==================== block 1
==> block_1/met1.png <==
(4 px per um) Supply wires on this layer in gray.
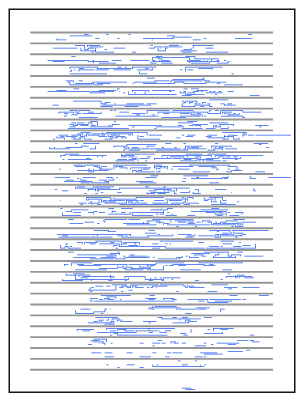
==> block_1/met2.png <==
(3 px per um) Cells faint in the background.
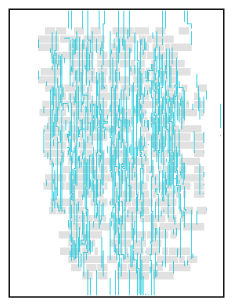
==> block_1/final_placement.png <==
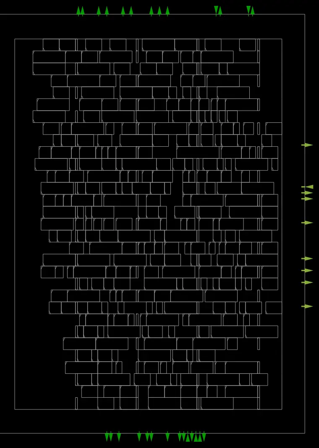
### config.mk
export PLATFORM = sky130hd
export DESIGN_NAME = sonar_scheduler
export DESIGN_NICKNAME = d
export VERILOG_FILES = /design/src/rtl/sonar_scheduler_pkg.sv /design/src/rtl/sonar_scheduler_echo_sync.sv /design/src/rtl/sonar_scheduler.sv
export SDC_FILE = /design/constraint.sdc
export NUM_CORES = 1
export LEC_CHECK = 0
export CORE_ASPECT_RATIO = 1.4
export CORE_MARGIN = 5
export CORE_UTILIZATION = 55
export DETAILED_ROUTE_END_ITERATION = 10
export PLACE_DENSITY = 0.83
export SLEW_MARGIN = 5
export SYNTH_ARGS = -nofsm -noshare
export SYNTH_HDL_FRONTEND = slang
export SYNTH_SLANG_ARGS = --single-unit
### constraint.sdc
create_clock -name clk -period 2.9 [get_ports clk]
set_clock_uncertainty 0.1 [all_clocks]
set_input_delay 0.87 -clock clk [delete_from_list [all_inputs] [get_ports clk]]
set_output_delay 0.87 -clock clk [all_outputs]
set_load 0.01 [all_outputs]
### src/rtl/sonar_scheduler_pkg.sv
// Shared state encoding and default 50 MHz timing for the sonar round-robin scheduler.
package sonar_scheduler_pkg;

    typedef enum logic [2:0] {
        ST_IDLE   = 3'd0,
        ST_TRIG   = 3'd1,
        ST_WAIT_R = 3'd2,
        ST_MEAS   = 3'd3,
        ST_GUARD  = 3'd4
    } state_t;

    localparam int DEF_N_SENSORS    = 3;
    localparam int DEF_SEL_W        = 2;
    localparam int DEF_CNT_W        = 22;
    localparam int DEF_TRIG_CYCLES  = 500;
    localparam int DEF_ECHO_TIMEOUT = 1_900_000;
    localparam int DEF_GUARD_CYCLES = 3_000_000;

endpackage

### src/rtl/sonar_scheduler_echo_sync.sv
// Two-flop synchronizer for one raw echo pin.
module sonar_scheduler_echo_sync (
    input  logic clk,
    input  logic reset,
    input  logic d,
    output logic q
);

    logic meta_q;
    logic sync_q;

    always_ff @(posedge clk) begin
        if (reset) begin
            meta_q <= 1'b0;
            sync_q <= 1'b0;
        end else begin
            meta_q <= d;
            sync_q <= meta_q;
        end
    end

    assign q = sync_q;

endmodule

### src/rtl/sonar_scheduler.sv
// Round-robin trigger/echo controller for N HC-SR04 sensors: trigger, time the echo,
// report the width (or a timeout), then hold a guard pause before the next sensor.
module sonar_scheduler
    import sonar_scheduler_pkg::*;
#(
    parameter int N_SENSORS    = DEF_N_SENSORS,
    parameter int SEL_W        = DEF_SEL_W,
    parameter int CNT_W        = DEF_CNT_W,
    parameter int TRIG_CYCLES  = DEF_TRIG_CYCLES,
    parameter int ECHO_TIMEOUT = DEF_ECHO_TIMEOUT,
    parameter int GUARD_CYCLES = DEF_GUARD_CYCLES
) (
    input  logic                 clk,
    input  logic                 reset,
    input  logic                 enable,
    input  logic [N_SENSORS-1:0] echo,
    output logic [N_SENSORS-1:0] trig,
    output logic                 busy,
    output logic                 meas_valid,
    output logic [SEL_W-1:0]     meas_id,
    output logic [CNT_W-1:0]     meas_width,
    output logic                 meas_timeout
);

    localparam logic [CNT_W-1:0] TRIG_LAST  = CNT_W'(TRIG_CYCLES - 1);
    localparam logic [CNT_W-1:0] ECHO_LAST  = CNT_W'(ECHO_TIMEOUT - 1);
    localparam logic [CNT_W-1:0] ECHO_FULL  = CNT_W'(ECHO_TIMEOUT);
    localparam logic [CNT_W-1:0] GUARD_LAST = CNT_W'(GUARD_CYCLES - 1);
    localparam logic [SEL_W-1:0] CUR_LAST   = SEL_W'(N_SENSORS - 1);

    logic [N_SENSORS-1:0] echo_s;

    generate
        for (genvar gi = 0; gi < N_SENSORS; gi++) begin : g_sync
            sonar_scheduler_echo_sync u_sync (
                .clk   (clk),
                .reset (reset),
                .d     (echo[gi]),
                .q     (echo_s[gi])
            );
        end
    endgenerate

    state_t               state_q, state_d;
    logic [SEL_W-1:0]     cur_q, cur_d;
    logic [CNT_W-1:0]     cnt_q, cnt_d;
    logic                 echo_lvl_q, echo_lvl_d;
    logic [N_SENSORS-1:0] trig_q, trig_d;
    logic                 busy_q, busy_d;
    logic                 valid_q, valid_d;
    logic [SEL_W-1:0]     id_q, id_d;
    logic [CNT_W-1:0]     width_q, width_d;
    logic                 timeout_q, timeout_d;

    logic echo_cur;
    assign echo_cur = echo_s[cur_q];

    always_comb begin
        state_d    = state_q;
        cur_d      = cur_q;
        cnt_d      = cnt_q + 1'b1;
        echo_lvl_d = echo_cur;
        valid_d    = 1'b0;
        id_d       = id_q;
        width_d    = width_q;
        timeout_d  = timeout_q;

        unique case (state_q)
            ST_IDLE: begin
                cnt_d = '0;
                if (enable) state_d = ST_TRIG;
            end
            ST_TRIG: begin
                if (cnt_q == TRIG_LAST) begin
                    state_d = ST_WAIT_R;
                    cnt_d   = '0;
                end
            end
            ST_WAIT_R: begin
                // Only a fresh rising edge starts a measurement; a level that was already high is ignored.
                if (echo_cur && !echo_lvl_q) begin
                    state_d = ST_MEAS;
                    cnt_d   = '0;
                end else if (cnt_q == ECHO_LAST) begin
                    state_d   = ST_GUARD;
                    cnt_d     = '0;
                    valid_d   = 1'b1;
                    id_d      = cur_q;
                    width_d   = '0;
                    timeout_d = 1'b1;
                end
            end
            ST_MEAS: begin
                // The delayed level lines the count up with the edge cycle, so width = cycles high.
                if (!echo_lvl_q) begin
                    state_d   = ST_GUARD;
                    cnt_d     = '0;
                    valid_d   = 1'b1;
                    id_d      = cur_q;
                    width_d   = cnt_q;
                    timeout_d = 1'b0;
                end else if (cnt_q == ECHO_LAST) begin
                    state_d   = ST_GUARD;
                    cnt_d     = '0;
                    valid_d   = 1'b1;
                    id_d      = cur_q;
                    width_d   = ECHO_FULL;
                    timeout_d = 1'b1;
                end
            end
            ST_GUARD: begin
                if (cnt_q == GUARD_LAST) begin
                    cnt_d   = '0;
                    cur_d   = (cur_q == CUR_LAST) ? '0 : cur_q + 1'b1;
                    state_d = enable ? ST_TRIG : ST_IDLE;
                end
            end
            default: begin
                state_d = ST_IDLE;
                cnt_d   = '0;
            end
        endcase

        busy_d = (state_d != ST_IDLE);
        trig_d = '0;
        if (state_d == ST_TRIG) trig_d[cur_d] = 1'b1;
    end

    always_ff @(posedge clk) begin
        if (reset) begin
            state_q    <= ST_IDLE;
            cur_q      <= '0;
            cnt_q      <= '0;
            echo_lvl_q <= 1'b0;
            trig_q     <= '0;
            busy_q     <= 1'b0;
            valid_q    <= 1'b0;
            id_q       <= '0;
            width_q    <= '0;
            timeout_q  <= 1'b0;
        end else begin
            state_q    <= state_d;
            cur_q      <= cur_d;
            cnt_q      <= cnt_d;
            echo_lvl_q <= echo_lvl_d;
            trig_q     <= trig_d;
            busy_q     <= busy_d;
            valid_q    <= valid_d;
            id_q       <= id_d;
            width_q    <= width_d;
            timeout_q  <= timeout_d;
        end
    end

    assign trig         = trig_q;
    assign busy         = busy_q;
    assign meas_valid   = valid_q;
    assign meas_id      = id_q;
    assign meas_width   = width_q;
    assign meas_timeout = timeout_q;

endmodule

==> notes.md <==
yosys + openroad results -> status finished clean, # hold bufs at CTS 0, port bufs 35, clk ins delay skew pair 0.34 ns, top cells by count dfxtp_1 (64), nor2_1 (27), nor3_1 (20), max-cap viol count 0, Place WS 0.2186 ns, post-route ant nets 0, Top logic family simple AND/OR/NAND/NOR gates, Crit path required time 3.04 ns, ao+oa area frac 14.15%, met3 Usage GRT 4.536%, CP max-delay cell a2111o_1, layout cell share with drive strength beyond 1 14.93%, Critical R2R Launch cnt_q[0], routed vias/inst 5.875, grt met1 use 21.18%, Arr. time, crit path 2.73 ns, Met2 Wirelength 3.472 mm, crit-path leading delay family AND-OR/OR-AND gates, routing usage on met2 37.62%, worst-margin pin slew 0.7341 ns, Pre-Place Util 55.94%, CTS Root Cell clkbuf_8, remaining global-route overflow 0, yosys xor share 6.422%, cell with the most instances after synthesis dfxtp_1, busiest grt layer met2, drt pass-1 iters 5, logic area 1389 um^2, Final Cycle Share 89.47%, WP buf/inv 0, overall power 1.654 mW, part of the power in the clock network 41.5%, largest net degree at the start of global routing 33, Remaining DRCs 0, Total GRT Usage 20.40%, area occupied by registers 1281 um^2, setup violators final 0, Initial DRC Count 178, Period minus WS final 2.595 ns, hold slack 0.3499 ns, Worst Setup SP cnt_q[0]
Notes on block_1/met1.png above:
wire length on this layer: 2490 um
share of all routed wire: 39%
main direction: horizontal
nets with wire on the layer: 314
longest straight run: 20.2 um

Notes on block_1/met2.png above:
longest straight run: 38.4 um
main direction: vertical
nets with wire on the layer: 296

Notes on block_1/final_placement.png above:
final core occ: 66.35%
Site Rows: 31
Post-Layout Cell Count: 401

[layout make-up]
class,instances,area share (%)
timing repair buffer,41,11.49
inverter,19,2.099
sequential,64,37.72
clock inverter,6,1.326
multi-input combinational,195,40.88
tap,66,2.431
clock buffer,10,4.052
[path summary, 6_finish.rpt]
path / slack, ns / depth (start not counted) / endpoint
worst max-delay path: 0.31 / 6 / meas_width[7]
worst min register to register: 0.35 / 1 / g_sync[0].u_sync.q
worst max register to register: 0.31 / 6 / meas_width[7]
worst min-delay path: 0.35 / 1 / g_sync[0].u_sync.q

==================== block 2
==> block_2/met1.png <==
(3 px per um) Supply wires on this layer in gray.
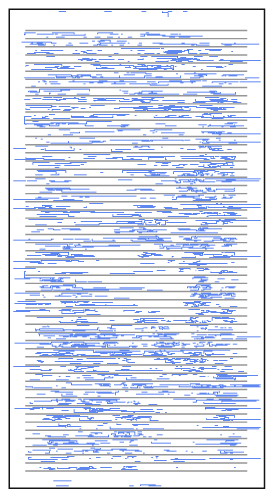
==> block_2/met2.png <==
(2 px per um) Cells faint in the background.
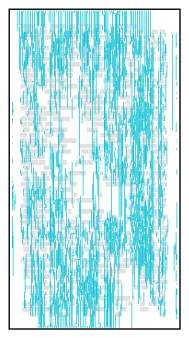
==> block_2/met3.png <==
(3 px per um)
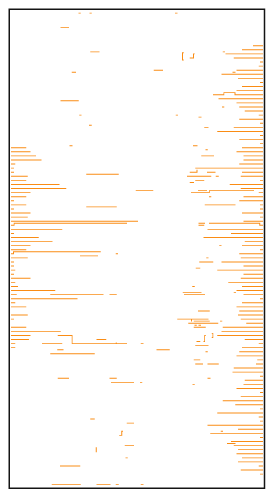
### src/rtl/cpu_types.sv
// Shared CPU type definitions: memory access sizes and arbiter states.
package cpu_types;

    localparam int unsigned XLEN = 32;
    localparam int unsigned BE_W = XLEN / 8;
    localparam logic [XLEN-1:0] WORD_ALIGN_MASK = 32'hFFFF_FFFC;

    typedef enum logic [1:0] {
        MASK_BYTE = 2'b00,
        MASK_HALF = 2'b01,
        MASK_WORD = 2'b10
    } memory_mask_t;

    typedef enum logic [1:0] {
        ARB_IDLE  = 2'b00,
        ARB_FETCH = 2'b01,
        ARB_DATA  = 2'b10
    } arb_state_t;

endpackage

### src/rtl/memory_lane_align.sv
// Combinational byte-lane placement for stores, lane extraction/extension for loads,
// and misalignment detection for the data requester.
module memory_lane_align
    import cpu_types::*;
(
    input  memory_mask_t    st_mask,
    input  logic [1:0]      st_addr,
    input  logic [XLEN-1:0] st_wdata,
    output logic [XLEN-1:0] st_lane_wdata,
    output logic [BE_W-1:0] st_byte_en,
    output logic            st_misaligned,
    input  memory_mask_t    ld_mask,
    input  logic [1:0]      ld_addr,
    input  logic            ld_sign_ext,
    input  logic [XLEN-1:0] ld_word,
    output logic [XLEN-1:0] ld_rdata
);

    logic [XLEN-1:0] shifted;

    always_comb begin
        st_lane_wdata = st_wdata;
        st_byte_en    = 4'b1111;
        st_misaligned = 1'b0;
        case (st_mask)
            MASK_BYTE: begin
                st_lane_wdata = {4{st_wdata[7:0]}};
                st_byte_en    = 4'b0001 << st_addr;
            end
            MASK_HALF: begin
                st_lane_wdata = {2{st_wdata[15:0]}};
                st_byte_en    = st_addr[1] ? 4'b1100 : 4'b0011;
                st_misaligned = st_addr[0];
            end
            default: st_misaligned = |st_addr;
        endcase
    end

    always_comb begin
        shifted  = ld_word >> {ld_addr, 3'b000};
        ld_rdata = ld_word;
        case (ld_mask)
            MASK_BYTE: ld_rdata = {{24{ld_sign_ext & shifted[7]}}, shifted[7:0]};
            MASK_HALF: ld_rdata = {{16{ld_sign_ext & shifted[15]}}, shifted[15:0]};
            default:   ld_rdata = ld_word;
        endcase
    end

endmodule

### src/rtl/memory_arbiter.sv
// Shares one memory port between instruction fetch and load/store, one transaction at a time.
// Define MEMORY_ARBITER_ROUND_ROBIN_EN for round-robin tie-breaking instead of data priority.
module memory_arbiter
    import cpu_types::*;
(
    input  logic            clk,
    input  logic            rst_n,
    input  logic            if_req,
    input  logic [XLEN-1:0] if_addr,
    output logic            if_ready,
    output logic [XLEN-1:0] if_rdata,
    input  logic            dm_req,
    input  logic            dm_we,
    input  logic [XLEN-1:0] dm_addr,
    input  logic [XLEN-1:0] dm_wdata,
    input  memory_mask_t    dm_mask,
    input  logic            dm_sign_ext,
    output logic            dm_ready,
    output logic [XLEN-1:0] dm_rdata,
    output logic            dm_misaligned,
    output logic            mem_req,
    output logic            mem_we,
    output logic [XLEN-1:0] mem_addr,
    output logic [XLEN-1:0] mem_wdata,
    output logic [BE_W-1:0] mem_byte_en,
    input  logic [XLEN-1:0] mem_rdata,
    input  logic            mem_ready
);

    arb_state_t      state_q, state_d;
    logic            grant_if, grant_dm, prefer_dm;
    memory_mask_t    mask_q;
    logic [1:0]      addr_lo_q;
    logic            sign_ext_q;
    logic [XLEN-1:0] st_lane_wdata, ld_rdata;
    logic [BE_W-1:0] st_byte_en;
    logic            st_misaligned;

    memory_lane_align u_align (
        .st_mask       (dm_mask),
        .st_addr       (dm_addr[1:0]),
        .st_wdata      (dm_wdata),
        .st_lane_wdata (st_lane_wdata),
        .st_byte_en    (st_byte_en),
        .st_misaligned (st_misaligned),
        .ld_mask       (mask_q),
        .ld_addr       (addr_lo_q),
        .ld_sign_ext   (sign_ext_q),
        .ld_word       (mem_rdata),
        .ld_rdata      (ld_rdata)
    );

`ifdef MEMORY_ARBITER_ROUND_ROBIN_EN
    // Set when the data side was served most recently; reset value lets fetch win the first tie.
    logic last_dm_q;

    assign prefer_dm = !if_req || !last_dm_q;

    always_ff @(posedge clk or negedge rst_n) begin
        if (!rst_n)
            last_dm_q <= 1'b1;
        else if (grant_dm || dm_misaligned)
            last_dm_q <= 1'b1;
        else if (grant_if)
            last_dm_q <= 1'b0;
    end
`else
    assign prefer_dm = 1'b1;
`endif

    always_ff @(posedge clk or negedge rst_n) begin
        if (!rst_n)
            state_q <= ARB_IDLE;
        else
            state_q <= state_d;
    end

    always_comb begin
        state_d       = state_q;
        grant_if      = 1'b0;
        grant_dm      = 1'b0;
        if_ready      = 1'b0;
        if_rdata      = '0;
        dm_ready      = 1'b0;
        dm_rdata      = '0;
        dm_misaligned = 1'b0;
        case (state_q)
            ARB_IDLE: begin
                if (dm_req && prefer_dm) begin
                    // Misaligned requests are answered on the spot and never reach memory.
                    if (st_misaligned) begin
                        dm_ready      = 1'b1;
                        dm_misaligned = 1'b1;
                    end else begin
                        state_d  = ARB_DATA;
                        grant_dm = 1'b1;
                    end
                end else if (if_req) begin
                    state_d  = ARB_FETCH;
                    grant_if = 1'b1;
                end
            end
            ARB_FETCH: begin
                if (mem_ready) begin
                    if_ready = 1'b1;
                    if_rdata = mem_rdata;
                    // A misaligned data request waiting here is answered from IDLE next cycle.
                    if (dm_req && !st_misaligned) begin
                        state_d  = ARB_DATA;
                        grant_dm = 1'b1;
                    end else begin
                        state_d = ARB_IDLE;
                    end
                end
            end
            ARB_DATA: begin
                if (mem_ready) begin
                    dm_ready = 1'b1;
                    if (!mem_we)
                        dm_rdata = ld_rdata;
                    if (if_req) begin
                        state_d  = ARB_FETCH;
                        grant_if = 1'b1;
                    end else begin
                        state_d = ARB_IDLE;
                    end
                end
            end
            default: state_d = ARB_IDLE;
        endcase
    end

    always_ff @(posedge clk or negedge rst_n) begin
        if (!rst_n) begin
            mem_req     <= 1'b0;
            mem_we      <= 1'b0;
            mem_addr    <= '0;
            mem_wdata   <= '0;
            mem_byte_en <= '0;
            mask_q      <= MASK_BYTE;
            addr_lo_q   <= 2'b00;
            sign_ext_q  <= 1'b0;
        end else begin
            mem_req <= (state_d != ARB_IDLE);
            if (grant_dm) begin
                mem_we      <= dm_we;
                mem_addr    <= dm_addr & WORD_ALIGN_MASK;
                mem_wdata   <= dm_we ? st_lane_wdata : '0;
                mem_byte_en <= st_byte_en;
                mask_q      <= dm_mask;
                addr_lo_q   <= dm_addr[1:0];
                sign_ext_q  <= dm_sign_ext;
            end else if (grant_if) begin
                mem_we      <= 1'b0;
                mem_addr    <= if_addr & WORD_ALIGN_MASK;
                mem_wdata   <= '0;
                mem_byte_en <= 4'b1111;
            end
        end
    end

endmodule

### config.mk
export PLATFORM = sky130hd
export DESIGN_NAME = memory_arbiter
export DESIGN_NICKNAME = d
export VERILOG_FILES = /design/src/rtl/cpu_types.sv /design/src/rtl/memory_lane_align.sv /design/src/rtl/memory_arbiter.sv
export SDC_FILE = /design/constraint.sdc
export NUM_CORES = 1
export LEC_CHECK = 0
export ABC_CLOCK_PERIOD_IN_PS = 3000
export CAP_MARGIN = 30
export CORE_ASPECT_RATIO = 2
export CORE_MARGIN = 5
export CORE_UTILIZATION = 42
export DETAILED_ROUTE_END_ITERATION = 12
export GPL_TIMING_DRIVEN = 0
export PLACE_DENSITY = 0.88
export SYNTH_ARGS = -nofsm -noshare
export SYNTH_HDL_FRONTEND = slang
export SYNTH_SLANG_ARGS = --single-unit
### constraint.sdc
create_clock -name clk -period 3 [get_ports clk]
set_clock_uncertainty 0.15 [all_clocks]
set_input_delay 0.3 -clock clk [delete_from_list [all_inputs] [get_ports clk]]
set_output_delay 0.3 -clock clk [all_outputs]
set_load 0.05 [all_outputs]
==> notes.md <==
yosys + openroad results -> status finished clean, vias in the first global route 5070, crit path to dm_rdata[15], crit-path leading delay family buffers and inverters, top cells by count dfrtp_1 (75), mux2_2 (37), and2_1 (34), mux2i_1 (34), mux2_4 (26), drt total wl 18.49 mm, Top logic family multiplexers, Max power group combinational logic, H-tree levels 3, Cell area leaders dfrtp_1 (40%), mux2_2 (8.9%), mux2_4 (8.4%), Arr. time, crit path 2.52 ns, drt pass-1 iters 5, Final Hold Fails 0, # Cells Yosys 408, Int Pwr 3.273 mW, simple share 9.751%, CTS tree done, # hold bufs at CTS 1, Critical R2R Capture mem_wdata[29], critical path, cell by cell clkdlybuf4s50_1 > mux4_1 > or3b_2 > clkbuf_1 > a21oi_1 > clkbuf_4, yosys stat area 4671 um^2, Largest register FFs 32, seq_cells 75
Notes on block_2/met1.png above:
main direction: horizontal
share of all routed wire: 32%
longest straight run: 26.7 um

Notes on block_2/met2.png above:
nets with wire on the layer: 768
wire length on this layer: 9950 um
share of all routed wire: 54%
longest straight run: 68.2 um
main direction: vertical

Notes on block_2/met3.png above:
main direction: horizontal
nets with wire on the layer: 205
share of all routed wire: 7.9%

metal layers:
metal / share of wire, % / vias to the layer above / track usage (%) / wire (um)
li1: - / 2078 / - / -
met4: 6.1 / 0 / 16.21 / 1126
met1: 32 / 2242 / 24.80 / 5956
met3: 7.9 / 64 / 6.007 / 1464
met5: 0 / - / 0 / 0
met2: 54 / 281 / 49.39 / 9945
stage by stage:
stage          cell area (um^2)  instances
2_1_floorplan              4674        409
3_3_place_gp               7522        816
3_5_place_dp               7547        817
4_1_cts                    7820        836
5_1_grt                    7871        839
6_report                   7871        839

==================== block 3
==> block_3/met1.png <==
(3 px per um) Supply wires on this layer in gray.
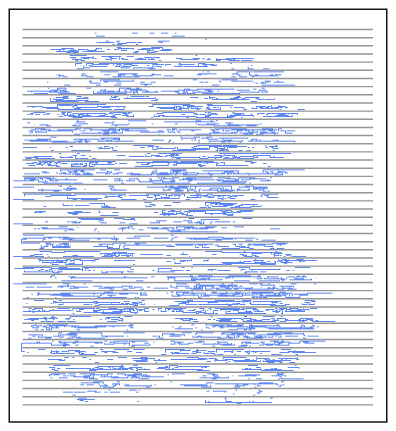
==> block_3/met2.png <==
(2 px per um) Cells faint in the background.
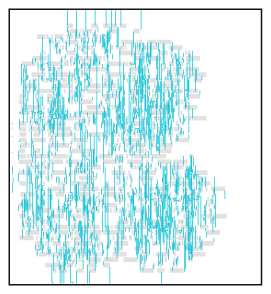
==> block_3/met3.png <==
(3 px per um)
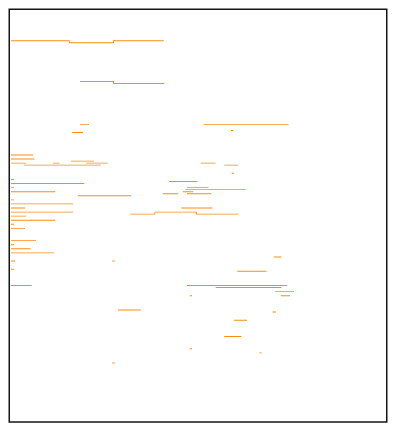
<file path="config.mk">
export PLATFORM = sky130hd
export DESIGN_NAME = tick_receiver
export DESIGN_NICKNAME = d
export VERILOG_FILES = /design/src/rtl/tick_receiver.sv
export SDC_FILE = /design/constraint.sdc
export NUM_CORES = 1
export LEC_CHECK = 0
export ABC_AREA = 1
export CORE_ASPECT_RATIO = 1.1
export CORE_MARGIN = 4
export CORE_UTILIZATION = 40
export DETAILED_ROUTE_END_ITERATION = 10
export HOLD_SLACK_MARGIN = 0.03
export PLACE_DENSITY = 0.69
export SYNTH_ARGS = -nofsm -noshare
export SYNTH_HDL_FRONTEND = slang
export SYNTH_SLANG_ARGS = --single-unit
</file>
<file path="constraint.sdc">
create_clock -name clk -period 4 [get_ports clk]
set_input_delay 0.6 -clock clk [delete_from_list [all_inputs] [get_ports clk]]
set_output_delay 0.6 -clock clk [all_outputs]
set_load 0.01 [all_outputs]
</file>
<file path="src/rtl/tick_receiver.sv">
// Synchronises slow clocks/strobes into clk, edge-detects them and emits prescaled one-cycle
// tick enables, with a wrapping tick counter and a stall flag per channel.
module tick_receiver #(
  parameter int NUM_CH      = 2,
  parameter int SYNC_STAGES = 2,
  parameter int CNT_W       = 8,
  parameter int TMO_W       = 28,
  parameter int TIMEOUT     = 200000000
) (
  input  logic                    clk,
  input  logic                    rst,
  input  logic [NUM_CH-1:0]       slow_in,
  input  logic [NUM_CH-1:0]       edge_sel,
  input  logic [NUM_CH*CNT_W-1:0] div_m,
  output logic [NUM_CH-1:0]       tick,
  output logic [NUM_CH*CNT_W-1:0] tick_count,
  output logic [NUM_CH-1:0]       stalled
);

  localparam int ARM_N = SYNC_STAGES + 1;
  localparam int ARM_W = $clog2(ARM_N + 1);

  logic [ARM_W-1:0] arm_cnt_reg;
  logic             armed;

  // Detection stays off until the synchronisers have flushed the reset zeros, so a level
  // already present on slow_in is absorbed into the history instead of looking like an edge.
  assign armed = (arm_cnt_reg == ARM_W'(ARM_N));

  always_ff @(posedge clk) begin
    if (rst) begin
      arm_cnt_reg <= '0;
    end else if (!armed) begin
      arm_cnt_reg <= arm_cnt_reg + 1'b1;
    end
  end

  genvar gi;
  generate
    for (gi = 0; gi < NUM_CH; gi++) begin : g_ch
      logic [SYNC_STAGES-1:0] sync_reg;
      logic                   hist_reg;
      logic                   sync_last;
      logic                   edge_det;
      logic [CNT_W-1:0]       div_val;
      logic [CNT_W-1:0]       last_ec;
      logic [CNT_W-1:0]       ec_reg;
      logic [CNT_W-1:0]       cnt_reg;
      logic                   tick_reg;
      logic [TMO_W-1:0]       timer_reg;
      logic                   stalled_reg;

      assign sync_last = sync_reg[SYNC_STAGES-1];
      assign edge_det  = armed && (edge_sel[gi] ? (!sync_last && hist_reg)
                                                : (sync_last && !hist_reg));
      assign div_val   = div_m[gi*CNT_W +: CNT_W];
      assign last_ec   = (div_val == '0) ? '0 : div_val - 1'b1;

      always_ff @(posedge clk) begin
        if (rst) begin
          sync_reg <= '0;
          hist_reg <= 1'b0;
        end else begin
          sync_reg <= {sync_reg[SYNC_STAGES-2:0], slow_in[gi]};
          hist_reg <= sync_last;
        end
      end

      // Prescaler: ">=" lets a lowered div_m take effect on the very next edge.
      always_ff @(posedge clk) begin
        if (rst) begin
          ec_reg   <= '0;
          tick_reg <= 1'b0;
          cnt_reg  <= '0;
        end else if (edge_det && (ec_reg >= last_ec)) begin
          ec_reg   <= '0;
          tick_reg <= 1'b1;
          cnt_reg  <= cnt_reg + 1'b1;
        end else begin
          tick_reg <= 1'b0;
          if (edge_det) begin
            ec_reg <= ec_reg + 1'b1;
          end
        end
      end

      // Stall timer watches raw detected edges and saturates at TIMEOUT-1.
      always_ff @(posedge clk) begin
        if (rst || !armed) begin
          timer_reg   <= '0;
          stalled_reg <= 1'b0;
        end else if (edge_det) begin
          timer_reg   <= '0;
          stalled_reg <= 1'b0;
        end else if (timer_reg == TMO_W'(TIMEOUT - 1)) begin
          stalled_reg <= 1'b1;
        end else begin
          timer_reg <= timer_reg + 1'b1;
        end
      end

      assign tick[gi]                     = tick_reg;
      assign tick_count[gi*CNT_W +: CNT_W] = cnt_reg;
      assign stalled[gi]                  = stalled_reg;
    end
  endgenerate

endmodule

</file>
==> notes.md <==
yosys + openroad results -> status finished clean, Filler cells 1521, crit end category register, Post-Syn Nets 982, CTS tree done, predominant post-synthesis flop cell dfxtp_1, met3 Usage GRT 3.474%, antenna violations before repair 0, routed vias/inst 4.845, logic area 3473 um^2, # Cells Yosys 935, most numerous logic cell after layout nand2_1, CTS Root Cell clkbuf_16, core region area 14620 um^2, MI comb cells 690, Layout area overhead 14.29%, port bufs 41, remaining global-route overflow 0, max_slew headroom 63.87%, Vias 5669, CP max-delay cell clkdlybuf4s50_1
## Picture notes: block_3/met1.png
main direction: horizontal
nets with wire on the layer: 970
wire length on this layer: 6350 um
share of all routed wire: 48%

## Picture notes: block_3/met2.png
wire length on this layer: 6120 um
main direction: vertical
share of all routed wire: 46%

## Picture notes: block_3/met3.png
wire length on this layer: 543 um
nets with wire on the layer: 48
main direction: horizontal
share of all routed wire: 4.1%
longest straight run: 33.1 um

## path summary, 6_finish.rpt
path,startpoint,end,slack [ns],cells past startpoint
worst max register to register,arm_cnt_reg[0],g_ch[0].ec_reg[3],1.96,6
worst min register to register,g_ch[1].sync_reg[0],g_ch[1].sync_reg[1],0.40,2
worst max-delay path,div_m[0],g_ch[0].ec_reg[7],1.10,14
worst min-delay path,g_ch[1].sync_reg[0],g_ch[1].sync_reg[1],0.40,2

==================== block 4
==> block_4/met1.png <==
(2 px per um) Supply wires on this layer in gray.
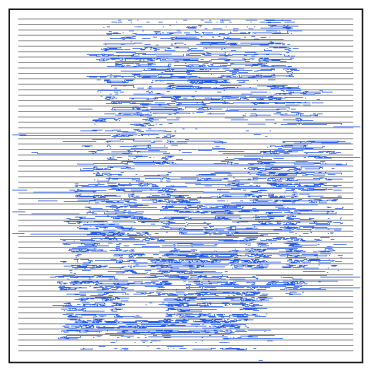
### src/rtl/d_cache_loader.sv
// d_cache_loader: receives a byte stream over valid/ready, packs the bytes
// little-endian into DPW-bit words and writes them to the d_cache preload
// port at consecutive word addresses, starting from a latched base address.
module d_cache_loader #(
  parameter int DPW      = 32,
  parameter int Depth    = 120,
  parameter int CntWidth = 16
) (
  input  logic                clk,
  input  logic                rst_n,
  input  logic                start,
  input  logic [DPW-1:0]      base_addr,
  input  logic [CntWidth-1:0] word_count,
  input  logic                byte_valid,
  input  logic [7:0]          byte_data,
  output logic                byte_ready,
  output logic                data_en,
  output logic [DPW-1:0]      input_data,
  output logic [DPW-1:0]      input_addr,
  output logic                busy,
  output logic                done,
  output logic                err_range
);

  // Wide enough that base + 4*count can never wrap during the bounds check.
  localparam int SumW = DPW + CntWidth + 2;

  typedef enum logic [1:0] {
    S_IDLE,
    S_COLLECT,
    S_WRITE,
    S_DONE
  } state_t;

  state_t                r_state;
  state_t                w_state_next;
  logic [DPW-1:0]        r_addr;
  logic [DPW-1:0]        r_word;
  logic [DPW-1:0]        r_input_data;
  logic [DPW-1:0]        r_input_addr;
  logic [CntWidth-1:0]   r_words_left;
  logic [1:0]            r_byte_idx;
  logic                  r_err_range;

  logic [SumW-1:0]       w_end_addr;
  logic                  w_over;
  logic                  w_xfer;
  logic                  w_last_byte;
  logic [DPW-1:0]        w_word_next;

  // Request bounds check: one past the last byte written must not exceed Depth.
  assign w_end_addr  = SumW'(base_addr) + SumW'({word_count, 2'b00});
  assign w_over      = w_end_addr > SumW'(Depth);
  assign w_xfer      = byte_valid && (r_state == S_COLLECT);
  assign w_last_byte = (r_byte_idx == 2'd3);

  // Merge the incoming byte into the lane selected by the byte index.
  always_comb begin
    w_word_next = r_word;
    w_word_next[{r_byte_idx, 3'b000} +: 8] = byte_data;
  end

  // Next-state logic and state-decoded handshake/strobe outputs.
  always_comb begin
    w_state_next = r_state;
    byte_ready   = 1'b0;
    data_en      = 1'b0;
    busy         = 1'b0;
    done         = 1'b0;
    case (r_state)
      S_IDLE: begin
        if (start) begin
          if (w_over || (word_count == '0)) begin
            w_state_next = S_DONE;
          end else begin
            w_state_next = S_COLLECT;
          end
        end
      end
      S_COLLECT: begin
        byte_ready = 1'b1;
        busy       = 1'b1;
        if (byte_valid && w_last_byte) begin
          w_state_next = S_WRITE;
        end
      end
      S_WRITE: begin
        data_en = 1'b1;
        busy    = 1'b1;
        if (r_words_left == CntWidth'(1)) begin
          w_state_next = S_DONE;
        end else begin
          w_state_next = S_COLLECT;
        end
      end
      S_DONE: begin
        done         = 1'b1;
        w_state_next = S_IDLE;
      end
      default: w_state_next = S_IDLE;
    endcase
  end

  // State register.
  always_ff @(posedge clk) begin
    if (!rst_n) begin
      r_state <= S_IDLE;
    end else begin
      r_state <= w_state_next;
    end
  end

  // Datapath: latch the request, assemble words, advance address and count.
  always_ff @(posedge clk) begin
    if (!rst_n) begin
      r_addr       <= '0;
      r_word       <= '0;
      r_input_data <= '0;
      r_input_addr <= '0;
      r_words_left <= '0;
      r_byte_idx   <= '0;
      r_err_range  <= 1'b0;
    end else begin
      case (r_state)
        S_IDLE: begin
          if (start) begin
            r_addr       <= base_addr;
            r_words_left <= word_count;
            r_err_range  <= w_over;
            r_byte_idx   <= '0;
          end
        end
        S_COLLECT: begin
          if (w_xfer) begin
            r_word     <= w_word_next;
            r_byte_idx <= r_byte_idx + 2'd1;
            // Present the completed word during the WRITE cycle and hold it after.
            if (w_last_byte) begin
              r_input_data <= w_word_next;
              r_input_addr <= r_addr;
            end
          end
        end
        S_WRITE: begin
          r_addr       <= r_addr + DPW'(4);
          r_words_left <= r_words_left - CntWidth'(1);
        end
        default: begin
        end
      endcase
    end
  end

  assign input_data = r_input_data;
  assign input_addr = r_input_addr;
  assign err_range  = r_err_range;

endmodule

### config.mk
export PLATFORM = sky130hd
export DESIGN_NAME = d_cache_loader
export DESIGN_NICKNAME = d
export VERILOG_FILES = /design/src/rtl/d_cache_loader.sv
export SDC_FILE = /design/constraint.sdc
export NUM_CORES = 1
export LEC_CHECK = 0
export CORE_MARGIN = 4
export CORE_UTILIZATION = 29
export CTS_CLUSTER_DIAMETER = 40
export CTS_CLUSTER_SIZE = 24
export DETAILED_ROUTE_END_ITERATION = 12
export PLACE_DENSITY = 0.56
export SYNTH_ARGS = -nofsm -noshare
export SYNTH_HDL_FRONTEND = slang
export SYNTH_SLANG_ARGS = --single-unit
### constraint.sdc
create_clock -name clk -period 6.8 [get_ports clk]
set_clock_uncertainty 0.1 [all_clocks]
set_input_delay 0.68 -clock clk [delete_from_list [all_inputs] [get_ports clk]]
set_output_delay 0.68 -clock clk [all_outputs]
set_load 0.01 [all_outputs]
==> notes.md <==
yosys + openroad results -> core region area 27780 um^2, RD Place Congestion 0.9268, crit end category register, Slew Viols, Final 0, Pre-Place Util 29.41%, Hold Startpoint input_addr[7], Vias 8182, CP max FO 4, Critical R2R Launch r_state[0], clk ins delay skew pair 0.43 ns, yosys xor share 0.8574%, Arr. time, crit path 3.83 ns, metal3 WL 1.187 mm, status finished clean, cell type with the largest total area dfxtp_1
About block_4/met1.png:
nets with wire on the layer: 1147
share of all routed wire: 47%
longest straight run: 52.0 um
main direction: horizontal
wire length on this layer: 12800 um

-- stage by stage --
stage	cell area (um^2)	std cells
4_1_cts	10210	1538
3_5_place_dp	9638	1506
6_report	10210	1538
2_1_floorplan	8172	1073
3_3_place_gp	9638	1506
5_1_grt	10210	1538
-- power breakdown --
part           internal (mW)  switching (mW)  leakage (nW)
clock                  0.499           0.431         0.288
combinational          0.416           0.640          2.21
sequential             0.974           0.151          1.15

==================== block 5
==> block_5/met3.png <==
(3 px per um)
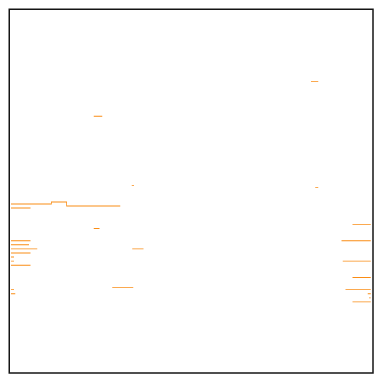
### config.mk
export PLATFORM = sky130hd
export DESIGN_NAME = neuron_mac
export DESIGN_NICKNAME = d
export VERILOG_FILES = /design/src/rtl/neuron_mac.sv
export SDC_FILE = /design/constraint.sdc
export NUM_CORES = 1
export LEC_CHECK = 0
export CORE_MARGIN = 3
export CORE_UTILIZATION = 30
export DETAILED_ROUTE_END_ITERATION = 8
export PLACE_DENSITY = 0.47
export SYNTH_ARGS = -nofsm -noshare
export SYNTH_HDL_FRONTEND = slang
export SYNTH_SLANG_ARGS = --single-unit
### constraint.sdc
create_clock -name clk -period 3.83 [get_ports clk]
set_input_delay 0.766 -clock clk [delete_from_list [all_inputs] [get_ports clk]]
set_output_delay 0.766 -clock clk [all_outputs]
set_load 0.03 [all_outputs]
### src/rtl/neuron_mac.sv
// neuron_mac: single-neuron multiply-accumulate engine.
// Streams N_INPUTS unsigned activations and multiplies each one by a weight
// read from an external combinational ROM. The 20-bit sum is shifted right
// by SHIFT and saturated to 8 bits. The result is held on out_data with a
// valid/ready handshake until the consumer accepts it.
//
// Parameter ranges: N_INPUTS 1..16, SHIFT 0..12, and BASE_ADDR+N_INPUTS <= 128.
// Within these ranges the accumulator cannot wrap, because 16*255*255 < 2^20.
module neuron_mac #(
    parameter int N_INPUTS  = 4,
    parameter int BASE_ADDR = 0,
    parameter int SHIFT     = 0
) (
    input  logic       clk,
    input  logic       rst_n,
    input  logic       start,
    input  logic       in_valid,
    input  logic [7:0] in_data,
    output logic       in_ready,
    output logic [7:0] rom_address,
    output logic       rom_enable,
    input  logic [7:0] rom_data,
    output logic [7:0] out_data,
    output logic       out_valid,
    input  logic       out_ready,
    output logic       busy
);

    // State encoding is kept as plain constants so the state register stays
    // a simple 2-bit vector for downstream tools.
    localparam logic [1:0] IDLE = 2'd0;
    localparam logic [1:0] RUN  = 2'd1;
    localparam logic [1:0] OUT  = 2'd2;

    localparam logic [4:0] LAST_INDEX = 5'(N_INPUTS - 1);
    localparam logic [7:0] BASE       = 8'(BASE_ADDR);

    logic [1:0]  state;
    logic [1:0]  state_next;
    logic [19:0] acc;
    logic [19:0] acc_next;
    logic [4:0]  index;
    logic [4:0]  index_next;
    logic [15:0] product;
    logic [19:0] shifted;
    logic        transfer;

    // An activation is consumed only in RUN. Outside RUN, rom_data is high-Z
    // and never reaches the accumulator.
    assign transfer = (state == RUN) && in_valid;

    // The operands are zero-extended before the multiply so the full 16-bit
    // unsigned product is kept.
    assign product = {8'h00, in_data} * {8'h00, rom_data};

    // Next-state, accumulator and index update.
    always_comb begin
        // NOTE: every variable gets a default first; a path that left one
        // unassigned would infer a latch.
        state_next = state;
        acc_next   = acc;
        index_next = index;
        case (state)
            IDLE: begin
                if (start) begin
                    acc_next   = 20'd0;
                    index_next = 5'd0;
                    state_next = RUN;
                end
            end
            RUN: begin
                // A start pulse here is ignored. With in_valid low, the
                // accumulator, the index and the address all hold.
                if (transfer) begin
                    acc_next   = acc + {4'h0, product};
                    index_next = index + 5'd1;
                    // The final accumulation and the move to OUT happen on
                    // the same edge.
                    if (index == LAST_INDEX) begin
                        state_next = OUT;
                    end
                end
            end
            OUT: begin
                // The result is held until the consumer takes it.
                if (out_ready) begin
                    state_next = IDLE;
                end
            end
            default: begin
                state_next = IDLE;
            end
        endcase
    end

    // State registers. Reset abandons any evaluation in progress.
    always_ff @(posedge clk or negedge rst_n) begin
        if (!rst_n) begin
            state <= IDLE;
            acc   <= 20'd0;
            index <= 5'd0;
        end else begin
            // NOTE: sequential state uses non-blocking assignments so that
            // every register samples the values from before the edge.
            state <= state_next;
            acc   <= acc_next;
            index <= index_next;
        end
    end

    // Handshake and ROM-side outputs decode directly from registered state.
    assign in_ready    = (state == RUN);
    assign rom_enable  = (state == RUN);
    assign busy        = (state != IDLE);
    assign out_valid   = (state == OUT);
    assign rom_address = BASE + {3'b000, index};

    // The result comes only from the registered accumulator, so there is no
    // path from in_data or rom_data to out_data. In reset the accumulator is
    // zero, which makes out_data zero as well.
    assign shifted  = acc >> SHIFT;
    assign out_data = (shifted > 20'd255) ? 8'hFF : shifted[7:0];

endmodule

==> notes.md <==
yosys + openroad results -> status complete, but fails checks, failing checks setup timing, CP max FO 3, Clock transition at path regs 0.07 ns, Total GRT Usage 14.60%, register bit count reported by yosys 27, Top logic family adder cells, port bufs 37, antenna violations before repair 0, worst setup margin -0.6633 ns, Place WS -1.461 ns, setup violators final 14, Routed wire per std cell 13.88 um, OpenROAD warnings 29, Hold Path Class reg -> reg, Vias 3365, top sig layer met4, remaining global-route overflow 0, Post-Layout Cell Count 742, Worst Setup SP rom_data[7], Most Frequent Cell on Critical Path fa_1, cell with the most instances after synthesis inv_1, Crit path required time 3.98 ns, CP max-delay cell fa_1, busiest grt layer met2
About block_5/met3.png:
nets with wire on the layer: 22
main direction: horizontal
wire length on this layer: 142 um
longest straight run: 17.7 um
share of all routed wire: 1.4%

## area by class of cell
type	instances	share of cell area (%)
multi-input combinational	314	56.69
timing repair buffer	121	19.10
sequential	27	11.99
inverter	104	6.930
tap	172	3.821
clock buffer	3	1.333
clock inverter	1	0.1333
## logic make-up after synthesis
family / Yosys count
AND-OR/OR-AND: 61
AND/OR/NAND/NOR: 147
flip-flops: 27
buffers and inverters: 114
multiplexers: 3
other: 1
adder cells (fa/ha/maj): 92
XOR/XNOR: 8
## state kept, by name (all words and copies together), names as in the netlist
name,flops
acc,20
index,5
state,2

==================== block 6
==> block_6/met1.png <==
(3 px per um) Supply wires on this layer in gray.
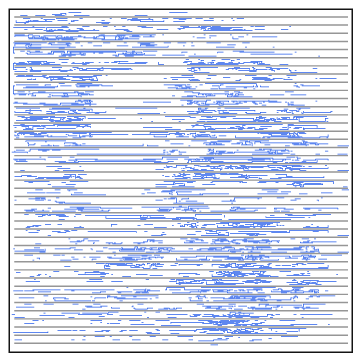
## src/rtl/edsac_store_access.sv

```systemverilog
// Bit-serial access controller for the 32 mercury-delay tanks of the main store.
// Optional long-word (36-slot) transfers are enabled by defining LONG_WORD_EN.
module edsac_store_access (
    input  logic        clk,
    input  logic        rst_n,
    input  logic        req_valid,
    output logic        req_ready,
    input  logic        req_write,
    input  logic [9:0]  req_addr,
    input  logic        req_long,
    input  logic [35:0] wr_data,
    output logic        rsp_valid,
    output logic [35:0] rd_data,
    output logic [9:0]  pos,
    output logic [3:0]  mib,
    output logic [31:0] tn_in,
    output logic [31:0] tn_clr,
    output logic [31:0] tn_out,
    input  logic [31:0] mob
);
    // state | meaning
    // IDLE  | ready for a request
    // WAIT  | request latched, waiting for the word to circulate round
    // XFER  | strobing the addressed tank, one bit slot per cycle
    // DONE  | one-cycle response pulse
    localparam int TANKS          = 32;
    localparam int WORD_BITS      = 18;
    localparam int WORDS_PER_TANK = 32;
    localparam int CIRC           = WORD_BITS * WORDS_PER_TANK;
    localparam logic [9:0] POS_MAX = 10'(CIRC - 1);

    typedef enum logic [1:0] {IDLE, WAIT, XFER, DONE} state_t;

    state_t      state, state_nx;
    logic        accept;
    logic [4:0]  word_sel;
    logic [9:0]  base_sel;
    logic [9:0]  start_sel;
    logic [35:0] data_sel;
    logic        long_sel;

    logic        write_q;
    logic        long_q;
    logic [4:0]  tank_q;
    logic [9:0]  start_q;
    logic [35:0] data_q;
    logic [5:0]  slot;
    logic [5:0]  last_slot;
    logic [TANKS-1:0] tank_oh;

    assign accept = req_valid & req_ready;

`ifdef LONG_WORD_EN
    assign long_sel = req_long;
    assign word_sel = req_long ? {req_addr[4:1], 1'b0} : req_addr[4:0];
    assign data_sel = req_long ? wr_data : {19'd0, wr_data[16:0]};
`else
    logic unused_inputs;
    assign unused_inputs = ^{req_long, wr_data[35:17]};
    assign long_sel = 1'b0;
    assign word_sel = req_addr[4:0];
    assign data_sel = {19'd0, wr_data[16:0]};
`endif

    // base = word*18; the pad slot of a short word falls out as data_q[17] = 0
    assign base_sel  = {1'b0, word_sel, 4'b0000} + {4'b0000, word_sel, 1'b0};
    assign start_sel = (base_sel == 10'd0) ? POS_MAX : base_sel - 10'd1;
    assign last_slot = long_q ? 6'd35 : 6'd17;

    always_ff @(posedge clk or negedge rst_n) begin
        if (!rst_n) begin
            pos <= 10'd0;
        end else if (pos == POS_MAX) begin
            pos <= 10'd0;
        end else begin
            pos <= pos + 10'd1;
        end
    end

    always_ff @(posedge clk or negedge rst_n) begin
        if (!rst_n) begin
            state <= IDLE;
        end else begin
            state <= state_nx;
        end
    end

    // Leaving WAIT one slot early puts XFER slot 0 on the cycle where pos == base.
    always_comb begin
        state_nx = state;
        case (state)
            IDLE: if (accept) state_nx = (pos == start_sel) ? XFER : WAIT;
            WAIT: if (pos == start_q) state_nx = XFER;
            XFER: if (slot == last_slot) state_nx = DONE;
            DONE: state_nx = IDLE;
            default: state_nx = IDLE;
        endcase
    end

    always_ff @(posedge clk or negedge rst_n) begin
        if (!rst_n) begin
            write_q <= 1'b0;
            long_q  <= 1'b0;
            tank_q  <= 5'd0;
            start_q <= 10'd0;
            data_q  <= 36'd0;
            slot    <= 6'd0;
            rd_data <= 36'd0;
        end else begin
            if (accept) begin
                write_q <= req_write;
                long_q  <= long_sel;
                tank_q  <= req_addr[9:5];
                start_q <= start_sel;
                data_q  <= data_sel;
                rd_data <= 36'd0;
            end
            if (state == XFER) begin
                slot <= slot + 6'd1;
                if (!write_q) rd_data[slot] <= mob[tank_q];
            end else begin
                slot <= 6'd0;
            end
        end
    end

    assign tank_oh = TANKS'(1) << tank_q;

    always_comb begin
        req_ready = (state == IDLE);
        rsp_valid = (state == DONE);
        tn_in     = '0;
        tn_clr    = '0;
        tn_out    = '0;
        mib       = '0;
        if (state == XFER) begin
            if (write_q) begin
                tn_in              = tank_oh;
                tn_clr             = tank_oh;
                mib[tank_q[4:3]]   = data_q[slot];
            end else begin
                tn_out = tank_oh;
            end
        end
    end

endmodule

```

## config.mk

```make
export PLATFORM = sky130hd
export DESIGN_NAME = edsac_store_access
export DESIGN_NICKNAME = d
export VERILOG_FILES = /design/src/rtl/edsac_store_access.sv
export SDC_FILE = /design/constraint.sdc
export NUM_CORES = 1
export LEC_CHECK = 0
export CAP_MARGIN = 10
export CORE_UTILIZATION = 43
export DETAILED_ROUTE_END_ITERATION = 7
export GPL_ROUTABILITY_DRIVEN = 0
export PLACE_DENSITY = 0.81
export SYNTH_ARGS = -nofsm -noshare
export SYNTH_HDL_FRONTEND = slang
export SYNTH_SLANG_ARGS = --single-unit
```

## constraint.sdc

```tcl
create_clock -name clk -period 3.2 [get_ports clk]
set_input_delay 0.48 -clock clk [delete_from_list [all_inputs] [get_ports clk]]
set_output_delay 0.48 -clock clk [all_outputs]
set_load 0.01 [all_outputs]
```

==> notes.md <==
yosys + openroad results -> status finished clean, top sig layer met4, tap cell count 168, worst-margin pin slew 1.094 ns, dominant kind of cell by area combinational gates, chip width 113.8 um, Site Rows 40, Netlist cell types 54, Logic power comb 1.87 mW, internal reg-to-reg setup slack 0.78 ns, Diodes inserted 0, Post-synth ARST share 100.0%, core region area 12110 um^2, worst setup margin 0.1183 ns, die area 12960 um^2, Filler cells 978, vias in the first global route 5059, post-layout instance area 7836 um^2, clk pwr 1.02 mW, Met2 Wirelength 8.524 mm
## Picture notes: block_6/met1.png
main direction: horizontal
nets with wire on the layer: 740
share of all routed wire: 39%
longest straight run: 29.9 um

==> cells by family (layout without fill, tap and decap cells) <==
group	count (synthesis)	after routing	synth area share, %
fa+ha+maj	11	11	2.699
simple gates	261	261	22.92
compound gates	75	75	8.818
buf+inv	81	266	8.306
xor+xnor	28	28	4.560
flops	87	87	40.48
mux	48	48	12.21
==> registers in the layout (all words and copies together), names as in the netlist <==
name / flops
start_q: 10
slot: 6
tank_q: 5
data_q: 17
write_q: 1
state: 2
rd_data: 36
pos: 10

==================== block 7
==> block_7/met1.png <==
(3 px per um) Supply wires on this layer in gray.
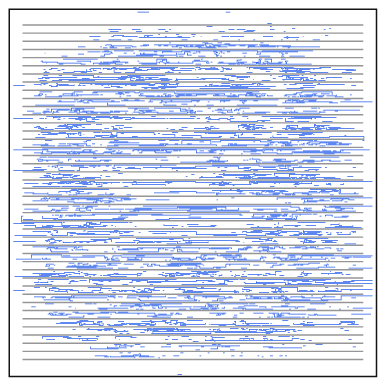
==> block_7/met2.png <==
(2 px per um) Cells faint in the background.
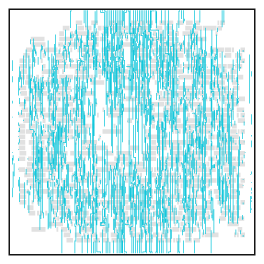
**config.mk**
```make
export PLATFORM = sky130hd
export DESIGN_NAME = compress_word_sequencer
export DESIGN_NICKNAME = d
export VERILOG_FILES = /design/src/rtl/compress_pkg.sv /design/src/rtl/comparator_array1.sv /design/src/rtl/compress_word_sequencer.sv
export SDC_FILE = /design/constraint.sdc
export NUM_CORES = 1
export LEC_CHECK = 0
export CAP_MARGIN = 20
export CORE_MARGIN = 4
export CORE_UTILIZATION = 45
export CTS_BUF_LIST = sky130_fd_sc_hd__clkbuf_4
export CTS_CLUSTER_DIAMETER = 100
export DETAILED_ROUTE_END_ITERATION = 10
export GPL_TIMING_DRIVEN = 0
export PLACE_DENSITY = 0.79
export SYNTH_ARGS = -nofsm -noshare
export SYNTH_HDL_FRONTEND = slang
export SYNTH_SLANG_ARGS = --single-unit
```
**constraint.sdc**
```tcl
create_clock -name i_clk -period 3.42 [get_ports i_clk]
set_input_delay 0.513 -clock i_clk [delete_from_list [all_inputs] [get_ports i_clk]]
set_output_delay 0.513 -clock i_clk [all_outputs]
set_load 0.02 [all_outputs]
```
**src/rtl/compress_pkg.sv**
```systemverilog
// Shared definitions for the compressor word path: bit costs, sequencer states, zzzx code prefix.
// Latency: n/a (types and constants only).
// Backpressure: n/a.
package compress_pkg;

  // Compressed size in bits of one word, by comparator outcome
  localparam int CODE_BITS_ZZZZ = 2;
  localparam int CODE_BITS_ZZZX = 12;
  localparam int CODE_BITS_XXXX = 34;

  // Code prefix marking a word whose upper three bytes are zero
  localparam logic [3:0] ZZZX_PREFIX = 4'b1101;

  typedef enum logic {
    IDLE = 1'b0,
    EMIT = 1'b1
  } seq_state_e;

  // Bit cost of one word given the comparator flags
  function automatic logic [5:0] word_cost(input logic match_s, input logic type_matched);
    if (type_matched) begin
      return 6'(CODE_BITS_ZZZZ);
    end
    if (match_s) begin
      return 6'(CODE_BITS_ZZZX);
    end
    return 6'(CODE_BITS_XXXX);
  endfunction

endpackage

```
**src/rtl/comparator_array1.sv**
```systemverilog
// Zero-pattern comparator: classifies one word as zzzz, zzzx (low byte only) or unmatched.
// Latency: combinational.
// Backpressure: none; pure function of the word.
module comparator_array1
  import compress_pkg::*;
#(
  parameter int WIDTH = 32
) (
  input  logic [WIDTH-1:0] word,
  output logic [11:0]      code,
  output logic             match_s,
  output logic             type_matched
);

  logic upper_zero;
  logic low_zero;

  assign upper_zero = (word[WIDTH-1:8] == '0);
  assign low_zero   = (word[7:0] == '0);

  // zzzz has an empty code; zzzx carries the prefix plus the surviving low byte
  always_comb begin
    code         = '0;
    match_s      = 1'b0;
    type_matched = 1'b0;
    if (upper_zero && low_zero) begin
      match_s      = 1'b1;
      type_matched = 1'b1;
    end else if (upper_zero) begin
      match_s = 1'b1;
      code    = {ZZZX_PREFIX, word[7:0]};
    end
  end

endmodule

```
**src/rtl/compress_word_sequencer.sv**
```systemverilog
// Buffers a cache line and streams it word by word through the zero-pattern comparator.
// Latency: first beat valid the cycle after line acceptance; one beat per cycle; stats one cycle after last beat.
// Backpressure: i_code_ready low holds the current beat; next line accepted on the last-beat handshake.
// Optional line statistics are built when COMP_SEQ_STATS_EN is defined.
module compress_word_sequencer
  import compress_pkg::*;
#(
  parameter int WIDTH     = 32,
  parameter int NUM_WORDS = 4
) (
  input  logic                               i_clk,
  input  logic                               i_reset,
  input  logic                               i_line_valid,
  output logic                               o_line_ready,
  input  logic [NUM_WORDS*WIDTH-1:0]         i_line,
  output logic                               o_code_valid,
  input  logic                               i_code_ready,
  output logic [11:0]                        o_code,
  output logic                               o_match_s,
  output logic                               o_type_matched,
  output logic [WIDTH-1:0]                   o_word,
  output logic [$clog2(NUM_WORDS)-1:0]       o_idx,
  output logic                               o_last,
  output logic                               o_stat_valid,
  output logic [$clog2(NUM_WORDS+1)-1:0]     o_zzzz_cnt,
  output logic [$clog2(NUM_WORDS+1)-1:0]     o_zzzx_cnt,
  output logic [$clog2(34*NUM_WORDS+1)-1:0]  o_line_bits
);

  localparam int IDX_W  = $clog2(NUM_WORDS);
  localparam int CNT_W  = $clog2(NUM_WORDS + 1);
  localparam int BITS_W = $clog2(34 * NUM_WORDS + 1);
  localparam logic [IDX_W-1:0] LAST_IDX = IDX_W'(NUM_WORDS - 1);

  seq_state_e                 state;
  logic [NUM_WORDS*WIDTH-1:0] line_q;
  logic [IDX_W-1:0]           idx;
  logic [WIDTH-1:0]           cur_word;
  logic [11:0]                cmp_code;
  logic                       cmp_match_s;
  logic                       cmp_type_matched;
  logic                       emit;
  logic                       is_last;
  logic                       beat_fire;
  logic                       last_fire;
  logic                       line_fire;

  assign emit      = (state == EMIT);
  assign is_last   = emit && (idx == LAST_IDX);
  assign cur_word  = line_q[idx*WIDTH +: WIDTH];
  assign beat_fire = emit && i_code_ready;
  assign last_fire = beat_fire && is_last;
  assign line_fire = i_line_valid && o_line_ready;

  comparator_array1 #(
    .WIDTH(WIDTH)
  ) u_cmp (
    .word         (cur_word),
    .code         (cmp_code),
    .match_s      (cmp_match_s),
    .type_matched (cmp_type_matched)
  );

  // Ready in IDLE, or on the final beat so the next line follows without a bubble
  assign o_line_ready = !emit || last_fire;

  // Beat outputs are forced to zero outside EMIT so IDLE presents a clean bus
  assign o_code_valid   = emit;
  assign o_code         = emit ? cmp_code : '0;
  assign o_match_s      = emit && cmp_match_s;
  assign o_type_matched = emit && cmp_type_matched;
  assign o_word         = emit ? cur_word : '0;
  assign o_idx          = emit ? idx : '0;
  assign o_last         = is_last;

  // Line buffer, word index and IDLE/EMIT state
  always_ff @(posedge i_clk) begin
    if (i_reset) begin
      state  <= IDLE;
      idx    <= '0;
      line_q <= '0;
    end else if (line_fire) begin
      line_q <= i_line;
      idx    <= '0;
      state  <= EMIT;
    end else if (last_fire) begin
      state <= IDLE;
    end else if (beat_fire) begin
      idx <= idx + 1'b1;
    end
  end

`ifdef COMP_SEQ_STATS_EN
  logic [CNT_W-1:0]  acc_zzzz;
  logic [CNT_W-1:0]  acc_zzzx;
  logic [BITS_W-1:0] acc_bits;
  logic [CNT_W-1:0]  nxt_zzzz;
  logic [CNT_W-1:0]  nxt_zzzx;
  logic [BITS_W-1:0] nxt_bits;
  logic              stat_valid_q;
  logic [CNT_W-1:0]  stat_zzzz_q;
  logic [CNT_W-1:0]  stat_zzzx_q;
  logic [BITS_W-1:0] stat_bits_q;

  // Running totals including the word on the bus this cycle
  always_comb begin
    nxt_zzzz = acc_zzzz + CNT_W'(cmp_type_matched);
    nxt_zzzx = acc_zzzx + CNT_W'(cmp_match_s && !cmp_type_matched);
    nxt_bits = acc_bits + BITS_W'(word_cost(cmp_match_s, cmp_type_matched));
  end

  // Accumulate per beat, publish on the last beat, restart on every new line
  always_ff @(posedge i_clk) begin
    if (i_reset) begin
      acc_zzzz     <= '0;
      acc_zzzx     <= '0;
      acc_bits     <= '0;
      stat_valid_q <= 1'b0;
      stat_zzzz_q  <= '0;
      stat_zzzx_q  <= '0;
      stat_bits_q  <= '0;
    end else begin
      stat_valid_q <= last_fire;
      if (last_fire) begin
        stat_zzzz_q <= nxt_zzzz;
        stat_zzzx_q <= nxt_zzzx;
        stat_bits_q <= nxt_bits;
      end
      if (line_fire) begin
        acc_zzzz <= '0;
        acc_zzzx <= '0;
        acc_bits <= '0;
      end else if (beat_fire) begin
        acc_zzzz <= nxt_zzzz;
        acc_zzzx <= nxt_zzzx;
        acc_bits <= nxt_bits;
      end
    end
  end

  assign o_stat_valid = stat_valid_q;
  assign o_zzzz_cnt   = stat_zzzz_q;
  assign o_zzzx_cnt   = stat_zzzx_q;
  assign o_line_bits  = stat_bits_q;
`else
  assign o_stat_valid = 1'b0;
  assign o_zzzz_cnt   = '0;
  assign o_zzzx_cnt   = '0;
  assign o_line_bits  = '0;
`endif

endmodule

```
==> notes.md <==
yosys + openroad results -> CP Depth 9, Final Hold Fails 0, Crit path required time 2.91 ns, Pre-Place Util 46.11%, CTS tree done, Resize count post-CTS 82, drt pass-1 iters 5, Psw 924.2 uW, metal3 WL 1.662 mm, Filler cells 1089, clock network share of area 2.901%, CP Class reg -> out, fmax 0.2997 GHz, tap cell count 172, Netlist cell types 26, status finished clean, critical path, cell by cell buf_12 > buf_12 > mux4_2 > nor4_4 > nand4_1 > buf_6 > buf_12 > nor3_4 > buf_6, # Cells Yosys 701, hold slack 0.4577 ns, worst-margin pin slew 0.6732 ns, crit end category output pin, die area 14870 um^2, flop share of the area 30.88%, Sw Share 28.08%, crit-path leading delay family buffers and inverters, Arr. time, crit path 2.82 ns, core region area 12670 um^2, Most Frequent Cell on Critical Path buf_12
## Picture notes: block_7/met1.png
longest straight run: 50.1 um
nets with wire on the layer: 954
main direction: horizontal

## Picture notes: block_7/met2.png
share of all routed wire: 49%
main direction: vertical
nets with wire on the layer: 859

-- cells by family (layout without fill, tap and decap cells) --
group	after synthesis	after routing	share of synthesized area, %
compound gates	130	130	11.22
xor+xnor	1	1	0.1499
fa+ha+maj	1	1	0.2141
buf+inv	85	305	7.152
flops	131	131	44.88
mux	33	33	12.51
other cells	1	16	0.06418
simple gates	319	319	23.81
-- registers in the layout, summed over array words and instances, names as in the netlist --
name          count
line_q          128
idx               2
o_code_valid      1

==================== block 8
===== src/rtl/deflate_pipe_pkg.sv =====
// Shared Deflate pipeline types: skid buffer state encoding and statistics width.
package deflate_pipe_pkg;

  typedef enum logic [1:0] {SB_EMPTY, SB_BUSY, SB_FULL} sb_state_t;

  localparam int STAT_W = 32;

endpackage


===== src/rtl/skid_buffer_en_sat_counter.sv =====
// Saturating event counter with synchronous active-high reset.
module sat_counter
  import deflate_pipe_pkg::*;
#(
  parameter int W = STAT_W
) (
  input  logic         clk,
  input  logic         reset,
  input  logic         inc,
  output logic [W-1:0] count
);

  always_ff @(posedge clk) begin
    if (reset) begin
      count <= '0;
    end else if (inc && (count != '1)) begin
      count <= count + 1'b1;
    end
  end

endmodule


===== src/rtl/skid_buffer_en.sv =====
// Two-entry elastic stage with registered in_ready and downstream load enable.
// Optional statistics counters are built when SKID_BUFFER_STATS_EN is defined.
module skid_buffer_en
  import deflate_pipe_pkg::*;
#(
  parameter int N = 32
) (
  input  logic              clk,
  input  logic              reset,
  input  logic [N-1:0]      in_data,
  input  logic              in_valid,
  output logic              in_ready,
  output logic [N-1:0]      out_data,
  output logic              out_valid,
  input  logic              out_ready,
  output logic              load_en
`ifdef SKID_BUFFER_STATS_EN
  ,
  output logic [STAT_W-1:0] stall_cnt,
  output logic [STAT_W-1:0] xfer_cnt
`endif
);

  sb_state_t  state_q, state_d;
  logic [N-1:0] m_q, s_q;
  logic in_fire, out_fire;
  logic m_load, m_from_s, s_load;

  assign out_valid = (state_q != SB_EMPTY);
  assign out_data  = m_q;
  assign in_fire   = in_valid & in_ready;
  assign out_fire  = out_valid & out_ready;
  assign load_en   = out_fire;

  always_comb begin
    state_d  = state_q;
    m_load   = 1'b0;
    m_from_s = 1'b0;
    s_load   = 1'b0;
    case (state_q)
      SB_EMPTY: begin
        if (in_fire) begin
          state_d = SB_BUSY;
          m_load  = 1'b1;
        end
      end
      SB_BUSY: begin
        if (in_fire && out_fire) begin
          m_load = 1'b1;
        end else if (in_fire) begin
          state_d = SB_FULL;
          s_load  = 1'b1;
        end else if (out_fire) begin
          state_d = SB_EMPTY;
        end
      end
      SB_FULL: begin
        if (out_fire) begin
          state_d  = SB_BUSY;
          m_load   = 1'b1;
          m_from_s = 1'b1;
        end
      end
      default: state_d = SB_EMPTY;
    endcase
  end

  // in_ready is registered from next_state so back-pressure never depends on out_ready combinationally.
  always_ff @(posedge clk) begin
    if (reset) begin
      state_q  <= SB_EMPTY;
      m_q      <= '0;
      s_q      <= '0;
      in_ready <= 1'b1;
    end else begin
      state_q  <= state_d;
      in_ready <= (state_d != SB_FULL);
      if (m_load) begin
        m_q <= m_from_s ? s_q : in_data;
      end
      if (s_load) begin
        s_q <= in_data;
      end
    end
  end

`ifdef SKID_BUFFER_STATS_EN
  sat_counter #(.W(STAT_W)) u_stall_cnt (
    .clk   (clk),
    .reset (reset),
    .inc   (out_valid & ~out_ready),
    .count (stall_cnt)
  );

  sat_counter #(.W(STAT_W)) u_xfer_cnt (
    .clk   (clk),
    .reset (reset),
    .inc   (out_fire),
    .count (xfer_cnt)
  );
`endif

endmodule


===== config.mk =====
export PLATFORM = sky130hd
export DESIGN_NAME = skid_buffer_en
export DESIGN_NICKNAME = d
export VERILOG_FILES = /design/src/rtl/deflate_pipe_pkg.sv /design/src/rtl/skid_buffer_en_sat_counter.sv /design/src/rtl/skid_buffer_en.sv
export SDC_FILE = /design/constraint.sdc
export NUM_CORES = 1
export LEC_CHECK = 0
export CAP_MARGIN = 40
export CORE_MARGIN = 2
export CORE_UTILIZATION = 49
export CTS_CLUSTER_DIAMETER = 50
export CTS_CLUSTER_SIZE = 24
export DETAILED_ROUTE_END_ITERATION = 6
export GPL_ROUTABILITY_DRIVEN = 0
export PLACE_DENSITY = 0.8
export SLEW_MARGIN = 20
export SYNTH_ARGS = -nofsm -noshare
export SYNTH_HDL_FRONTEND = slang
export SYNTH_HIERARCHICAL = 1
export SYNTH_SLANG_ARGS = --single-unit

===== constraint.sdc =====
create_clock -name clk -period 1.6 [get_ports clk]
set_input_delay 0.32 -clock clk [delete_from_list [all_inputs] [get_ports clk]]
set_output_delay 0.32 -clock clk [all_outputs]
set_load 0.05 [all_outputs]

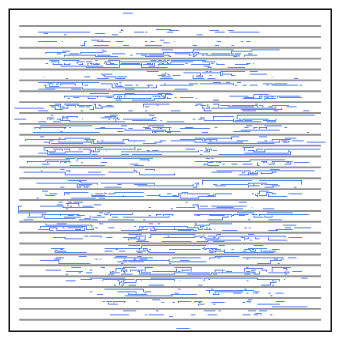
(block_8/met1.png)
(4 px per um) Supply wires on this layer in gray.
main direction: horizontal
wire length on this layer: 2780 um
longest straight run: 19.3 um

==> notes.md <==
yosys + openroad results -> status finished clean, Critical R2R Capture out_data[14], chip width 80.15 um, Critical R2R Launch state_q[1], Top-area cell share 47.20%, worst-margin pin slew 0.4976 ns, H-tree levels 3, number of enable flip-flop cells 0, setup violators final 0, Sequential Power 1.80 mW, CTS tree done, Peak VDD IR 628.3 uV, worst setup margin 0.03923 ns, Post-Syn Nets 373, yosys stat area 2841 um^2, register share after synthesis 47.20%, sequential share of power 46.0%, predominant post-synthesis flop cell dfxtp_1, first-pass GRT wire length 10.83 mm, syn avg cell area 8.432 um^2, hold slack 0.4388 ns, CP Class reg -> out
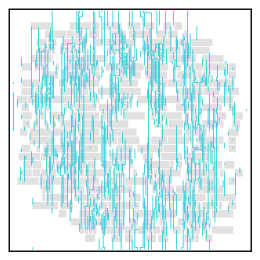
(block_8/met2.png)
(3 px per um) Cells faint in the background.
wire length on this layer: 3370 um
share of all routed wire: 51%
main direction: vertical

## layout make-up
type	count	area [um^2]	share of cell area, %
timing repair buffer	85	857.1	22.58
multi-input combinational	243	1309	34.49
tap	72	90.09	2.374
inverter	1	3.754	0.09891
clock inverter	1	7.507	0.1978
sequential	67	1349	35.54
clock buffer	13	178.9	4.715
## Yosys cell counts (3+ instances only)
master      n
a21oi_1    33
a311oi_1   20
a311oi_2   12
buf_2      10
buf_6       6
buf_8       3
clkbuf_1    6
dfxtp_1    67
nand2_1   129
nor2_1     33
## registers in the layout (all words and copies together) (netlist names)
register,flops
s_q,32
in_ready,1
out_data,32
state_q,2

==================== block 9
==> block_9/met1.png <==
(1 px per um) Supply wires on this layer in gray.
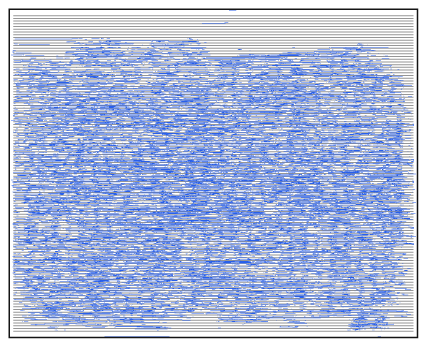
==> block_9/met2.png <==
(1 px per um) Cells faint in the background.
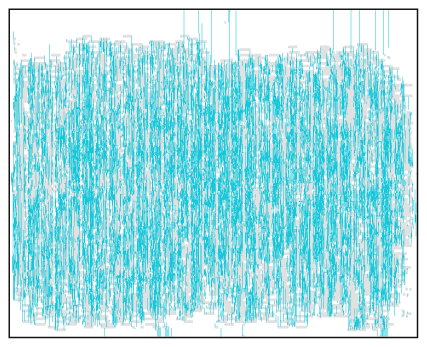
==> block_9/met3.png <==
(1 px per um)
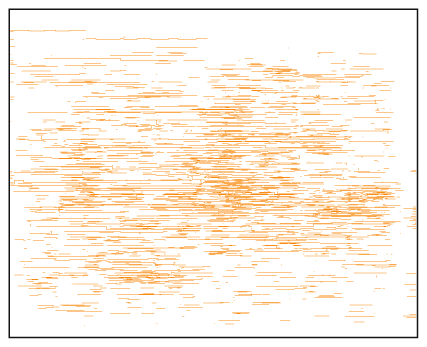
[src/rtl/dmem_responder_pkg.sv]
// Shared types and constants for the multicycle data-memory responder.
package dmem_responder_pkg;

  localparam int unsigned LAT_W = 4;
  localparam logic [1:0] MISALIGN_MASK = 2'b11;

  typedef enum logic [1:0] {
    IDLE,
    WAIT,
    RESP
  } dmemState;

endpackage

[src/rtl/dmem_array.sv]
// Single-port word array: synchronous write, combinational read, no reset.
module dmem_array #(
  parameter int unsigned DEPTH_LOG2 = 6
) (
  input  logic                  clk,
  input  logic                  we,
  input  logic [DEPTH_LOG2-1:0] addr,
  input  logic [31:0]           wdata,
  output logic [31:0]           rdata
);

  logic [31:0] mem [2**DEPTH_LOG2];

  always_ff @(posedge clk) begin
    if (we) begin
      mem[addr] <= wdata;
    end
  end

  assign rdata = mem[addr];

endmodule

[src/rtl/dmem_responder.sv]
// Handshaked data-memory responder: one request at a time, response after LATENCY cycles,
// with a stall output that holds the pipeline until the access completes.
module dmem_responder
  import dmem_responder_pkg::*;
#(
  parameter int unsigned DEPTH_LOG2 = 6,
  parameter int unsigned LATENCY    = 2
) (
  input  logic        clk,
  input  logic        reset,
  input  logic        req_valid,
  input  logic        req_write,
  input  logic [31:0] req_addr,
  input  logic [31:0] req_wdata,
  output logic        req_ready,
  output logic        resp_valid,
  output logic [31:0] resp_rdata,
  output logic        misalign,
  output logic        stall
);

  dmemState               stateQ, stateD;
  logic [LAT_W-1:0]       cntQ, cntD;
  logic [31:0]            rdataQ;
  logic                   misQ;
  logic                   accept;
  logic                   isMis;
  logic                   memWe;
  logic [31:0]            memRdata;
  logic [DEPTH_LOG2-1:0]  wordAddr;
  logic                   unusedAddr;

  // Upper address bits are dropped, so addresses wrap over the array.
  assign wordAddr   = req_addr[DEPTH_LOG2+1:2];
  assign unusedAddr = ^req_addr[31:DEPTH_LOG2+2];
  assign isMis      = |(req_addr[1:0] & MISALIGN_MASK);
  assign accept     = (stateQ == IDLE) && req_valid;
  // Reset wins over a same-cycle acceptance, including the store commit.
  assign memWe      = accept && req_write && !isMis && !reset;

  dmem_array #(
    .DEPTH_LOG2(DEPTH_LOG2)
  ) uArray (
    .clk  (clk),
    .we   (memWe),
    .addr (wordAddr),
    .wdata(req_wdata),
    .rdata(memRdata)
  );

  always_comb begin
    stateD = stateQ;
    cntD   = cntQ;
    case (stateQ)
      IDLE: begin
        if (req_valid) begin
          cntD   = LAT_W'(LATENCY - 1);
          stateD = (LATENCY == 1) ? RESP : WAIT;
        end
      end
      WAIT: begin
        if (cntQ == LAT_W'(1)) begin
          stateD = RESP;
        end else begin
          cntD = cntQ - LAT_W'(1);
        end
      end
      RESP:    stateD = IDLE;
      default: stateD = IDLE;
    endcase
  end

  always_ff @(posedge clk) begin
    if (reset) begin
      stateQ <= IDLE;
      cntQ   <= '0;
      rdataQ <= '0;
      misQ   <= 1'b0;
    end else begin
      stateQ <= stateD;
      cntQ   <= cntD;
      if (accept) begin
        misQ   <= isMis;
        rdataQ <= (req_write || isMis) ? 32'h0 : memRdata;
      end
    end
  end

  assign req_ready  = (stateQ == IDLE);
  assign resp_valid = (stateQ == RESP);
  assign resp_rdata = rdataQ;
  assign misalign   = misQ;
  assign stall      = accept || (stateQ == WAIT);

endmodule
[config.mk]
export PLATFORM = sky130hd
export DESIGN_NAME = dmem_responder
export DESIGN_NICKNAME = d
export VERILOG_FILES = /design/src/rtl/dmem_responder_pkg.sv /design/src/rtl/dmem_array.sv /design/src/rtl/dmem_responder.sv
export SDC_FILE = /design/constraint.sdc
export NUM_CORES = 2
export LEC_CHECK = 0
export CAP_MARGIN = 10
export CORE_ASPECT_RATIO = 0.8
export CORE_MARGIN = 3
export CORE_UTILIZATION = 62
export DETAILED_ROUTE_END_ITERATION = 12
export PLACE_DENSITY = 0.79
export SETUP_SLACK_MARGIN = 0.4
export SKIP_CTS_REPAIR_TIMING = 1
export SLEW_MARGIN = 10
export SYNTH_ARGS = -nofsm -noshare
export SYNTH_HDL_FRONTEND = slang
export SYNTH_HIERARCHICAL = 1
export SYNTH_SLANG_ARGS = --single-unit
[constraint.sdc]
create_clock -name clk -period 4.85 [get_ports clk]
set_input_delay 0.485 -clock clk [delete_from_list [all_inputs] [get_ports clk]]
set_output_delay 0.485 -clock clk [all_outputs]
set_load 0.01 [all_outputs]
==> notes.md <==
yosys + openroad results -> part of the power in the clock network 40.0%, Crit path required time 5.54 ns, OpenROAD warnings 52, MI comb cells 1923, combinational share of power 5.0%, status finished clean, yosys stat area 79680 um^2, clock network share of area 6.526%, first-pass GRT wire length 300.0 mm, worst-case reg-to-reg path depth 8, Critical R2R Capture uArray/mem[11][9], Final Hold Fails 0, top cells by count edfxtp_1 (2048), mux2i_1 (259), a22oi_1 (188), Hold Startpoint req_wdata[9], Sum Neg Setup Slack 0 ns, Hold Path Class in -> reg, Largest register FFs 2048, CP Launch Type input pin, crit-path leading delay family buffers and inverters, port bufs 79, Psw 7.680 mW
About block_9/met1.png:
share of all routed wire: 36%
wire length on this layer: 75.0 mm
nets with wire on the layer: 4368

About block_9/met2.png:
wire length on this layer: 94.7 mm
nets with wire on the layer: 3956

About block_9/met3.png:
main direction: horizontal
longest straight run: 139 um
wire length on this layer: 26.9 mm
nets with wire on the layer: 629
share of all routed wire: 13%

-- metrics by stage --
step / power, mW / instance area (um^2) / utilization (%) / hold slack (ns) / instances
after floorplan: 21.13 / 79680 / - / 0.4640 / 4322
after global placement: 21.91 / 83990 / 66.51 / 0.4581 / 5978
after detailed placement: 21.96 / 83990 / 66.51 / 0.4583 / 5978
after CTS: 36.06 / 89850 / 71.16 / 0.3031 / 6318
after global routing: 36.84 / 89850 / 71.16 / 0.2880 / 6318
final: 36.02 / 89860 / 71.17 / 0.2560 / 6322

==================== block 10
==> block_10/met1.png <==
(3 px per um) Supply wires on this layer in gray.
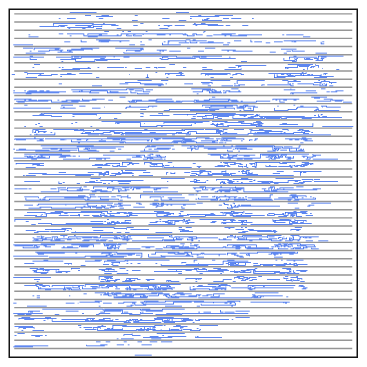
==> src/rtl/audio_ram_sequencer_if.sv <==
// rtl/audio_ram_sequencer_if.sv - shared RAM port, playback stream and debug read port bundle
interface audio_ram_sequencer_if #(
  parameter int ADDR_W = 16,
  parameter int DATA_W = 16
);
  logic [ADDR_W-1:0] ram_addr;
  logic [DATA_W-1:0] ram_din;
  logic              ram_we;
  logic [DATA_W-1:0] ram_dout;
  logic [DATA_W-1:0] play_data;
  logic              play_valid;
  logic              play_ready;
  logic              dbg_req;
  logic [ADDR_W-1:0] dbg_addr;
  logic              dbg_gnt;
  logic [DATA_W-1:0] dbg_rdata;
  logic              dbg_rvalid;

  modport master (
    output ram_addr, ram_din, ram_we,
    input  ram_dout,
    output play_data, play_valid,
    input  play_ready,
    input  dbg_req, dbg_addr,
    output dbg_gnt, dbg_rdata, dbg_rvalid
  );

  modport slave (
    input  ram_addr, ram_din, ram_we,
    output ram_dout,
    input  play_data, play_valid,
    output play_ready,
    output dbg_req, dbg_addr,
    input  dbg_gnt, dbg_rdata, dbg_rvalid
  );
endinterface

==> src/rtl/audio_ram_sequencer.sv <==
// rtl/audio_ram_sequencer.sv - record/playback session controller and single-port RAM arbiter
module audio_ram_sequencer #(
  parameter int ADDR_W   = 16,
  parameter int DATA_W   = 16,
  parameter int PLAY_DIV = 512
) (
  input  logic                  clk,
  input  logic                  rst_n,
  input  logic                  btn_record,
  input  logic                  btn_play,
  output logic                  rec_en,
  input  logic [ADDR_W-1:0]     rec_addr,
  input  logic [DATA_W-1:0]     rec_dout,
  input  logic                  rec_we,
  audio_ram_sequencer_if.master bus,
  output logic                  busy,
  output logic [1:0]            state
);
  typedef enum logic [1:0] {S_IDLE = 2'd0, S_REC = 2'd1, S_PLAY = 2'd2} state_t;

  localparam int CNT_W = (PLAY_DIV > 1) ? $clog2(PLAY_DIV) : 1;
  localparam logic [CNT_W-1:0]  CNT_MAX  = CNT_W'(PLAY_DIV - 1);
  localparam logic [CNT_W-1:0]  CNT_ONE  = CNT_W'(1);
  localparam logic [ADDR_W-1:0] ADDR_ONE = ADDR_W'(1);
  localparam logic [ADDR_W:0]   LEN_ONE  = (ADDR_W+1)'(1);
  localparam logic [ADDR_W:0]   LEN_FULL = {1'b1, {ADDR_W{1'b0}}};

  state_t            state_q, state_d;
  logic              rec_btn_q, play_btn_q, rec_en_q;
  logic [ADDR_W:0]   rec_len_q;
  logic              first_seen_q;
  logic [ADDR_W-1:0] start_addr_q, idx_q;
  logic [CNT_W-1:0]  tick_cnt_q;
  logic              pend_q, play_rd_q, dbg_rd_q, play_valid_q;
  logic [DATA_W-1:0] play_data_q;

  logic rec_rise, play_rise, rec_wr, tick, play_rd, dbg_gnt, hs, last_hs;

  assign rec_rise  = btn_record & ~rec_btn_q;
  assign play_rise = btn_play & ~play_btn_q;
  // rst_n gating kills a write presented in the same cycle reset is asserted
  assign rec_wr    = rst_n & (state_q == S_REC) & rec_we;
  assign tick      = (state_q == S_PLAY) && (tick_cnt_q == '0);
  assign play_rd   = rst_n & (state_q == S_PLAY) & (pend_q | tick) & ~play_valid_q
                     & ~play_rd_q & ~play_rise;
  assign dbg_gnt   = rst_n & bus.dbg_req & ~rec_wr & ~play_rd;
  assign hs        = (state_q == S_PLAY) & play_valid_q & bus.play_ready;
  assign last_hs   = hs && ({1'b0, idx_q} == (rec_len_q - LEN_ONE));

  always_comb begin
    state_d = state_q;
    case (state_q)
      S_IDLE: begin
        if (rec_rise) state_d = S_REC;
        else if (play_rise && rec_len_q != '0) state_d = S_PLAY;
      end
      S_REC:   if (rec_rise || (rec_wr && rec_len_q == (LEN_FULL - LEN_ONE))) state_d = S_IDLE;
      S_PLAY:  if (play_rise || last_hs) state_d = S_IDLE;
      default: state_d = S_IDLE;
    endcase
  end

  always_ff @(posedge clk) begin
    if (!rst_n) begin
      state_q      <= S_IDLE;
      rec_btn_q    <= 1'b0;
      play_btn_q   <= 1'b0;
      rec_en_q     <= 1'b0;
      rec_len_q    <= '0;
      first_seen_q <= 1'b0;
      start_addr_q <= '0;
      idx_q        <= '0;
      tick_cnt_q   <= '0;
      pend_q       <= 1'b0;
      play_rd_q    <= 1'b0;
      dbg_rd_q     <= 1'b0;
      play_valid_q <= 1'b0;
      play_data_q  <= '0;
    end else begin
      state_q    <= state_d;
      rec_btn_q  <= btn_record;
      play_btn_q <= btn_play;
      rec_en_q   <= (state_q == S_REC);
      play_rd_q  <= play_rd;
      dbg_rd_q   <= dbg_gnt;

      if (state_q == S_IDLE && rec_rise) begin
        rec_len_q    <= '0;
        first_seen_q <= 1'b0;
      end
      if (rec_wr) begin
        rec_len_q <= rec_len_q + LEN_ONE;
        if (!first_seen_q) begin
          start_addr_q <= rec_addr;
          first_seen_q <= 1'b1;
        end
      end

      // At most one tick is remembered while the consumer stalls
      if (state_q == S_PLAY) begin
        tick_cnt_q <= (tick_cnt_q == CNT_MAX) ? '0 : tick_cnt_q + CNT_ONE;
        pend_q     <= (pend_q | tick) & ~play_rd;
        if (hs) idx_q <= idx_q + ADDR_ONE;
      end else begin
        tick_cnt_q <= '0;
        pend_q     <= 1'b0;
        idx_q      <= '0;
      end

      if (state_q != S_PLAY || play_rise || hs) begin
        play_valid_q <= 1'b0;
      end else if (play_rd_q) begin
        play_valid_q <= 1'b1;
        play_data_q  <= bus.ram_dout;
      end
    end
  end

  assign bus.ram_we     = rec_wr;
  assign bus.ram_din    = rec_wr ? rec_dout : '0;
  assign bus.ram_addr   = rec_wr  ? rec_addr :
                          play_rd ? (start_addr_q + idx_q) :
                          dbg_gnt ? bus.dbg_addr : '0;
  assign bus.dbg_gnt    = dbg_gnt;
  assign bus.dbg_rvalid = dbg_rd_q;
  assign bus.dbg_rdata  = dbg_rd_q ? bus.ram_dout : '0;
  assign bus.play_valid = play_valid_q;
  assign bus.play_data  = play_data_q;

  assign rec_en = rec_en_q;
  assign busy   = (state_q != S_IDLE);
  assign state  = state_q;
endmodule

==> src/flat_wrapper.sv <==
// flat-port wrapper written by rule: the top's interface ports become plain ports
module audio_ram_sequencer_flat 
#(
  parameter int ADDR_W   = 16,
  parameter int DATA_W   = 16,
  parameter int PLAY_DIV = 512
)
  (clk, rst_n, btn_record, btn_play, rec_en, rec_addr, rec_dout, rec_we, busy, state, bus_ram_addr, bus_ram_din, bus_ram_we, bus_ram_dout, bus_play_data, bus_play_valid, bus_play_ready, bus_dbg_req, bus_dbg_addr, bus_dbg_gnt, bus_dbg_rdata, bus_dbg_rvalid);
  audio_ram_sequencer_if #(.ADDR_W(ADDR_W), .DATA_W(DATA_W)) bus_i ();
  input  logic clk;
  input  logic rst_n;
  input  logic btn_record;
  input  logic btn_play;
  output logic rec_en;
  input  logic [ADDR_W-1:0] rec_addr;
  input  logic [DATA_W-1:0] rec_dout;
  input  logic rec_we;
  output logic busy;
  output logic [1:0] state;
  output wire logic [$bits(bus_i.ram_addr)-1:0] bus_ram_addr;
  output wire logic [$bits(bus_i.ram_din)-1:0] bus_ram_din;
  output wire logic [$bits(bus_i.ram_we)-1:0] bus_ram_we;
  input wire logic [$bits(bus_i.ram_dout)-1:0] bus_ram_dout;
  output wire logic [$bits(bus_i.play_data)-1:0] bus_play_data;
  output wire logic [$bits(bus_i.play_valid)-1:0] bus_play_valid;
  input wire logic [$bits(bus_i.play_ready)-1:0] bus_play_ready;
  input wire logic [$bits(bus_i.dbg_req)-1:0] bus_dbg_req;
  input wire logic [$bits(bus_i.dbg_addr)-1:0] bus_dbg_addr;
  output wire logic [$bits(bus_i.dbg_gnt)-1:0] bus_dbg_gnt;
  output wire logic [$bits(bus_i.dbg_rdata)-1:0] bus_dbg_rdata;
  output wire logic [$bits(bus_i.dbg_rvalid)-1:0] bus_dbg_rvalid;
  assign bus_ram_addr = bus_i.ram_addr;
  assign bus_ram_din = bus_i.ram_din;
  assign bus_ram_we = bus_i.ram_we;
  assign bus_i.ram_dout = bus_ram_dout;
  assign bus_play_data = bus_i.play_data;
  assign bus_play_valid = bus_i.play_valid;
  assign bus_i.play_ready = bus_play_ready;
  assign bus_i.dbg_req = bus_dbg_req;
  assign bus_i.dbg_addr = bus_dbg_addr;
  assign bus_dbg_gnt = bus_i.dbg_gnt;
  assign bus_dbg_rdata = bus_i.dbg_rdata;
  assign bus_dbg_rvalid = bus_i.dbg_rvalid;
  audio_ram_sequencer #(.ADDR_W(ADDR_W), .DATA_W(DATA_W), .PLAY_DIV(PLAY_DIV)) u_core (.clk(clk), .rst_n(rst_n), .btn_record(btn_record), .btn_play(btn_play), .rec_en(rec_en), .rec_addr(rec_addr), .rec_dout(rec_dout), .rec_we(rec_we), .bus(bus_i), .busy(busy), .state(state));
endmodule
==> config.mk <==
export PLATFORM = sky130hd
export DESIGN_NAME = audio_ram_sequencer_flat
export DESIGN_NICKNAME = d
export VERILOG_FILES = /design/src/rtl/audio_ram_sequencer_if.sv /design/src/rtl/audio_ram_sequencer.sv /design/src/flat_wrapper.sv
export SDC_FILE = /design/constraint.sdc
export NUM_CORES = 1
export LEC_CHECK = 0
export ABC_CLOCK_PERIOD_IN_PS = 3800
export CORE_UTILIZATION = 41
export DETAILED_ROUTE_END_ITERATION = 10
export MAX_ROUTING_LAYER = met4
export PLACE_DENSITY = 0.67
export SYNTH_ARGS = -nofsm -noshare
export SYNTH_HDL_FRONTEND = slang
export SYNTH_SLANG_ARGS = --single-unit
==> constraint.sdc <==
create_clock -name clk -period 3.8 [get_ports clk]
set_input_delay 0.57 -clock clk [delete_from_list [all_inputs] [get_ports clk]]
set_output_delay 0.57 -clock clk [all_outputs]
set_load 0.02 [all_outputs]
==> notes.md <==
yosys + openroad results -> part of the power in the clock network 44.7%, status finished clean, Post-synth ARST share 0%, Die Y 115.5 um, top cells by count dfxtp_1 (84), nand2_1 (76), nor2_1 (71), Slew Viols, Final 0, remaining global-route overflow 0, core region area 12570 um^2, crit-path leading delay family simple AND/OR/NAND/NOR gates, overall power 2.108 mW, clk ins delay skew pair 0.34 ns, Sw Share 22.63%, area occupied by registers 1682 um^2, bufs w/o clock 158, layout cell share with drive strength beyond 1 5.693%, Layout area overhead 36.43%, Total GRT Usage 22.83%, busiest grt layer met2, Routed wire per std cell 14.81 um, grt met1 use 27.55%, routed vias/inst 5.219, Post-Layout Cell Count 980, Post-Syn Instances 674, sequential share of power 42.6%, WP buf/inv 2, Critical R2R Launch u_core.state[0], antenna violations before repair 0
## Picture notes: block_10/met1.png
main direction: horizontal
nets with wire on the layer: 813

logic make-up after synthesis:
logic type | count (synthesis) | share of synthesized area (%)
mux | 21 | 4.025
buf+inv | 57 | 4.332
xor+xnor | 55 | 9.115
flops | 84 | 31.82
compound gates | 129 | 15.86
fa+ha+maj | 23 | 5.587
simple gates | 305 | 29.26
worst min-delay path, delay by kind of cell (launching register included):
family | cells | cell delay, ns
AND-OR/OR-AND | 1 | 0.05
flip-flops | 1 | 0.31
AND/OR/NAND/NOR | 1 | 0.05

==================== block 11
==> block_11/met1.png <==
(4 px per um) Supply wires on this layer in gray.
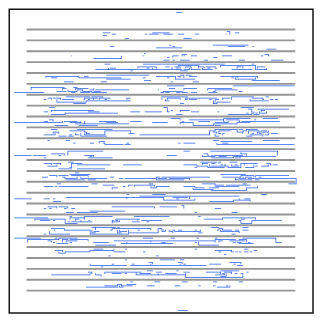
==> block_11/met2.png <==
(4 px per um) Cells faint in the background.
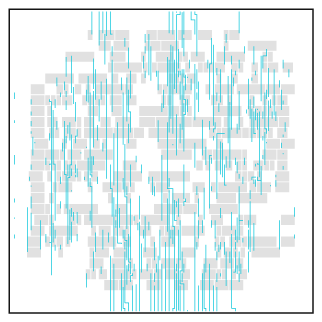
File: src/rtl/cache_pkg.sv
// Shared types for the cache request arbiter: FSM state,
// default widths and the captured cache response bundle.
package cache_pkg;

  localparam int DEF_ADDR_W = 8;
  localparam int DEF_DATA_W = 8;

  typedef enum logic [1:0] {
    IDLE  = 2'd0,
    ISSUE = 2'd1,
    WAIT  = 2'd2,
    RESP  = 2'd3
  } arb_state_t;

  typedef struct packed {
    logic [DEF_DATA_W-1:0] rdata;
    logic                  hit;
    logic                  err;
  } rsp_t;

endpackage

File: src/rtl/cache_req_arbiter_rr_pick.sv
// Combinational round-robin picker: first valid index at or
// above ptr, wrapping modulo N. Ports: valid, ptr -> winner, any_valid.
module rr_pick #(
  parameter int N = 2
) (
  input  logic [N-1:0] valid,
  input  logic [1:0]   ptr,
  output logic [1:0]   winner,
  output logic         any_valid
);

  localparam int IW = (N > 1) ? $clog2(N) : 1;

  // Scan from the farthest offset down so the nearest valid
  // index above the pointer is the one left in winner.
  always_comb begin
    winner    = '0;
    any_valid = |valid;
    for (int k = N - 1; k >= 0; k--) begin
      if (valid[IW'((int'(ptr) + k) % N)])
        winner = 2'((int'(ptr) + k) % N);
    end
  end

endmodule

File: src/rtl/cache_req_arbiter.sv
// Round-robin arbiter sharing one cache port among NUM_REQ
// requesters. Ports: req_* (requesters), rsp_* (responses),
// c_* (cache side), busy, grant_id. Optional WAIT timeout is
// enabled by defining CACHE_ARB_TIMEOUT_EN.
module cache_req_arbiter
  import cache_pkg::*;
#(
  parameter int NUM_REQ = 2,
  parameter int ADDR_W  = DEF_ADDR_W,
  parameter int DATA_W  = DEF_DATA_W,
  parameter int TIMEOUT = 15
) (
  input  logic                  clk,
  input  logic                  rst,
  input  logic [NUM_REQ-1:0]    req_valid,
  output logic [NUM_REQ-1:0]    req_ready,
  input  logic [NUM_REQ-1:0]    req_we,
  input  logic [NUM_REQ*ADDR_W-1:0] req_addr,
  input  logic [NUM_REQ*DATA_W-1:0] req_wdata,
  output logic [NUM_REQ-1:0]    rsp_valid,
  output logic [DATA_W-1:0]     rsp_rdata,
  output logic                  rsp_hit,
  output logic                  rsp_err,
  output logic                  c_req_valid,
  input  logic                  c_req_ready,
  output logic                  c_we,
  output logic [ADDR_W-1:0]     c_addr,
  output logic [DATA_W-1:0]     c_wdata,
  input  logic                  c_rsp_valid,
  input  logic [DATA_W-1:0]     c_rdata,
  input  logic                  c_hit,
  output logic                  busy,
  output logic [1:0]            grant_id
);

  localparam int IW = (NUM_REQ > 1) ? $clog2(NUM_REQ) : 1;
  localparam logic [1:0] LAST = 2'(NUM_REQ - 1);

  arb_state_t state, nxt;
  logic [1:0] ptr, grant_q, winner;
  logic any_valid, take, tmo;
  logic we_q;
  logic [ADDR_W-1:0] addr_q;
  logic [DATA_W-1:0] wdata_q;
  rsp_t rsp_q;

  rr_pick #(.N(NUM_REQ)) u_pick (
    .valid     (req_valid),
    .ptr       (ptr),
    .winner    (winner),
    .any_valid (any_valid)
  );

  assign take = (state == IDLE) && any_valid;

`ifdef CACHE_ARB_TIMEOUT_EN
  logic [3:0] cnt;
  // cnt is 0 in the first WAIT cycle, so TIMEOUT WAIT cycles
  // have elapsed when it shows TIMEOUT-1.
  assign tmo = (state == WAIT) && (cnt == 4'(TIMEOUT - 1));
`else
  assign tmo = 1'b0;
`endif

  always_comb begin
    nxt         = state;
    req_ready   = '0;
    rsp_valid   = '0;
    c_req_valid = 1'b0;
    rsp_rdata   = '0;
    rsp_hit     = 1'b0;
    rsp_err     = 1'b0;
    unique case (state)
      IDLE: begin
        if (any_valid) begin
          req_ready = NUM_REQ'(1) << winner;
          nxt       = ISSUE;
        end
      end
      ISSUE: begin
        c_req_valid = 1'b1;
        if (c_req_ready) nxt = WAIT;
      end
      WAIT: begin
        if (c_rsp_valid || tmo) nxt = RESP;
      end
      RESP: begin
        rsp_valid = NUM_REQ'(1) << grant_q;
        rsp_rdata = rsp_q.rdata;
        rsp_hit   = rsp_q.hit;
        rsp_err   = rsp_q.err;
        nxt       = IDLE;
      end
      default: nxt = IDLE;
    endcase
  end

  always_ff @(posedge clk) begin
    if (rst) state <= IDLE;
    else     state <= nxt;
  end

  always_ff @(posedge clk) begin
    if (rst) begin
      ptr     <= '0;
      grant_q <= '0;
      we_q    <= 1'b0;
      addr_q  <= '0;
      wdata_q <= '0;
      rsp_q   <= '0;
    end else begin
      if (take) begin
        we_q    <= req_we[IW'(winner)];
        addr_q  <= ADDR_W'(req_addr >> (int'(winner) * ADDR_W));
        wdata_q <= DATA_W'(req_wdata >> (int'(winner) * DATA_W));
        grant_q <= winner;
        ptr     <= (winner == LAST) ? 2'd0 : winner + 2'd1;
      end
      // A real response beats a timeout in the same cycle.
      if (state == WAIT && c_rsp_valid) begin
        rsp_q.rdata <= we_q ? '0 : c_rdata;
        rsp_q.hit   <= c_hit;
        rsp_q.err   <= 1'b0;
      end else if (tmo) begin
        rsp_q.rdata <= '0;
        rsp_q.hit   <= 1'b0;
        rsp_q.err   <= 1'b1;
      end
    end
  end

`ifdef CACHE_ARB_TIMEOUT_EN
  always_ff @(posedge clk) begin
    if (rst)                cnt <= '0;
    else if (state == ISSUE) cnt <= '0;
    else if (state == WAIT)  cnt <= cnt + 4'd1;
  end
`endif

  assign busy     = (state != IDLE);
  assign grant_id = grant_q;
  assign c_we     = we_q;
  assign c_addr   = addr_q;
  assign c_wdata  = wdata_q;

endmodule

File: config.mk
export PLATFORM = sky130hd
export DESIGN_NAME = cache_req_arbiter
export DESIGN_NICKNAME = d
export VERILOG_FILES = /design/src/rtl/cache_pkg.sv /design/src/rtl/cache_req_arbiter_rr_pick.sv /design/src/rtl/cache_req_arbiter.sv
export SDC_FILE = /design/constraint.sdc
export NUM_CORES = 1
export LEC_CHECK = 0
export ABC_AREA = 1
export ABC_CLOCK_PERIOD_IN_PS = 1700
export CORE_MARGIN = 4
export CORE_UTILIZATION = 35
export CTS_CLUSTER_DIAMETER = 100
export DETAILED_ROUTE_END_ITERATION = 12
export GPL_ROUTABILITY_DRIVEN = 1
export GPL_TIMING_DRIVEN = 1
export PLACE_DENSITY_LB_ADDON = 0.2
export SLEW_MARGIN = 20
export SYNTH_ARGS = -nofsm -noshare
export SYNTH_HDL_FRONTEND = slang
export SYNTH_SLANG_ARGS = --single-unit
File: constraint.sdc
create_clock -name clk -period 1.7 [get_ports clk]
set_input_delay 0.34 -clock clk [delete_from_list [all_inputs] [get_ports clk]]
set_output_delay 0.34 -clock clk [all_outputs]
set_load 0.03 [all_outputs]
==> notes.md <==
yosys + openroad results -> Top-area cell share 37.56%, post-layout instance area 2566 um^2, H-tree levels 2, ao+oa area frac 10.56%, final-layout clock buffer total 7, Cell Pwr Density 1334 nW/um^2, routing usage on met2 26.17%, overall power 3.422 mW, # Cells Yosys 234, antenna violations before repair 0, Sequential Power 980 uW, # IOs 84, sequential share of power 28.6%, clock tree buffer depth 2, drt total wl 4.237 mm, hold slack 0.4639 ns, Initial DRC Count 67, Top logic family simple AND/OR/NAND/NOR gates, top cells by count nand2_1 (103), dfxtp_1 (30), inv_1 (20), status finished clean, Cell area leaders dfxtp_1 (38%), nand2_1 (24%), a21oi_1 (5.3%), clock network share of area 3.559%, largest net degree at the start of global routing 19, Arr. time, crit path 1.31 ns, Period minus WS final 1.646 ns, OpenROAD warnings 31
Notes on block_11/met1.png above:
wire length on this layer: 1810 um
longest straight run: 25.3 um
share of all routed wire: 43%
nets with wire on the layer: 309

Notes on block_11/met2.png above:
nets with wire on the layer: 279
main direction: vertical
longest straight run: 43.4 um
share of all routed wire: 48%

worst min-delay path by stage:
stage / start / to / slack [ns] / cells past startpoint
after floorplan: rsp_q[2] / rsp_q[2] / 0.45 / 2
after global placement: rsp_q[2] / rsp_q[2] / 0.45 / 2
after detailed placement: rsp_q[4] / rsp_q[4] / 0.45 / 2
after CTS: rsp_q[4] / rsp_q[4] / 0.46 / 2
after global routing: rsp_q[7] / rsp_q[7] / 0.48 / 2
final: rsp_q[4] / rsp_q[4] / 0.46 / 2
repair_timing:
item | in CTS | in global routing
setup endpoints to repair | 13 | 3
hold buffers | 0 | 0
gates resized | 8 | 3
pin swaps | 1 | 0

==================== block 12
==> config.mk <==
export PLATFORM = sky130hd
export DESIGN_NAME = uart_rx_frame_assembler
export DESIGN_NICKNAME = d
export VERILOG_FILES = /design/src/rtl/uart_rx_frame_assembler.sv
export SDC_FILE = /design/constraint.sdc
export NUM_CORES = 1
export LEC_CHECK = 0
export ABC_AREA = 1
export ABC_CLOCK_PERIOD_IN_PS = 2640
export CAP_MARGIN = 20
export CORE_UTILIZATION = 55
export CTS_CLUSTER_SIZE = 24
export DETAILED_ROUTE_END_ITERATION = 10
export GPL_TIMING_DRIVEN = 0
export PLACE_DENSITY = 0.83
export SYNTH_ARGS = -nofsm -noshare
export SYNTH_HDL_FRONTEND = slang
export SYNTH_SLANG_ARGS = --single-unit
==> constraint.sdc <==
create_clock -name clock -period 2.64 [get_ports clock]
set_input_delay 0.66 -clock clock [delete_from_list [all_inputs] [get_ports clock]]
set_output_delay 0.66 -clock clock [all_outputs]
set_load 0.01 [all_outputs]
==> src/rtl/uart_rx_frame_assembler.sv <==
// UART receive frame assembler: gathers NUM_BYTES bytes into a shadow
// register and publishes them to frame_out with a one-cycle done pulse.
// Partial frames are dropped after an inter-byte timeout or on clear.
// Optional trailing XOR checksum byte: define UART_RX_FRAME_CHECKSUM_EN.
module uart_rx_frame_assembler #(
    parameter int unsigned NUM_BYTES      = 2,
    parameter int unsigned TIMEOUT_CYCLES = 50000
) (
    input  logic                            clock,
    input  logic                            reset,
    input  logic                            new_data,
    input  logic [7:0]                      data,
    input  logic                            clear,
    output logic [8*NUM_BYTES-1:0]          frame_out,
    output logic                            done,
    output logic                            busy,
    output logic [$clog2(NUM_BYTES+2)-1:0]  byte_count,
    output logic                            timeout_err,
    output logic                            chk_err
);

`ifdef UART_RX_FRAME_CHECKSUM_EN
    localparam int unsigned L = NUM_BYTES + 1;
`else
    localparam int unsigned L = NUM_BYTES;
`endif
    localparam int unsigned CW = $clog2(NUM_BYTES + 2);
    localparam int unsigned TW = (TIMEOUT_CYCLES > 1) ? $clog2(TIMEOUT_CYCLES) : 1;

    typedef enum logic [1:0] {
        IDLE   = 2'd0,
        RECV   = 2'd1,
        COMMIT = 2'd2
    } state_t;

    state_t                 state_q, state_d;
    logic                   new_data_q;
    logic [8*L-1:0]         shadow_q, shadow_d;
    logic [8*NUM_BYTES-1:0] frame_q, frame_d;
    logic [CW-1:0]          count_q, count_d;
    logic [TW-1:0]          tmo_q, tmo_d;
    logic                   done_q, done_d;
    logic                   terr_q, terr_d;
    logic                   accept;
    logic                   chk_ok;
`ifdef UART_RX_FRAME_CHECKSUM_EN
    logic                   cerr_q, cerr_d;
    logic [7:0]             xsum;

    // XOR of the payload bytes, compared against the trailing checksum byte
    always_comb begin
        xsum = '0;
        for (int unsigned i = 0; i < NUM_BYTES; i++) begin
            xsum = xsum ^ shadow_q[i*8 +: 8];
        end
    end
    assign chk_ok  = (xsum == shadow_q[8*L-1 -: 8]);
    assign chk_err = cerr_q;
`else
    assign chk_ok  = 1'b1;
    assign chk_err = 1'b0;
`endif

    assign accept = new_data & ~new_data_q;

    // Next-state, shadow capture, timeout and output pulse logic
    always_comb begin
        state_d  = state_q;
        shadow_d = shadow_q;
        frame_d  = frame_q;
        count_d  = count_q;
        tmo_d    = tmo_q;
        done_d   = 1'b0;
        terr_d   = 1'b0;
`ifdef UART_RX_FRAME_CHECKSUM_EN
        cerr_d   = 1'b0;
`endif
        case (state_q)
            IDLE: begin
                tmo_d   = '0;
                count_d = '0;
                if (!clear && accept) begin
                    shadow_d[7:0] = data;
                    count_d       = CW'(1);
                    state_d       = (L == 1) ? COMMIT : RECV;
                end
            end
            RECV: begin
                if (clear) begin
                    state_d = IDLE;
                    count_d = '0;
                    tmo_d   = '0;
                end else if (accept) begin
                    shadow_d[count_q*8 +: 8] = data;
                    count_d = count_q + CW'(1);
                    tmo_d   = '0;
                    if (count_q == CW'(L - 1)) state_d = COMMIT;
                end else if (TIMEOUT_CYCLES != 0) begin
                    if (tmo_q == TW'(TIMEOUT_CYCLES - 1)) begin
                        state_d  = IDLE;
                        shadow_d = '0;
                        count_d  = '0;
                        tmo_d    = '0;
                        terr_d   = 1'b1;
                    end else begin
                        tmo_d = tmo_q + TW'(1);
                    end
                end
            end
            COMMIT: begin
                // clear is ignored here; it takes effect in IDLE next cycle
                state_d = IDLE;
                count_d = '0;
                tmo_d   = '0;
                if (chk_ok) begin
                    frame_d = shadow_q[8*NUM_BYTES-1:0];
                    done_d  = 1'b1;
                end else begin
`ifdef UART_RX_FRAME_CHECKSUM_EN
                    cerr_d  = 1'b1;
`endif
                end
            end
            default: state_d = IDLE;
        endcase
    end

    // State and datapath registers with asynchronous active-high reset
    always_ff @(posedge clock or posedge reset) begin
        if (reset) begin
            state_q    <= IDLE;
            new_data_q <= 1'b1;
            shadow_q   <= '0;
            frame_q    <= '0;
            count_q    <= '0;
            tmo_q      <= '0;
            done_q     <= 1'b0;
            terr_q     <= 1'b0;
`ifdef UART_RX_FRAME_CHECKSUM_EN
            cerr_q     <= 1'b0;
`endif
        end else begin
            state_q    <= state_d;
            new_data_q <= new_data;
            shadow_q   <= shadow_d;
            frame_q    <= frame_d;
            count_q    <= count_d;
            tmo_q      <= tmo_d;
            done_q     <= done_d;
            terr_q     <= terr_d;
`ifdef UART_RX_FRAME_CHECKSUM_EN
            cerr_q     <= cerr_d;
`endif
        end
    end

    assign frame_out   = frame_q;
    assign done        = done_q;
    assign timeout_err = terr_q;
    assign byte_count  = count_q;
    assign busy        = (state_q == RECV);

endmodule

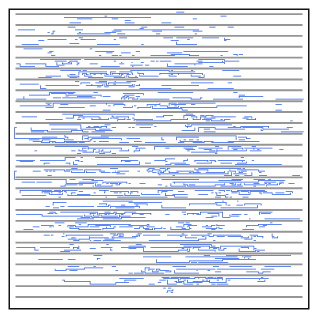
(block_12/met1.png)
(4 px per um) Supply wires on this layer in gray.
nets with wire on the layer: 358
longest straight run: 33.8 um

==> notes.md <==
yosys + openroad results -> status finished clean, Place WS 0.3697 ns, number of clock sinks 55, Final Cycle Share 90.45%, Peak VDD IR 395.5 uV, first-pass GRT wire length 9.108 mm, crit-path max cell delay 0.59 ns, predominant post-synthesis flop cell dfrtp_1, internal reg-to-reg setup slack 0.89 ns, post-route ant nets 0, register bit count reported by yosys 55, Netlist cell types 36, layout cell share with drive strength beyond 1 17.20%, Int Pwr 1.551 mW, sequential share of power 44.8%, Cell area leaders dfrtp_1 (47%), nand2_1 (9.5%), mux2_2 (6.2%), H-tree levels 2, Sw Share 35.38%, Initial DRC Count 128, Resize count post-CTS 0, crit path to busy, Pre-Place Util 56.93%, CTS Root Cell clkbuf_8, critical path, cell by cell inv_1 > ha_1 > clkdlybuf4s50_1, max-cap viol count 0, Hold Path Class reg -> reg, dpl cells 434, Num CTS Buffers 5, Period minus WS final 2.388 ns
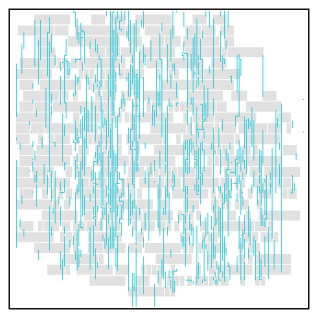
(block_12/met2.png)
(4 px per um) Cells faint in the background.
nets with wire on the layer: 311
longest straight run: 41.8 um
wire length on this layer: 2580 um
main direction: vertical

[layout make-up]
class,count,area (um^2),area share [%]
flip-flops and latches,55,1378,40.40
multi-input cells,230,1323,38.79
repair buffers,33,340.3,9.982
inverters,42,157.7,4.624
well taps,70,87.58,2.569
clock buffers,5,68.82,2.018
plain buffers,4,31.28,0.9174
clock inverters,3,23.77,0.6972
[metal layers]
| metal | track usage [%] | part of all wire [%] |
|---|---|---|
| met5 | 0 | 0 |
| met3 | 4.201 | 3.0 |
| met1 | 28.41 | 48 |
| met2 | 36.54 | 48 |
| met4 | 5.241 | 0.87 |

==================== block 13
==> block_13/met1.png <==
(2 px per um) Supply wires on this layer in gray.
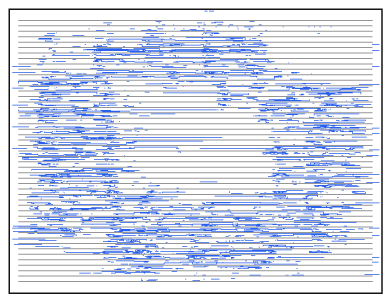
==> block_13/met2.png <==
(1.5 px per um) Cells faint in the background.
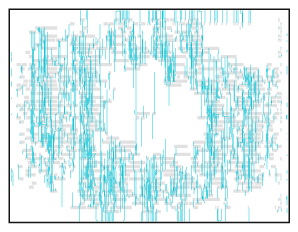
==> block_13/met3.png <==
(2 px per um)
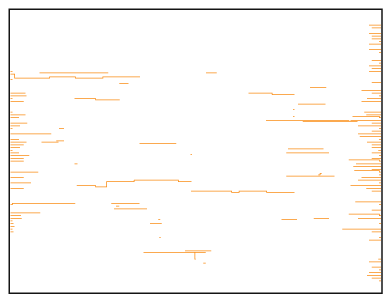
File: src/rtl/regfile_wb_buffer_pkg.sv
// Shared definitions for the register-file writeback buffer: default
// widths, the hard-wired zero register and the queue entry layout.
package regfile_wb_buffer_pkg;

  localparam int N_DEF     = 5;
  localparam int M_DEF     = 32;
  localparam int DEPTH_DEF = 4;

  // Architectural zero register; writes to it are discarded at the input.
  localparam int unsigned REG_X0 = 0;

  // Queue entry layout at default widths: {rd, wd}.
  typedef struct packed {
    logic [N_DEF-1:0] rd;
    logic [M_DEF-1:0] wd;
  } wb_entry_t;

  // Number of free slots for a given occupancy.
  function automatic int unsigned free_slots(input int unsigned depth,
                                             input int unsigned occupied);
    return depth - occupied;
  endfunction

endpackage

File: src/rtl/regfile_wb_buffer_wb_fifo.sv
// Circular writeback queue: up to two pushes (push0 older than push1) and
// one pop per cycle. Exposes the occupied entries in age order (index 0 is
// the head) so the top level can drive the write port and search for
// forwarding matches. Storage is not reset; only pointers and count are.
module regfile_wb_buffer_wb_fifo
  import regfile_wb_buffer_pkg::*;
#(
  parameter int N     = N_DEF,
  parameter int M     = M_DEF,
  parameter int DEPTH = DEPTH_DEF
) (
  input  logic                          clk,
  input  logic                          reset,
  input  logic                          push0_i,
  input  logic [N-1:0]                  push0_rd_i,
  input  logic [M-1:0]                  push0_wd_i,
  input  logic                          push1_i,
  input  logic [N-1:0]                  push1_rd_i,
  input  logic [M-1:0]                  push1_wd_i,
  input  logic                          pop_i,
  output logic [DEPTH-1:0][N-1:0]       age_rd_o,
  output logic [DEPTH-1:0][M-1:0]       age_wd_o,
  output logic [DEPTH-1:0]              age_vld_o,
  output logic [$clog2(DEPTH):0]        count_o
);

  localparam int PW = $clog2(DEPTH);
  localparam int CW = $clog2(DEPTH) + 1;

  logic [N-1:0]  rd_mem_q [DEPTH];
  logic [M-1:0]  wd_mem_q [DEPTH];
  logic [PW-1:0] wr_ptr_q, wr_ptr_d;
  logic [PW-1:0] rd_ptr_q, rd_ptr_d;
  logic [CW-1:0] count_q,  count_d;
  logic          pop_eff;
  logic          push1_eff;

  // An empty queue has nothing to pop; push1 is only meaningful behind push0.
  assign pop_eff   = pop_i && (count_q != '0);
  assign push1_eff = push1_i && push0_i;

  // Next-state pointers and occupancy for 2-push / 1-pop.
  always_comb begin
    wr_ptr_d = wr_ptr_q + PW'(push0_i) + PW'(push1_eff);
    rd_ptr_d = rd_ptr_q + PW'(pop_eff);
    count_d  = count_q + CW'(push0_i) + CW'(push1_eff) - CW'(pop_eff);
  end

  // Control state: pointers wrap naturally since DEPTH is a power of two.
  always_ff @(posedge clk) begin
    if (reset) begin
      wr_ptr_q <= '0;
      rd_ptr_q <= '0;
      count_q  <= '0;
    end else begin
      wr_ptr_q <= wr_ptr_d;
      rd_ptr_q <= rd_ptr_d;
      count_q  <= count_d;
    end
  end

  // Entry storage: push0 lands at the write pointer, push1 right behind it.
  always_ff @(posedge clk) begin
    if (push0_i) begin
      rd_mem_q[wr_ptr_q] <= push0_rd_i;
      wd_mem_q[wr_ptr_q] <= push0_wd_i;
    end
    if (push1_eff) begin
      rd_mem_q[wr_ptr_q + PW'(1)] <= push1_rd_i;
      wd_mem_q[wr_ptr_q + PW'(1)] <= push1_wd_i;
    end
  end

  // Age-ordered view: slot i is the i-th oldest entry, valid when i < count.
  always_comb begin
    for (int i = 0; i < DEPTH; i++) begin
      age_rd_o[i]  = rd_mem_q[rd_ptr_q + PW'(i)];
      age_wd_o[i]  = wd_mem_q[rd_ptr_q + PW'(i)];
      age_vld_o[i] = (CW'(i) < count_q);
    end
  end

  assign count_o = count_q;

endmodule

File: src/rtl/regfile_wb_buffer.sv
// Write-side front end of the register file. Merges load and ALU writeback
// requests into an in-order queue (load older when both arrive together),
// filters writes to x0, raises stall when fewer than two slots are free,
// and drains one entry per cycle onto the we/a3/wd3 write port.
// Optional feature macro: WB_FORWARD_EN builds the decode-stage forwarding
// search over queued entries; without it the forwarding outputs are zero.
module regfile_wb_buffer
  import regfile_wb_buffer_pkg::*;
#(
  parameter int N     = N_DEF,
  parameter int M     = M_DEF,
  parameter int DEPTH = DEPTH_DEF
) (
  input  logic                   clk,
  input  logic                   reset,
  input  logic                   ld_valid,
  input  logic [N-1:0]           ld_rd,
  input  logic [M-1:0]           ld_wd,
  input  logic                   alu_valid,
  input  logic [N-1:0]           alu_rd,
  input  logic [M-1:0]           alu_wd,
  output logic                   stall,
  output logic                   overflow,
  output logic                   rf_we,
  output logic [N-1:0]           rf_a3,
  output logic [M-1:0]           rf_wd3,
  input  logic [N-1:0]           fwd_a1,
  input  logic [N-1:0]           fwd_a2,
  output logic                   fwd_hit1,
  output logic                   fwd_hit2,
  output logic [M-1:0]           fwd_d1,
  output logic [M-1:0]           fwd_d2,
  output logic [$clog2(DEPTH):0] count
);

  localparam int CW = $clog2(DEPTH) + 1;

  logic                     ld_ok;
  logic                     alu_ok;
  logic                     push0;
  logic                     push1;
  logic [N-1:0]             push0_rd;
  logic [M-1:0]             push0_wd;
  logic [DEPTH-1:0][N-1:0]  age_rd;
  logic [DEPTH-1:0][M-1:0]  age_wd;
  logic [DEPTH-1:0]         age_vld;
  logic [CW-1:0]            count_q;
  logic                     overflow_q, overflow_d;

  // Stall comes from registered occupancy only: fewer than two free slots.
  assign stall = (free_slots(DEPTH, 32'(count_q)) < 2);

  // Accept a request only when not stalled and not targeting x0.
  assign ld_ok  = ld_valid  && !stall && (ld_rd  != N'(REG_X0));
  assign alu_ok = alu_valid && !stall && (alu_rd != N'(REG_X0));

  // Compact accepted requests: the load always takes the older slot.
  always_comb begin
    push0    = ld_ok || alu_ok;
    push1    = ld_ok && alu_ok;
    push0_rd = ld_ok ? ld_rd : alu_rd;
    push0_wd = ld_ok ? ld_wd : alu_wd;
  end

  regfile_wb_buffer_wb_fifo #(
    .N     (N),
    .M     (M),
    .DEPTH (DEPTH)
  ) u_fifo (
    .clk        (clk),
    .reset      (reset),
    .push0_i    (push0),
    .push0_rd_i (push0_rd),
    .push0_wd_i (push0_wd),
    .push1_i    (push1),
    .push1_rd_i (alu_rd),
    .push1_wd_i (alu_wd),
    .pop_i      (rf_we),
    .age_rd_o   (age_rd),
    .age_wd_o   (age_wd),
    .age_vld_o  (age_vld),
    .count_o    (count_q)
  );

  // Any request presented while stalled is lost; remember that until reset.
  always_comb begin
    overflow_d = overflow_q;
    if (stall && (ld_valid || alu_valid)) begin
      overflow_d = 1'b1;
    end
  end

  // Sticky overflow flag.
  always_ff @(posedge clk) begin
    if (reset) begin
      overflow_q <= 1'b0;
    end else begin
      overflow_q <= overflow_d;
    end
  end

  // Drain port: the head entry is presented whenever the queue is non-empty
  // and is popped on the same edge the register file captures it.
  always_comb begin
    rf_we  = (count_q != '0);
    rf_a3  = '0;
    rf_wd3 = '0;
    if (rf_we) begin
      rf_a3  = age_rd[0];
      rf_wd3 = age_wd[0];
    end
  end

  assign overflow = overflow_q;
  assign count    = count_q;

`ifdef WB_FORWARD_EN
  // Forwarding search, oldest to youngest so the youngest match wins.
  // Entries pushed this cycle are not yet in the age view.
  always_comb begin
    fwd_hit1 = 1'b0;
    fwd_hit2 = 1'b0;
    fwd_d1   = '0;
    fwd_d2   = '0;
    for (int i = 0; i < DEPTH; i++) begin
      if (age_vld[i] && (fwd_a1 != N'(REG_X0)) && (age_rd[i] == fwd_a1)) begin
        fwd_hit1 = 1'b1;
        fwd_d1   = age_wd[i];
      end
      if (age_vld[i] && (fwd_a2 != N'(REG_X0)) && (age_rd[i] == fwd_a2)) begin
        fwd_hit2 = 1'b1;
        fwd_d2   = age_wd[i];
      end
    end
  end
`else
  // Forwarding not built: outputs are constant zero.
  assign fwd_hit1 = 1'b0;
  assign fwd_hit2 = 1'b0;
  assign fwd_d1   = '0;
  assign fwd_d2   = '0;

  logic unused_fwd;
  assign unused_fwd = ^{fwd_a1, fwd_a2, age_rd, age_wd, age_vld};
`endif

endmodule
File: config.mk
export PLATFORM = sky130hd
export DESIGN_NAME = regfile_wb_buffer
export DESIGN_NICKNAME = d
export VERILOG_FILES = /design/src/rtl/regfile_wb_buffer_pkg.sv /design/src/rtl/regfile_wb_buffer_wb_fifo.sv /design/src/rtl/regfile_wb_buffer.sv
export SDC_FILE = /design/constraint.sdc
export NUM_CORES = 1
export LEC_CHECK = 0
export ABC_CLOCK_PERIOD_IN_PS = 6900
export CORE_ASPECT_RATIO = 0.75
export CORE_MARGIN = 4
export CORE_UTILIZATION = 40
export DETAILED_ROUTE_END_ITERATION = 16
export PLACE_DENSITY = 0.72
export SLEW_MARGIN = 15
export SYNTH_ARGS = -nofsm -noshare
export SYNTH_HDL_FRONTEND = slang
export SYNTH_HIERARCHICAL = 1
export SYNTH_SLANG_ARGS = --single-unit
File: constraint.sdc
create_clock -name clk -period 6.9 [get_ports clk]
set_clock_uncertainty 0.1 [all_clocks]
set_input_delay 1.725 -clock clk [delete_from_list [all_inputs] [get_ports clk]]
set_output_delay 1.725 -clock clk [all_outputs]
set_load 0.02 [all_outputs]
==> notes.md <==
yosys + openroad results -> post-route ant nets 0, CP Launch Type input pin, Site Rows 48, antenna violations before repair 0, worst-margin pin slew 1.181 ns, routed vias/inst 5.009, Sequential Power 1.67 mW, CP max FO 37, Clock transition at path regs 0.06 ns, RD Place Congestion 0.7555, Cells on Worst Hold Path 2, crit-path max cell delay 0.97 ns, Logic power comb 2.29 mW, status finished clean, Hold Path Class reg -> reg, most numerous logic cell after layout edfxtp_1, buffering overhead 11.33%, drt total wl 19.97 mm, Routed wire per std cell 19.97 um, nonclk inv count 13, Synth warnings 6, Place WS 1.718 ns
Notes on block_13/met1.png above:
longest straight run: 49.7 um
share of all routed wire: 44%
nets with wire on the layer: 659
wire length on this layer: 8730 um
main direction: horizontal

Notes on block_13/met2.png above:
share of all routed wire: 49%
longest straight run: 84.7 um
wire length on this layer: 9880 um
nets with wire on the layer: 698
main direction: vertical

Notes on block_13/met3.png above:
longest straight run: 41.4 um
wire length on this layer: 1200 um
main direction: horizontal

## how the worst max path moves through the flow
stage	end	slack, ns	cells after the start
after global routing	u_fifo/wd_mem_q[3][6]	1.97	8
after CTS	u_fifo/wd_mem_q[2][5]	2.16	8
after floorplan	u_fifo/rd_mem_q[2][0]	0.88	9
after global placement	u_fifo/wd_mem_q[2][22]	1.78	7
after detailed placement	u_fifo/wd_mem_q[2][7]	1.72	8
final	u_fifo/wd_mem_q[2][11]	2.15	7
## routing by layer
metal  share of wire (%)  track usage, %
met1                  44           19.86
met2                  49           25.54
met3                 6.0           3.637
met4                0.81           3.296
met5                   0               0

==================== block 14
### config.mk
export PLATFORM = sky130hd
export DESIGN_NAME = byte_aligner_flat
export DESIGN_NICKNAME = d
export VERILOG_FILES = /design/src/rtl/byte_aligner_if.sv /design/src/rtl/byte_aligner.sv /design/src/flat_wrapper.sv
export SDC_FILE = /design/constraint.sdc
export NUM_CORES = 1
export LEC_CHECK = 0
export ABC_CLOCK_PERIOD_IN_PS = 6700
export CORE_ASPECT_RATIO = 1.75
export CORE_MARGIN = 2
export CORE_UTILIZATION = 40
export CTS_BUF_LIST = sky130_fd_sc_hd__clkbuf_8
export CTS_CLUSTER_SIZE = 16
export DETAILED_ROUTE_END_ITERATION = 16
export SLEW_MARGIN = 20
export SYNTH_ARGS = -nofsm -noshare
export SYNTH_HDL_FRONTEND = slang
export SYNTH_SLANG_ARGS = --single-unit
### constraint.sdc
create_clock -name div_8_clk -period 6.7 [get_ports div_8_clk]
set_input_delay 1.675 -clock div_8_clk [delete_from_list [all_inputs] [get_ports div_8_clk]]
set_output_delay 1.675 -clock div_8_clk [all_outputs]
set_load 0.02 [all_outputs]
### src/rtl/byte_aligner_if.sv
// Byte stream and status bundle between the deserializer side and the aligner.
interface byte_aligner_if;
    logic [7:0] data_in;
    logic [7:0] data_out;
    logic       data_valid;
    logic       locked;
    logic [2:0] bit_offset;
    logic       align_err;

    // Source of raw bytes, consumer of aligned payload and status
    modport master (
        output data_in,
        input  data_out,
        input  data_valid,
        input  locked,
        input  bit_offset,
        input  align_err
    );

    // The aligner itself
    modport slave (
        input  data_in,
        output data_out,
        output data_valid,
        output locked,
        output bit_offset,
        output align_err
    );
endinterface

### src/rtl/byte_aligner.sv
// Byte/frame aligner: hunts for the sync byte at every bit offset, confirms it
// over several frames, then emits re-aligned payload bytes until repeated sync
// misses force a new hunt.
//
// state | meaning
// HUNT  | search all 8 offsets for the sync byte
// CHECK | offset candidate found, confirming sync at each frame start
// LOCK  | offset locked, payload bytes emitted, sync misses counted
module byte_aligner #(
    parameter logic [7:0] SYNC_BYTE  = 8'hA5,
    parameter int         FRAME_LEN  = 5,
    parameter int         LOCK_CNT   = 3,
    parameter int         UNLOCK_CNT = 4
) (
    input  logic          div_8_clk,
    input  logic          rst_n,
    byte_aligner_if.slave bus
);

    localparam logic [3:0] POS_LAST   = 4'(FRAME_LEN - 1);
    localparam logic [3:0] LOCK_TGT   = 4'(LOCK_CNT);
    localparam logic [3:0] UNLOCK_TGT = 4'(UNLOCK_CNT);

    typedef enum logic [1:0] {
        HUNT  = 2'd0,
        CHECK = 2'd1,
        LOCK  = 2'd2
    } state_t;

    state_t     state_q, state_d;
    logic [7:0] prev_q;
    logic [3:0] pos_q, pos_d;
    logic [3:0] match_cnt_q, match_cnt_d;
    logic [3:0] miss_cnt_q, miss_cnt_d;
    logic [2:0] offset_q, offset_d;
    logic [7:0] data_out_q, data_out_d;
    logic       valid_q, valid_d;
    logic       err_q, err_d;

    logic [15:0] window;
    logic [7:0]  cand [8];
    logic [7:0]  hit_vec;
    logic        any_hit;
    logic [2:0]  hit_k;
    logic [7:0]  cur_byte;
    logic        sync_ok;
    logic [3:0]  pos_next;

    function automatic logic [3:0] sat_inc(input logic [3:0] v);
        return (v == 4'hF) ? v : v + 4'd1;
    endfunction

    // The earliest received bit sits at window[15]; offset k drops k leading bits.
    assign window = {prev_q, bus.data_in};

    for (genvar k = 0; k < 8; k++) begin : g_cand
        assign cand[k]    = window[15-k : 8-k];
        assign hit_vec[k] = (cand[k] == SYNC_BYTE);
    end

    assign cur_byte = cand[offset_q];
    assign sync_ok  = (cur_byte == SYNC_BYTE);
    assign pos_next = (pos_q == POS_LAST) ? 4'd0 : pos_q + 4'd1;

    // Lowest matching offset wins when several offsets hit at once
    always_comb begin
        any_hit = |hit_vec;
        hit_k   = 3'd0;
        for (int k = 7; k >= 0; k--) begin
            if (hit_vec[k]) begin
                hit_k = 3'(k);
            end
        end
    end

    // Next-state, counters and registered-output decisions
    always_comb begin
        state_d     = state_q;
        pos_d       = pos_q;
        match_cnt_d = match_cnt_q;
        miss_cnt_d  = miss_cnt_q;
        offset_d    = offset_q;
        data_out_d  = data_out_q;
        valid_d     = 1'b0;
        err_d       = 1'b0;

        case (state_q)
            HUNT: begin
                if (any_hit) begin
                    offset_d    = hit_k;
                    pos_d       = 4'd1;
                    match_cnt_d = 4'd1;
                    if (LOCK_CNT == 1) begin
                        state_d    = LOCK;
                        miss_cnt_d = 4'd0;
                    end else begin
                        state_d = CHECK;
                    end
                end
            end

            CHECK: begin
                pos_d = pos_next;
                if (pos_q == 4'd0) begin
                    if (sync_ok) begin
                        match_cnt_d = sat_inc(match_cnt_q);
                        if (sat_inc(match_cnt_q) == LOCK_TGT) begin
                            state_d    = LOCK;
                            miss_cnt_d = 4'd0;
                        end
                    end else begin
                        state_d = HUNT;
                    end
                end
            end

            LOCK: begin
                pos_d = pos_next;
                if (pos_q != 4'd0) begin
                    data_out_d = cur_byte;
                    valid_d    = 1'b1;
                end else if (sync_ok) begin
                    miss_cnt_d = 4'd0;
                end else begin
                    err_d      = 1'b1;
                    miss_cnt_d = sat_inc(miss_cnt_q);
                    if (sat_inc(miss_cnt_q) == UNLOCK_TGT) begin
                        state_d = HUNT;
                    end
                end
            end

            default: begin
                state_d = HUNT;
            end
        endcase
    end

    // State and datapath registers, cleared asynchronously
    always_ff @(posedge div_8_clk or negedge rst_n) begin
        if (!rst_n) begin
            state_q     <= HUNT;
            prev_q      <= 8'd0;
            pos_q       <= 4'd0;
            match_cnt_q <= 4'd0;
            miss_cnt_q  <= 4'd0;
            offset_q    <= 3'd0;
            data_out_q  <= 8'd0;
            valid_q     <= 1'b0;
            err_q       <= 1'b0;
        end else begin
            state_q     <= state_d;
            prev_q      <= bus.data_in;
            pos_q       <= pos_d;
            match_cnt_q <= match_cnt_d;
            miss_cnt_q  <= miss_cnt_d;
            offset_q    <= offset_d;
            data_out_q  <= data_out_d;
            valid_q     <= valid_d;
            err_q       <= err_d;
        end
    end

    assign bus.data_out   = data_out_q;
    assign bus.data_valid = valid_q;
    assign bus.locked     = (state_q == LOCK);
    assign bus.bit_offset = offset_q;
    assign bus.align_err  = err_q;

endmodule

### src/flat_wrapper.sv
// flat-port wrapper written by rule: the top's interface ports become plain ports
module byte_aligner_flat 
#(
    parameter logic [7:0] SYNC_BYTE  = 8'hA5,
    parameter int         FRAME_LEN  = 5,
    parameter int         LOCK_CNT   = 3,
    parameter int         UNLOCK_CNT = 4
)
  (div_8_clk, rst_n, bus_data_in, bus_data_out, bus_data_valid, bus_locked, bus_bit_offset, bus_align_err);
  byte_aligner_if bus_i ();
  input  logic div_8_clk;
  input  logic rst_n;
  input wire logic [$bits(bus_i.data_in)-1:0] bus_data_in;
  output wire logic [$bits(bus_i.data_out)-1:0] bus_data_out;
  output wire logic [$bits(bus_i.data_valid)-1:0] bus_data_valid;
  output wire logic [$bits(bus_i.locked)-1:0] bus_locked;
  output wire logic [$bits(bus_i.bit_offset)-1:0] bus_bit_offset;
  output wire logic [$bits(bus_i.align_err)-1:0] bus_align_err;
  assign bus_i.data_in = bus_data_in;
  assign bus_data_out = bus_i.data_out;
  assign bus_data_valid = bus_i.data_valid;
  assign bus_locked = bus_i.locked;
  assign bus_bit_offset = bus_i.bit_offset;
  assign bus_align_err = bus_i.align_err;
  byte_aligner #(.SYNC_BYTE(SYNC_BYTE), .FRAME_LEN(FRAME_LEN), .LOCK_CNT(LOCK_CNT), .UNLOCK_CNT(UNLOCK_CNT)) u_core (.div_8_clk(div_8_clk), .rst_n(rst_n), .bus(bus_i));
endmodule
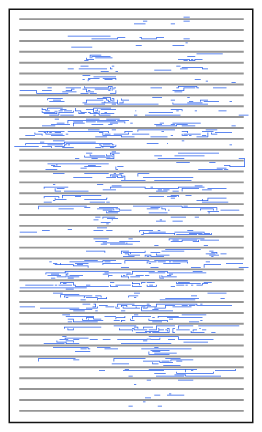
(block_14/met1.png)
(4 px per um) Supply wires on this layer in gray.
main direction: horizontal
nets with wire on the layer: 214
share of all routed wire: 37%

## layout make-up
type / instances / share of cell area, %
Timing Repair Buffer: 23 / 8.559
Clock buffer: 6 / 3.138
Multi-Input combinational cell: 147 / 48.64
Inverter: 10 / 1.427
Clock inverter: 2 / 1.331
Sequential cell: 35 / 33.29
Tap cell: 76 / 3.614
## worst reg2reg max path, cell delays in order, from the launching register on
cell	delay (ns)
dfrtp_1	0.75
mux4_2	0.61
mux2i_1	0.20
nand4_1	0.27
o21ai_0	0.56
o21ai_0	0.23
o2bb2ai_1	0.16
==> notes.md <==
yosys + openroad results -> yosys stat area 2237 um^2, crit-path leading delay family simple AND/OR/NAND/NOR gates, predominant post-synthesis flop cell dfrtp_1, drt pass-1 iters 4, Psw 355.3 uW, routing usage on met2 34.70%, Crit path required time 6.87 ns, Period minus WS final 4.112 ns, Max Clock Skew 0.005895 ns, Remaining DRCs 0, syn avg cell area 11.19 um^2, Logic power comb 409 uW, worst-margin pin slew 0.7892 ns, status finished clean, yosys xor share 0.7830%, Hold Path Class reg -> reg, Synth warnings 0, routed vias/inst 5.890, Post-synth ARST share 100.0%, crit path to u_core.state_q[1], Cells on Worst Hold Path 1, Total Nets Final 239, met3 Usage GRT 4.015%, OpenROAD warnings 29, Diodes inserted 0, Clock transition at path regs 0.07 ns, top cells by count dfrtp_1 (35), a21oi_1 (15), nand2_1 (13), dpl cells 291, CP Launch Type input pin, Top-area cell share 39.15%, Hold Startpoint u_core.bus.data_out[5], number of clock sinks 35

==================== block 15
==> block_15/met3.png <==
(4 px per um)
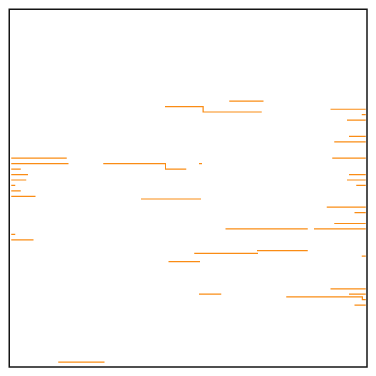
==> block_15/pins.png <==
(4 px per um) Pins as bars across the die edge, other pins in gray.
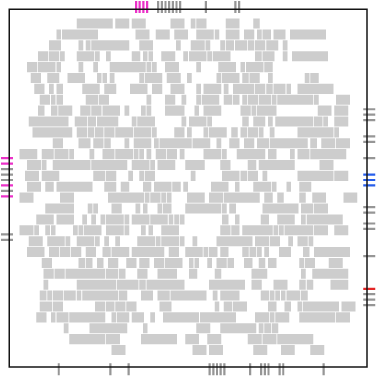
`config.mk`:
```
export PLATFORM = sky130hd
export DESIGN_NAME = vend_change_sequencer
export DESIGN_NICKNAME = d
export VERILOG_FILES = /design/src/rtl/vend_pkg.sv /design/src/rtl/coin_inventory.sv /design/src/rtl/vend_change_sequencer.sv
export SDC_FILE = /design/constraint.sdc
export NUM_CORES = 1
export LEC_CHECK = 0
export CAP_MARGIN = 20
export CORE_MARGIN = 2
export CORE_UTILIZATION = 45
export CTS_BUF_LIST = sky130_fd_sc_hd__clkbuf_4 sky130_fd_sc_hd__clkbuf_8 sky130_fd_sc_hd__clkbuf_16
export DETAILED_ROUTE_END_ITERATION = 10
export PLACE_DENSITY_LB_ADDON = 0.05
export SYNTH_ARGS = -nofsm -noshare
export SYNTH_HDL_FRONTEND = slang
export SYNTH_SLANG_ARGS = --single-unit
```
`constraint.sdc`:
```
create_clock -name clk -period 3.6 [get_ports clk]
set_clock_uncertainty 0.2 [all_clocks]
set_input_delay 0.72 -clock clk [delete_from_list [all_inputs] [get_ports clk]]
set_output_delay 0.72 -clock clk [all_outputs]
set_load 0.05 [all_outputs]
```
`src/rtl/vend_pkg.sv`:
```
// Shared types for the vending change sequencer: coin encoding, coin values
// and controller states.
package vend_pkg;

  typedef enum logic [1:0] {
    COIN_N = 2'b00,
    COIN_D = 2'b01,
    COIN_Q = 2'b10
  } coin_e;

  localparam int VAL_N = 1;
  localparam int VAL_D = 2;
  localparam int VAL_Q = 5;

  typedef enum logic [2:0] {
    IDLE,
    PROD,
    PICK,
    COIN,
    DONE,
    ERR
  } seq_state_e;

  function automatic logic [2:0] coin_val(input coin_e c);
    logic [2:0] v;
    case (c)
      COIN_Q:  v = 3'(VAL_Q);
      COIN_D:  v = 3'(VAL_D);
      default: v = 3'(VAL_N);
    endcase
    return v;
  endfunction

endpackage

```
`src/rtl/coin_inventory.sv`:
```
// One coin-denomination inventory counter: loads INIT on reset, saturating
// refill add and single-coin decrement, both usable in the same cycle.
module coin_inventory #(
  parameter int INV_W = 8,
  parameter int INIT  = 0
) (
  input  logic             clk,
  input  logic             rs,
  input  logic             add_en,
  input  logic [INV_W-1:0] add_cnt,
  input  logic             dec,
  output logic [INV_W-1:0] cnt
);

  logic [INV_W-1:0] cnt_q, cnt_d;
  logic [INV_W:0]   sum;

  // One extra bit catches overflow; dec only happens when cnt_q > 0.
  always_comb begin
    sum   = {1'b0, cnt_q} + (add_en ? {1'b0, add_cnt} : '0) - {{INV_W{1'b0}}, dec};
    cnt_d = sum[INV_W] ? '1 : sum[INV_W-1:0];
  end

  always_ff @(posedge clk or posedge rs) begin
    if (rs) cnt_q <= INV_W'(INIT);
    else    cnt_q <= cnt_d;
  end

  assign cnt = cnt_q;

endmodule

```
`src/rtl/vend_change_sequencer.sv`:
```
// Releases the product, then pays change coin by coin (greedy) over req/ack.
// Define VEND_ACK_TIMEOUT_EN to abort a stalled handshake after ACK_TO cycles.
module vend_change_sequencer
  import vend_pkg::*;
#(
  parameter int CHANGE_W = 3,
  parameter int INV_W    = 8,
  parameter int N_INIT   = 20,
  parameter int D_INIT   = 20,
  parameter int Q_INIT   = 10,
  parameter int ACK_TO   = 255
) (
  input  logic                clk,
  input  logic                rs,
  input  logic                vend_s,
  input  logic [CHANGE_W-1:0] vend_c,
  output logic                prod_req,
  input  logic                prod_ack,
  output logic                hop_req,
  output logic [1:0]          hop_sel,
  input  logic                hop_ack,
  input  logic                refill,
  input  logic [1:0]          refill_sel,
  input  logic [INV_W-1:0]    refill_cnt,
  output logic                busy,
  output logic                done,
  output logic                err,
  output logic [CHANGE_W-1:0] short_amt,
  output logic [INV_W-1:0]    inv_n,
  output logic [INV_W-1:0]    inv_d,
  output logic [INV_W-1:0]    inv_q,
  output logic                low_change,
  output seq_state_e          dbg_state
);

  // Handshake: a req stays high until the cycle its ack is sampled with it;
  // acks arriving while the matching req is low have no effect.
  seq_state_e          state_q, state_d;
  logic [CHANGE_W-1:0] rem_q, rem_d;
  logic [CHANGE_W-1:0] short_q, short_d;
  coin_e               hop_sel_q, hop_sel_d;
  logic                prod_req_q, prod_req_d;
  logic                hop_req_q, hop_req_d;
  logic                done_q, done_d;
  logic                err_q, err_d;
  logic                take;

`ifdef VEND_ACK_TIMEOUT_EN
  localparam int TO_W = $clog2(ACK_TO + 1);
  logic [TO_W-1:0] to_cnt_q, to_cnt_d;
`else
  logic unused_ack_to;
  assign unused_ack_to = (ACK_TO == 0);
`endif

  always_comb begin
    state_d   = state_q;
    rem_d     = rem_q;
    short_d   = short_q;
    hop_sel_d = hop_sel_q;
    take      = 1'b0;
    case (state_q)
      IDLE: if (vend_s) begin
        state_d = PROD;
        rem_d   = vend_c;
        short_d = '0;
      end
      PROD: if (prod_ack) state_d = PICK;
      PICK: begin
        if (rem_q == '0) begin
          state_d = DONE;
        end else if (int'(rem_q) >= VAL_Q && inv_q != '0) begin
          hop_sel_d = COIN_Q;
          state_d   = COIN;
        end else if (int'(rem_q) >= VAL_D && inv_d != '0) begin
          hop_sel_d = COIN_D;
          state_d   = COIN;
        end else if (inv_n != '0) begin
          hop_sel_d = COIN_N;
          state_d   = COIN;
        end else begin
          state_d = ERR;
          short_d = rem_q;
        end
      end
      COIN: if (hop_ack) begin
        take    = 1'b1;
        rem_d   = rem_q - CHANGE_W'(coin_val(hop_sel_q));
        state_d = PICK;
      end
      DONE:    state_d = IDLE;
      ERR:     state_d = IDLE;
      default: state_d = IDLE;
    endcase

`ifdef VEND_ACK_TIMEOUT_EN
    // Counts only while a req waits unanswered, so every new req starts at 0.
    to_cnt_d = '0;
    if ((state_q == PROD && !prod_ack) || (state_q == COIN && !hop_ack)) begin
      to_cnt_d = to_cnt_q + TO_W'(1);
      if (to_cnt_q == TO_W'(ACK_TO - 1)) begin
        state_d  = ERR;
        short_d  = rem_q;
        to_cnt_d = '0;
      end
    end
`endif

    prod_req_d = (state_d == PROD);
    hop_req_d  = (state_d == COIN);
    done_d     = (state_d == DONE);
    err_d      = (state_d == ERR);
  end

  always_ff @(posedge clk or posedge rs) begin
    if (rs) begin
      state_q    <= IDLE;
      rem_q      <= '0;
      short_q    <= '0;
      hop_sel_q  <= COIN_N;
      prod_req_q <= 1'b0;
      hop_req_q  <= 1'b0;
      done_q     <= 1'b0;
      err_q      <= 1'b0;
`ifdef VEND_ACK_TIMEOUT_EN
      to_cnt_q   <= '0;
`endif
    end else begin
      state_q    <= state_d;
      rem_q      <= rem_d;
      short_q    <= short_d;
      hop_sel_q  <= hop_sel_d;
      prod_req_q <= prod_req_d;
      hop_req_q  <= hop_req_d;
      done_q     <= done_d;
      err_q      <= err_d;
`ifdef VEND_ACK_TIMEOUT_EN
      to_cnt_q   <= to_cnt_d;
`endif
    end
  end

  coin_inventory #(.INV_W(INV_W), .INIT(N_INIT)) u_inv_n (
    .clk(clk), .rs(rs),
    .add_en(refill && refill_sel == COIN_N), .add_cnt(refill_cnt),
    .dec(take && hop_sel_q == COIN_N), .cnt(inv_n)
  );

  coin_inventory #(.INV_W(INV_W), .INIT(D_INIT)) u_inv_d (
    .clk(clk), .rs(rs),
    .add_en(refill && refill_sel == COIN_D), .add_cnt(refill_cnt),
    .dec(take && hop_sel_q == COIN_D), .cnt(inv_d)
  );

  coin_inventory #(.INV_W(INV_W), .INIT(Q_INIT)) u_inv_q (
    .clk(clk), .rs(rs),
    .add_en(refill && refill_sel == COIN_Q), .add_cnt(refill_cnt),
    .dec(take && hop_sel_q == COIN_Q), .cnt(inv_q)
  );

  assign prod_req   = prod_req_q;
  assign hop_req    = hop_req_q;
  assign hop_sel    = hop_sel_q;
  assign done       = done_q;
  assign err        = err_q;
  assign short_amt  = short_q;
  assign busy       = (state_q != IDLE);
  assign low_change = (inv_n == '0) || (inv_d == '0);
  assign dbg_state  = state_q;

endmodule

```
==> notes.md <==
yosys + openroad results -> predominant post-synthesis flop cell dfrtp_1, Most Frequent Cell on Critical Path nand2_1, Initial DRC Count 44, RD Place Congestion 0.8466, routing usage on met2 32.50%, number of enable flip-flop cells 0, CP max-delay cell clkdlybuf4s50_1, yosys stat area 3257 um^2, Cell Pwr Density 994.6 nW/um^2, worst-margin pin slew 0.6698 ns, max-cap viol count 0, dominant logic cell types in the final layout inv_1 (77), clkdlybuf4s50_1 (54), nand2_1 (50), ha_1 (49), dfrtp_1 (33), mux frac, synth 0.3073%, nonclk inv count 77, Final Cycle Share 95.57%, status finished clean
About block_15/met3.png:
wire length on this layer: 306 um
longest straight run: 20.2 um

About block_15/pins.png:
[blue] short_amt | pins: 3 | direction: output | edge: right
[magenta] inv_n | pins: 8 | direction: output | edge: 4 left, 4 top
[red] hop_ack | pins: 1 | direction: input | edge: right

metrics by stage:
stage	area [um^2]	hold WS, ns
6_report	4330	0.3021
5_1_grt	4330	0.3158
3_5_place_dp	4168	0.2840
2_1_floorplan	3257	0.3282
4_1_cts	4257	0.3063
3_3_place_gp	4168	0.2855
power breakdown:
group / leakage, nW / internal [mW] / switching (mW)
Sequential: 0.433 / 0.631 / 0.155
Clock: 0.0446 / 0.143 / 0.168
Combinational: 1.72 / 1.41 / 1.80
what timing repair did:
action	CTS	global route
setup endpoints to repair	0	22
setup buffers	0	2
hold buffers	0	0
resized	0	11

==================== block 16
**config.mk**
```make
export PLATFORM = sky130hd
export DESIGN_NAME = voice_alloc
export DESIGN_NICKNAME = d
export VERILOG_FILES = /design/src/rtl/synth_pkg.sv /design/src/rtl/voice_age_tracker.sv /design/src/rtl/voice_alloc.sv
export SDC_FILE = /design/constraint.sdc
export NUM_CORES = 1
export LEC_CHECK = 0
export ABC_AREA = 0
export CORE_MARGIN = 3
export CORE_UTILIZATION = 51
export DETAILED_ROUTE_END_ITERATION = 10
export PLACE_DENSITY = 0.79
export SLEW_MARGIN = 20
export SYNTH_ARGS = -nofsm -noshare
export SYNTH_HDL_FRONTEND = slang
export SYNTH_SLANG_ARGS = --single-unit
```
**constraint.sdc**
```tcl
create_clock -name clk -period 3.41 [get_ports clk]
set_input_delay 0.682 -clock clk [delete_from_list [all_inputs] [get_ports clk]]
set_output_delay 0.682 -clock clk [all_outputs]
set_load 0.01 [all_outputs]
```
**src/rtl/synth_pkg.sv**
```systemverilog
// Shared constants and helpers for the polyphonic voice allocator.
package synth_pkg;

    localparam int NVOICES = 4;
    localparam int NOTE_W  = 7;
    localparam int VEL_W   = 7;
    localparam int CHAN_W  = 4;
    localparam int RANK_W  = $clog2(NVOICES);
    localparam int VIDX_W  = $clog2(NVOICES);

    // Index of the lowest set bit of a voice mask; zero when the mask is empty.
    function automatic logic [VIDX_W-1:0] lowest_idx(input logic [NVOICES-1:0] mask);
        logic [VIDX_W-1:0] idx;
        idx = {VIDX_W{1'b0}};
        for (int i = NVOICES - 1; i >= 0; i--) begin
            if (mask[i]) begin
                idx = VIDX_W'(i);
            end else begin
                idx = idx;
            end
        end
        return idx;
    endfunction

endpackage

```
**src/rtl/voice_age_tracker.sv**
```systemverilog
// Age ranking of voices: rank 0 is the most recently (re)triggered voice,
// rank NVOICES-1 is the oldest and is the one offered for stealing.
module voice_age_tracker #(
    parameter int NVOICES = synth_pkg::NVOICES
) (
    input  logic                                      clk,
    input  logic                                      rst,
    input  logic                                      touch_i,
    input  logic [synth_pkg::VIDX_W-1:0]              touch_idx_i,
    output logic [NVOICES*synth_pkg::RANK_W-1:0]      rank_o,
    output logic [synth_pkg::VIDX_W-1:0]              oldest_o
);
    import synth_pkg::*;

    logic [RANK_W-1:0] rank_q [NVOICES];
    logic [RANK_W-1:0] rank_d [NVOICES];
    logic [RANK_W-1:0] age_s;

    // Move the touched voice to rank 0 and age every voice that was younger than it.
    always_comb begin
        age_s = rank_q[touch_idx_i];
        for (int i = 0; i < NVOICES; i++) begin
            rank_d[i] = rank_q[i];
        end
        if (touch_i) begin
            for (int i = 0; i < NVOICES; i++) begin
                if (VIDX_W'(i) == touch_idx_i) begin
                    rank_d[i] = {RANK_W{1'b0}};
                end else if (rank_q[i] < age_s) begin
                    rank_d[i] = rank_q[i] + RANK_W'(1);
                end else begin
                    rank_d[i] = rank_q[i];
                end
            end
        end else begin
            age_s = rank_q[touch_idx_i];
        end
    end

    // Rank registers; reset gives voice i rank i so the ranks start as a permutation.
    always_ff @(posedge clk) begin
        if (rst) begin
            for (int i = 0; i < NVOICES; i++) begin
                rank_q[i] <= RANK_W'(i);
            end
        end else begin
            for (int i = 0; i < NVOICES; i++) begin
                rank_q[i] <= rank_d[i];
            end
        end
    end

    // Locate the voice holding the oldest rank.
    always_comb begin
        oldest_o = {VIDX_W{1'b0}};
        for (int i = 0; i < NVOICES; i++) begin
            if (rank_q[i] == RANK_W'(NVOICES - 1)) begin
                oldest_o = VIDX_W'(i);
            end else begin
                oldest_o = oldest_o;
            end
        end
    end

    // Flatten ranks: voice i occupies bits [RANK_W*i +: RANK_W].
    always_comb begin
        rank_o = {(NVOICES*RANK_W){1'b0}};
        for (int i = 0; i < NVOICES; i++) begin
            rank_o[RANK_W*i +: RANK_W] = rank_q[i];
        end
    end

endmodule

```
**src/rtl/voice_alloc.sv**
```systemverilog
// Polyphonic voice allocator: maps MIDI note-on/off events onto a fixed pool
// of voices with retrigger, lowest-free allocation and oldest-voice stealing.
module voice_alloc #(
    parameter int NVOICES = synth_pkg::NVOICES
) (
    input  logic                                  clk,
    input  logic                                  rst,
    input  logic                                  note_pressed,
    input  logic                                  note_released,
    input  logic [synth_pkg::NOTE_W-1:0]          note,
    input  logic [synth_pkg::VEL_W-1:0]           velocity,
    input  logic [synth_pkg::CHAN_W-1:0]          channel,
    input  logic                                  all_off,
    output logic [NVOICES-1:0]                    voice_active,
    output logic [synth_pkg::NOTE_W*NVOICES-1:0]  voice_note,
    output logic [synth_pkg::VEL_W*NVOICES-1:0]   voice_vel,
    output logic [NVOICES-1:0]                    voice_on_stb,
    output logic [NVOICES-1:0]                    voice_off_stb,
    output logic                                  drop_evt
);
    import synth_pkg::*;

    logic [NVOICES-1:0] active_q, active_d;
    logic [NOTE_W-1:0]  note_q [NVOICES];
    logic [NOTE_W-1:0]  note_d [NVOICES];
    logic [VEL_W-1:0]   vel_q  [NVOICES];
    logic [VEL_W-1:0]   vel_d  [NVOICES];
    logic [CHAN_W-1:0]  chan_q [NVOICES];
    logic [CHAN_W-1:0]  chan_d [NVOICES];
    logic [NVOICES-1:0] on_q, on_d;
    logic [NVOICES-1:0] off_q, off_d;
    logic               drop_q, drop_d;

    logic [NVOICES-1:0]        match_s;
    logic [NVOICES-1:0]        free_s;
    logic                      is_release_s;
    logic                      touch_s;
    logic [VIDX_W-1:0]         touch_idx_s;
    logic [VIDX_W-1:0]         tgt_s;
    logic [VIDX_W-1:0]         oldest_s;
    logic [NVOICES*RANK_W-1:0] rank_s;

    voice_age_tracker #(
        .NVOICES (NVOICES)
    ) u_age (
        .clk         (clk),
        .rst         (rst),
        .touch_i     (touch_s),
        .touch_idx_i (touch_idx_s),
        .rank_o      (rank_s),
        .oldest_o    (oldest_s)
    );

    // Voices currently sounding the requested note on the requested channel, and free voices.
    always_comb begin
        for (int i = 0; i < NVOICES; i++) begin
            match_s[i] = active_q[i] && (note_q[i] == note) && (chan_q[i] == channel);
        end
        free_s = ~active_q;
    end

    // Event decode: all_off beats note events, release beats press, velocity-0 press is a release.
    always_comb begin
        active_d     = active_q;
        for (int i = 0; i < NVOICES; i++) begin
            note_d[i] = note_q[i];
            vel_d[i]  = vel_q[i];
            chan_d[i] = chan_q[i];
        end
        on_d         = {NVOICES{1'b0}};
        off_d        = {NVOICES{1'b0}};
        drop_d       = 1'b0;
        touch_s      = 1'b0;
        touch_idx_s  = {VIDX_W{1'b0}};
        tgt_s        = {VIDX_W{1'b0}};
        is_release_s = note_released || (note_pressed && (velocity == {VEL_W{1'b0}}));

        if (all_off) begin
            active_d = {NVOICES{1'b0}};
            off_d    = active_q;
            drop_d   = note_pressed || note_released;
        end else if (is_release_s) begin
            // Note and velocity are held so a release tail can keep using them.
            active_d = active_q & ~match_s;
            off_d    = match_s;
            drop_d   = note_pressed && note_released;
        end else if (note_pressed) begin
            if (|match_s) begin
                tgt_s        = lowest_idx(match_s);
                vel_d[tgt_s] = velocity;
                on_d[tgt_s]  = 1'b1;
            end else if (|free_s) begin
                tgt_s           = lowest_idx(free_s);
                active_d[tgt_s] = 1'b1;
                note_d[tgt_s]   = note;
                vel_d[tgt_s]    = velocity;
                chan_d[tgt_s]   = channel;
                on_d[tgt_s]     = 1'b1;
            end else begin
                // Pool exhausted: steal the oldest voice, signalling both release and trigger.
                tgt_s          = oldest_s;
                note_d[tgt_s]  = note;
                vel_d[tgt_s]   = velocity;
                chan_d[tgt_s]  = channel;
                on_d[tgt_s]    = 1'b1;
                off_d[tgt_s]   = 1'b1;
            end
            touch_s     = 1'b1;
            touch_idx_s = tgt_s;
        end else begin
            drop_d = 1'b0;
        end
    end

    // Voice state and output strobe registers; reset discards any coincident event silently.
    always_ff @(posedge clk) begin
        if (rst) begin
            active_q <= {NVOICES{1'b0}};
            on_q     <= {NVOICES{1'b0}};
            off_q    <= {NVOICES{1'b0}};
            drop_q   <= 1'b0;
            for (int i = 0; i < NVOICES; i++) begin
                note_q[i] <= {NOTE_W{1'b0}};
                vel_q[i]  <= {VEL_W{1'b0}};
                chan_q[i] <= {CHAN_W{1'b0}};
            end
        end else begin
            active_q <= active_d;
            on_q     <= on_d;
            off_q    <= off_d;
            drop_q   <= drop_d;
            for (int i = 0; i < NVOICES; i++) begin
                note_q[i] <= note_d[i];
                vel_q[i]  <= vel_d[i];
                chan_q[i] <= chan_d[i];
            end
        end
    end

    // Pack per-voice note and velocity onto the flat output buses.
    always_comb begin
        voice_note = {(NOTE_W*NVOICES){1'b0}};
        voice_vel  = {(VEL_W*NVOICES){1'b0}};
        for (int i = 0; i < NVOICES; i++) begin
            voice_note[NOTE_W*i +: NOTE_W] = note_q[i];
            voice_vel[VEL_W*i +: VEL_W]    = vel_q[i];
        end
    end

    assign voice_active  = active_q;
    assign voice_on_stb  = on_q;
    assign voice_off_stb = off_q;
    assign drop_evt      = drop_q;

endmodule

```
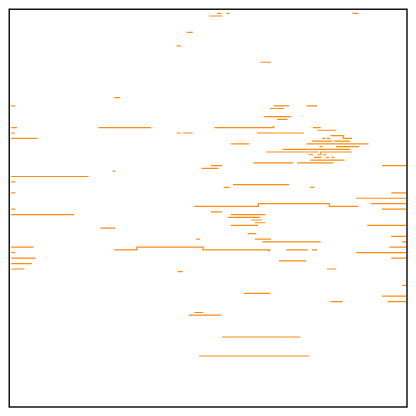
(block_16/met3.png)
(4 px per um)
share of all routed wire: 4.9%
main direction: horizontal
wire length on this layer: 568 um
longest straight run: 27.4 um
nets with wire on the layer: 73

==> notes.md <==
yosys + openroad results -> CP max-delay cell mux4_2, Clock transition at path regs 0.10 ns, Setup Fix Bufs, Post-CTS 0, Die Y 99.09 um, number of enable flip-flop cells 0, Critical R2R Capture u_age.rank_q[1][1], Logic power comb 210 uW, Post-synth ARST share 0%, Final Cycle Share 96.53%, placed wire-length estimate 8.571 mm, status finished clean, Total Nets Final 625, die area 9818 um^2, Cell Pwr Density 351.5 nW/um^2, Cell area leaders dfxtp_1 (42%), mux2i_1 (15%), xnor2_1 (7.7%), drt total wl 11.67 mm, first-pass GRT wire length 19.50 mm, Routed wire per std cell 16.46 um, grt met1 use 32.89%, dominant logic cell types in the final layout dfxtp_1 (93), clkdlybuf4s50_1 (84), nor2_1 (82), mux2i_1 (65), buf_4 (51), Worst Setup SP note[2], routing usage on met2 38.79%, Top logic family simple AND/OR/NAND/NOR gates, # IOs 92, Num CTS Buffers 9, Psw 552.5 uW, register share after synthesis 42.13%
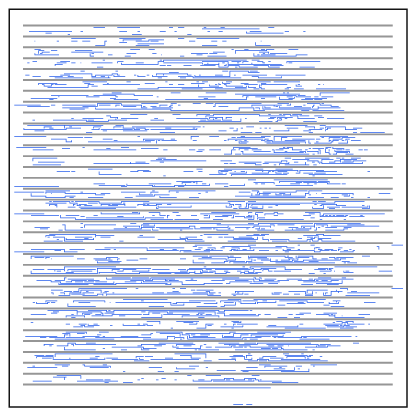
(block_16/met1.png)
(4 px per um) Supply wires on this layer in gray.
longest straight run: 26.2 um
main direction: horizontal
wire length on this layer: 5170 um

-- stage by stage --
stage          worst slack, ns  cell area, um^2  hold WS [ns]
2_1_floorplan           0.3473             4419        0.4805
3_5_place_dp           -0.2491             5764        0.4530
4_1_cts                 0.1048             5979        0.4684
6_report                0.1183             6015        0.4658
5_1_grt               0.005169             6015        0.4893
3_3_place_gp           -0.1905             5764        0.4470
-- final cells by class --
type / instances / area, um^2
multi-input combinational: 341 / 2360
fill: 613 / 2285
sequential: 93 / 1862
timing repair buffer: 148 / 1424
tap: 105 / 131.4
clock buffer: 9 / 123.9
clock inverter: 7 / 91.34
inverter: 6 / 22.52

==================== block 17
==> block_17/met1.png <==
(3 px per um) Supply wires on this layer in gray.
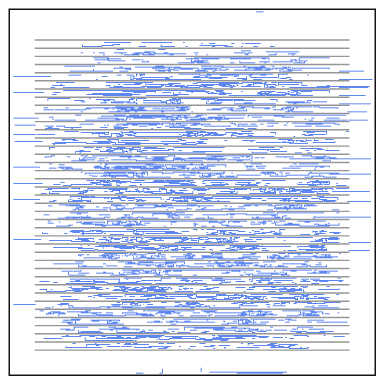
==> block_17/met2.png <==
(2 px per um) Cells faint in the background.
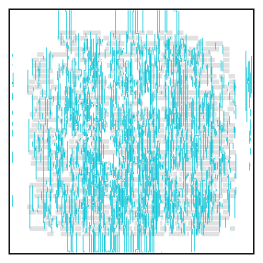
$ cat src/rtl/chan_pkt_framer.sv
// Frames channelizer output into {header, payload, trailer} packets keyed by bin index.
// Optional build macro CHAN_FRAMER_TIMESTAMP_EN adds a cycle-count timestamp header word.
`timescale 1ns/1ps
module chan_pkt_framer #(
    parameter int          BIN_WIDTH = 11,
    parameter logic [15:0] SYNC_WORD = 16'hA5C3
) (
    input  logic        clk,
    input  logic        async_reset_n,
    input  logic [15:0] payload_length,
    input  logic        s_axis_tvalid,
    input  logic [31:0] s_axis_tdata,
    input  logic [23:0] s_axis_tuser,
    input  logic        s_axis_tlast,
    output logic        s_axis_tready,
    output logic        m_axis_tvalid,
    output logic [31:0] m_axis_tdata,
    output logic        m_axis_tlast,
    input  logic        m_axis_tready,
    output logic [15:0] pkt_cnt
);

    typedef enum logic [2:0] {
        S_IDLE,
        S_HDR1,
`ifdef CHAN_FRAMER_TIMESTAMP_EN
        S_TS,
`endif
        S_PAYLOAD,
        S_TRAILER
    } state_t;

    state_t               state_q;
    logic [BIN_WIDTH-1:0] cur_bin_q;
    logic [15:0]          len_q;
    logic [15:0]          count_q;
    logic [2:0]           reason_q;
    logic [15:0]          seq_q;
    logic [15:0]          pkt_cnt_q;
    logic                 m_tvalid_q;
    logic [31:0]          m_tdata_q;
    logic                 m_tlast_q;

    logic [BIN_WIDTH-1:0] s_bin;
    logic                 out_free, bin_match, s_hs, trl_done;
    logic                 close_last, close_len;
    logic [15:0]          cnt_inc, seq_inc, hdr_seq;
    logic                 unused_tuser;

    assign s_bin        = s_axis_tuser[BIN_WIDTH-1:0];
    assign unused_tuser = ^s_axis_tuser[23:BIN_WIDTH];
    assign out_free     = !m_tvalid_q || m_axis_tready;
    assign bin_match    = (s_bin == cur_bin_q);
    assign s_axis_tready = (state_q == S_PAYLOAD) && out_free && bin_match;
    assign s_hs         = s_axis_tvalid && s_axis_tready;
    assign trl_done     = m_tvalid_q && m_axis_tready && m_tlast_q;
    assign cnt_inc      = count_q + 16'd1;
    assign seq_inc      = seq_q + 16'd1;
    // A header loaded in the same cycle the previous trailer drains must already carry the bumped seq.
    assign hdr_seq      = trl_done ? seq_inc : seq_q;
    assign close_last   = s_axis_tlast;
    assign close_len    = ((len_q != 16'd0) && (cnt_inc == len_q)) || (cnt_inc == 16'hFFFF);

    assign m_axis_tvalid = m_tvalid_q;
    assign m_axis_tdata  = m_tdata_q;
    assign m_axis_tlast  = m_tlast_q;
    assign pkt_cnt       = pkt_cnt_q;

`ifdef CHAN_FRAMER_TIMESTAMP_EN
    logic [31:0] ts_q;
    logic [31:0] ts_snap_q;

    always_ff @(posedge clk or negedge async_reset_n) begin
        if (!async_reset_n) begin
            ts_q      <= '0;
            ts_snap_q <= '0;
        end else begin
            ts_q <= ts_q + 32'd1;
            if (state_q == S_IDLE && s_axis_tvalid && out_free)
                ts_snap_q <= ts_q;
        end
    end
`endif

    always_ff @(posedge clk or negedge async_reset_n) begin
        if (!async_reset_n) begin
            state_q    <= S_IDLE;
            cur_bin_q  <= '0;
            len_q      <= '0;
            count_q    <= '0;
            reason_q   <= '0;
            seq_q      <= '0;
            pkt_cnt_q  <= '0;
            m_tvalid_q <= 1'b0;
            m_tdata_q  <= '0;
            m_tlast_q  <= 1'b0;
        end else begin
            if (trl_done) begin
                seq_q     <= seq_inc;
                pkt_cnt_q <= pkt_cnt_q + 16'd1;
            end
            if (out_free) begin
                m_tvalid_q <= 1'b0;
                m_tlast_q  <= 1'b0;
            end
            case (state_q)
                S_IDLE: begin
                    // The triggering sample is only peeked here; it is consumed in PAYLOAD.
                    if (s_axis_tvalid && out_free) begin
                        cur_bin_q  <= s_bin;
                        len_q      <= payload_length;
                        count_q    <= '0;
                        reason_q   <= '0;
                        m_tvalid_q <= 1'b1;
                        m_tdata_q  <= {SYNC_WORD, hdr_seq};
                        state_q    <= S_HDR1;
                    end
                end
                S_HDR1: begin
                    if (out_free) begin
                        m_tvalid_q <= 1'b1;
                        m_tdata_q  <= {{(32-BIN_WIDTH){1'b0}}, cur_bin_q};
`ifdef CHAN_FRAMER_TIMESTAMP_EN
                        state_q    <= S_TS;
`else
                        state_q    <= S_PAYLOAD;
`endif
                    end
                end
`ifdef CHAN_FRAMER_TIMESTAMP_EN
                S_TS: begin
                    if (out_free) begin
                        m_tvalid_q <= 1'b1;
                        m_tdata_q  <= ts_snap_q;
                        state_q    <= S_PAYLOAD;
                    end
                end
`endif
                S_PAYLOAD: begin
                    if (s_hs) begin
                        m_tvalid_q <= 1'b1;
                        m_tdata_q  <= s_axis_tdata;
                        count_q    <= cnt_inc;
                        if (close_last || close_len) begin
                            reason_q <= {1'b0, close_len, close_last};
                            state_q  <= S_TRAILER;
                        end
                    end else if (s_axis_tvalid && !bin_match && out_free) begin
                        reason_q <= 3'b100;
                        state_q  <= S_TRAILER;
                    end
                end
                S_TRAILER: begin
                    if (out_free) begin
                        m_tvalid_q <= 1'b1;
                        m_tdata_q  <= {count_q, 13'd0, reason_q};
                        m_tlast_q  <= 1'b1;
                        state_q    <= S_IDLE;
                    end
                end
                default: state_q <= S_IDLE;
            endcase
        end
    end

endmodule
$ cat config.mk
export PLATFORM = sky130hd
export DESIGN_NAME = chan_pkt_framer
export DESIGN_NICKNAME = d
export VERILOG_FILES = /design/src/rtl/chan_pkt_framer.sv
export SDC_FILE = /design/constraint.sdc
export NUM_CORES = 1
export LEC_CHECK = 0
export CAP_MARGIN = 20
export CORE_MARGIN = 8
export CORE_UTILIZATION = 56
export CTS_CLUSTER_SIZE = 12
export DETAILED_ROUTE_END_ITERATION = 8
export PLACE_DENSITY = 0.86
export SLEW_MARGIN = 20
export SYNTH_ARGS = -nofsm -noshare
export SYNTH_HDL_FRONTEND = slang
export SYNTH_SLANG_ARGS = --single-unit
$ cat constraint.sdc
create_clock -name clk -period 3.8 [get_ports clk]
set_input_delay 0.57 -clock clk [delete_from_list [all_inputs] [get_ports clk]]
set_output_delay 0.57 -clock clk [all_outputs]
set_load 0.03 [all_outputs]
==> notes.md <==
yosys + openroad results -> met3 Usage GRT 4.674%, final core occ 74.07%, Hold Path Class in -> async, grt met1 use 34.42%, critical path, cell by cell inv_1 > ha_1 > nand3_2 > nor4_4 > buf_4 > clkdlybuf4s50_1, # IOs 128, Setup Fix Bufs, Post-CTS 0, Leakage Power 3.268 nW, first-pass GRT wire length 30.32 mm, number of clock sinks 114, Final Hold Fails 0, register share after synthesis 45.74%, drt pass-1 iters 6, dpl cells 846, WP buf/inv 3, # hold bufs at CTS 0, Period minus WS final 3.189 ns, port bufs 114, number of enable flip-flop cells 0, clk ins delay skew pair 0.52 ns, Place WS 0.4438 ns, antenna violations before repair 0, Resize count post-CTS 0, Top logic family simple AND/OR/NAND/NOR gates, status finished clean, Netlist cell types 69, Sum Neg Setup Slack 0 ns, post-layout instance area 8029 um^2, max-cap viol count 0, worst-case reg-to-reg path depth 9, Total Nets Final 810, Synth warnings 0, Routed wire per std cell 21.34 um, routed vias/inst 6.323, Vias 5552, CTS tree done, cell with the most instances after synthesis dfrtp_1, internal reg-to-reg setup slack 0.62 ns, yosys xor share 9.127%
Notes on block_17/met1.png above:
nets with wire on the layer: 724
wire length on this layer: 7710 um

Notes on block_17/met2.png above:
nets with wire on the layer: 716
main direction: vertical

==> layout make-up <==
cell class                      instances  share of cell area [%]
Multi-Input combinational cell        455                   39.30
Timing Repair Buffer                  127                   15.40
Clock buffer                           17                   5.158
Inverter                               10                  0.4675
Sequential cell                       114                   35.53
Tap cell                              140                   2.182
Clock inverter                         15                   1.964
==> power by group <==
part,total (mW),switching (mW),internal (mW),leakage [nW]
Clock,1.55,0.609,0.936,0.271
Sequential,2.01,0.399,1.61,1.47
Combinational,2.83,1.66,1.18,1.53
Total,6.39,2.66,3.72,3.27

==================== block 18
==> block_18/met2.png <==
(1.5 px per um) Cells faint in the background.
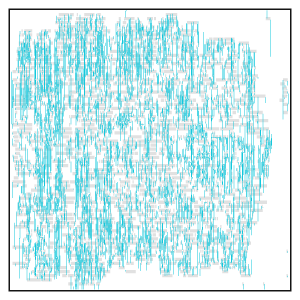
==> block_18/met4.png <==
(2 px per um) Supply wires on this layer in gray.
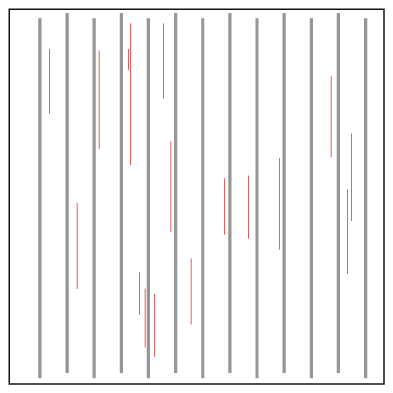
--- src/rtl/sun_path_if.sv ---
// Beam/control in, rendered colour and sequencer status out, between the timing generator and sun_path_engine.
interface sun_path_if #(
    parameter int XW    = 10,
    parameter int YW    = 9,
    parameter int COLRW = 12
);
    logic             frame;
    logic [XW-1:0]    sx;
    logic [YW-1:0]    sy;
    logic             start;
    logic             direction;
    logic [3:0]       speed;
    logic [COLRW-1:0] sun_colr;
    logic             busy;
    logic             done;
    logic [1:0]       phase;

    modport master (output frame, sx, sy, start, direction, speed,
                    input  sun_colr, busy, done, phase);
    modport slave  (input  frame, sx, sy, start, direction, speed,
                    output sun_colr, busy, done, phase);
endinterface

--- src/rtl/sun_path_engine.sv ---
// Animated sun: rise/hold/set sequencer stepping once per (speed+1) frames plus a 2-stage disc renderer.
// Optional halo ring enabled by defining SUN_HALO_EN.
module sun_path_engine #(
    parameter int               XW         = 10,
    parameter int               YW         = 9,
    parameter int               COLRW      = 12,
    parameter int               H_RES      = 640,
    parameter int               V_RES      = 480,
    parameter int               RADIUS     = 24,
    parameter logic [COLRW-1:0] COLOR_SUN  = 'hFF0,
    parameter int               START_X    = 640,
    parameter int               HORIZON_Y  = 310,
    parameter int               STEP_X     = 2,
    parameter int               STEP_Y     = 5,
    parameter int               RISE_STEPS = 40,
    parameter int               HOLD_STEPS = 160
`ifdef SUN_HALO_EN
   ,parameter int               HALO_W     = 4,
    parameter logic [COLRW-1:0] COLOR_HALO = 'h860
`endif
) (
    input  logic        clk_pix,
    input  logic        rst,
    sun_path_if.slave   bus
);
    typedef enum logic [1:0] {IDLE = 2'd0, RISE = 2'd1, HOLD = 2'd2, SET = 2'd3} state_t;

    localparam int SXW = XW + 1;
    localparam int SYW = YW + 1;
    localparam int DXW = XW + 2;
    localparam int DYW = YW + 2;
    localparam int D2W = 2*DXW + 1;
    localparam int CW  = $clog2((HOLD_STEPS > RISE_STEPS ? HOLD_STEPS : RISE_STEPS) + 1);

    localparam logic signed [SXW-1:0] X0_L  = SXW'(START_X);
    localparam logic signed [SXW-1:0] X0_R  = SXW'(H_RES - START_X);
    localparam logic signed [SYW-1:0] Y0    = SYW'(HORIZON_Y);
    localparam logic signed [SYW-1:0] V_LIM = SYW'(V_RES);
    localparam logic [D2W-1:0]        R2    = D2W'(RADIUS*RADIUS);
`ifdef SUN_HALO_EN
    localparam logic [D2W-1:0]        H2    = D2W'((RADIUS+HALO_W)*(RADIUS+HALO_W));
`endif

    state_t                state, state_n;
    logic                  done_r, done_n;
    logic signed [SXW-1:0] sun_x;
    logic signed [SYW-1:0] sun_y;
    logic                  dir_l;
    logic [3:0]            speed_l, div;
    logic [CW-1:0]         cnt;
    logic                  busy, tick, last;

    assign busy = (state != IDLE);
    assign tick = busy && bus.frame && (div == speed_l);
    assign last = (state == HOLD) ? (cnt == CW'(HOLD_STEPS-1)) : (cnt == CW'(RISE_STEPS-1));

    always_ff @(posedge clk_pix or posedge rst) begin
        if (rst) begin
            state  <= IDLE;
            done_r <= 1'b0;
        end else begin
            state  <= state_n;
            done_r <= done_n;
        end
    end

    always_comb begin
        state_n = state;
        done_n  = 1'b0;
        case (state)
            IDLE: if (bus.start)   state_n = RISE;
            RISE: if (tick && last) state_n = HOLD;
            HOLD: if (tick && last) state_n = SET;
            SET:  if (tick && last) begin
                state_n = IDLE;
                done_n  = 1'b1;
            end
            default: state_n = IDLE;
        endcase
    end

    // Trajectory only moves on step ticks so a frame never shows two sun positions.
    always_ff @(posedge clk_pix or posedge rst) begin
        if (rst) begin
            sun_x   <= X0_L;
            sun_y   <= Y0;
            dir_l   <= 1'b0;
            speed_l <= '0;
            div     <= '0;
            cnt     <= '0;
        end else if (state == IDLE) begin
            if (bus.start) begin
                dir_l   <= bus.direction;
                speed_l <= bus.speed;
                div     <= '0;
                cnt     <= '0;
                sun_x   <= bus.direction ? X0_R : X0_L;
                sun_y   <= Y0;
            end
        end else if (bus.frame) begin
            div <= tick ? '0 : div + 4'd1;
            if (tick) begin
                cnt <= last ? '0 : cnt + 1'b1;
                if (state == SET && last) begin
                    sun_x <= dir_l ? X0_R : X0_L;
                    sun_y <= Y0;
                end else begin
                    sun_x <= dir_l ? sun_x + SXW'(STEP_X) : sun_x - SXW'(STEP_X);
                    if (state == RISE)     sun_y <= sun_y - SYW'(STEP_Y);
                    else if (state == SET) sun_y <= sun_y + SYW'(STEP_Y);
                end
            end
        end
    end

    // Pixel pipe: S1 squares the signed offsets, S2 classifies the distance.
    logic signed [DXW-1:0]   dx;
    logic signed [DYW-1:0]   dy;
    logic signed [2*DXW-1:0] dx_w;
    logic signed [2*DYW-1:0] dy_w;
    logic [2*DXW-1:0]        dx2;
    logic [2*DYW-1:0]        dy2;
    logic [D2W-1:0]          dist2;
    logic                    vis1;
    logic [COLRW-1:0]        colr;

    assign dx    = $signed({2'b00, bus.sx}) - $signed({sun_x[SXW-1], sun_x});
    assign dy    = $signed({2'b00, bus.sy}) - $signed({sun_y[SYW-1], sun_y});
    assign dx_w  = {{DXW{dx[DXW-1]}}, dx};
    assign dy_w  = {{DYW{dy[DYW-1]}}, dy};
    assign dist2 = {1'b0, dx2} + {{(D2W-2*DYW){1'b0}}, dy2};

    always_ff @(posedge clk_pix or posedge rst) begin
        if (rst) begin
            dx2  <= '0;
            dy2  <= '0;
            vis1 <= 1'b0;
            colr <= '0;
        end else begin
            dx2  <= dx_w * dx_w;
            dy2  <= dy_w * dy_w;
            vis1 <= busy && (sun_y < V_LIM);
            if (!vis1)              colr <= '0;
            else if (dist2 <= R2)   colr <= COLOR_SUN;
`ifdef SUN_HALO_EN
            else if (dist2 <= H2)   colr <= COLOR_HALO;
`endif
            else                    colr <= '0;
        end
    end

    assign bus.sun_colr = colr;
    assign bus.busy     = busy;
    assign bus.done     = done_r;
    assign bus.phase    = state;
endmodule

--- src/flat_wrapper.sv ---
// flat-port wrapper written by rule: the top's interface ports become plain ports
module sun_path_engine_flat 
#(
    parameter int               XW         = 10,
    parameter int               YW         = 9,
    parameter int               COLRW      = 12,
    parameter int               H_RES      = 640,
    parameter int               V_RES      = 480,
    parameter int               RADIUS     = 24,
    parameter logic [COLRW-1:0] COLOR_SUN  = 'hFF0,
    parameter int               START_X    = 640,
    parameter int               HORIZON_Y  = 310,
    parameter int               STEP_X     = 2,
    parameter int               STEP_Y     = 5,
    parameter int               RISE_STEPS = 40,
    parameter int               HOLD_STEPS = 160

)
  (clk_pix, rst, bus_frame, bus_sx, bus_sy, bus_start, bus_direction, bus_speed, bus_sun_colr, bus_busy, bus_done, bus_phase);
  sun_path_if #(.XW(XW), .YW(YW), .COLRW(COLRW)) bus_i ();
  input  logic clk_pix;
  input  logic rst;
  input wire logic [$bits(bus_i.frame)-1:0] bus_frame;
  input wire logic [$bits(bus_i.sx)-1:0] bus_sx;
  input wire logic [$bits(bus_i.sy)-1:0] bus_sy;
  input wire logic [$bits(bus_i.start)-1:0] bus_start;
  input wire logic [$bits(bus_i.direction)-1:0] bus_direction;
  input wire logic [$bits(bus_i.speed)-1:0] bus_speed;
  output wire logic [$bits(bus_i.sun_colr)-1:0] bus_sun_colr;
  output wire logic [$bits(bus_i.busy)-1:0] bus_busy;
  output wire logic [$bits(bus_i.done)-1:0] bus_done;
  output wire logic [$bits(bus_i.phase)-1:0] bus_phase;
  assign bus_i.frame = bus_frame;
  assign bus_i.sx = bus_sx;
  assign bus_i.sy = bus_sy;
  assign bus_i.start = bus_start;
  assign bus_i.direction = bus_direction;
  assign bus_i.speed = bus_speed;
  assign bus_sun_colr = bus_i.sun_colr;
  assign bus_busy = bus_i.busy;
  assign bus_done = bus_i.done;
  assign bus_phase = bus_i.phase;
  sun_path_engine #(.XW(XW), .YW(YW), .COLRW(COLRW), .H_RES(H_RES), .V_RES(V_RES), .RADIUS(RADIUS), .COLOR_SUN(COLOR_SUN), .START_X(START_X), .HORIZON_Y(HORIZON_Y), .STEP_X(STEP_X), .STEP_Y(STEP_Y), .RISE_STEPS(RISE_STEPS), .HOLD_STEPS(HOLD_STEPS)) u_core (.clk_pix(clk_pix), .rst(rst), .bus(bus_i));
endmodule
--- config.mk ---
export PLATFORM = sky130hd
export DESIGN_NAME = sun_path_engine_flat
export DESIGN_NICKNAME = d
export VERILOG_FILES = /design/src/rtl/sun_path_if.sv /design/src/rtl/sun_path_engine.sv /design/src/flat_wrapper.sv
export SDC_FILE = /design/constraint.sdc
export NUM_CORES = 1
export LEC_CHECK = 0
export ABC_AREA = 1
export CORE_UTILIZATION = 45
export DETAILED_ROUTE_END_ITERATION = 8
export PLACE_DENSITY_LB_ADDON = 0.2
export SYNTH_ARGS = -nofsm -noshare
export SYNTH_HDL_FRONTEND = slang
export SYNTH_SLANG_ARGS = --single-unit
--- constraint.sdc ---
create_clock -name clk_pix -period 8.25 [get_ports clk_pix]
set_clock_uncertainty 0.05 [all_clocks]
set_input_delay 2.475 -clock clk_pix [delete_from_list [all_inputs] [get_ports clk_pix]]
set_output_delay 2.475 -clock clk_pix [all_outputs]
set_load 0.05 [all_outputs]
==> notes.md <==
yosys + openroad results -> port bufs 39, Netlist cell types 58, number of enable flip-flop cells 0, worst setup margin 0.2001 ns, Critical R2R Capture u_core.dx2[18], status finished clean, buffering overhead 12.79%, Sum Neg Setup Slack 0 ns, simple share 16.86%, Routed wire per std cell 13.45 um, remaining global-route overflow 0, routed vias/inst 4.825, Post-synth ARST share 100.0%, mux frac, synth 0.07339%, post-route ant nets 0, met3 Usage GRT 2.182%, Cells on Worst Hold Path 1, Top-area cell share 30.14%, Critical R2R Launch u_core.sun_x[1], DRT met1 WL 15.70 mm, Final Cycle Share 97.57%
About block_18/met2.png:
longest straight run: 48.4 um
nets with wire on the layer: 2241
share of all routed wire: 52%
wire length on this layer: 18400 um

About block_18/met4.png:
wire length on this layer: 632 um
nets with wire on the layer: 16
longest straight run: 70.7 um
main direction: vertical
share of all routed wire: 1.8%

==> critical path: cells and delay by family <==
family,cells,cell delay [ns]
adder cells (fa/ha/maj),7,3.13
buffers and inverters,7,0.70
AND-OR/OR-AND,5,0.67
XOR/XNOR,1,0.14
AND/OR/NAND/NOR,12,1.13

==================== block 19
==> block_19/met1.png <==
(8 px per um) Supply wires on this layer in gray.
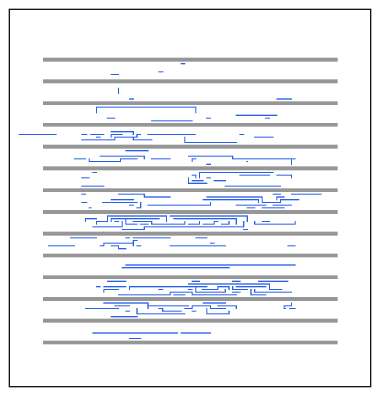
==> block_19/met2.png <==
(6 px per um) Cells faint in the background.
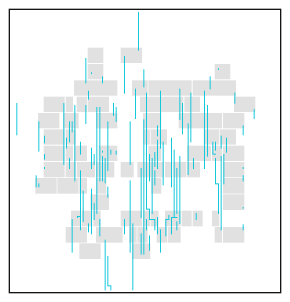
<file path="src/rtl/updown_mod_counter.sv">
// Modulo-MODULUS up/down counter with saturating parallel load, count enable,
// combinational terminal count (for cascading) and a registered wrap pulse.
module updown_mod_counter #(
  parameter int WIDTH       = 4,
  parameter int MODULUS     = 10,
  parameter int RESET_VALUE = 0
) (
  input  logic             clk,
  input  logic             rst_n,
  input  logic             en,
  input  logic             load,
  input  logic             up,
  input  logic [WIDTH-1:0] d,
  output logic [WIDTH-1:0] q,
  output logic [WIDTH-1:0] q_n,
  output logic             tc,
  output logic             co
);

  // MODULUS may equal 2**WIDTH, so range checks on d need one extra bit
  localparam logic [WIDTH:0]   L_MOD   = (WIDTH+1)'(MODULUS);
  localparam logic [WIDTH-1:0] L_MAX   = WIDTH'(MODULUS - 1);
  localparam logic [WIDTH-1:0] L_RESET = WIDTH'(RESET_VALUE);

  generate
    if (MODULUS < 2 || MODULUS > (2 ** WIDTH)) begin : g_bad_modulus
      $error("updown_mod_counter: MODULUS out of range 2..2**WIDTH");
    end
    if (RESET_VALUE < 0 || RESET_VALUE >= MODULUS) begin : g_bad_reset
      $error("updown_mod_counter: RESET_VALUE must be below MODULUS");
    end
  endgenerate

  logic [WIDTH-1:0] r_q;
  logic             r_co;
  logic [WIDTH-1:0] w_nextQ;
  logic             w_nextCo;
  logic             w_atTop;
  logic             w_atBottom;
  logic             w_dInRange;
  logic             w_wrap;

  assign w_atTop    = (r_q == L_MAX);
  assign w_atBottom = (r_q == '0);
  assign w_dInRange = ({1'b0, d} < L_MOD);
  assign w_wrap     = up ? w_atTop : w_atBottom;

  // Load wins over counting; wrapping steps modulo MODULUS, not 2**WIDTH
  always_comb begin
    w_nextQ  = r_q;
    w_nextCo = 1'b0;
    if (load) begin
      w_nextQ = w_dInRange ? d : L_MAX;
    end else if (en) begin
      w_nextCo = w_wrap;
      if (up) begin
        w_nextQ = w_atTop ? '0 : r_q + WIDTH'(1);
      end else begin
        w_nextQ = w_atBottom ? L_MAX : r_q - WIDTH'(1);
      end
    end
  end

  always_ff @(posedge clk) begin
    if (!rst_n) begin
      r_q  <= L_RESET;
      r_co <= 1'b0;
    end else begin
      r_q  <= w_nextQ;
      r_co <= w_nextCo;
    end
  end

  assign q   = r_q;
  assign q_n = ~r_q;
  assign co  = r_co;
  // Valid in the same cycle as the wrap edge so the next stage steps with it
  assign tc  = en & ~load & w_wrap;

endmodule
</file>
<file path="config.mk">
export PLATFORM = sky130hd
export DESIGN_NAME = updown_mod_counter
export DESIGN_NICKNAME = d
export VERILOG_FILES = /design/src/rtl/updown_mod_counter.sv
export SDC_FILE = /design/constraint.sdc
export NUM_CORES = 1
export LEC_CHECK = 0
export CORE_AREA = 4 4 41 43
export CTS_BUF_LIST = sky130_fd_sc_hd__clkbuf_2 sky130_fd_sc_hd__clkbuf_4 sky130_fd_sc_hd__clkbuf_8
export DETAILED_ROUTE_END_ITERATION = 10
export DIE_AREA = 0 0 45 47
export SETUP_SLACK_MARGIN = 0.3
export SLEW_MARGIN = 10
export SYNTH_ARGS = -nofsm -noshare
export SYNTH_HDL_FRONTEND = slang
export SYNTH_SLANG_ARGS = --single-unit
export TNS_END_PERCENT = 20
</file>
<file path="constraint.sdc">
create_clock -name clk -period 2.6 [get_ports clk]
set_input_delay 0.26 -clock clk [delete_from_list [all_inputs] [get_ports clk]]
set_output_delay 0.26 -clock clk [all_outputs]
set_load 0.02 [all_outputs]
</file>
==> notes.md <==
yosys + openroad results -> status finished clean, H-tree levels 1, Vias 450, clock tree buffer depth 2, Logic power comb 96.7 uW, port bufs 18, dominant logic cell types in the final layout clkdlybuf4s50_1 (18), o21ai_0 (8), inv_1 (5), dfxtp_1 (5), clkbuf_4 (4), critical path, cell by cell clkdlybuf4s50_1 > nor2b_1 > o2111a_1 > clkdlybuf4s50_1, fmax 0.4635 GHz, predominant post-synthesis flop cell dfxtp_1, Post-synth ARST share 0%, Critical R2R Launch q[3], Top logic family AND-OR/OR-AND gates, area occupied by registers 100.1 um^2, Critical R2R Capture q[1], most numerous logic cell after layout clkdlybuf4s50_1, chip width 45 um, seq_cells 5
## Picture notes: block_19/met1.png
wire length on this layer: 483 um
share of all routed wire: 45%
nets with wire on the layer: 66
longest straight run: 21.2 um

## Picture notes: block_19/met2.png
share of all routed wire: 44%
longest straight run: 22.4 um

==> critical path: cells and delay by family <==
| family | cells | cell delay, ns |
|---|---|---|
| buf+inv | 2 | 1.16 |
| simple gates | 1 | 0.26 |
| compound gates | 1 | 0.22 |
==> metal layers <==
metal | GRT usage [%] | wire, um
met1 | 14.35 | 482
met5 | 0 | 0
met3 | 8.046 | 115
met4 | 1.754 | 0
met2 | 20.34 | 471
==> sequential cells by signal (all words and copies together) (netlist names) <==
signal / flops
co: 1
q: 4

==================== block 20
==> block_20/met1.png <==
(6 px per um) Supply wires on this layer in gray.
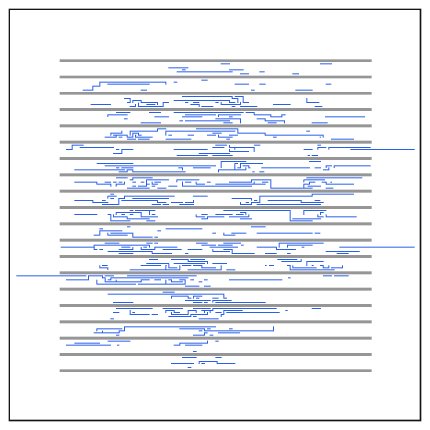
==> block_20/met2.png <==
(4 px per um) Cells faint in the background.
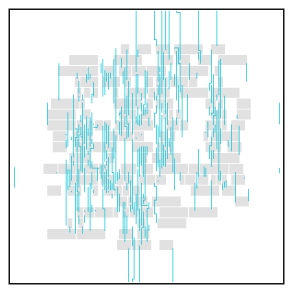
==> config.mk <==
export PLATFORM = sky130hd
export DESIGN_NAME = config_loader
export DESIGN_NICKNAME = d
export VERILOG_FILES = /design/src/rtl/config_loader_pkg.sv /design/src/rtl/config_loader_piso_shreg.sv /design/src/rtl/config_loader.sv
export SDC_FILE = /design/constraint.sdc
export NUM_CORES = 1
export LEC_CHECK = 0
export CAP_MARGIN = 40
export CORE_MARGIN = 8
export CORE_UTILIZATION = 45
export DETAILED_ROUTE_END_ITERATION = 10
export GPL_ROUTABILITY_DRIVEN = 0
export PLACE_DENSITY = 0.72
export SLEW_MARGIN = 20
export SYNTH_ARGS = -nofsm -noshare
export SYNTH_HDL_FRONTEND = slang
export SYNTH_SLANG_ARGS = --single-unit
==> constraint.sdc <==
create_clock -name i_clk -period 4.1 [get_ports i_clk]
set_input_delay 0.41 -clock i_clk [delete_from_list [all_inputs] [get_ports i_clk]]
set_output_delay 0.41 -clock i_clk [all_outputs]
set_load 0.02 [all_outputs]
==> src/rtl/config_loader_pkg.sv <==
// Shared definitions for the scan-chain configuration loader: FSM encoding and
// the default chain length derived from the fabric geometry.
package config_loader_pkg;

    localparam int CLB_NUM       = 10;
    localparam int LUT_WIDTH     = 4;
    localparam int DEF_CHAIN_LEN = CLB_NUM * (2 ** LUT_WIDTH);

    typedef enum logic [1:0] {
        LD_IDLE  = 2'd0,
        LD_WAIT  = 2'd1,
        LD_SHIFT = 2'd2,
        LD_DONE  = 2'd3
    } ld_state_e;

endpackage

==> src/rtl/config_loader_piso_shreg.sv <==
// Parallel-load, serial-out shift register; o_serial is the MSB of the held word.
module piso_shreg #(
    parameter int WORD_WIDTH = 8
) (
    input  logic                  i_clk,
    input  logic                  i_rst,
    input  logic                  i_clr,
    input  logic                  i_load,
    input  logic                  i_shift,
    input  logic [WORD_WIDTH-1:0] i_data,
    output logic                  o_serial
);

    logic [WORD_WIDTH-1:0] r_sreg;

    // Word storage: clear discards any unsent bits so the serial line idles low.
    always_ff @(posedge i_clk) begin
        if (i_rst) begin
            r_sreg <= '0;
        end else if (i_clr) begin
            r_sreg <= '0;
        end else if (i_load) begin
            r_sreg <= i_data;
        end else if (i_shift) begin
            r_sreg <= {r_sreg[WORD_WIDTH-2:0], 1'b0};
        end else begin
            r_sreg <= r_sreg;
        end
    end

    assign o_serial = r_sreg[WORD_WIDTH-1];

endmodule

==> src/rtl/config_loader.sv <==
// Bitstream-to-scan-chain loader: accepts words on a valid/ready handshake and
// shifts exactly CHAIN_LEN bits MSB-first into the fabric scan chain.
module config_loader
    import config_loader_pkg::*;
#(
    parameter int WORD_WIDTH = 8,
    parameter int CHAIN_LEN  = DEF_CHAIN_LEN,
    parameter int CNT_WIDTH  = 8
) (
    input  logic                  i_clk,
    input  logic                  i_rst,
    input  logic                  i_start,
    input  logic                  i_abort,
    input  logic [WORD_WIDTH-1:0] i_word_in,
    input  logic                  i_word_valid,
    output logic                  o_word_ready,
    output logic                  o_scan_en,
    output logic                  o_scan_data,
    output logic                  o_busy,
    output logic                  o_done,
    output logic [CNT_WIDTH-1:0]  o_bit_count
);

    localparam int                   WB_WIDTH   = (WORD_WIDTH > 1) ? $clog2(WORD_WIDTH) : 1;
    localparam logic [CNT_WIDTH-1:0] LAST_CHAIN = CNT_WIDTH'(CHAIN_LEN);
    localparam logic [WB_WIDTH-1:0]  LAST_WBIT  = WB_WIDTH'(WORD_WIDTH - 1);

    ld_state_e            r_state;
    ld_state_e            w_next;
    logic [CNT_WIDTH-1:0] r_bit_count;
    logic [CNT_WIDTH-1:0] w_bit_count_nxt;
    logic [CNT_WIDTH-1:0] w_bit_count_inc;
    logic [WB_WIDTH-1:0]  r_wbit;
    logic [WB_WIDTH-1:0]  w_wbit_nxt;
    logic                 r_word_ready;
    logic                 r_scan_en;
    logic                 r_busy;
    logic                 r_done;
    logic                 w_load;
    logic                 w_shift;
    logic                 w_clr;
    logic                 w_serial;

    assign w_bit_count_inc = r_bit_count + CNT_WIDTH'(1);

    // Next-state, counter updates and shift-register controls.
    always_comb begin
        w_next          = r_state;
        w_bit_count_nxt = r_bit_count;
        w_wbit_nxt      = r_wbit;
        w_load          = 1'b0;
        w_shift         = 1'b0;
        case (r_state)
            LD_IDLE: begin
                if (i_start && !i_abort) begin
                    w_next          = LD_WAIT;
                    w_bit_count_nxt = '0;
                end else begin
                    w_next = LD_IDLE;
                end
            end
            LD_WAIT: begin
                if (i_abort) begin
                    w_next = LD_IDLE;
                end else if (i_word_valid) begin
                    w_next     = LD_SHIFT;
                    w_load     = 1'b1;
                    w_wbit_nxt = '0;
                end else begin
                    w_next = LD_WAIT;
                end
            end
            LD_SHIFT: begin
                // The bit on scan_data this cycle reaches the fabric even when aborting.
                w_bit_count_nxt = w_bit_count_inc;
                w_wbit_nxt      = r_wbit + WB_WIDTH'(1);
                if (i_abort) begin
                    w_next = LD_IDLE;
                end else if (w_bit_count_inc == LAST_CHAIN) begin
                    w_next = LD_DONE;
                end else if (r_wbit == LAST_WBIT) begin
                    w_next = LD_WAIT;
                end else begin
                    w_next  = LD_SHIFT;
                    w_shift = 1'b1;
                end
            end
            LD_DONE: begin
                w_next = LD_IDLE;
            end
            default: begin
                w_next = LD_IDLE;
            end
        endcase
    end

    assign w_clr = (w_next != LD_SHIFT);

    // State, counters and outputs, all registered from the next state.
    always_ff @(posedge i_clk) begin
        if (i_rst) begin
            r_state      <= LD_IDLE;
            r_bit_count  <= '0;
            r_wbit       <= '0;
            r_word_ready <= 1'b0;
            r_scan_en    <= 1'b0;
            r_busy       <= 1'b0;
            r_done       <= 1'b0;
        end else begin
            r_state      <= w_next;
            r_bit_count  <= w_bit_count_nxt;
            r_wbit       <= w_wbit_nxt;
            r_word_ready <= (w_next == LD_WAIT);
            r_scan_en    <= (w_next == LD_SHIFT);
            r_busy       <= (w_next != LD_IDLE);
            r_done       <= (w_next == LD_DONE);
        end
    end

    piso_shreg #(
        .WORD_WIDTH (WORD_WIDTH)
    ) u_piso (
        .i_clk    (i_clk),
        .i_rst    (i_rst),
        .i_clr    (w_clr),
        .i_load   (w_load),
        .i_shift  (w_shift),
        .i_data   (i_word_in),
        .o_serial (w_serial)
    );

    assign o_word_ready = r_word_ready;
    assign o_scan_en    = r_scan_en;
    assign o_scan_data  = w_serial;
    assign o_busy       = r_busy;
    assign o_done       = r_done;
    assign o_bit_count  = r_bit_count;

endmodule

==> notes.md <==
yosys + openroad results -> Crit path required time 4.28 ns, Die Y 68.28 um, CP Class reg -> reg, busiest grt layer met2, Clock transition at path regs 0.13 ns, Post-Syn Nets 161, hold endpoint u_piso.r_sreg[6], internal reg-to-reg setup slack 1.71 ns, port bufs 25, Adders+Majority by Area 4.069%, buffering overhead 16.61%, Initial DRC Count 86, cell with the most instances after synthesis dfxtp_1, part of the power in the clock network 27.9%, simple share 25.64%, status finished clean
Notes on block_20/met1.png above:
share of all routed wire: 45%
main direction: horizontal

Notes on block_20/met2.png above:
wire length on this layer: 1300 um
longest straight run: 20.6 um
main direction: vertical

## registers in the layout (all words and copies together) (netlist names)
register / count
o_busy: 1
r_wbit: 3
o_done: 1
o_scan_en: 1
r_state: 2
o_word_ready: 1
u_piso.r_sreg: 8
o_bit_count: 8
## cell usage in the layout (no fill, tap or decap), drive strengths merged, types with 4 or more instances in the layout
cell type	instances
nor3	4
clkbuf	4
o21ai	7
nor2b	5
a21oi	6
inv	8
nand2	15
o31ai	7
dfxtp	25
and2	4
ha	4
a31oi	6
clkdlybuf4s50	25
nor2	12
a311oi	4

==================== block 21
==> block_21/met1.png <==
(4 px per um) Supply wires on this layer in gray.
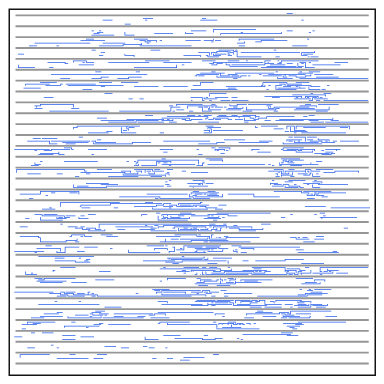
[src/rtl/qspi_mem_responder.sv]
// QPI memory target: decodes quad read (0xEB) / quad write (0x38) from an oversampled
// sck/ce_n/sio link and turns them into single-byte accesses on a synchronous memory port.
module qspi_mem_responder #(
  parameter int AW    = 16,
  parameter int DUMMY = 6
) (
  input  logic          clk,
  input  logic          rst,
  input  logic          sck,
  input  logic          ce_n,
  input  logic [3:0]    sio_i,
  output logic [3:0]    sio_o,
  output logic          sio_en,
  output logic [AW-1:0] mem_addr,
  output logic [7:0]    mem_wdata,
  output logic          mem_we,
  output logic          mem_re,
  input  logic [7:0]    mem_rdata,
  output logic          busy
);

  typedef enum logic [2:0] {
    S_IDLE, S_CMD, S_ADDR, S_DUMMY, S_RDATA, S_WDATA, S_IGNORE
  } state_t;

  state_t      state;
  logic [1:0]  sck_sync;
  logic [1:0]  ce_sync;
  logic [3:0]  sio_meta;
  logic [3:0]  sio_s;
  logic        sck_d;
  logic        sck_rise;
  logic        sck_fall;
  logic        ce_hi;
  logic [3:0]  cnt;
  logic [3:0]  cmd_hi;
  logic        is_read;
  logic [23:0] addr;
  logic        nib_lo;
  logic [3:0]  wbuf;
  logic [7:0]  rbuf;
  logic        rd_pend;

  // ce_n synchronizer resets to "deselected" so busy is low out of reset
  always_ff @(posedge clk or posedge rst) begin
    if (rst) begin
      sck_sync <= 2'b00;
      ce_sync  <= 2'b11;
      sio_meta <= 4'h0;
      sio_s    <= 4'h0;
      sck_d    <= 1'b0;
    end else begin
      sck_sync <= {sck_sync[0], sck};
      ce_sync  <= {ce_sync[0], ce_n};
      sio_meta <= sio_i;
      sio_s    <= sio_meta;
      sck_d    <= sck_sync[1];
    end
  end

  assign sck_rise = sck_sync[1] & ~sck_d;
  assign sck_fall = ~sck_sync[1] & sck_d;
  assign ce_hi    = ce_sync[1];
  assign busy     = ~ce_hi;
  assign mem_addr = addr[AW-1:0];

  always_ff @(posedge clk or posedge rst) begin
    if (rst) begin
      state     <= S_IDLE;
      sio_o     <= 4'h0;
      sio_en    <= 1'b0;
      mem_wdata <= 8'h00;
      mem_we    <= 1'b0;
      mem_re    <= 1'b0;
      cnt       <= 4'h0;
      cmd_hi    <= 4'h0;
      is_read   <= 1'b0;
      addr      <= 24'h0;
      nib_lo    <= 1'b0;
      wbuf      <= 4'h0;
      rbuf      <= 8'h00;
      rd_pend   <= 1'b0;
    end else begin
      mem_we  <= 1'b0;
      mem_re  <= 1'b0;
      rd_pend <= mem_re;
      if (rd_pend)
        rbuf <= mem_rdata;
      if (state != S_IDLE && ce_hi) begin
        // deselect aborts everything: partial write byte and in-flight prefetch are dropped
        state   <= S_IDLE;
        sio_en  <= 1'b0;
        rd_pend <= 1'b0;
        nib_lo  <= 1'b0;
        cnt     <= 4'h0;
      end else begin
        case (state)
          S_IDLE: begin
            if (!ce_hi) begin
              state  <= S_CMD;
              cnt    <= 4'h0;
              nib_lo <= 1'b0;
            end
          end
          S_CMD: begin
            if (sck_rise) begin
              cmd_hi <= sio_s;
              cnt    <= cnt + 4'd1;
              if (cnt == 4'd1) begin
                cnt <= 4'h0;
                case ({cmd_hi, sio_s})
                  8'hEB: begin is_read <= 1'b1; state <= S_ADDR; end
                  8'h38: begin is_read <= 1'b0; state <= S_ADDR; end
                  default: state <= S_IGNORE;
                endcase
              end
            end
          end
          S_ADDR: begin
            if (sck_rise) begin
              addr <= {addr[19:0], sio_s};
              cnt  <= cnt + 4'd1;
              if (cnt == 4'd5) begin
                cnt    <= 4'h0;
                nib_lo <= 1'b0;
                if (is_read) begin
                  mem_re <= 1'b1;
                  state  <= S_DUMMY;
                end else begin
                  state <= S_WDATA;
                end
              end
            end
          end
          S_DUMMY: begin
            if (sck_rise && cnt != 4'(DUMMY)) begin
              cnt <= cnt + 4'd1;
            end else if (sck_fall && cnt == 4'(DUMMY)) begin
              sio_en <= 1'b1;
              sio_o  <= rbuf[7:4];
              nib_lo <= 1'b1;
              state  <= S_RDATA;
            end
          end
          S_RDATA: begin
            // driving the low nibble frees the byte, so prefetch the next one right away
            if (sck_fall) begin
              if (nib_lo) begin
                sio_o  <= rbuf[3:0];
                addr   <= addr + 24'd1;
                mem_re <= 1'b1;
                nib_lo <= 1'b0;
              end else begin
                sio_o  <= rbuf[7:4];
                nib_lo <= 1'b1;
              end
            end
          end
          S_WDATA: begin
            if (mem_we)
              addr <= addr + 24'd1;
            if (sck_rise) begin
              if (!nib_lo) begin
                wbuf   <= sio_s;
                nib_lo <= 1'b1;
              end else begin
                mem_wdata <= {wbuf, sio_s};
                mem_we    <= 1'b1;
                nib_lo    <= 1'b0;
              end
            end
          end
          S_IGNORE: ;
          default: state <= S_IDLE;
        endcase
      end
    end
  end

endmodule

[config.mk]
export PLATFORM = sky130hd
export DESIGN_NAME = qspi_mem_responder
export DESIGN_NICKNAME = d
export VERILOG_FILES = /design/src/rtl/qspi_mem_responder.sv
export SDC_FILE = /design/constraint.sdc
export NUM_CORES = 1
export LEC_CHECK = 0
export CAP_MARGIN = 15
export CORE_UTILIZATION = 43
export CTS_BUF_LIST = sky130_fd_sc_hd__clkbuf_8
export CTS_CLUSTER_DIAMETER = 40
export DETAILED_ROUTE_END_ITERATION = 12
export PLACE_DENSITY_LB_ADDON = 0.05
export SKIP_LAST_GASP = 1
export SLEW_MARGIN = 20
export SYNTH_ARGS = -nofsm -noshare
export SYNTH_HDL_FRONTEND = slang
export SYNTH_SLANG_ARGS = --single-unit
[constraint.sdc]
create_clock -name clk -period 2.76 [get_ports clk]
set_input_delay 0.552 -clock clk [delete_from_list [all_inputs] [get_ports clk]]
set_output_delay 0.552 -clock clk [all_outputs]
set_load 0.1 [all_outputs]
==> notes.md <==
yosys + openroad results -> Worst Setup SP state[1], Hold Startpoint sio_meta[2], Largest register FFs 16, syn avg cell area 10.53 um^2, Hold Path Class reg -> reg, # hold bufs at CTS 0, post-route ant nets 0, fmax 0.4267 GHz, RD Place Congestion 0.9787, Cell area leaders dfrtp_1 (50%), mux2_2 (7.9%), a21oi_1 (3.2%), Peak VDD IR 411.2 uV, Sequential Power 1.49 mW, status finished clean, placed wire-length estimate 5.052 mm, # Cells Yosys 324, grt met1 use 25.83%, Cells on Worst Hold Path 0, Met2 Wirelength 3.472 mm, Max power group combinational logic, Setup Fix Bufs, Post-CTS 0, clock tree buffer depth 2, CTS tree done, clk ins delay skew pair 0.35 ns, routed vias/inst 5.646, Sw Share 46.00%, overall power 4.098 mW, nonclk inv count 11
Notes on block_21/met1.png above:
nets with wire on the layer: 344
share of all routed wire: 47%

-- cell families (layout without fill, tap and decap cells) --
kind of cell / count (synthesis) / count (layout) / share of synthesized area [%]
AND-OR/OR-AND: 85 / 85 / 15.76
buffers and inverters: 32 / 81 / 4.399
adder cells (fa/ha/maj): 4 / 4 / 1.466
flip-flops: 70 / 70 / 51.39
AND/OR/NAND/NOR: 102 / 102 / 17.01
multiplexers: 31 / 31 / 9.971
-- worst max-delay path: cells and delay by family, from the launching register on --
| family | cells | cell delay (ns) |
|---|---|---|
| flops | 1 | 0.69 |
| compound gates | 3 | 0.67 |
| simple gates | 2 | 0.85 |

==================== block 22
==> block_22/met1.png <==
(4 px per um) Supply wires on this layer in gray.
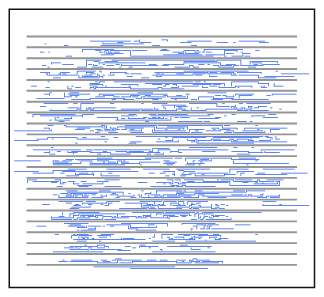
==> block_22/met2.png <==
(4 px per um) Cells faint in the background.
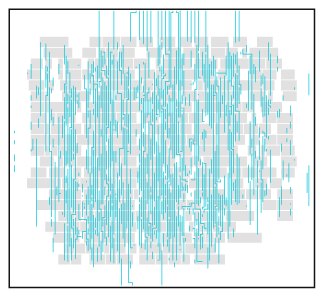
==> block_22/met3.png <==
(4 px per um)
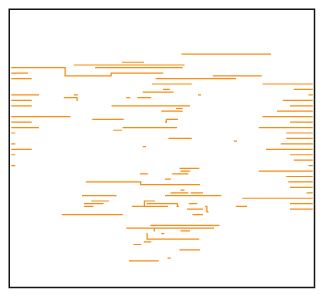
[config.mk]
export PLATFORM = sky130hd
export DESIGN_NAME = oam_dma_arbiter_flat
export DESIGN_NICKNAME = d
export VERILOG_FILES = /design/src/rtl/oam_dma_arbiter_if.sv /design/src/rtl/oam_dma_arbiter.sv /design/src/flat_wrapper.sv
export SDC_FILE = /design/constraint.sdc
export NUM_CORES = 1
export LEC_CHECK = 0
export ABC_AREA = 0
export CAP_MARGIN = 15
export CORE_ASPECT_RATIO = 0.9
export CORE_MARGIN = 4
export CORE_UTILIZATION = 40
export CTS_CLUSTER_DIAMETER = 80
export CTS_CLUSTER_SIZE = 28
export DETAILED_ROUTE_END_ITERATION = 7
export GPL_ROUTABILITY_DRIVEN = 1
export GPL_TIMING_DRIVEN = 0
export HOLD_SLACK_MARGIN = 0.02
export PLACE_DENSITY = 0.74
export REMOVE_ABC_BUFFERS = 1
export SETUP_SLACK_MARGIN = 0.2
export SLEW_MARGIN = 10
export SYNTH_ARGS = -nofsm -noshare
export SYNTH_HDL_FRONTEND = slang
export SYNTH_SLANG_ARGS = --single-unit
[constraint.sdc]
create_clock -name clk_ph1 -period 1.6 [get_ports clk_ph1]
set_input_delay 0.16 -clock clk_ph1 [delete_from_list [all_inputs] [get_ports clk_ph1]]
set_output_delay 0.16 -clock clk_ph1 [all_outputs]
set_load 0.03 [all_outputs]
[src/rtl/oam_dma_arbiter_if.sv]
// CPU-side and system-bus-side signals of the sprite DMA arbiter.
// slave: the arbiter; master: the CPU core / bus fabric that surrounds it.
interface oam_dma_arbiter_if;
  logic [15:0] cpu_addr;
  logic [7:0]  cpu_dout;
  logic        cpu_r_nw;
  logic [7:0]  bus_din;
  logic [15:0] bus_addr;
  logic [7:0]  bus_dout;
  logic        bus_r_nw;
  logic        cpu_rdy;
  logic        dma_active;

  modport slave (
    input  cpu_addr, cpu_dout, cpu_r_nw, bus_din,
    output bus_addr, bus_dout, bus_r_nw, cpu_rdy, dma_active
  );

  modport master (
    output cpu_addr, cpu_dout, cpu_r_nw, bus_din,
    input  bus_addr, bus_dout, bus_r_nw, cpu_rdy, dma_active
  );
endinterface

[src/rtl/oam_dma_arbiter.sv]
// Sprite DMA + bus arbiter: $4014 write halts CPU (cpu_rdy) and copies 256 bytes to $2004; 514/515-cycle stall.
// Outputs combinational from state; CPU stalls only on its reads. OAM_DMA_DBG_EN adds idx/state/stall-count debug ports.
module oam_dma_arbiter #(
  parameter logic [15:0] DMA_REG_ADDR  = 16'h4014,
  parameter logic [15:0] OAM_DATA_ADDR = 16'h2004
) (
  input  logic            clk_ph1,
  input  logic            rst,
  oam_dma_arbiter_if.slave io
`ifdef OAM_DMA_DBG_EN
  ,
  output logic [7:0]      dma_idx_dbg,
  output logic [2:0]      dma_state_dbg,
  output logic [15:0]     dma_stall_cnt_dbg
`endif
);

  typedef enum logic [2:0] {
    IDLE  = 3'd0,
    HALT  = 3'd1,
    ALIGN = 3'd2,
    READ  = 3'd3,
    WRITE = 3'd4
  } state_t;

  state_t      state;
  state_t      state_nxt;
  logic [7:0]  page;
  logic [7:0]  idx;
  logic [7:0]  data_buf;
  logic        phase;
  logic        trigger;

  assign trigger = !io.cpu_r_nw && (io.cpu_addr == DMA_REG_ADDR);

  always_ff @(posedge clk_ph1) begin
    if (rst) begin
      state    <= IDLE;
      page     <= 8'h00;
      idx      <= 8'h00;
      data_buf <= 8'h00;
      phase    <= 1'b0;
    end else begin
      state <= state_nxt;
      phase <= ~phase;
      // page only loads from IDLE; a repeat $4014 write during HALT is ignored
      if (state == IDLE && trigger) begin
        page <= io.cpu_dout;
        idx  <= 8'h00;
      end
      if (state == READ) begin
        data_buf <= io.bus_din;
      end
      if (state == WRITE) begin
        idx <= idx + 8'h01;
      end
    end
  end

  always_comb begin
    state_nxt     = state;
    io.bus_addr   = io.cpu_addr;
    io.bus_dout   = io.cpu_dout;
    io.bus_r_nw   = io.cpu_r_nw;
    io.cpu_rdy    = 1'b1;
    io.dma_active = 1'b0;
    case (state)
      IDLE: begin
        if (trigger) state_nxt = HALT;
      end
      HALT: begin
        io.cpu_rdy = 1'b0;
        if (io.cpu_r_nw) state_nxt = ALIGN;
      end
      ALIGN: begin
        io.cpu_rdy    = 1'b0;
        io.dma_active = 1'b1;
        if (phase) state_nxt = READ;
      end
      READ: begin
        io.cpu_rdy    = 1'b0;
        io.dma_active = 1'b1;
        io.bus_addr   = {page, idx};
        io.bus_r_nw   = 1'b1;
        io.bus_dout   = data_buf;
        state_nxt     = WRITE;
      end
      WRITE: begin
        io.cpu_rdy    = 1'b0;
        io.dma_active = 1'b1;
        io.bus_addr   = OAM_DATA_ADDR;
        io.bus_r_nw   = 1'b0;
        io.bus_dout   = data_buf;
        state_nxt     = (idx == 8'hFF) ? IDLE : READ;
      end
      default: begin
        state_nxt = IDLE;
      end
    endcase
  end

`ifdef OAM_DMA_DBG_EN
  logic [15:0] stall_cnt;

  always_ff @(posedge clk_ph1) begin
    if (rst) begin
      stall_cnt <= 16'h0000;
    end else if (!io.cpu_rdy && stall_cnt != 16'hFFFF) begin
      stall_cnt <= stall_cnt + 16'h0001;
    end
  end

  assign dma_idx_dbg       = idx;
  assign dma_state_dbg     = state;
  assign dma_stall_cnt_dbg = stall_cnt;
`endif

endmodule

[src/flat_wrapper.sv]
// flat-port wrapper written by rule: the top's interface ports become plain ports
module oam_dma_arbiter_flat 
#(
  parameter logic [15:0] DMA_REG_ADDR  = 16'h4014,
  parameter logic [15:0] OAM_DATA_ADDR = 16'h2004
)
  (clk_ph1, rst, io_cpu_addr, io_cpu_dout, io_cpu_r_nw, io_bus_din, io_bus_addr, io_bus_dout, io_bus_r_nw, io_cpu_rdy, io_dma_active);
  oam_dma_arbiter_if io_i ();
  input  logic clk_ph1;
  input  logic rst;
  input wire logic [$bits(io_i.cpu_addr)-1:0] io_cpu_addr;
  input wire logic [$bits(io_i.cpu_dout)-1:0] io_cpu_dout;
  input wire logic [$bits(io_i.cpu_r_nw)-1:0] io_cpu_r_nw;
  input wire logic [$bits(io_i.bus_din)-1:0] io_bus_din;
  output wire logic [$bits(io_i.bus_addr)-1:0] io_bus_addr;
  output wire logic [$bits(io_i.bus_dout)-1:0] io_bus_dout;
  output wire logic [$bits(io_i.bus_r_nw)-1:0] io_bus_r_nw;
  output wire logic [$bits(io_i.cpu_rdy)-1:0] io_cpu_rdy;
  output wire logic [$bits(io_i.dma_active)-1:0] io_dma_active;
  assign io_i.cpu_addr = io_cpu_addr;
  assign io_i.cpu_dout = io_cpu_dout;
  assign io_i.cpu_r_nw = io_cpu_r_nw;
  assign io_i.bus_din = io_bus_din;
  assign io_bus_addr = io_i.bus_addr;
  assign io_bus_dout = io_i.bus_dout;
  assign io_bus_r_nw = io_i.bus_r_nw;
  assign io_cpu_rdy = io_i.cpu_rdy;
  assign io_dma_active = io_i.dma_active;
  oam_dma_arbiter #(.DMA_REG_ADDR(DMA_REG_ADDR), .OAM_DATA_ADDR(OAM_DATA_ADDR)) u_core (.clk_ph1(clk_ph1), .rst(rst), .io(io_i));
endmodule
==> notes.md <==
yosys + openroad results -> Site Rows 21, ao+oa area frac 25.06%, top cells by count dfxtp_1 (28), nand2_1 (28), a21oi_1 (21), status complete, but fails checks, Crit path required time 1.44 ns, fmax 0.5221 GHz, flop share of the area 19.00%, routed vias/inst 6.083, port bufs 61, worst setup margin -0.3152 ns, internal reg-to-reg setup slack -0.24 ns, Adders+Majority by Area 0.7524%, # Cells Yosys 207, setup violators final 35, OpenROAD warnings 27, vias in the first global route 1916, failing checks setup timing, Cell Area, Synth 1663 um^2, Cells on Worst Hold Path 3
## Picture notes: block_22/met1.png
share of all routed wire: 39%
main direction: horizontal
nets with wire on the layer: 306
wire length on this layer: 2840 um

## Picture notes: block_22/met2.png
share of all routed wire: 48%
wire length on this layer: 3570 um
longest straight run: 35.9 um
nets with wire on the layer: 303
main direction: vertical

## Picture notes: block_22/met3.png
longest straight run: 27.4 um
nets with wire on the layer: 75
wire length on this layer: 667 um

==> how the worst max path moves through the flow <==
stage / to / slack (ns) / cells past startpoint
2_1_floorplan: io_bus_dout[0] / -0.75 / 4
3_3_place_gp: io_bus_dout[0] / -1.88 / 5
3_5_place_dp: io_bus_dout[1] / -1.53 / 5
4_1_cts: io_bus_addr[7] / -0.27 / 7
5_1_grt: io_bus_dout[3] / -0.34 / 6
6_report: io_bus_dout[3] / -0.32 / 6
==> where the power goes <==
group,internal (mW),switching [mW]
registers,0.688,0.000796
logic,0.164,0.149
clock network,0.222,0.239
total,1.07,0.389

==================== block 23
==> block_23/met1.png <==
(1.5 px per um) Supply wires on this layer in gray.
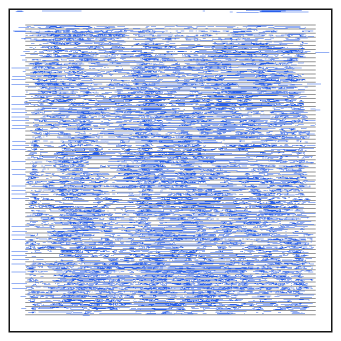
==> block_23/met2.png <==
(1 px per um) Cells faint in the background.
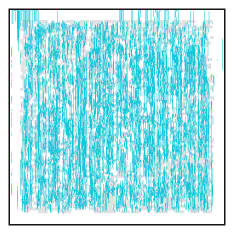
==> block_23/met3.png <==
(1.5 px per um)
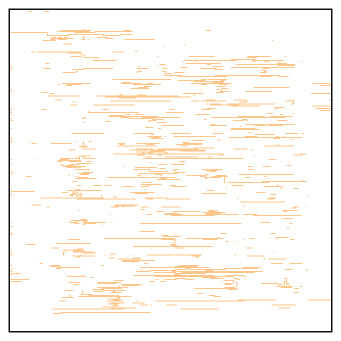
### config.mk
export PLATFORM = sky130hd
export DESIGN_NAME = mult_unit
export DESIGN_NICKNAME = d
export VERILOG_FILES = /design/src/rtl/common_types_pkg.sv /design/src/rtl/mult_operand_cond.sv /design/src/rtl/mult_unit.sv
export SDC_FILE = /design/constraint.sdc
export NUM_CORES = 1
export LEC_CHECK = 0
export CORE_MARGIN = 10
export CORE_UTILIZATION = 55
export DETAILED_ROUTE_END_ITERATION = 10
export GPL_TIMING_DRIVEN = 0
export HOLD_SLACK_MARGIN = 0.1
export PLACE_DENSITY = 0.74
export SYNTH_ARGS = -nofsm -noshare
export SYNTH_HDL_FRONTEND = slang
export SYNTH_SLANG_ARGS = --single-unit
### constraint.sdc
create_clock -name clk -period 20.9 [get_ports clk]
set_input_delay 2.09 -clock clk [delete_from_list [all_inputs] [get_ports clk]]
set_output_delay 2.09 -clock clk [all_outputs]
set_load 0.005 [all_outputs]
### src/rtl/common_types_pkg.sv
`default_nettype none
// ============================================================================
// Module      : common_types_pkg
// Description : Shared enums for the EX-stage multiplier (op codes, FSM states)
// Revision    : 1.0
// ============================================================================
package common_types_pkg;

    typedef enum logic [1:0] {
        MUL    = 2'd0,
        MULH   = 2'd1,
        MULHSU = 2'd2,
        MULHU  = 2'd3
    } mult_op_t;

    typedef enum logic [1:0] {
        IDLE = 2'd0,
        BUSY = 2'd1,
        DONE = 2'd2
    } mult_state_t;

endpackage
`default_nettype wire

### src/rtl/mult_operand_cond.sv
`default_nettype none
// ============================================================================
// Module      : mult_operand_cond
// Description : Converts RV32M operands to unsigned magnitudes plus sign flag
// Revision    : 1.0
// ============================================================================
module mult_operand_cond
    import common_types_pkg::*;
#(
    parameter int XLEN = 32
) (
    input  logic [1:0]      op,
    input  logic [XLEN-1:0] a,
    input  logic [XLEN-1:0] b,
    output logic [XLEN-1:0] mag_a,
    output logic [XLEN-1:0] mag_b,
    output logic            neg
);

    mult_op_t w_op;
    logic     w_a_neg;
    logic     w_b_neg;

    // Negating 0x80000000 yields 0x80000000, which is the correct unsigned magnitude.
    always_comb begin
        w_op    = mult_op_t'(op);
        w_a_neg = a[XLEN-1] & ((w_op == MULH) || (w_op == MULHSU));
        w_b_neg = b[XLEN-1] & (w_op == MULH);
        mag_a   = w_a_neg ? -a : a;
        mag_b   = w_b_neg ? -b : b;
        neg     = w_a_neg ^ w_b_neg;
    end

endmodule
`default_nettype wire

### src/rtl/mult_unit.sv
`default_nettype none
// ============================================================================
// Module      : mult_unit
// Description : Iterative RV32M multiplier (MUL/MULH/MULHSU/MULHU) for EX stage.
//               Optional MULT_RESULT_REUSE_EN: reuse last product for MULH;MUL.
// Revision    : 1.0
// ============================================================================
module mult_unit
    import common_types_pkg::*;
#(
    parameter int BITS_PER_CYCLE = 2,
    parameter int XLEN           = 32
) (
    input  logic            clk,
    input  logic            nrst,
    input  logic            mult_en,
    input  logic            flush,
    input  logic            advance,
    input  logic [1:0]      op,
    input  logic [XLEN-1:0] a,
    input  logic [XLEN-1:0] b,
    output logic            ready,
    output logic            busy,
    output logic [XLEN-1:0] result
);

    localparam int STEPS = XLEN / BITS_PER_CYCLE;
    localparam int CW    = $clog2(STEPS) + 1;

    mult_state_t         r_state;
    mult_state_t         w_next;
    logic [2*XLEN-1:0]   r_acc;
    logic [2*XLEN-1:0]   r_mcand;
    logic [XLEN-1:0]     r_mplier;
    logic [CW-1:0]       r_cnt;
    logic                r_neg;
    logic [1:0]          r_op;
    logic [XLEN-1:0]     r_result;

    logic [XLEN-1:0]     w_mag_a;
    logic [XLEN-1:0]     w_mag_b;
    logic                w_neg;
    logic [2*XLEN-1:0]   w_pp;
    logic [2*XLEN-1:0]   w_acc_sum;
    logic [2*XLEN-1:0]   w_product;
    logic                w_start;
    logic                w_last;
    logic                w_hit;

    function automatic logic [XLEN-1:0] f_sel(input logic [1:0] o, input logic [2*XLEN-1:0] p);
        return (mult_op_t'(o) == MUL) ? p[XLEN-1:0] : p[2*XLEN-1:XLEN];
    endfunction

    mult_operand_cond #(.XLEN(XLEN)) u_cond (
        .op    (op),
        .a     (a),
        .b     (b),
        .mag_a (w_mag_a),
        .mag_b (w_mag_b),
        .neg   (w_neg)
    );

    always_comb begin
        w_pp = '0;
        for (int i = 0; i < BITS_PER_CYCLE; i++) begin
            if (r_mplier[i]) begin
                w_pp = w_pp + (r_mcand << i);
            end
        end
        w_acc_sum = r_acc + w_pp;
        w_product = r_neg ? -w_acc_sum : w_acc_sum;
    end

    assign w_start = (r_state == IDLE) && mult_en && !flush;
    assign w_last  = (r_state == BUSY) && (r_cnt == CW'(1)) && !flush;

`ifdef MULT_RESULT_REUSE_EN
    logic [XLEN-1:0]   r_cur_a;
    logic [XLEN-1:0]   r_cur_b;
    logic [XLEN-1:0]   r_last_a;
    logic [XLEN-1:0]   r_last_b;
    logic [1:0]        r_last_op;
    logic [2*XLEN-1:0] r_last_product;
    logic              r_reuse_valid;

    // The low word is sign-independent, so MUL may reuse a product of any op.
    assign w_hit = r_reuse_valid && (a == r_last_a) && (b == r_last_b) &&
                   ((mult_op_t'(op) == MUL) || (op == r_last_op));

    always_ff @(posedge clk or negedge nrst) begin
        if (!nrst) begin
            r_cur_a        <= '0;
            r_cur_b        <= '0;
            r_last_a       <= '0;
            r_last_b       <= '0;
            r_last_op      <= '0;
            r_last_product <= '0;
            r_reuse_valid  <= 1'b0;
        end else begin
            if (w_start) begin
                r_cur_a <= a;
                r_cur_b <= b;
            end
            if (w_last) begin
                r_last_a       <= r_cur_a;
                r_last_b       <= r_cur_b;
                r_last_op      <= r_op;
                r_last_product <= w_product;
                r_reuse_valid  <= 1'b1;
            end
        end
    end
`else
    assign w_hit = 1'b0;
`endif

    always_comb begin
        w_next = r_state;
        case (r_state)
            IDLE:    if (mult_en) w_next = w_hit ? DONE : BUSY;
            BUSY:    if (r_cnt == CW'(1)) w_next = DONE;
            DONE:    if (advance) w_next = IDLE;
            default: w_next = IDLE;
        endcase
        if (flush) w_next = IDLE;
    end

    always_ff @(posedge clk or negedge nrst) begin
        if (!nrst) begin
            r_state <= IDLE;
        end else begin
            r_state <= w_next;
        end
    end

    always_ff @(posedge clk or negedge nrst) begin
        if (!nrst) begin
            r_acc    <= '0;
            r_mcand  <= '0;
            r_mplier <= '0;
            r_cnt    <= '0;
            r_neg    <= 1'b0;
            r_op     <= '0;
            r_result <= '0;
        end else if (w_start) begin
            r_op     <= op;
            r_neg    <= w_neg;
            r_mcand  <= {{XLEN{1'b0}}, w_mag_a};
            r_mplier <= w_mag_b;
            r_acc    <= '0;
            r_cnt    <= CW'(STEPS);
`ifdef MULT_RESULT_REUSE_EN
            if (w_hit) r_result <= f_sel(op, r_last_product);
`endif
        end else if ((r_state == BUSY) && !flush) begin
            r_acc    <= w_acc_sum;
            r_mcand  <= r_mcand << BITS_PER_CYCLE;
            r_mplier <= r_mplier >> BITS_PER_CYCLE;
            r_cnt    <= r_cnt - CW'(1);
            if (r_cnt == CW'(1)) r_result <= f_sel(r_op, w_product);
        end
    end

    assign ready  = (r_state == DONE);
    assign busy   = (r_state == BUSY);
    assign result = r_result;

endmodule
`default_nettype wire

==> notes.md <==
yosys + openroad results -> metal3 WL 5.761 mm, combinational share of power 66.8%, status finished clean, post-layout instance area 23350 um^2, Arr. time, crit path 14.38 ns, Leakage Power 9.675 nW, # IOs 105, Psw 1.698 mW, placed wire-length estimate 61.01 mm, # hold bufs at CTS 0, Top logic family AND-OR/OR-AND gates, Critical R2R Launch r_mplier[0], register share after synthesis 24.42%, CP Class reg -> reg, crit end category register
About block_23/met1.png:
longest straight run: 71.8 um
nets with wire on the layer: 2925
wire length on this layer: 31.9 mm

About block_23/met2.png:
main direction: vertical
nets with wire on the layer: 2566
share of all routed wire: 45%
longest straight run: 115 um

About block_23/met3.png:
main direction: horizontal
nets with wire on the layer: 419
share of all routed wire: 7.5%
longest straight run: 71.3 um

==> worst paths after layout <==
path / endpoint / slack [ns] / cells past startpoint
worst max register to register: result[21] / 6.91 / 34
worst max-delay path: result[21] / 6.91 / 34
worst min register to register: result[25] / 0.46 / 2
min in group asynchronous: r_mcand[55] / 1.43 / 1
max in group asynchronous: r_op[0] / 18.31 / 3
worst min-delay path: result[25] / 0.46 / 2
==> tightest hold or removal path: cells and delay by family, from the launching register on <==
kind,cells,cell delay (ns)
AND/OR/NAND/NOR,2,0.09
flip-flops,1,0.34

==================== block 24
==> block_24/met1.png <==
(1.5 px per um) Supply wires on this layer in gray.
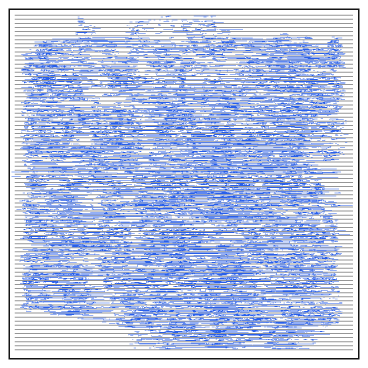
==> block_24/met2.png <==
(1 px per um) Cells faint in the background.
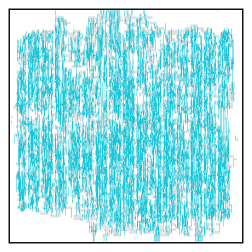
==> config.mk <==
export PLATFORM = sky130hd
export DESIGN_NAME = rs_error_locator
export DESIGN_NICKNAME = d
export VERILOG_FILES = /design/src/rtl/rs_gf_pkg.sv /design/src/rtl/rs_gf_inv.sv /design/src/rtl/rs_error_locator.sv
export SDC_FILE = /design/constraint.sdc
export NUM_CORES = 1
export LEC_CHECK = 0
export CAP_MARGIN = 40
export CORE_MARGIN = 3
export CORE_UTILIZATION = 45
export CTS_CLUSTER_SIZE = 20
export DETAILED_ROUTE_END_ITERATION = 7
export GPL_TIMING_DRIVEN = 0
export PLACE_DENSITY = 0.58
export SLEW_MARGIN = 20
export SYNTH_ARGS = -nofsm -noshare
export SYNTH_HDL_FRONTEND = slang
export SYNTH_SLANG_ARGS = --single-unit
export TNS_END_PERCENT = 50
==> constraint.sdc <==
create_clock -name clk -period 8.45 [get_ports clk]
set_input_delay 1.69 -clock clk [delete_from_list [all_inputs] [get_ports clk]]
set_output_delay 1.69 -clock clk [all_outputs]
set_load 0.01 [all_outputs]
==> src/rtl/rs_gf_pkg.sv <==
// rtl/rs_gf_pkg.sv - GF(2^8) arithmetic, Chien constants and FSM states for the t=2 RS decoder
package rs_gf_pkg;

  localparam int         SEG_LEN_DEF = 176;
  localparam logic [7:0] GF_POLY_LOW = 8'h1D;  // x^8 = x^4+x^3+x^2+1

  typedef enum logic [2:0] {IDLE, CALC, INV_A, SIGMA, INV_B, CHIEN, DONE} rs_state_e;

  function automatic logic [7:0] gf_mul(input logic [7:0] a, input logic [7:0] b);
    logic [7:0] acc;
    logic [7:0] sh;
    acc = 8'h00;
    sh  = a;
    for (int i = 0; i < 8; i++) begin
      if (b[i]) acc = acc ^ sh;
      sh = {sh[6:0], 1'b0} ^ (sh[7] ? GF_POLY_LOW : 8'h00);
    end
    return acc;
  endfunction

  function automatic logic [7:0] gf_sq(input logic [7:0] a);
    return gf_mul(a, a);
  endfunction

  function automatic logic [7:0] gf_alpha_pow(input int n);
    logic [7:0] r;
    r = 8'h01;
    for (int i = 0; i < n; i++) r = gf_mul(r, 8'h02);
    return r;
  endfunction

  localparam logic [7:0] ALPHA_TOP = gf_alpha_pow(SEG_LEN_DEF - 1);
  localparam logic [7:0] ALPHA_INV = 8'h8E;

endpackage

==> src/rtl/rs_gf_inv.sv <==
// rtl/rs_gf_inv.sv - iterative GF(2^8) inverse a^254 over 7 cycles.
// done is high in the final iteration; result is valid from the next cycle and held until start.
module rs_gf_inv import rs_gf_pkg::*; (
  input  logic       clk,
  input  logic       reset,
  input  logic       start,
  input  logic [7:0] operand,
  output logic [7:0] result,
  output logic       done
);

  logic [7:0] acc;
  logic [7:0] pw;
  logic [2:0] step;
  logic       active;

  // a^254 = product of a^(2^k) for k = 1..7, one factor per cycle
  always_ff @(posedge clk) begin
    if (reset) begin
      acc    <= 8'h01;
      pw     <= 8'h00;
      step   <= 3'd0;
      active <= 1'b0;
    end else if (start) begin
      acc    <= 8'h01;
      pw     <= gf_sq(operand);
      step   <= 3'd0;
      active <= 1'b1;
    end else if (active) begin
      acc  <= gf_mul(acc, pw);
      pw   <= gf_sq(pw);
      step <= step + 3'd1;
      if (step == 3'd6) active <= 1'b0;
    end
  end

  assign result = acc;
  assign done   = active && (step == 3'd6);

endmodule

==> src/rtl/rs_error_locator.sv <==
// rtl/rs_error_locator.sv - t=2 RS error locator: Peterson solve, Chien search, error values.
// Optional RS_CHIEN_EARLY_EXIT_EN ends the Chien search once the expected hits are found.
module rs_error_locator import rs_gf_pkg::*; #(
  parameter int SEG_LEN = 176
) (
  input  logic       clk,
  input  logic       reset,
  input  logic       synReady,
  input  logic [7:0] s0,
  input  logic [7:0] s1,
  input  logic [7:0] s2,
  input  logic [7:0] s3,
  output logic       busy,
  output logic       errValid,
  output logic [7:0] errPos,
  output logic [7:0] errMag,
  output logic       done,
  output logic [1:0] errCount,
  output logic       uncorrectable
);

  localparam logic [7:0] X_START = (SEG_LEN == SEG_LEN_DEF) ? ALPHA_TOP : gf_alpha_pow(SEG_LEN - 1);
  localparam logic [7:0] IDX_END = 8'(SEG_LEN);

  rs_state_e  state, nextState;
  logic [7:0] syn0, syn1, syn2, syn3;
  logic       twoErr;
  logic [7:0] sig1, sig2, x1;
  logic [7:0] xCur, idx;
  logic [1:0] hitCount;

  logic [7:0] invResult, invOperand;
  logic       invStart, invDone;

  logic [7:0] det, sigma1C, sigma2C, x1C, quad, chienMag;
  logic       allZero, oneOk, earlyStop, chienScan, chienHit, finUnc;
  logic [1:0] required, finCount;

  rs_gf_inv invUnit (
    .clk     (clk),
    .reset   (reset),
    .start   (invStart),
    .operand (invOperand),
    .result  (invResult),
    .done    (invDone)
  );

  // invResult is det^-1 / S0^-1 during SIGMA and sigma1^-1 during CHIEN
  assign det      = gf_sq(syn1) ^ gf_mul(syn0, syn2);
  assign allZero  = ({syn0, syn1, syn2, syn3} == 32'h0);
  assign sigma1C  = gf_mul(gf_mul(syn0, syn3) ^ gf_mul(syn1, syn2), invResult);
  assign sigma2C  = gf_mul(gf_mul(syn1, syn3) ^ gf_sq(syn2), invResult);
  assign x1C      = gf_mul(syn1, invResult);
  assign oneOk    = (syn2 == gf_mul(syn1, x1C)) && (syn3 == gf_mul(syn2, x1C));
  assign required = twoErr ? 2'd2 : 2'd1;

  assign quad      = gf_sq(xCur) ^ gf_mul(sig1, xCur) ^ sig2;
  assign chienScan = (state == CHIEN) && (idx != IDX_END) && !earlyStop;
  assign chienHit  = chienScan && (twoErr ? (quad == 8'h00) : (xCur == x1));
  assign chienMag  = twoErr ? gf_mul(syn1 ^ gf_mul(syn0, xCur) ^ gf_mul(syn0, sig1), invResult) : syn0;

  always_comb begin
`ifdef RS_CHIEN_EARLY_EXIT_EN
    earlyStop = (hitCount == required);
`else
    earlyStop = 1'b0;
`endif
  end

  always_comb begin
    nextState  = state;
    invStart   = 1'b0;
    invOperand = 8'h01;
    finCount   = 2'd0;
    finUnc     = 1'b0;
    case (state)
      IDLE: nextState = IDLE;
      CALC: begin
        if (allZero) begin
          nextState = DONE;
        end else if (det != 8'h00) begin
          nextState  = INV_A;
          invStart   = 1'b1;
          invOperand = det;
        end else if (syn0 != 8'h00) begin
          nextState  = INV_A;
          invStart   = 1'b1;
          invOperand = syn0;
        end else begin
          nextState = DONE;
          finUnc    = 1'b1;
        end
      end
      INV_A: if (invDone) nextState = SIGMA;
      SIGMA: begin
        if (twoErr ? (sigma1C == 8'h00 || sigma2C == 8'h00) : !oneOk) begin
          nextState = DONE;
          finUnc    = 1'b1;
        end else begin
          // the one-error path inverts 1 only to keep latency identical
          nextState  = INV_B;
          invStart   = 1'b1;
          invOperand = twoErr ? sigma1C : 8'h01;
        end
      end
      INV_B: if (invDone) nextState = CHIEN;
      CHIEN: begin
        if (idx == IDX_END || earlyStop) begin
          nextState = DONE;
          finCount  = hitCount;
          finUnc    = (hitCount != required);
        end
      end
      DONE:    nextState = IDLE;
      default: nextState = IDLE;
    endcase
    if (synReady) begin
      nextState = CALC;
      invStart  = 1'b0;
    end
  end

  always_ff @(posedge clk) begin
    if (reset) begin
      state         <= IDLE;
      busy          <= 1'b0;
      errValid      <= 1'b0;
      errPos        <= 8'h00;
      errMag        <= 8'h00;
      done          <= 1'b0;
      errCount      <= 2'd0;
      uncorrectable <= 1'b0;
      syn0          <= 8'h00;
      syn1          <= 8'h00;
      syn2          <= 8'h00;
      syn3          <= 8'h00;
      twoErr        <= 1'b0;
      sig1          <= 8'h00;
      sig2          <= 8'h00;
      x1            <= 8'h00;
      xCur          <= 8'h00;
      idx           <= 8'h00;
      hitCount      <= 2'd0;
    end else begin
      state    <= nextState;
      busy     <= (nextState != IDLE);
      done     <= (nextState == DONE);
      errValid <= chienHit && !synReady;
      if (chienHit) begin
        errPos <= idx;
        errMag <= chienMag;
      end
      if (nextState == DONE) begin
        errCount      <= finCount;
        uncorrectable <= finUnc;
      end
      if (synReady) begin
        syn0          <= s0;
        syn1          <= s1;
        syn2          <= s2;
        syn3          <= s3;
        errCount      <= 2'd0;
        uncorrectable <= 1'b0;
      end
      if (state == CALC) twoErr <= (det != 8'h00);
      if (state == SIGMA) begin
        sig1     <= sigma1C;
        sig2     <= sigma2C;
        x1       <= x1C;
        xCur     <= X_START;
        idx      <= 8'h00;
        hitCount <= 2'd0;
      end
      if (chienScan) begin
        xCur <= gf_mul(xCur, ALPHA_INV);
        idx  <= idx + 8'd1;
      end
      if (chienHit) hitCount <= hitCount + 2'd1;
    end
  end

endmodule

==> notes.md <==
yosys + openroad results -> Leakage Power 8.613 nW, top cells by count nand2_1 (803), xnor2_1 (780), nor2_1 (236), yosys stat area 22980 um^2, layout cell share with drive strength beyond 1 5.952%, placed wire-length estimate 72.04 mm, cell with the most instances after synthesis nand2_1, area post-placement 24650 um^2, largest net degree at the start of global routing 17, number of enable flip-flop cells 0, routing usage on met2 52.93%, DRT met1 WL 40.51 mm, Arr. time, crit path 8.55 ns, combinational share of power 73.8%, final core occ 50.50%, Post-Layout Cell Count 4067, worst setup margin 0.3025 ns, cell type with the largest total area xnor2_1, Hold Startpoint errPos[6], status finished clean, predominant post-synthesis flop cell dfxtp_1, Post-Syn Nets 3320
Notes on block_24/met1.png above:
share of all routed wire: 43%
nets with wire on the layer: 3208
wire length on this layer: 40.5 mm
longest straight run: 80.5 um
main direction: horizontal

Notes on block_24/met2.png above:
longest straight run: 84.7 um
wire length on this layer: 40.9 mm
share of all routed wire: 43%

==> cell families after synthesis <==
logic type	after synthesis	share of synthesized area [%]
muxes	82	3.714
xor gates and xnor gates	1088	45.70
buffers and inverters	326	5.865
and+or+nand+nor	1242	22.38
AOI/OAI and AO/OA	395	11.02
adders and majority gates	16	0.8713
DFF	120	10.46
==> layout make-up <==
type | instances | area, um^2
buffer | 279 | 1172
fill | 5116 | 24880
tap | 672 | 840.8
sequential | 120 | 2402
inverter | 47 | 176.4
clock inverter | 15 | 178.9
timing repair buffer | 93 | 898.4
multi-input combinational | 2823 | 19290
antenna | 1 | 2.502
clock buffer | 17 | 425.4

==================== block 25
==> block_25/met1.png <==
(8 px per um) Supply wires on this layer in gray.
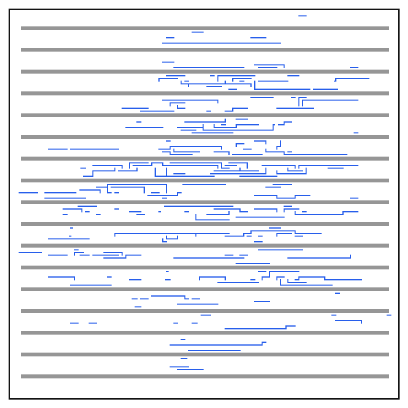
==> block_25/met2.png <==
(6 px per um) Cells faint in the background.
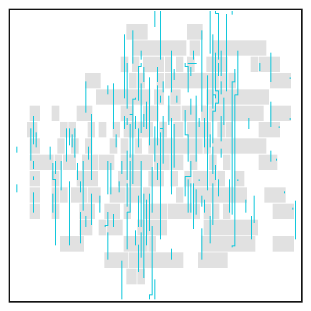
<file path="src/rtl/prio_enc_rr_reg.sv">
// prio_enc_rr_reg
//   Registered N:log2(N) priority encoder with optional round-robin arbitration.
//   Each cycle in which the output slot is free (or being consumed) and at
//   least one request is present, the winning request is registered as an
//   encoded index plus a one-hot grant and offered on a valid/ready handshake.
//
// Parameters
//   N   number of request lines (>= 2, need not be a power of two)
//   W   width of the encoded index, derived from N
//   RR  0 = fixed priority (highest index wins), 1 = round-robin
//
// Ports
//   clk        clock, all state updates on the rising edge
//   rst        asynchronous reset, active-high
//   req        request vector, bit i = source i requesting
//   out_ready  consumer accepts the current result when high with out_valid
//   out_valid  idx/grant hold a valid winner
//   idx        encoded index of the winner
//   grant      one-hot of the winner
//   pend       combinational OR of req, status only

module prio_enc_rr_reg #(
    parameter int N  = 8,
    parameter int W  = (N > 1) ? $clog2(N) : 1,
    parameter bit RR = 1'b0
) (
    input  logic         clk,
    input  logic         rst,
    input  logic [N-1:0] req,
    input  logic         out_ready,
    output logic         out_valid,
    output logic [W-1:0] idx,
    output logic [N-1:0] grant,
    output logic         pend
);

    localparam logic [W-1:0] TOP = W'(N - 1);

    logic [W-1:0] rr_ptr;
    logic [W-1:0] start;
    logic [W-1:0] win_lo;
    logic [W-1:0] win_hi;
    logic         any_lo;
    logic [W-1:0] win_p0;
    logic [N-1:0] grant_p0;
    logic         any_req;
    logic         load;

    assign any_req = |req;
    assign pend    = any_req;
    assign load    = (!out_valid || out_ready) && any_req;

    // Search order is start, start-1, ..., 0, N-1, ..., start+1. Split into the
    // bits at or below start and the bits above it; within each half the
    // highest set index wins, and the lower half takes precedence.
    // Fixed priority is the special case start = N-1.
    assign start = RR ? rr_ptr : TOP;

    always_comb begin
        win_lo = '0;
        win_hi = '0;
        any_lo = 1'b0;
        for (int i = 0; i < N; i++) begin
            if (req[i]) begin
                if (W'(i) <= start) begin
                    win_lo = W'(i);
                    any_lo = 1'b1;
                end else begin
                    win_hi = W'(i);
                end
            end
        end
    end

    assign win_p0   = any_lo ? win_lo : win_hi;
    assign grant_p0 = {{(N-1){1'b0}}, 1'b1} << win_p0;

    // ---- stage boundary: registered winner and handshake ----
    always_ff @(posedge clk or posedge rst) begin
        if (rst) begin
            out_valid <= 1'b0;
            idx       <= '0;
            grant     <= '0;
            rr_ptr    <= TOP;
        end else if (load) begin
            out_valid <= 1'b1;
            idx       <= win_p0;
            grant     <= grant_p0;
            // Last winner drops to lowest priority; wrap goes to N-1, not 2^W-1.
            if (RR) begin
                rr_ptr <= (win_p0 == '0) ? TOP : win_p0 - W'(1);
            end
        end else if (out_valid && out_ready) begin
            out_valid <= 1'b0;
            idx       <= '0;
            grant     <= '0;
        end
    end

endmodule

</file>
<file path="config.mk">
export PLATFORM = sky130hd
export DESIGN_NAME = prio_enc_rr_reg
export DESIGN_NICKNAME = d
export VERILOG_FILES = /design/src/rtl/prio_enc_rr_reg.sv
export SDC_FILE = /design/constraint.sdc
export NUM_CORES = 1
export LEC_CHECK = 0
export ABC_AREA = 1
export CELL_PAD_IN_SITES_DETAIL_PLACEMENT = 0
export CELL_PAD_IN_SITES_GLOBAL_PLACEMENT = 1
export CORE_MARGIN = 1
export CORE_UTILIZATION = 28
export DETAILED_ROUTE_END_ITERATION = 8
export PLACE_DENSITY = 0.84
export SYNTH_ARGS = -nofsm -noshare
export SYNTH_HDL_FRONTEND = slang
export SYNTH_SLANG_ARGS = --single-unit
</file>
<file path="constraint.sdc">
create_clock -name clk -period 1.45 [get_ports clk]
set_clock_uncertainty 0.1 [all_clocks]
set_input_delay 0.3625 -clock clk [delete_from_list [all_inputs] [get_ports clk]]
set_output_delay 0.3625 -clock clk [all_outputs]
set_load 0.02 [all_outputs]
</file>
==> notes.md <==
yosys + openroad results -> buffering overhead 30.02%, setup violators final 0, clk ins delay skew pair 0.26 ns, chip width 48.51 um, most numerous logic cell after layout nand2_1, routed vias/inst 4.322, die area 2353 um^2, status finished clean, H-tree levels 1, number of enable flip-flop cells 0, Arr. time, crit path 0.96 ns, Netlist cell types 10, tap cell count 27, Diodes inserted 0, dominant logic cell types in the final layout nand2_1 (35), buf_4 (14), inv_1 (12), dfrtp_1 (12), clkdlybuf4s15_1 (9), Die Y 48.51 um, remaining global-route overflow 0, Top-area cell share 49.59%, CP max FO 2, cell type with the largest total area dfrtp_1, crit path to idx[0], antenna violations before repair 0, Period minus WS final 1.419 ns, fmax 0.7048 GHz, dpl cells 142, Resize count post-CTS 41, port bufs 23, Pre-Place Util 30.25%, Logic power comb 161 uW, Cell Pwr Density 771.4 nW/um^2, Post-synth ARST share 100.0%, Clock transition at path regs 0.07 ns, MI comb cells 57, Hold Path Class in -> reg, nonclk inv count 14, Sequential Power 356 uW, syn avg cell area 7.296 um^2, met3 Usage GRT 1.258%, number of clock sinks 12, mux frac, synth 0%, Post-Syn Nets 94, Cell Area, Synth 605.6 um^2
## Picture notes: block_25/met1.png
nets with wire on the layer: 113
main direction: horizontal

## Picture notes: block_25/met2.png
nets with wire on the layer: 115
wire length on this layer: 743 um
share of all routed wire: 52%

-- worst min-delay path by stage --
stage,from,end,slack [ns],depth (start not counted)
2_1_floorplan,rst,grant[0],0.13,1
3_3_place_gp,idx[0],idx[0],0.35,2
3_5_place_dp,idx[0],idx[0],0.36,2
4_1_cts,rst,grant[4],0.30,2
5_1_grt,req[7],grant[7],0.24,3
6_report,req[7],grant[7],0.23,3
-- registers in the layout, summed over array words and instances, names as in the netlist --
| register | flops |
|---|---|
| idx | 3 |
| grant | 8 |
| out_valid | 1 |

==================== block 26
`src/rtl/snn_axi_cfg_slave.sv`:
```
`default_nettype none
// ============================================================================
//  Module   : snn_axi_cfg_slave
//  Purpose  : AXI4-Lite config responder for the SNN core. It holds the
//             CTRL/SIM_TIME/MEM_CFG registers, forwards an external-memory
//             window, and issues a busy-gated network start pulse.
//  Revision : 1.0  initial release
// ============================================================================
module snn_axi_cfg_slave #(
    parameter int                          C_S_AXI_DATA_WIDTH = 32,
    parameter int                          C_S_AXI_ADDR_WIDTH = 16,
    parameter logic [C_S_AXI_ADDR_WIDTH-1:0] EXT_MEM_OFFSET   = 16'h0100,
    parameter int                          EXT_MEM_ADDR_WIDTH = 12
) (
    input  logic                            S_AXI_ACLK,
    input  logic                            S_AXI_ARESET,
    input  logic [C_S_AXI_ADDR_WIDTH-1:0]   S_AXI_AWADDR,
    input  logic                            S_AXI_AWVALID,
    output logic                            S_AXI_AWREADY,
    input  logic [C_S_AXI_DATA_WIDTH-1:0]   S_AXI_WDATA,
    input  logic [C_S_AXI_DATA_WIDTH/8-1:0] S_AXI_WSTRB,
    input  logic                            S_AXI_WVALID,
    output logic                            S_AXI_WREADY,
    output logic [1:0]                      S_AXI_BRESP,
    output logic                            S_AXI_BVALID,
    input  logic                            S_AXI_BREADY,
    input  logic [C_S_AXI_ADDR_WIDTH-1:0]   S_AXI_ARADDR,
    input  logic                            S_AXI_ARVALID,
    output logic                            S_AXI_ARREADY,
    output logic [C_S_AXI_DATA_WIDTH-1:0]   S_AXI_RDATA,
    output logic [1:0]                      S_AXI_RRESP,
    output logic                            S_AXI_RVALID,
    input  logic                            S_AXI_RREADY,
    input  logic                            busy,
    input  logic [C_S_AXI_DATA_WIDTH-1:0]   debug_in,
    output logic [C_S_AXI_DATA_WIDTH-1:0]   ctrl_reg,
    output logic [C_S_AXI_DATA_WIDTH-1:0]   sim_time_reg,
    output logic [C_S_AXI_DATA_WIDTH-1:0]   mem_cfg_reg,
    output logic                            net_start,
    output logic                            mem_wen,
    output logic                            mem_ren,
    output logic [EXT_MEM_ADDR_WIDTH-1:0]   mem_addr,
    output logic [C_S_AXI_DATA_WIDTH-1:0]   mem_wdata,
    input  logic [C_S_AXI_DATA_WIDTH-1:0]   mem_rdata
);

    localparam logic [1:0] c_IDLE    = 2'd0;
    localparam logic [1:0] c_WR_RESP = 2'd1;
    localparam logic [1:0] c_RD_WAIT = 2'd2;
    localparam logic [1:0] c_RD_RESP = 2'd3;

    localparam logic [C_S_AXI_ADDR_WIDTH-1:0] c_ADDR_CTRL  = C_S_AXI_ADDR_WIDTH'('h0);
    localparam logic [C_S_AXI_ADDR_WIDTH-1:0] c_ADDR_SIM   = C_S_AXI_ADDR_WIDTH'('h4);
    localparam logic [C_S_AXI_ADDR_WIDTH-1:0] c_ADDR_MEM   = C_S_AXI_ADDR_WIDTH'('h8);
    localparam logic [C_S_AXI_ADDR_WIDTH-1:0] c_ADDR_DEBUG = C_S_AXI_ADDR_WIDTH'('hC);

    logic [1:0]                    r_state;
    logic [C_S_AXI_DATA_WIDTH-1:0] r_ctrl;
    logic [C_S_AXI_DATA_WIDTH-1:0] r_sim_time;
    logic [C_S_AXI_DATA_WIDTH-1:0] r_mem_cfg;
    logic [C_S_AXI_DATA_WIDTH-1:0] r_rdata;
    logic                          r_net_start;

    logic                          w_idle;
    logic                          w_wr_go;
    logic                          w_rd_go;
    logic                          w_aw_win;
    logic                          w_ar_win;
    logic [C_S_AXI_ADDR_WIDTH-1:0] w_aw_off;
    logic [C_S_AXI_ADDR_WIDTH-1:0] w_ar_off;
    logic [C_S_AXI_DATA_WIDTH-1:0] w_reg_rdata;
    logic                          w_unused_ok;

    // Handshakes are combinational so accept and commit share one edge;
    // reset masks them so nothing is accepted while it is asserted.
    assign w_idle   = (r_state == c_IDLE) & ~S_AXI_ARESET;
    assign w_wr_go  = w_idle & S_AXI_AWVALID & S_AXI_WVALID;
    assign w_rd_go  = w_idle & S_AXI_ARVALID & ~(S_AXI_AWVALID & S_AXI_WVALID);
    assign w_aw_win = (S_AXI_AWADDR >= EXT_MEM_OFFSET);
    assign w_ar_win = (S_AXI_ARADDR >= EXT_MEM_OFFSET);
    assign w_aw_off = S_AXI_AWADDR - EXT_MEM_OFFSET;
    assign w_ar_off = S_AXI_ARADDR - EXT_MEM_OFFSET;

    assign S_AXI_AWREADY = w_wr_go;
    assign S_AXI_WREADY  = w_wr_go;
    assign S_AXI_ARREADY = w_rd_go;
    assign S_AXI_BRESP   = 2'b00;
    assign S_AXI_RRESP   = 2'b00;
    assign S_AXI_BVALID  = (r_state == c_WR_RESP);
    assign S_AXI_RVALID  = (r_state == c_RD_RESP);
    assign S_AXI_RDATA   = r_rdata;

    assign mem_wen   = w_wr_go & w_aw_win;
    assign mem_ren   = w_rd_go & w_ar_win;
    assign mem_addr  = mem_wen ? w_aw_off[EXT_MEM_ADDR_WIDTH-1:0] :
                       mem_ren ? w_ar_off[EXT_MEM_ADDR_WIDTH-1:0] : '0;
    assign mem_wdata = mem_wen ? S_AXI_WDATA : '0;

    assign ctrl_reg     = r_ctrl;
    assign sim_time_reg = r_sim_time;
    assign mem_cfg_reg  = r_mem_cfg;
    assign net_start    = r_net_start;

    // Byte strobes are deliberately ignored; window offsets are truncated.
    assign w_unused_ok = ^{S_AXI_WSTRB, w_aw_off, w_ar_off};

    always_comb begin
        w_reg_rdata = '0;
        case (S_AXI_ARADDR)
            c_ADDR_CTRL:  w_reg_rdata = r_ctrl;
            c_ADDR_SIM:   w_reg_rdata = r_sim_time;
            c_ADDR_MEM:   w_reg_rdata = r_mem_cfg;
            c_ADDR_DEBUG: w_reg_rdata = debug_in;
            default:      w_reg_rdata = '0;
        endcase
    end

    always_ff @(posedge S_AXI_ACLK or posedge S_AXI_ARESET) begin
        if (S_AXI_ARESET) begin
            r_state     <= c_IDLE;
            r_ctrl      <= '0;
            r_sim_time  <= '0;
            r_mem_cfg   <= '0;
            r_rdata     <= '0;
            r_net_start <= 1'b0;
        end else begin
            r_net_start <= 1'b0;
            // Start bit is self-clearing at the end of the pulse cycle.
            if (r_net_start) begin
                r_ctrl[0] <= 1'b0;
            end
            case (r_state)
                c_IDLE: begin
                    if (w_wr_go) begin
                        r_state <= c_WR_RESP;
                        if (!w_aw_win) begin
                            case (S_AXI_AWADDR)
                                c_ADDR_CTRL: begin
                                    r_ctrl      <= S_AXI_WDATA;
                                    r_net_start <= S_AXI_WDATA[0] & ~busy;
                                end
                                c_ADDR_SIM: r_sim_time <= S_AXI_WDATA;
                                c_ADDR_MEM: r_mem_cfg  <= S_AXI_WDATA;
                                default: ;
                            endcase
                        end
                    end else if (w_rd_go) begin
                        if (w_ar_win) begin
                            r_state <= c_RD_WAIT;
                        end else begin
                            r_rdata <= w_reg_rdata;
                            r_state <= c_RD_RESP;
                        end
                    end
                end
                c_WR_RESP: begin
                    if (S_AXI_BREADY) begin
                        r_state <= c_IDLE;
                    end
                end
                c_RD_WAIT: begin
                    r_rdata <= mem_rdata;
                    r_state <= c_RD_RESP;
                end
                c_RD_RESP: begin
                    if (S_AXI_RREADY) begin
                        r_state <= c_IDLE;
                    end
                end
                default: r_state <= c_IDLE;
            endcase
        end
    end

endmodule
`default_nettype wire

```
`config.mk`:
```
export PLATFORM = sky130hd
export DESIGN_NAME = snn_axi_cfg_slave
export DESIGN_NICKNAME = d
export VERILOG_FILES = /design/src/rtl/snn_axi_cfg_slave.sv
export SDC_FILE = /design/constraint.sdc
export NUM_CORES = 1
export LEC_CHECK = 0
export CAP_MARGIN = 40
export CORE_ASPECT_RATIO = 1.25
export CORE_MARGIN = 5
export CORE_UTILIZATION = 45
export CTS_CLUSTER_SIZE = 16
export DETAILED_ROUTE_END_ITERATION = 6
export MAX_ROUTING_LAYER = met4
export PLACE_DENSITY = 0.87
export SYNTH_ARGS = -nofsm -noshare
export SYNTH_HDL_FRONTEND = slang
export SYNTH_SLANG_ARGS = --single-unit
```
`constraint.sdc`:
```
create_clock -name S_AXI_ACLK -period 14.85 [get_ports S_AXI_ACLK]
set_clock_uncertainty 0.1 [all_clocks]
set_input_delay 3.7125 -clock S_AXI_ACLK [delete_from_list [all_inputs] [get_ports S_AXI_ACLK]]
set_output_delay 3.7125 -clock S_AXI_ACLK [all_outputs]
set_load 0.1 [all_outputs]
```
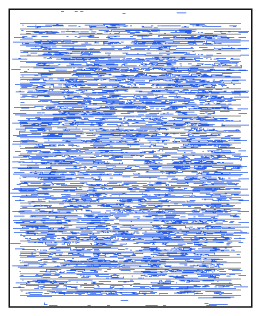
(block_26/met1.png)
(2 px per um) Supply wires on this layer in gray.
main direction: horizontal
nets with wire on the layer: 1061
longest straight run: 37.7 um

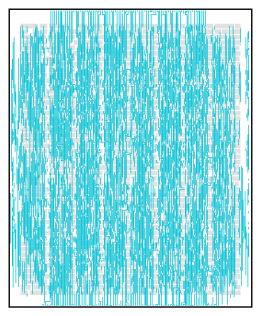
(block_26/met2.png)
(2 px per um) Cells faint in the background.
wire length on this layer: 21.8 mm
share of all routed wire: 48%

==> notes.md <==
yosys + openroad results -> busiest grt layer met2, Die Y 148.2 um, register share after synthesis 47.71%, Cell Area, Synth 6872 um^2, Top-area cell share 47.71%, logic area 3217 um^2, status finished clean, CTS tree done, clk pwr 481 uW, # Cells Yosys 550, Remaining DRCs 0, RD Place Congestion 0.8790, yosys stat area 6872 um^2, Crit path required time 11.04 ns, Site Rows 50, Synth warnings 0, top sig layer met4, Place WS 4.138 ns, Pre-Place Util 45.77%, simple share 9.304%, clk ins delay skew pair 0.44 ns, Initial DRC Count 1345, Resize count post-CTS 0, max_slew headroom 39.45%, DRT met1 WL 13.42 mm, OpenROAD warnings 37, Cell Pwr Density 136.4 nW/um^2, die area 17860 um^2, Arr. time, crit path 7.16 ns
[final timing paths]
check / from / end / slack, ns
worst max-delay path: S_AXI_AWADDR[9] / mem_wdata[20] / 3.88
worst min-delay path: ctrl_reg[31] / ctrl_reg[31] / 0.46
worst max register to register: r_state[1] / sim_time_reg[26] / 11.83
worst min register to register: ctrl_reg[31] / ctrl_reg[31] / 0.46
max in group asynchronous: S_AXI_ARESET / S_AXI_RDATA[9] / 9.56
min in group asynchronous: S_AXI_ARESET / mem_cfg_reg[4] / 3.56

==================== block 27
File: src/rtl/mem_stage_pkg.sv
// Shared opcodes, widths and types for the MEM pipeline stage.
package mem_stage_pkg;
  localparam int OPCODE_W = 5;
  localparam int TAG_W    = 7;
  localparam int DATA_W   = 32;

  localparam logic [OPCODE_W-1:0] OP_NOP = 5'd0;
  localparam logic [OPCODE_W-1:0] OP_LDR = 5'd20;
  localparam logic [OPCODE_W-1:0] OP_STR = 5'd21;

  typedef enum logic [0:0] {IDLE, WAIT} mem_state_t;

  // Instruction identity held while the memory access is in flight.
  typedef struct packed {
    logic [OPCODE_W-1:0] op;
    logic [TAG_W-1:0]    tag;
  } mem_inflight_t;

  function automatic logic isMemOp(input logic [OPCODE_W-1:0] op);
    return (op == OP_LDR) || (op == OP_STR);
  endfunction
endpackage

File: src/rtl/mem_wait_timer.sv
// Wait-cycle counter for the memory handshake; flags the last allowed cycle.
module mem_wait_timer #(
  parameter int TIMEOUT = 16
) (
  input  logic clk,
  input  logic rst,
  input  logic clear,
  input  logic enable,
  output logic timeoutHit
);
  localparam int CW = (TIMEOUT > 1) ? $clog2(TIMEOUT) : 1;

  logic [CW-1:0] cnt;

  always_ff @(posedge clk) begin
    if (rst || clear) cnt <= '0;
    else if (enable)  cnt <= cnt + CW'(1);
  end

  assign timeoutHit = (cnt == CW'(TIMEOUT - 1));
endmodule

File: src/rtl/mem_access_stage.sv
// MEM stage: single-cycle pass-through for ALU ops, req/ack data-memory
// access with upstream stall and timeout abort for loads and stores.
module mem_access_stage
  import mem_stage_pkg::*;
#(
  parameter int ADDR_W  = 10,
  parameter int TIMEOUT = 16
) (
  input  logic                clk,
  input  logic                rst,
  input  logic                InValid,
  input  logic [OPCODE_W-1:0] OpCode,
  input  logic [TAG_W-1:0]    CurrentAddress,
  input  logic [DATA_W-1:0]   ResultAlu,
  input  logic [DATA_W-1:0]   StoreData,
  output logic                Stall,
  output logic                MemReq,
  output logic                MemWe,
  output logic [ADDR_W-1:0]   MemAddr,
  output logic [DATA_W-1:0]   MemWData,
  input  logic                MemAck,
  input  logic [DATA_W-1:0]   MemRData,
  output logic                ValidOut,
  output logic [OPCODE_W-1:0] OpCodeOut,
  output logic [TAG_W-1:0]    CurrentAddressOut,
  output logic [DATA_W-1:0]   ResultOut,
  output logic                ErrorOut
);
  mem_state_t    state, stateNxt;
  mem_inflight_t inflight;
  logic          isMem, timerHit, timeoutHit, done;

  assign isMem      = InValid && isMemOp(OpCode);
  assign timeoutHit = (state == WAIT) && timerHit && !MemAck;
  assign done       = (state == WAIT) && (MemAck || timerHit);

  mem_wait_timer #(.TIMEOUT(TIMEOUT)) uTimer (
    .clk        (clk),
    .rst        (rst),
    .clear      (state == IDLE),
    .enable     (state == WAIT),
    .timeoutHit (timerHit)
  );

  always_ff @(posedge clk) begin
    if (rst) state <= IDLE;
    else     state <= stateNxt;
  end

  always_comb begin
    stateNxt = state;
    Stall    = 1'b0;
    case (state)
      IDLE: begin
        Stall = isMem;
        if (isMem) stateNxt = WAIT;
      end
      WAIT: begin
        Stall = !MemAck && !timeoutHit;
        if (done) stateNxt = IDLE;
      end
      default: stateNxt = IDLE;
    endcase
    if (rst) Stall = 1'b0;
  end

  always_ff @(posedge clk) begin
    if (rst) begin
      MemReq            <= 1'b0;
      MemWe             <= 1'b0;
      MemAddr           <= '0;
      MemWData          <= '0;
      inflight          <= '0;
      ValidOut          <= 1'b0;
      OpCodeOut         <= '0;
      CurrentAddressOut <= '0;
      ResultOut         <= '0;
      ErrorOut          <= 1'b0;
    end else begin
      ValidOut <= 1'b0;
      case (state)
        IDLE: begin
          if (isMem) begin
            MemReq       <= 1'b1;
            MemWe        <= (OpCode == OP_STR);
            MemAddr      <= ResultAlu[ADDR_W-1:0];
            MemWData     <= StoreData;
            inflight.op  <= OpCode;
            inflight.tag <= CurrentAddress;
          end else if (InValid) begin
            ValidOut          <= 1'b1;
            OpCodeOut         <= OpCode;
            CurrentAddressOut <= CurrentAddress;
            ResultOut         <= ResultAlu;
            ErrorOut          <= 1'b0;
          end
        end
        WAIT: begin
          // Ack wins over a coincident timeout.
          if (done) begin
            MemReq            <= 1'b0;
            ValidOut          <= 1'b1;
            OpCodeOut         <= inflight.op;
            CurrentAddressOut <= inflight.tag;
            ErrorOut          <= !MemAck;
            if (!MemAck)                    ResultOut <= '0;
            else if (inflight.op == OP_LDR) ResultOut <= MemRData;
            else                            ResultOut <= DATA_W'(MemAddr);
          end
        end
        default: ;
      endcase
    end
  end
endmodule
File: config.mk
export PLATFORM = sky130hd
export DESIGN_NAME = mem_access_stage
export DESIGN_NICKNAME = d
export VERILOG_FILES = /design/src/rtl/mem_stage_pkg.sv /design/src/rtl/mem_wait_timer.sv /design/src/rtl/mem_access_stage.sv
export SDC_FILE = /design/constraint.sdc
export NUM_CORES = 1
export LEC_CHECK = 0
export CAP_MARGIN = 30
export CORE_ASPECT_RATIO = 1.1
export CORE_MARGIN = 2
export CORE_UTILIZATION = 42
export CTS_CLUSTER_DIAMETER = 200
export DETAILED_ROUTE_END_ITERATION = 7
export PLACE_DENSITY = 0.86
export SYNTH_ARGS = -nofsm -noshare
export SYNTH_HDL_FRONTEND = slang
export SYNTH_SLANG_ARGS = --single-unit
File: constraint.sdc
create_clock -name clk -period 1.8 [get_ports clk]
set_input_delay 0.36 -clock clk [delete_from_list [all_inputs] [get_ports clk]]
set_output_delay 0.36 -clock clk [all_outputs]
set_load 0.01 [all_outputs]
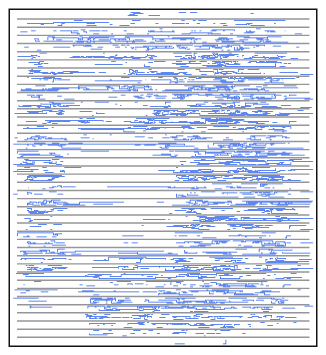
(block_27/met1.png)
(3 px per um) Supply wires on this layer in gray.
share of all routed wire: 39%
main direction: horizontal
nets with wire on the layer: 728
wire length on this layer: 5510 um

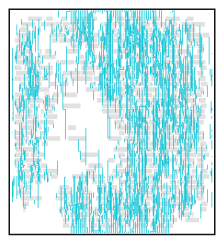
(block_27/met2.png)
(2 px per um) Cells faint in the background.
main direction: vertical
wire length on this layer: 7270 um
longest straight run: 51.2 um

==> notes.md <==
yosys + openroad results -> cell with the most instances after synthesis nand2_1, Diodes inserted 0, Crit path required time 1.44 ns, OpenROAD warnings 29, worst setup margin -0.04315 ns, RSZ-0062 raised after global routing true, status complete, but fails checks, failing checks setup timing, H-tree levels 3, dominant kind of cell by area buffers, die area 11410 um^2, yosys xor share 0.3946%, setup violators final 1, yosys stat area 4439 um^2, Cell Pwr Density 765.0 nW/um^2, Arr. time, crit path 1.48 ns, Adders+Majority by Area 0.2818%, most numerous logic cell after layout clkdlybuf4s50_1, nonclk inv count 3
-- kinds of logic after synthesis --
logic type,after synthesis
simple gates,234
compound gates,122
flops,107
buf+inv,48
mux,12
xor+xnor,2
fa+ha+maj,1
-- where the power goes --
part	internal, mW	switching (mW)
sequential	2.46	0.0547
combinational	0.532	0.359
clock	1.11	0.937
-- per-layer routing --
metal,global-route usage [%],vias up
li1,-,2192
met3,5.650,29
met5,0,-
met1,27.31,2184
met2,39.69,193
met4,8.622,0
-- worst reg2reg max path, delay by kind of cell, from the launching register on --
kind            cells  cell delay, ns
compound gates      2            0.55
buf+inv             3            0.49
flops               1            0.36
simple gates        2            0.24

==================== block 28
==> block_28/met1.png <==
(3 px per um) Supply wires on this layer in gray.
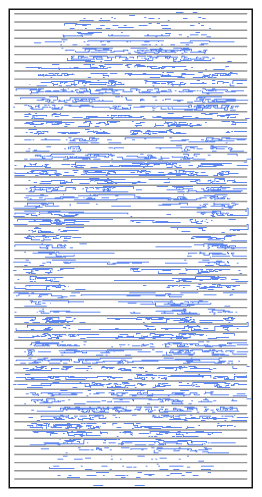
==> block_28/met2.png <==
(2 px per um) Cells faint in the background.
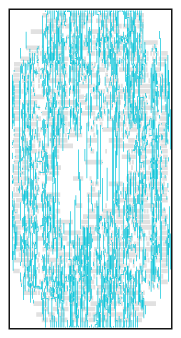
==> block_28/met3.png <==
(3 px per um)
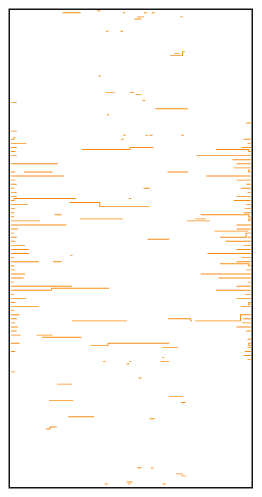
`src/rtl/razor_pkg.sv`:
```
// Shared types and default parameters for the Razor pipeline stage register.
package razor_pkg;

    typedef enum logic {
        NORMAL  = 1'b0,
        RECOVER = 1'b1
    } razor_state_e;

    localparam int DEF_WIDTH          = 64;
    localparam int DEF_RECOVER_CYCLES = 1;
    localparam int DEF_CNT_W          = 8;

endpackage

```
`src/rtl/razor_recover_fsm.sv`:
```
// Recovery sequencer: on a detected mismatch, holds stall_out high for
// exactly RECOVER_CYCLES cycles, then returns to NORMAL.
module razor_recover_fsm
    import razor_pkg::*;
#(
    parameter int RECOVER_CYCLES = DEF_RECOVER_CYCLES
) (
    input  logic clk,
    input  logic reset,
    input  logic mis,
    output logic stall_out,
    output logic in_recover
);

    localparam int RC_W = $clog2(RECOVER_CYCLES + 1);

    razor_state_e    state_q, state_d;
    logic [RC_W-1:0] cnt_q, cnt_d;
    logic            stall_q, stall_d;

    always_comb begin
        state_d = state_q;
        cnt_d   = cnt_q;
        stall_d = stall_q;
        case (state_q)
            NORMAL: begin
                if (mis) begin
                    state_d = RECOVER;
                    cnt_d   = RC_W'(RECOVER_CYCLES);
                    stall_d = 1'b1;
                end
            end
            RECOVER: begin
                cnt_d = cnt_q - RC_W'(1);
                if (cnt_q == RC_W'(1)) begin
                    state_d = NORMAL;
                    stall_d = 1'b0;
                end
            end
            default: state_d = NORMAL;
        endcase
    end

    always_ff @(posedge clk) begin
        if (reset) begin
            state_q <= NORMAL;
            cnt_q   <= '0;
            stall_q <= 1'b0;
        end else begin
            state_q <= state_d;
            cnt_q   <= cnt_d;
            stall_q <= stall_d;
        end
    end

    assign stall_out  = stall_q;
    assign in_recover = (state_q == RECOVER);

endmodule

```
`src/rtl/razor_pipe_reg.sv`:
```
// Razor-style pipeline stage register with shadow-compare correction.
// Define RAZOR_ERR_COUNT_EN to build the saturating corrected-error counter.
module razor_pipe_reg
    import razor_pkg::*;
#(
    parameter int WIDTH          = DEF_WIDTH,
    parameter int RECOVER_CYCLES = DEF_RECOVER_CYCLES,
    parameter int CNT_W          = DEF_CNT_W
) (
    input  logic             clk,
    input  logic             reset,
    input  logic             stall_in,
    input  logic             flush_in,
    input  logic             valid_in,
    input  logic [WIDTH-1:0] d_in,
    input  logic [WIDTH-1:0] d_late,
    output logic             valid_out,
    output logic [WIDTH-1:0] q_out,
    output logic             error_out,
    output logic             stall_out,
    output logic [CNT_W-1:0] err_count
);

    logic [WIDTH-1:0] q_q, q_d;
    logic             valid_q, valid_d;
    logic             chk_pending_q, chk_pending_d;
    logic             error_q, error_d;
    logic             in_recover;
    logic             mis;

    // A flush on the mismatch edge swallows the error entirely.
    assign mis = chk_pending_q & valid_q & (d_late != q_q) & ~in_recover & ~flush_in;

    razor_recover_fsm #(
        .RECOVER_CYCLES(RECOVER_CYCLES)
    ) u_fsm (
        .clk       (clk),
        .reset     (reset),
        .mis       (mis),
        .stall_out (stall_out),
        .in_recover(in_recover)
    );

    always_comb begin
        q_d           = q_q;
        valid_d       = valid_q;
        chk_pending_d = 1'b0;
        error_d       = 1'b0;
        if (flush_in) begin
            q_d     = '0;
            valid_d = 1'b0;
        end else if (in_recover) begin
            // inputs are ignored until the recovery window closes
        end else if (mis) begin
            q_d     = d_late;
            error_d = 1'b1;
        end else if (!stall_in) begin
            q_d           = d_in;
            valid_d       = valid_in;
            chk_pending_d = 1'b1;
        end
    end

    always_ff @(posedge clk) begin
        if (reset) begin
            q_q           <= '0;
            valid_q       <= 1'b0;
            chk_pending_q <= 1'b0;
            error_q       <= 1'b0;
        end else begin
            q_q           <= q_d;
            valid_q       <= valid_d;
            chk_pending_q <= chk_pending_d;
            error_q       <= error_d;
        end
    end

`ifdef RAZOR_ERR_COUNT_EN
    logic [CNT_W-1:0] cnt_q, cnt_d;

    always_comb begin
        cnt_d = cnt_q;
        if (mis && (cnt_q != {CNT_W{1'b1}}))
            cnt_d = cnt_q + CNT_W'(1);
    end

    always_ff @(posedge clk) begin
        if (reset) cnt_q <= '0;
        else       cnt_q <= cnt_d;
    end

    assign err_count = cnt_q;
`else
    assign err_count = '0;
`endif

    assign q_out     = q_q;
    assign valid_out = valid_q;
    assign error_out = error_q;

endmodule

```
`config.mk`:
```
export PLATFORM = sky130hd
export DESIGN_NAME = razor_pipe_reg
export DESIGN_NICKNAME = d
export VERILOG_FILES = /design/src/rtl/razor_pkg.sv /design/src/rtl/razor_recover_fsm.sv /design/src/rtl/razor_pipe_reg.sv
export SDC_FILE = /design/constraint.sdc
export NUM_CORES = 1
export LEC_CHECK = 0
export ABC_AREA = 1
export CAP_MARGIN = 20
export CORE_ASPECT_RATIO = 2
export CORE_UTILIZATION = 40
export CTS_CLUSTER_SIZE = 28
export DETAILED_ROUTE_END_ITERATION = 8
export GPL_TIMING_DRIVEN = 0
export PLACE_DENSITY = 0.84
export SKIP_LAST_GASP = 1
export SLEW_MARGIN = 20
export SYNTH_ARGS = -nofsm -noshare
export SYNTH_HDL_FRONTEND = slang
export SYNTH_SLANG_ARGS = --single-unit
```
`constraint.sdc`:
```
create_clock -name clk -period 2.6 [get_ports clk]
set_input_delay 0.65 -clock clk [delete_from_list [all_inputs] [get_ports clk]]
set_output_delay 0.65 -clock clk [all_outputs]
set_load 0.05 [all_outputs]
```
==> notes.md <==
yosys + openroad results -> status finished clean, crit end category register, Hold Startpoint u_fsm.stall_out, Total GRT Usage 25.92%, dpl cells 1301, Site Rows 57, fmax 0.3936 GHz, Top logic family simple AND/OR/NAND/NOR gates, Remaining DRCs 0, # Cells Yosys 948, WP buf/inv 3, Critical R2R Launch q_out[1], # IOs 208, Period minus WS final 2.541 ns, clock tree buffer depth 2, setup violators final 0, Vias 6090, Cell Area, Synth 4932 um^2, ao+oa area frac 0.3044%, first-pass GRT wire length 26.08 mm, hold slack 0.4865 ns, crit path to q_out[11], max_slew headroom 59.56%, drt total wl 16.88 mm, clk pwr 1.55 mW, Arr. time, crit path 2.76 ns, Sequential Power 1.16 mW, grt met1 use 24.77%, Int Pwr 2.594 mW, core region area 12050 um^2, most numerous logic cell after layout nand2_1, Cells on Worst Hold Path 2, critical path, cell by cell clkdlybuf4s50_1 > xor2_1 > nor2_1 > nand2_1 > nor2_1 > nand2_1 > nor2_2 > nand2_2 > nand2_4 > nand2_1 > nand2_2 > buf_12 > clkbuf_16 > nand2_1 > nand2_1 > nor2_1, area post-placement 7134 um^2, Post-Syn Instances 948, Largest register FFs 64, yosys stat area 4932 um^2, register bit count reported by yosys 70, Synth warnings 0, metal3 WL 789 um, Psw 1.036 mW, combinational share of power 25.5%, met3 Usage GRT 4.527%
Notes on block_28/met1.png above:
share of all routed wire: 36%
main direction: horizontal
longest straight run: 34.5 um
wire length on this layer: 6010 um

Notes on block_28/met2.png above:
wire length on this layer: 9290 um
longest straight run: 70.7 um
main direction: vertical
nets with wire on the layer: 984

Notes on block_28/met3.png above:
main direction: horizontal
share of all routed wire: 4.7%
longest straight run: 20.5 um
wire length on this layer: 789 um

## per-stage QoR
step	TNS (ns)	util [%]
global route	-3.219	65.35
CTS	-0.006657	62.58
detailed placement	-23.60	59.19
finish	0	65.35
floorplan	0	-
global placement	-23.71	59.19
## cell type report
type                            count  area [um^2]  area share (%)
Antenna cell                        1        2.502         0.03177
Buffer                             50        392.9           4.988
Clock buffer                       10        239.0           3.034
Clock inverter                      6        132.6           1.684
Inverter                          124        465.4           5.909
Multi-Input combinational cell    711         2874           36.49
Sequential cell                    70         1401           17.79
Tap cell                          147        183.9           2.335
Timing Repair Buffer              204         2185           27.74


==> screenshots <==
The metal 4 layer.
shot_01.png
(3 px per um) Supply wires on this layer in gray.
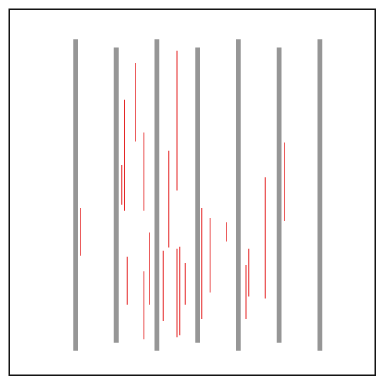
shot_02.png
(4 px per um) Supply wires on this layer in gray.
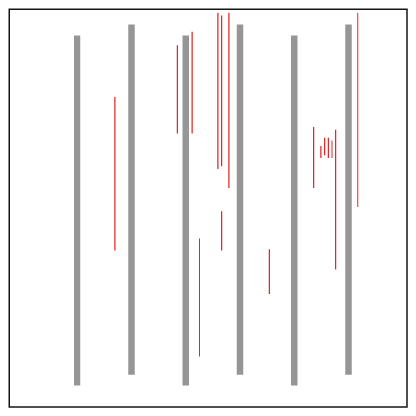
shot_03.png
(4 px per um) Supply wires on this layer in gray.
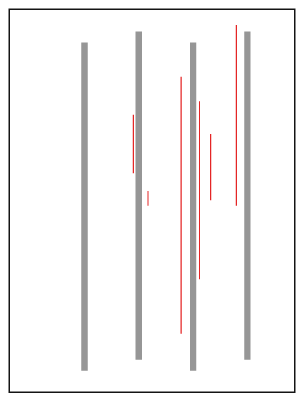
shot_04.png
(3 px per um) Supply wires on this layer in gray.
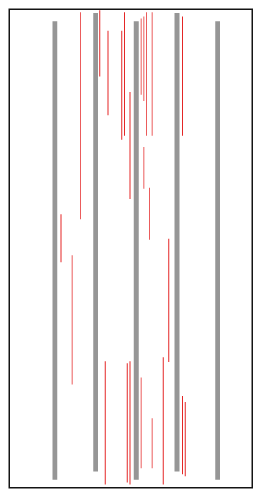
shot_05.png
(4 px per um) Supply wires on this layer in gray.
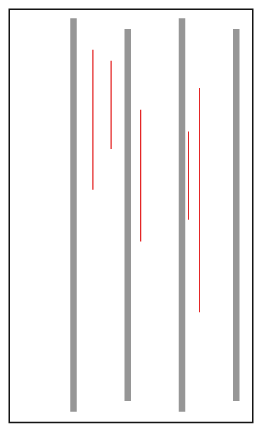
shot_06.png
(2 px per um) Supply wires on this layer in gray.
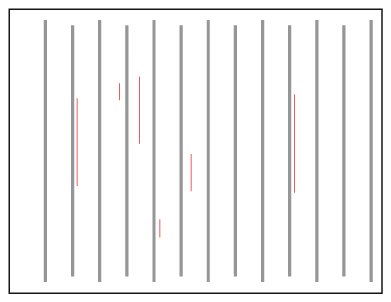
- largest die: shot_06.png
For block 16, see shot_02.png.
For block 14, see shot_05.png.
For block 17, see shot_01.png.
For block 28, see shot_04.png.
For block 13, see shot_06.png.
For block 1, see shot_03.png.


## Gallery

The metal 4 layer.
image #1
(1.5 px per um) Supply wires on this layer in gray.
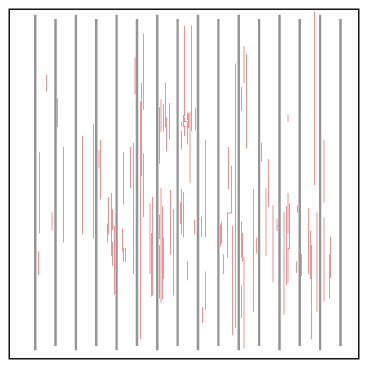
image #2
(3 px per um) Supply wires on this layer in gray.
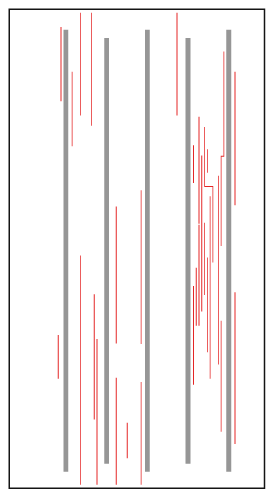
image #3
(3 px per um) Supply wires on this layer in gray.
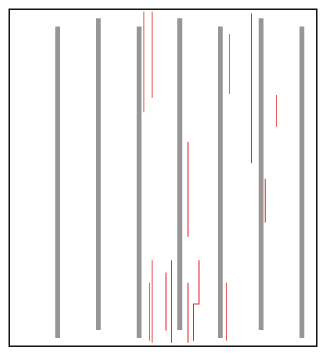
image #4
(4 px per um) Supply wires on this layer in gray.
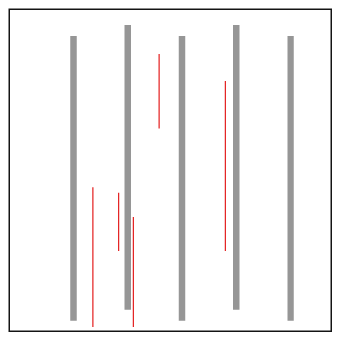
image #5
(1.5 px per um) Supply wires on this layer in gray.
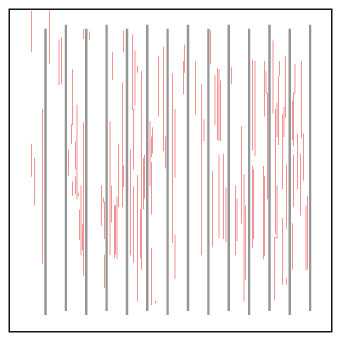
image #6
(3 px per um) Supply wires on this layer in gray.
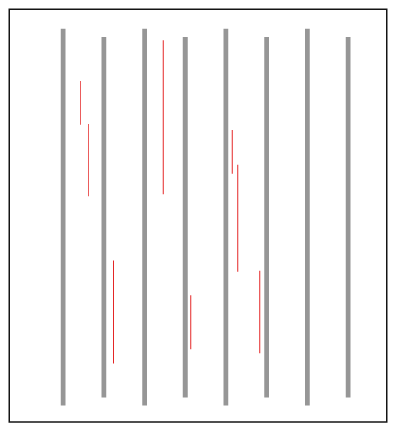
| picture | from |
|---|---|
| image #6 | block 3 |
| image #3 | block 27 |
| image #4 | block 8 |
| image #2 | block 2 |
| image #5 | block 23 |
| image #1 | block 24 |
The one with the smallest die is image #4.

Key to image #2:
main direction: vertical
longest straight run: 76.2 um
share of all routed wire: 6.1%

Power figures rest on the tool's default switching activity, not on a simulated workload.
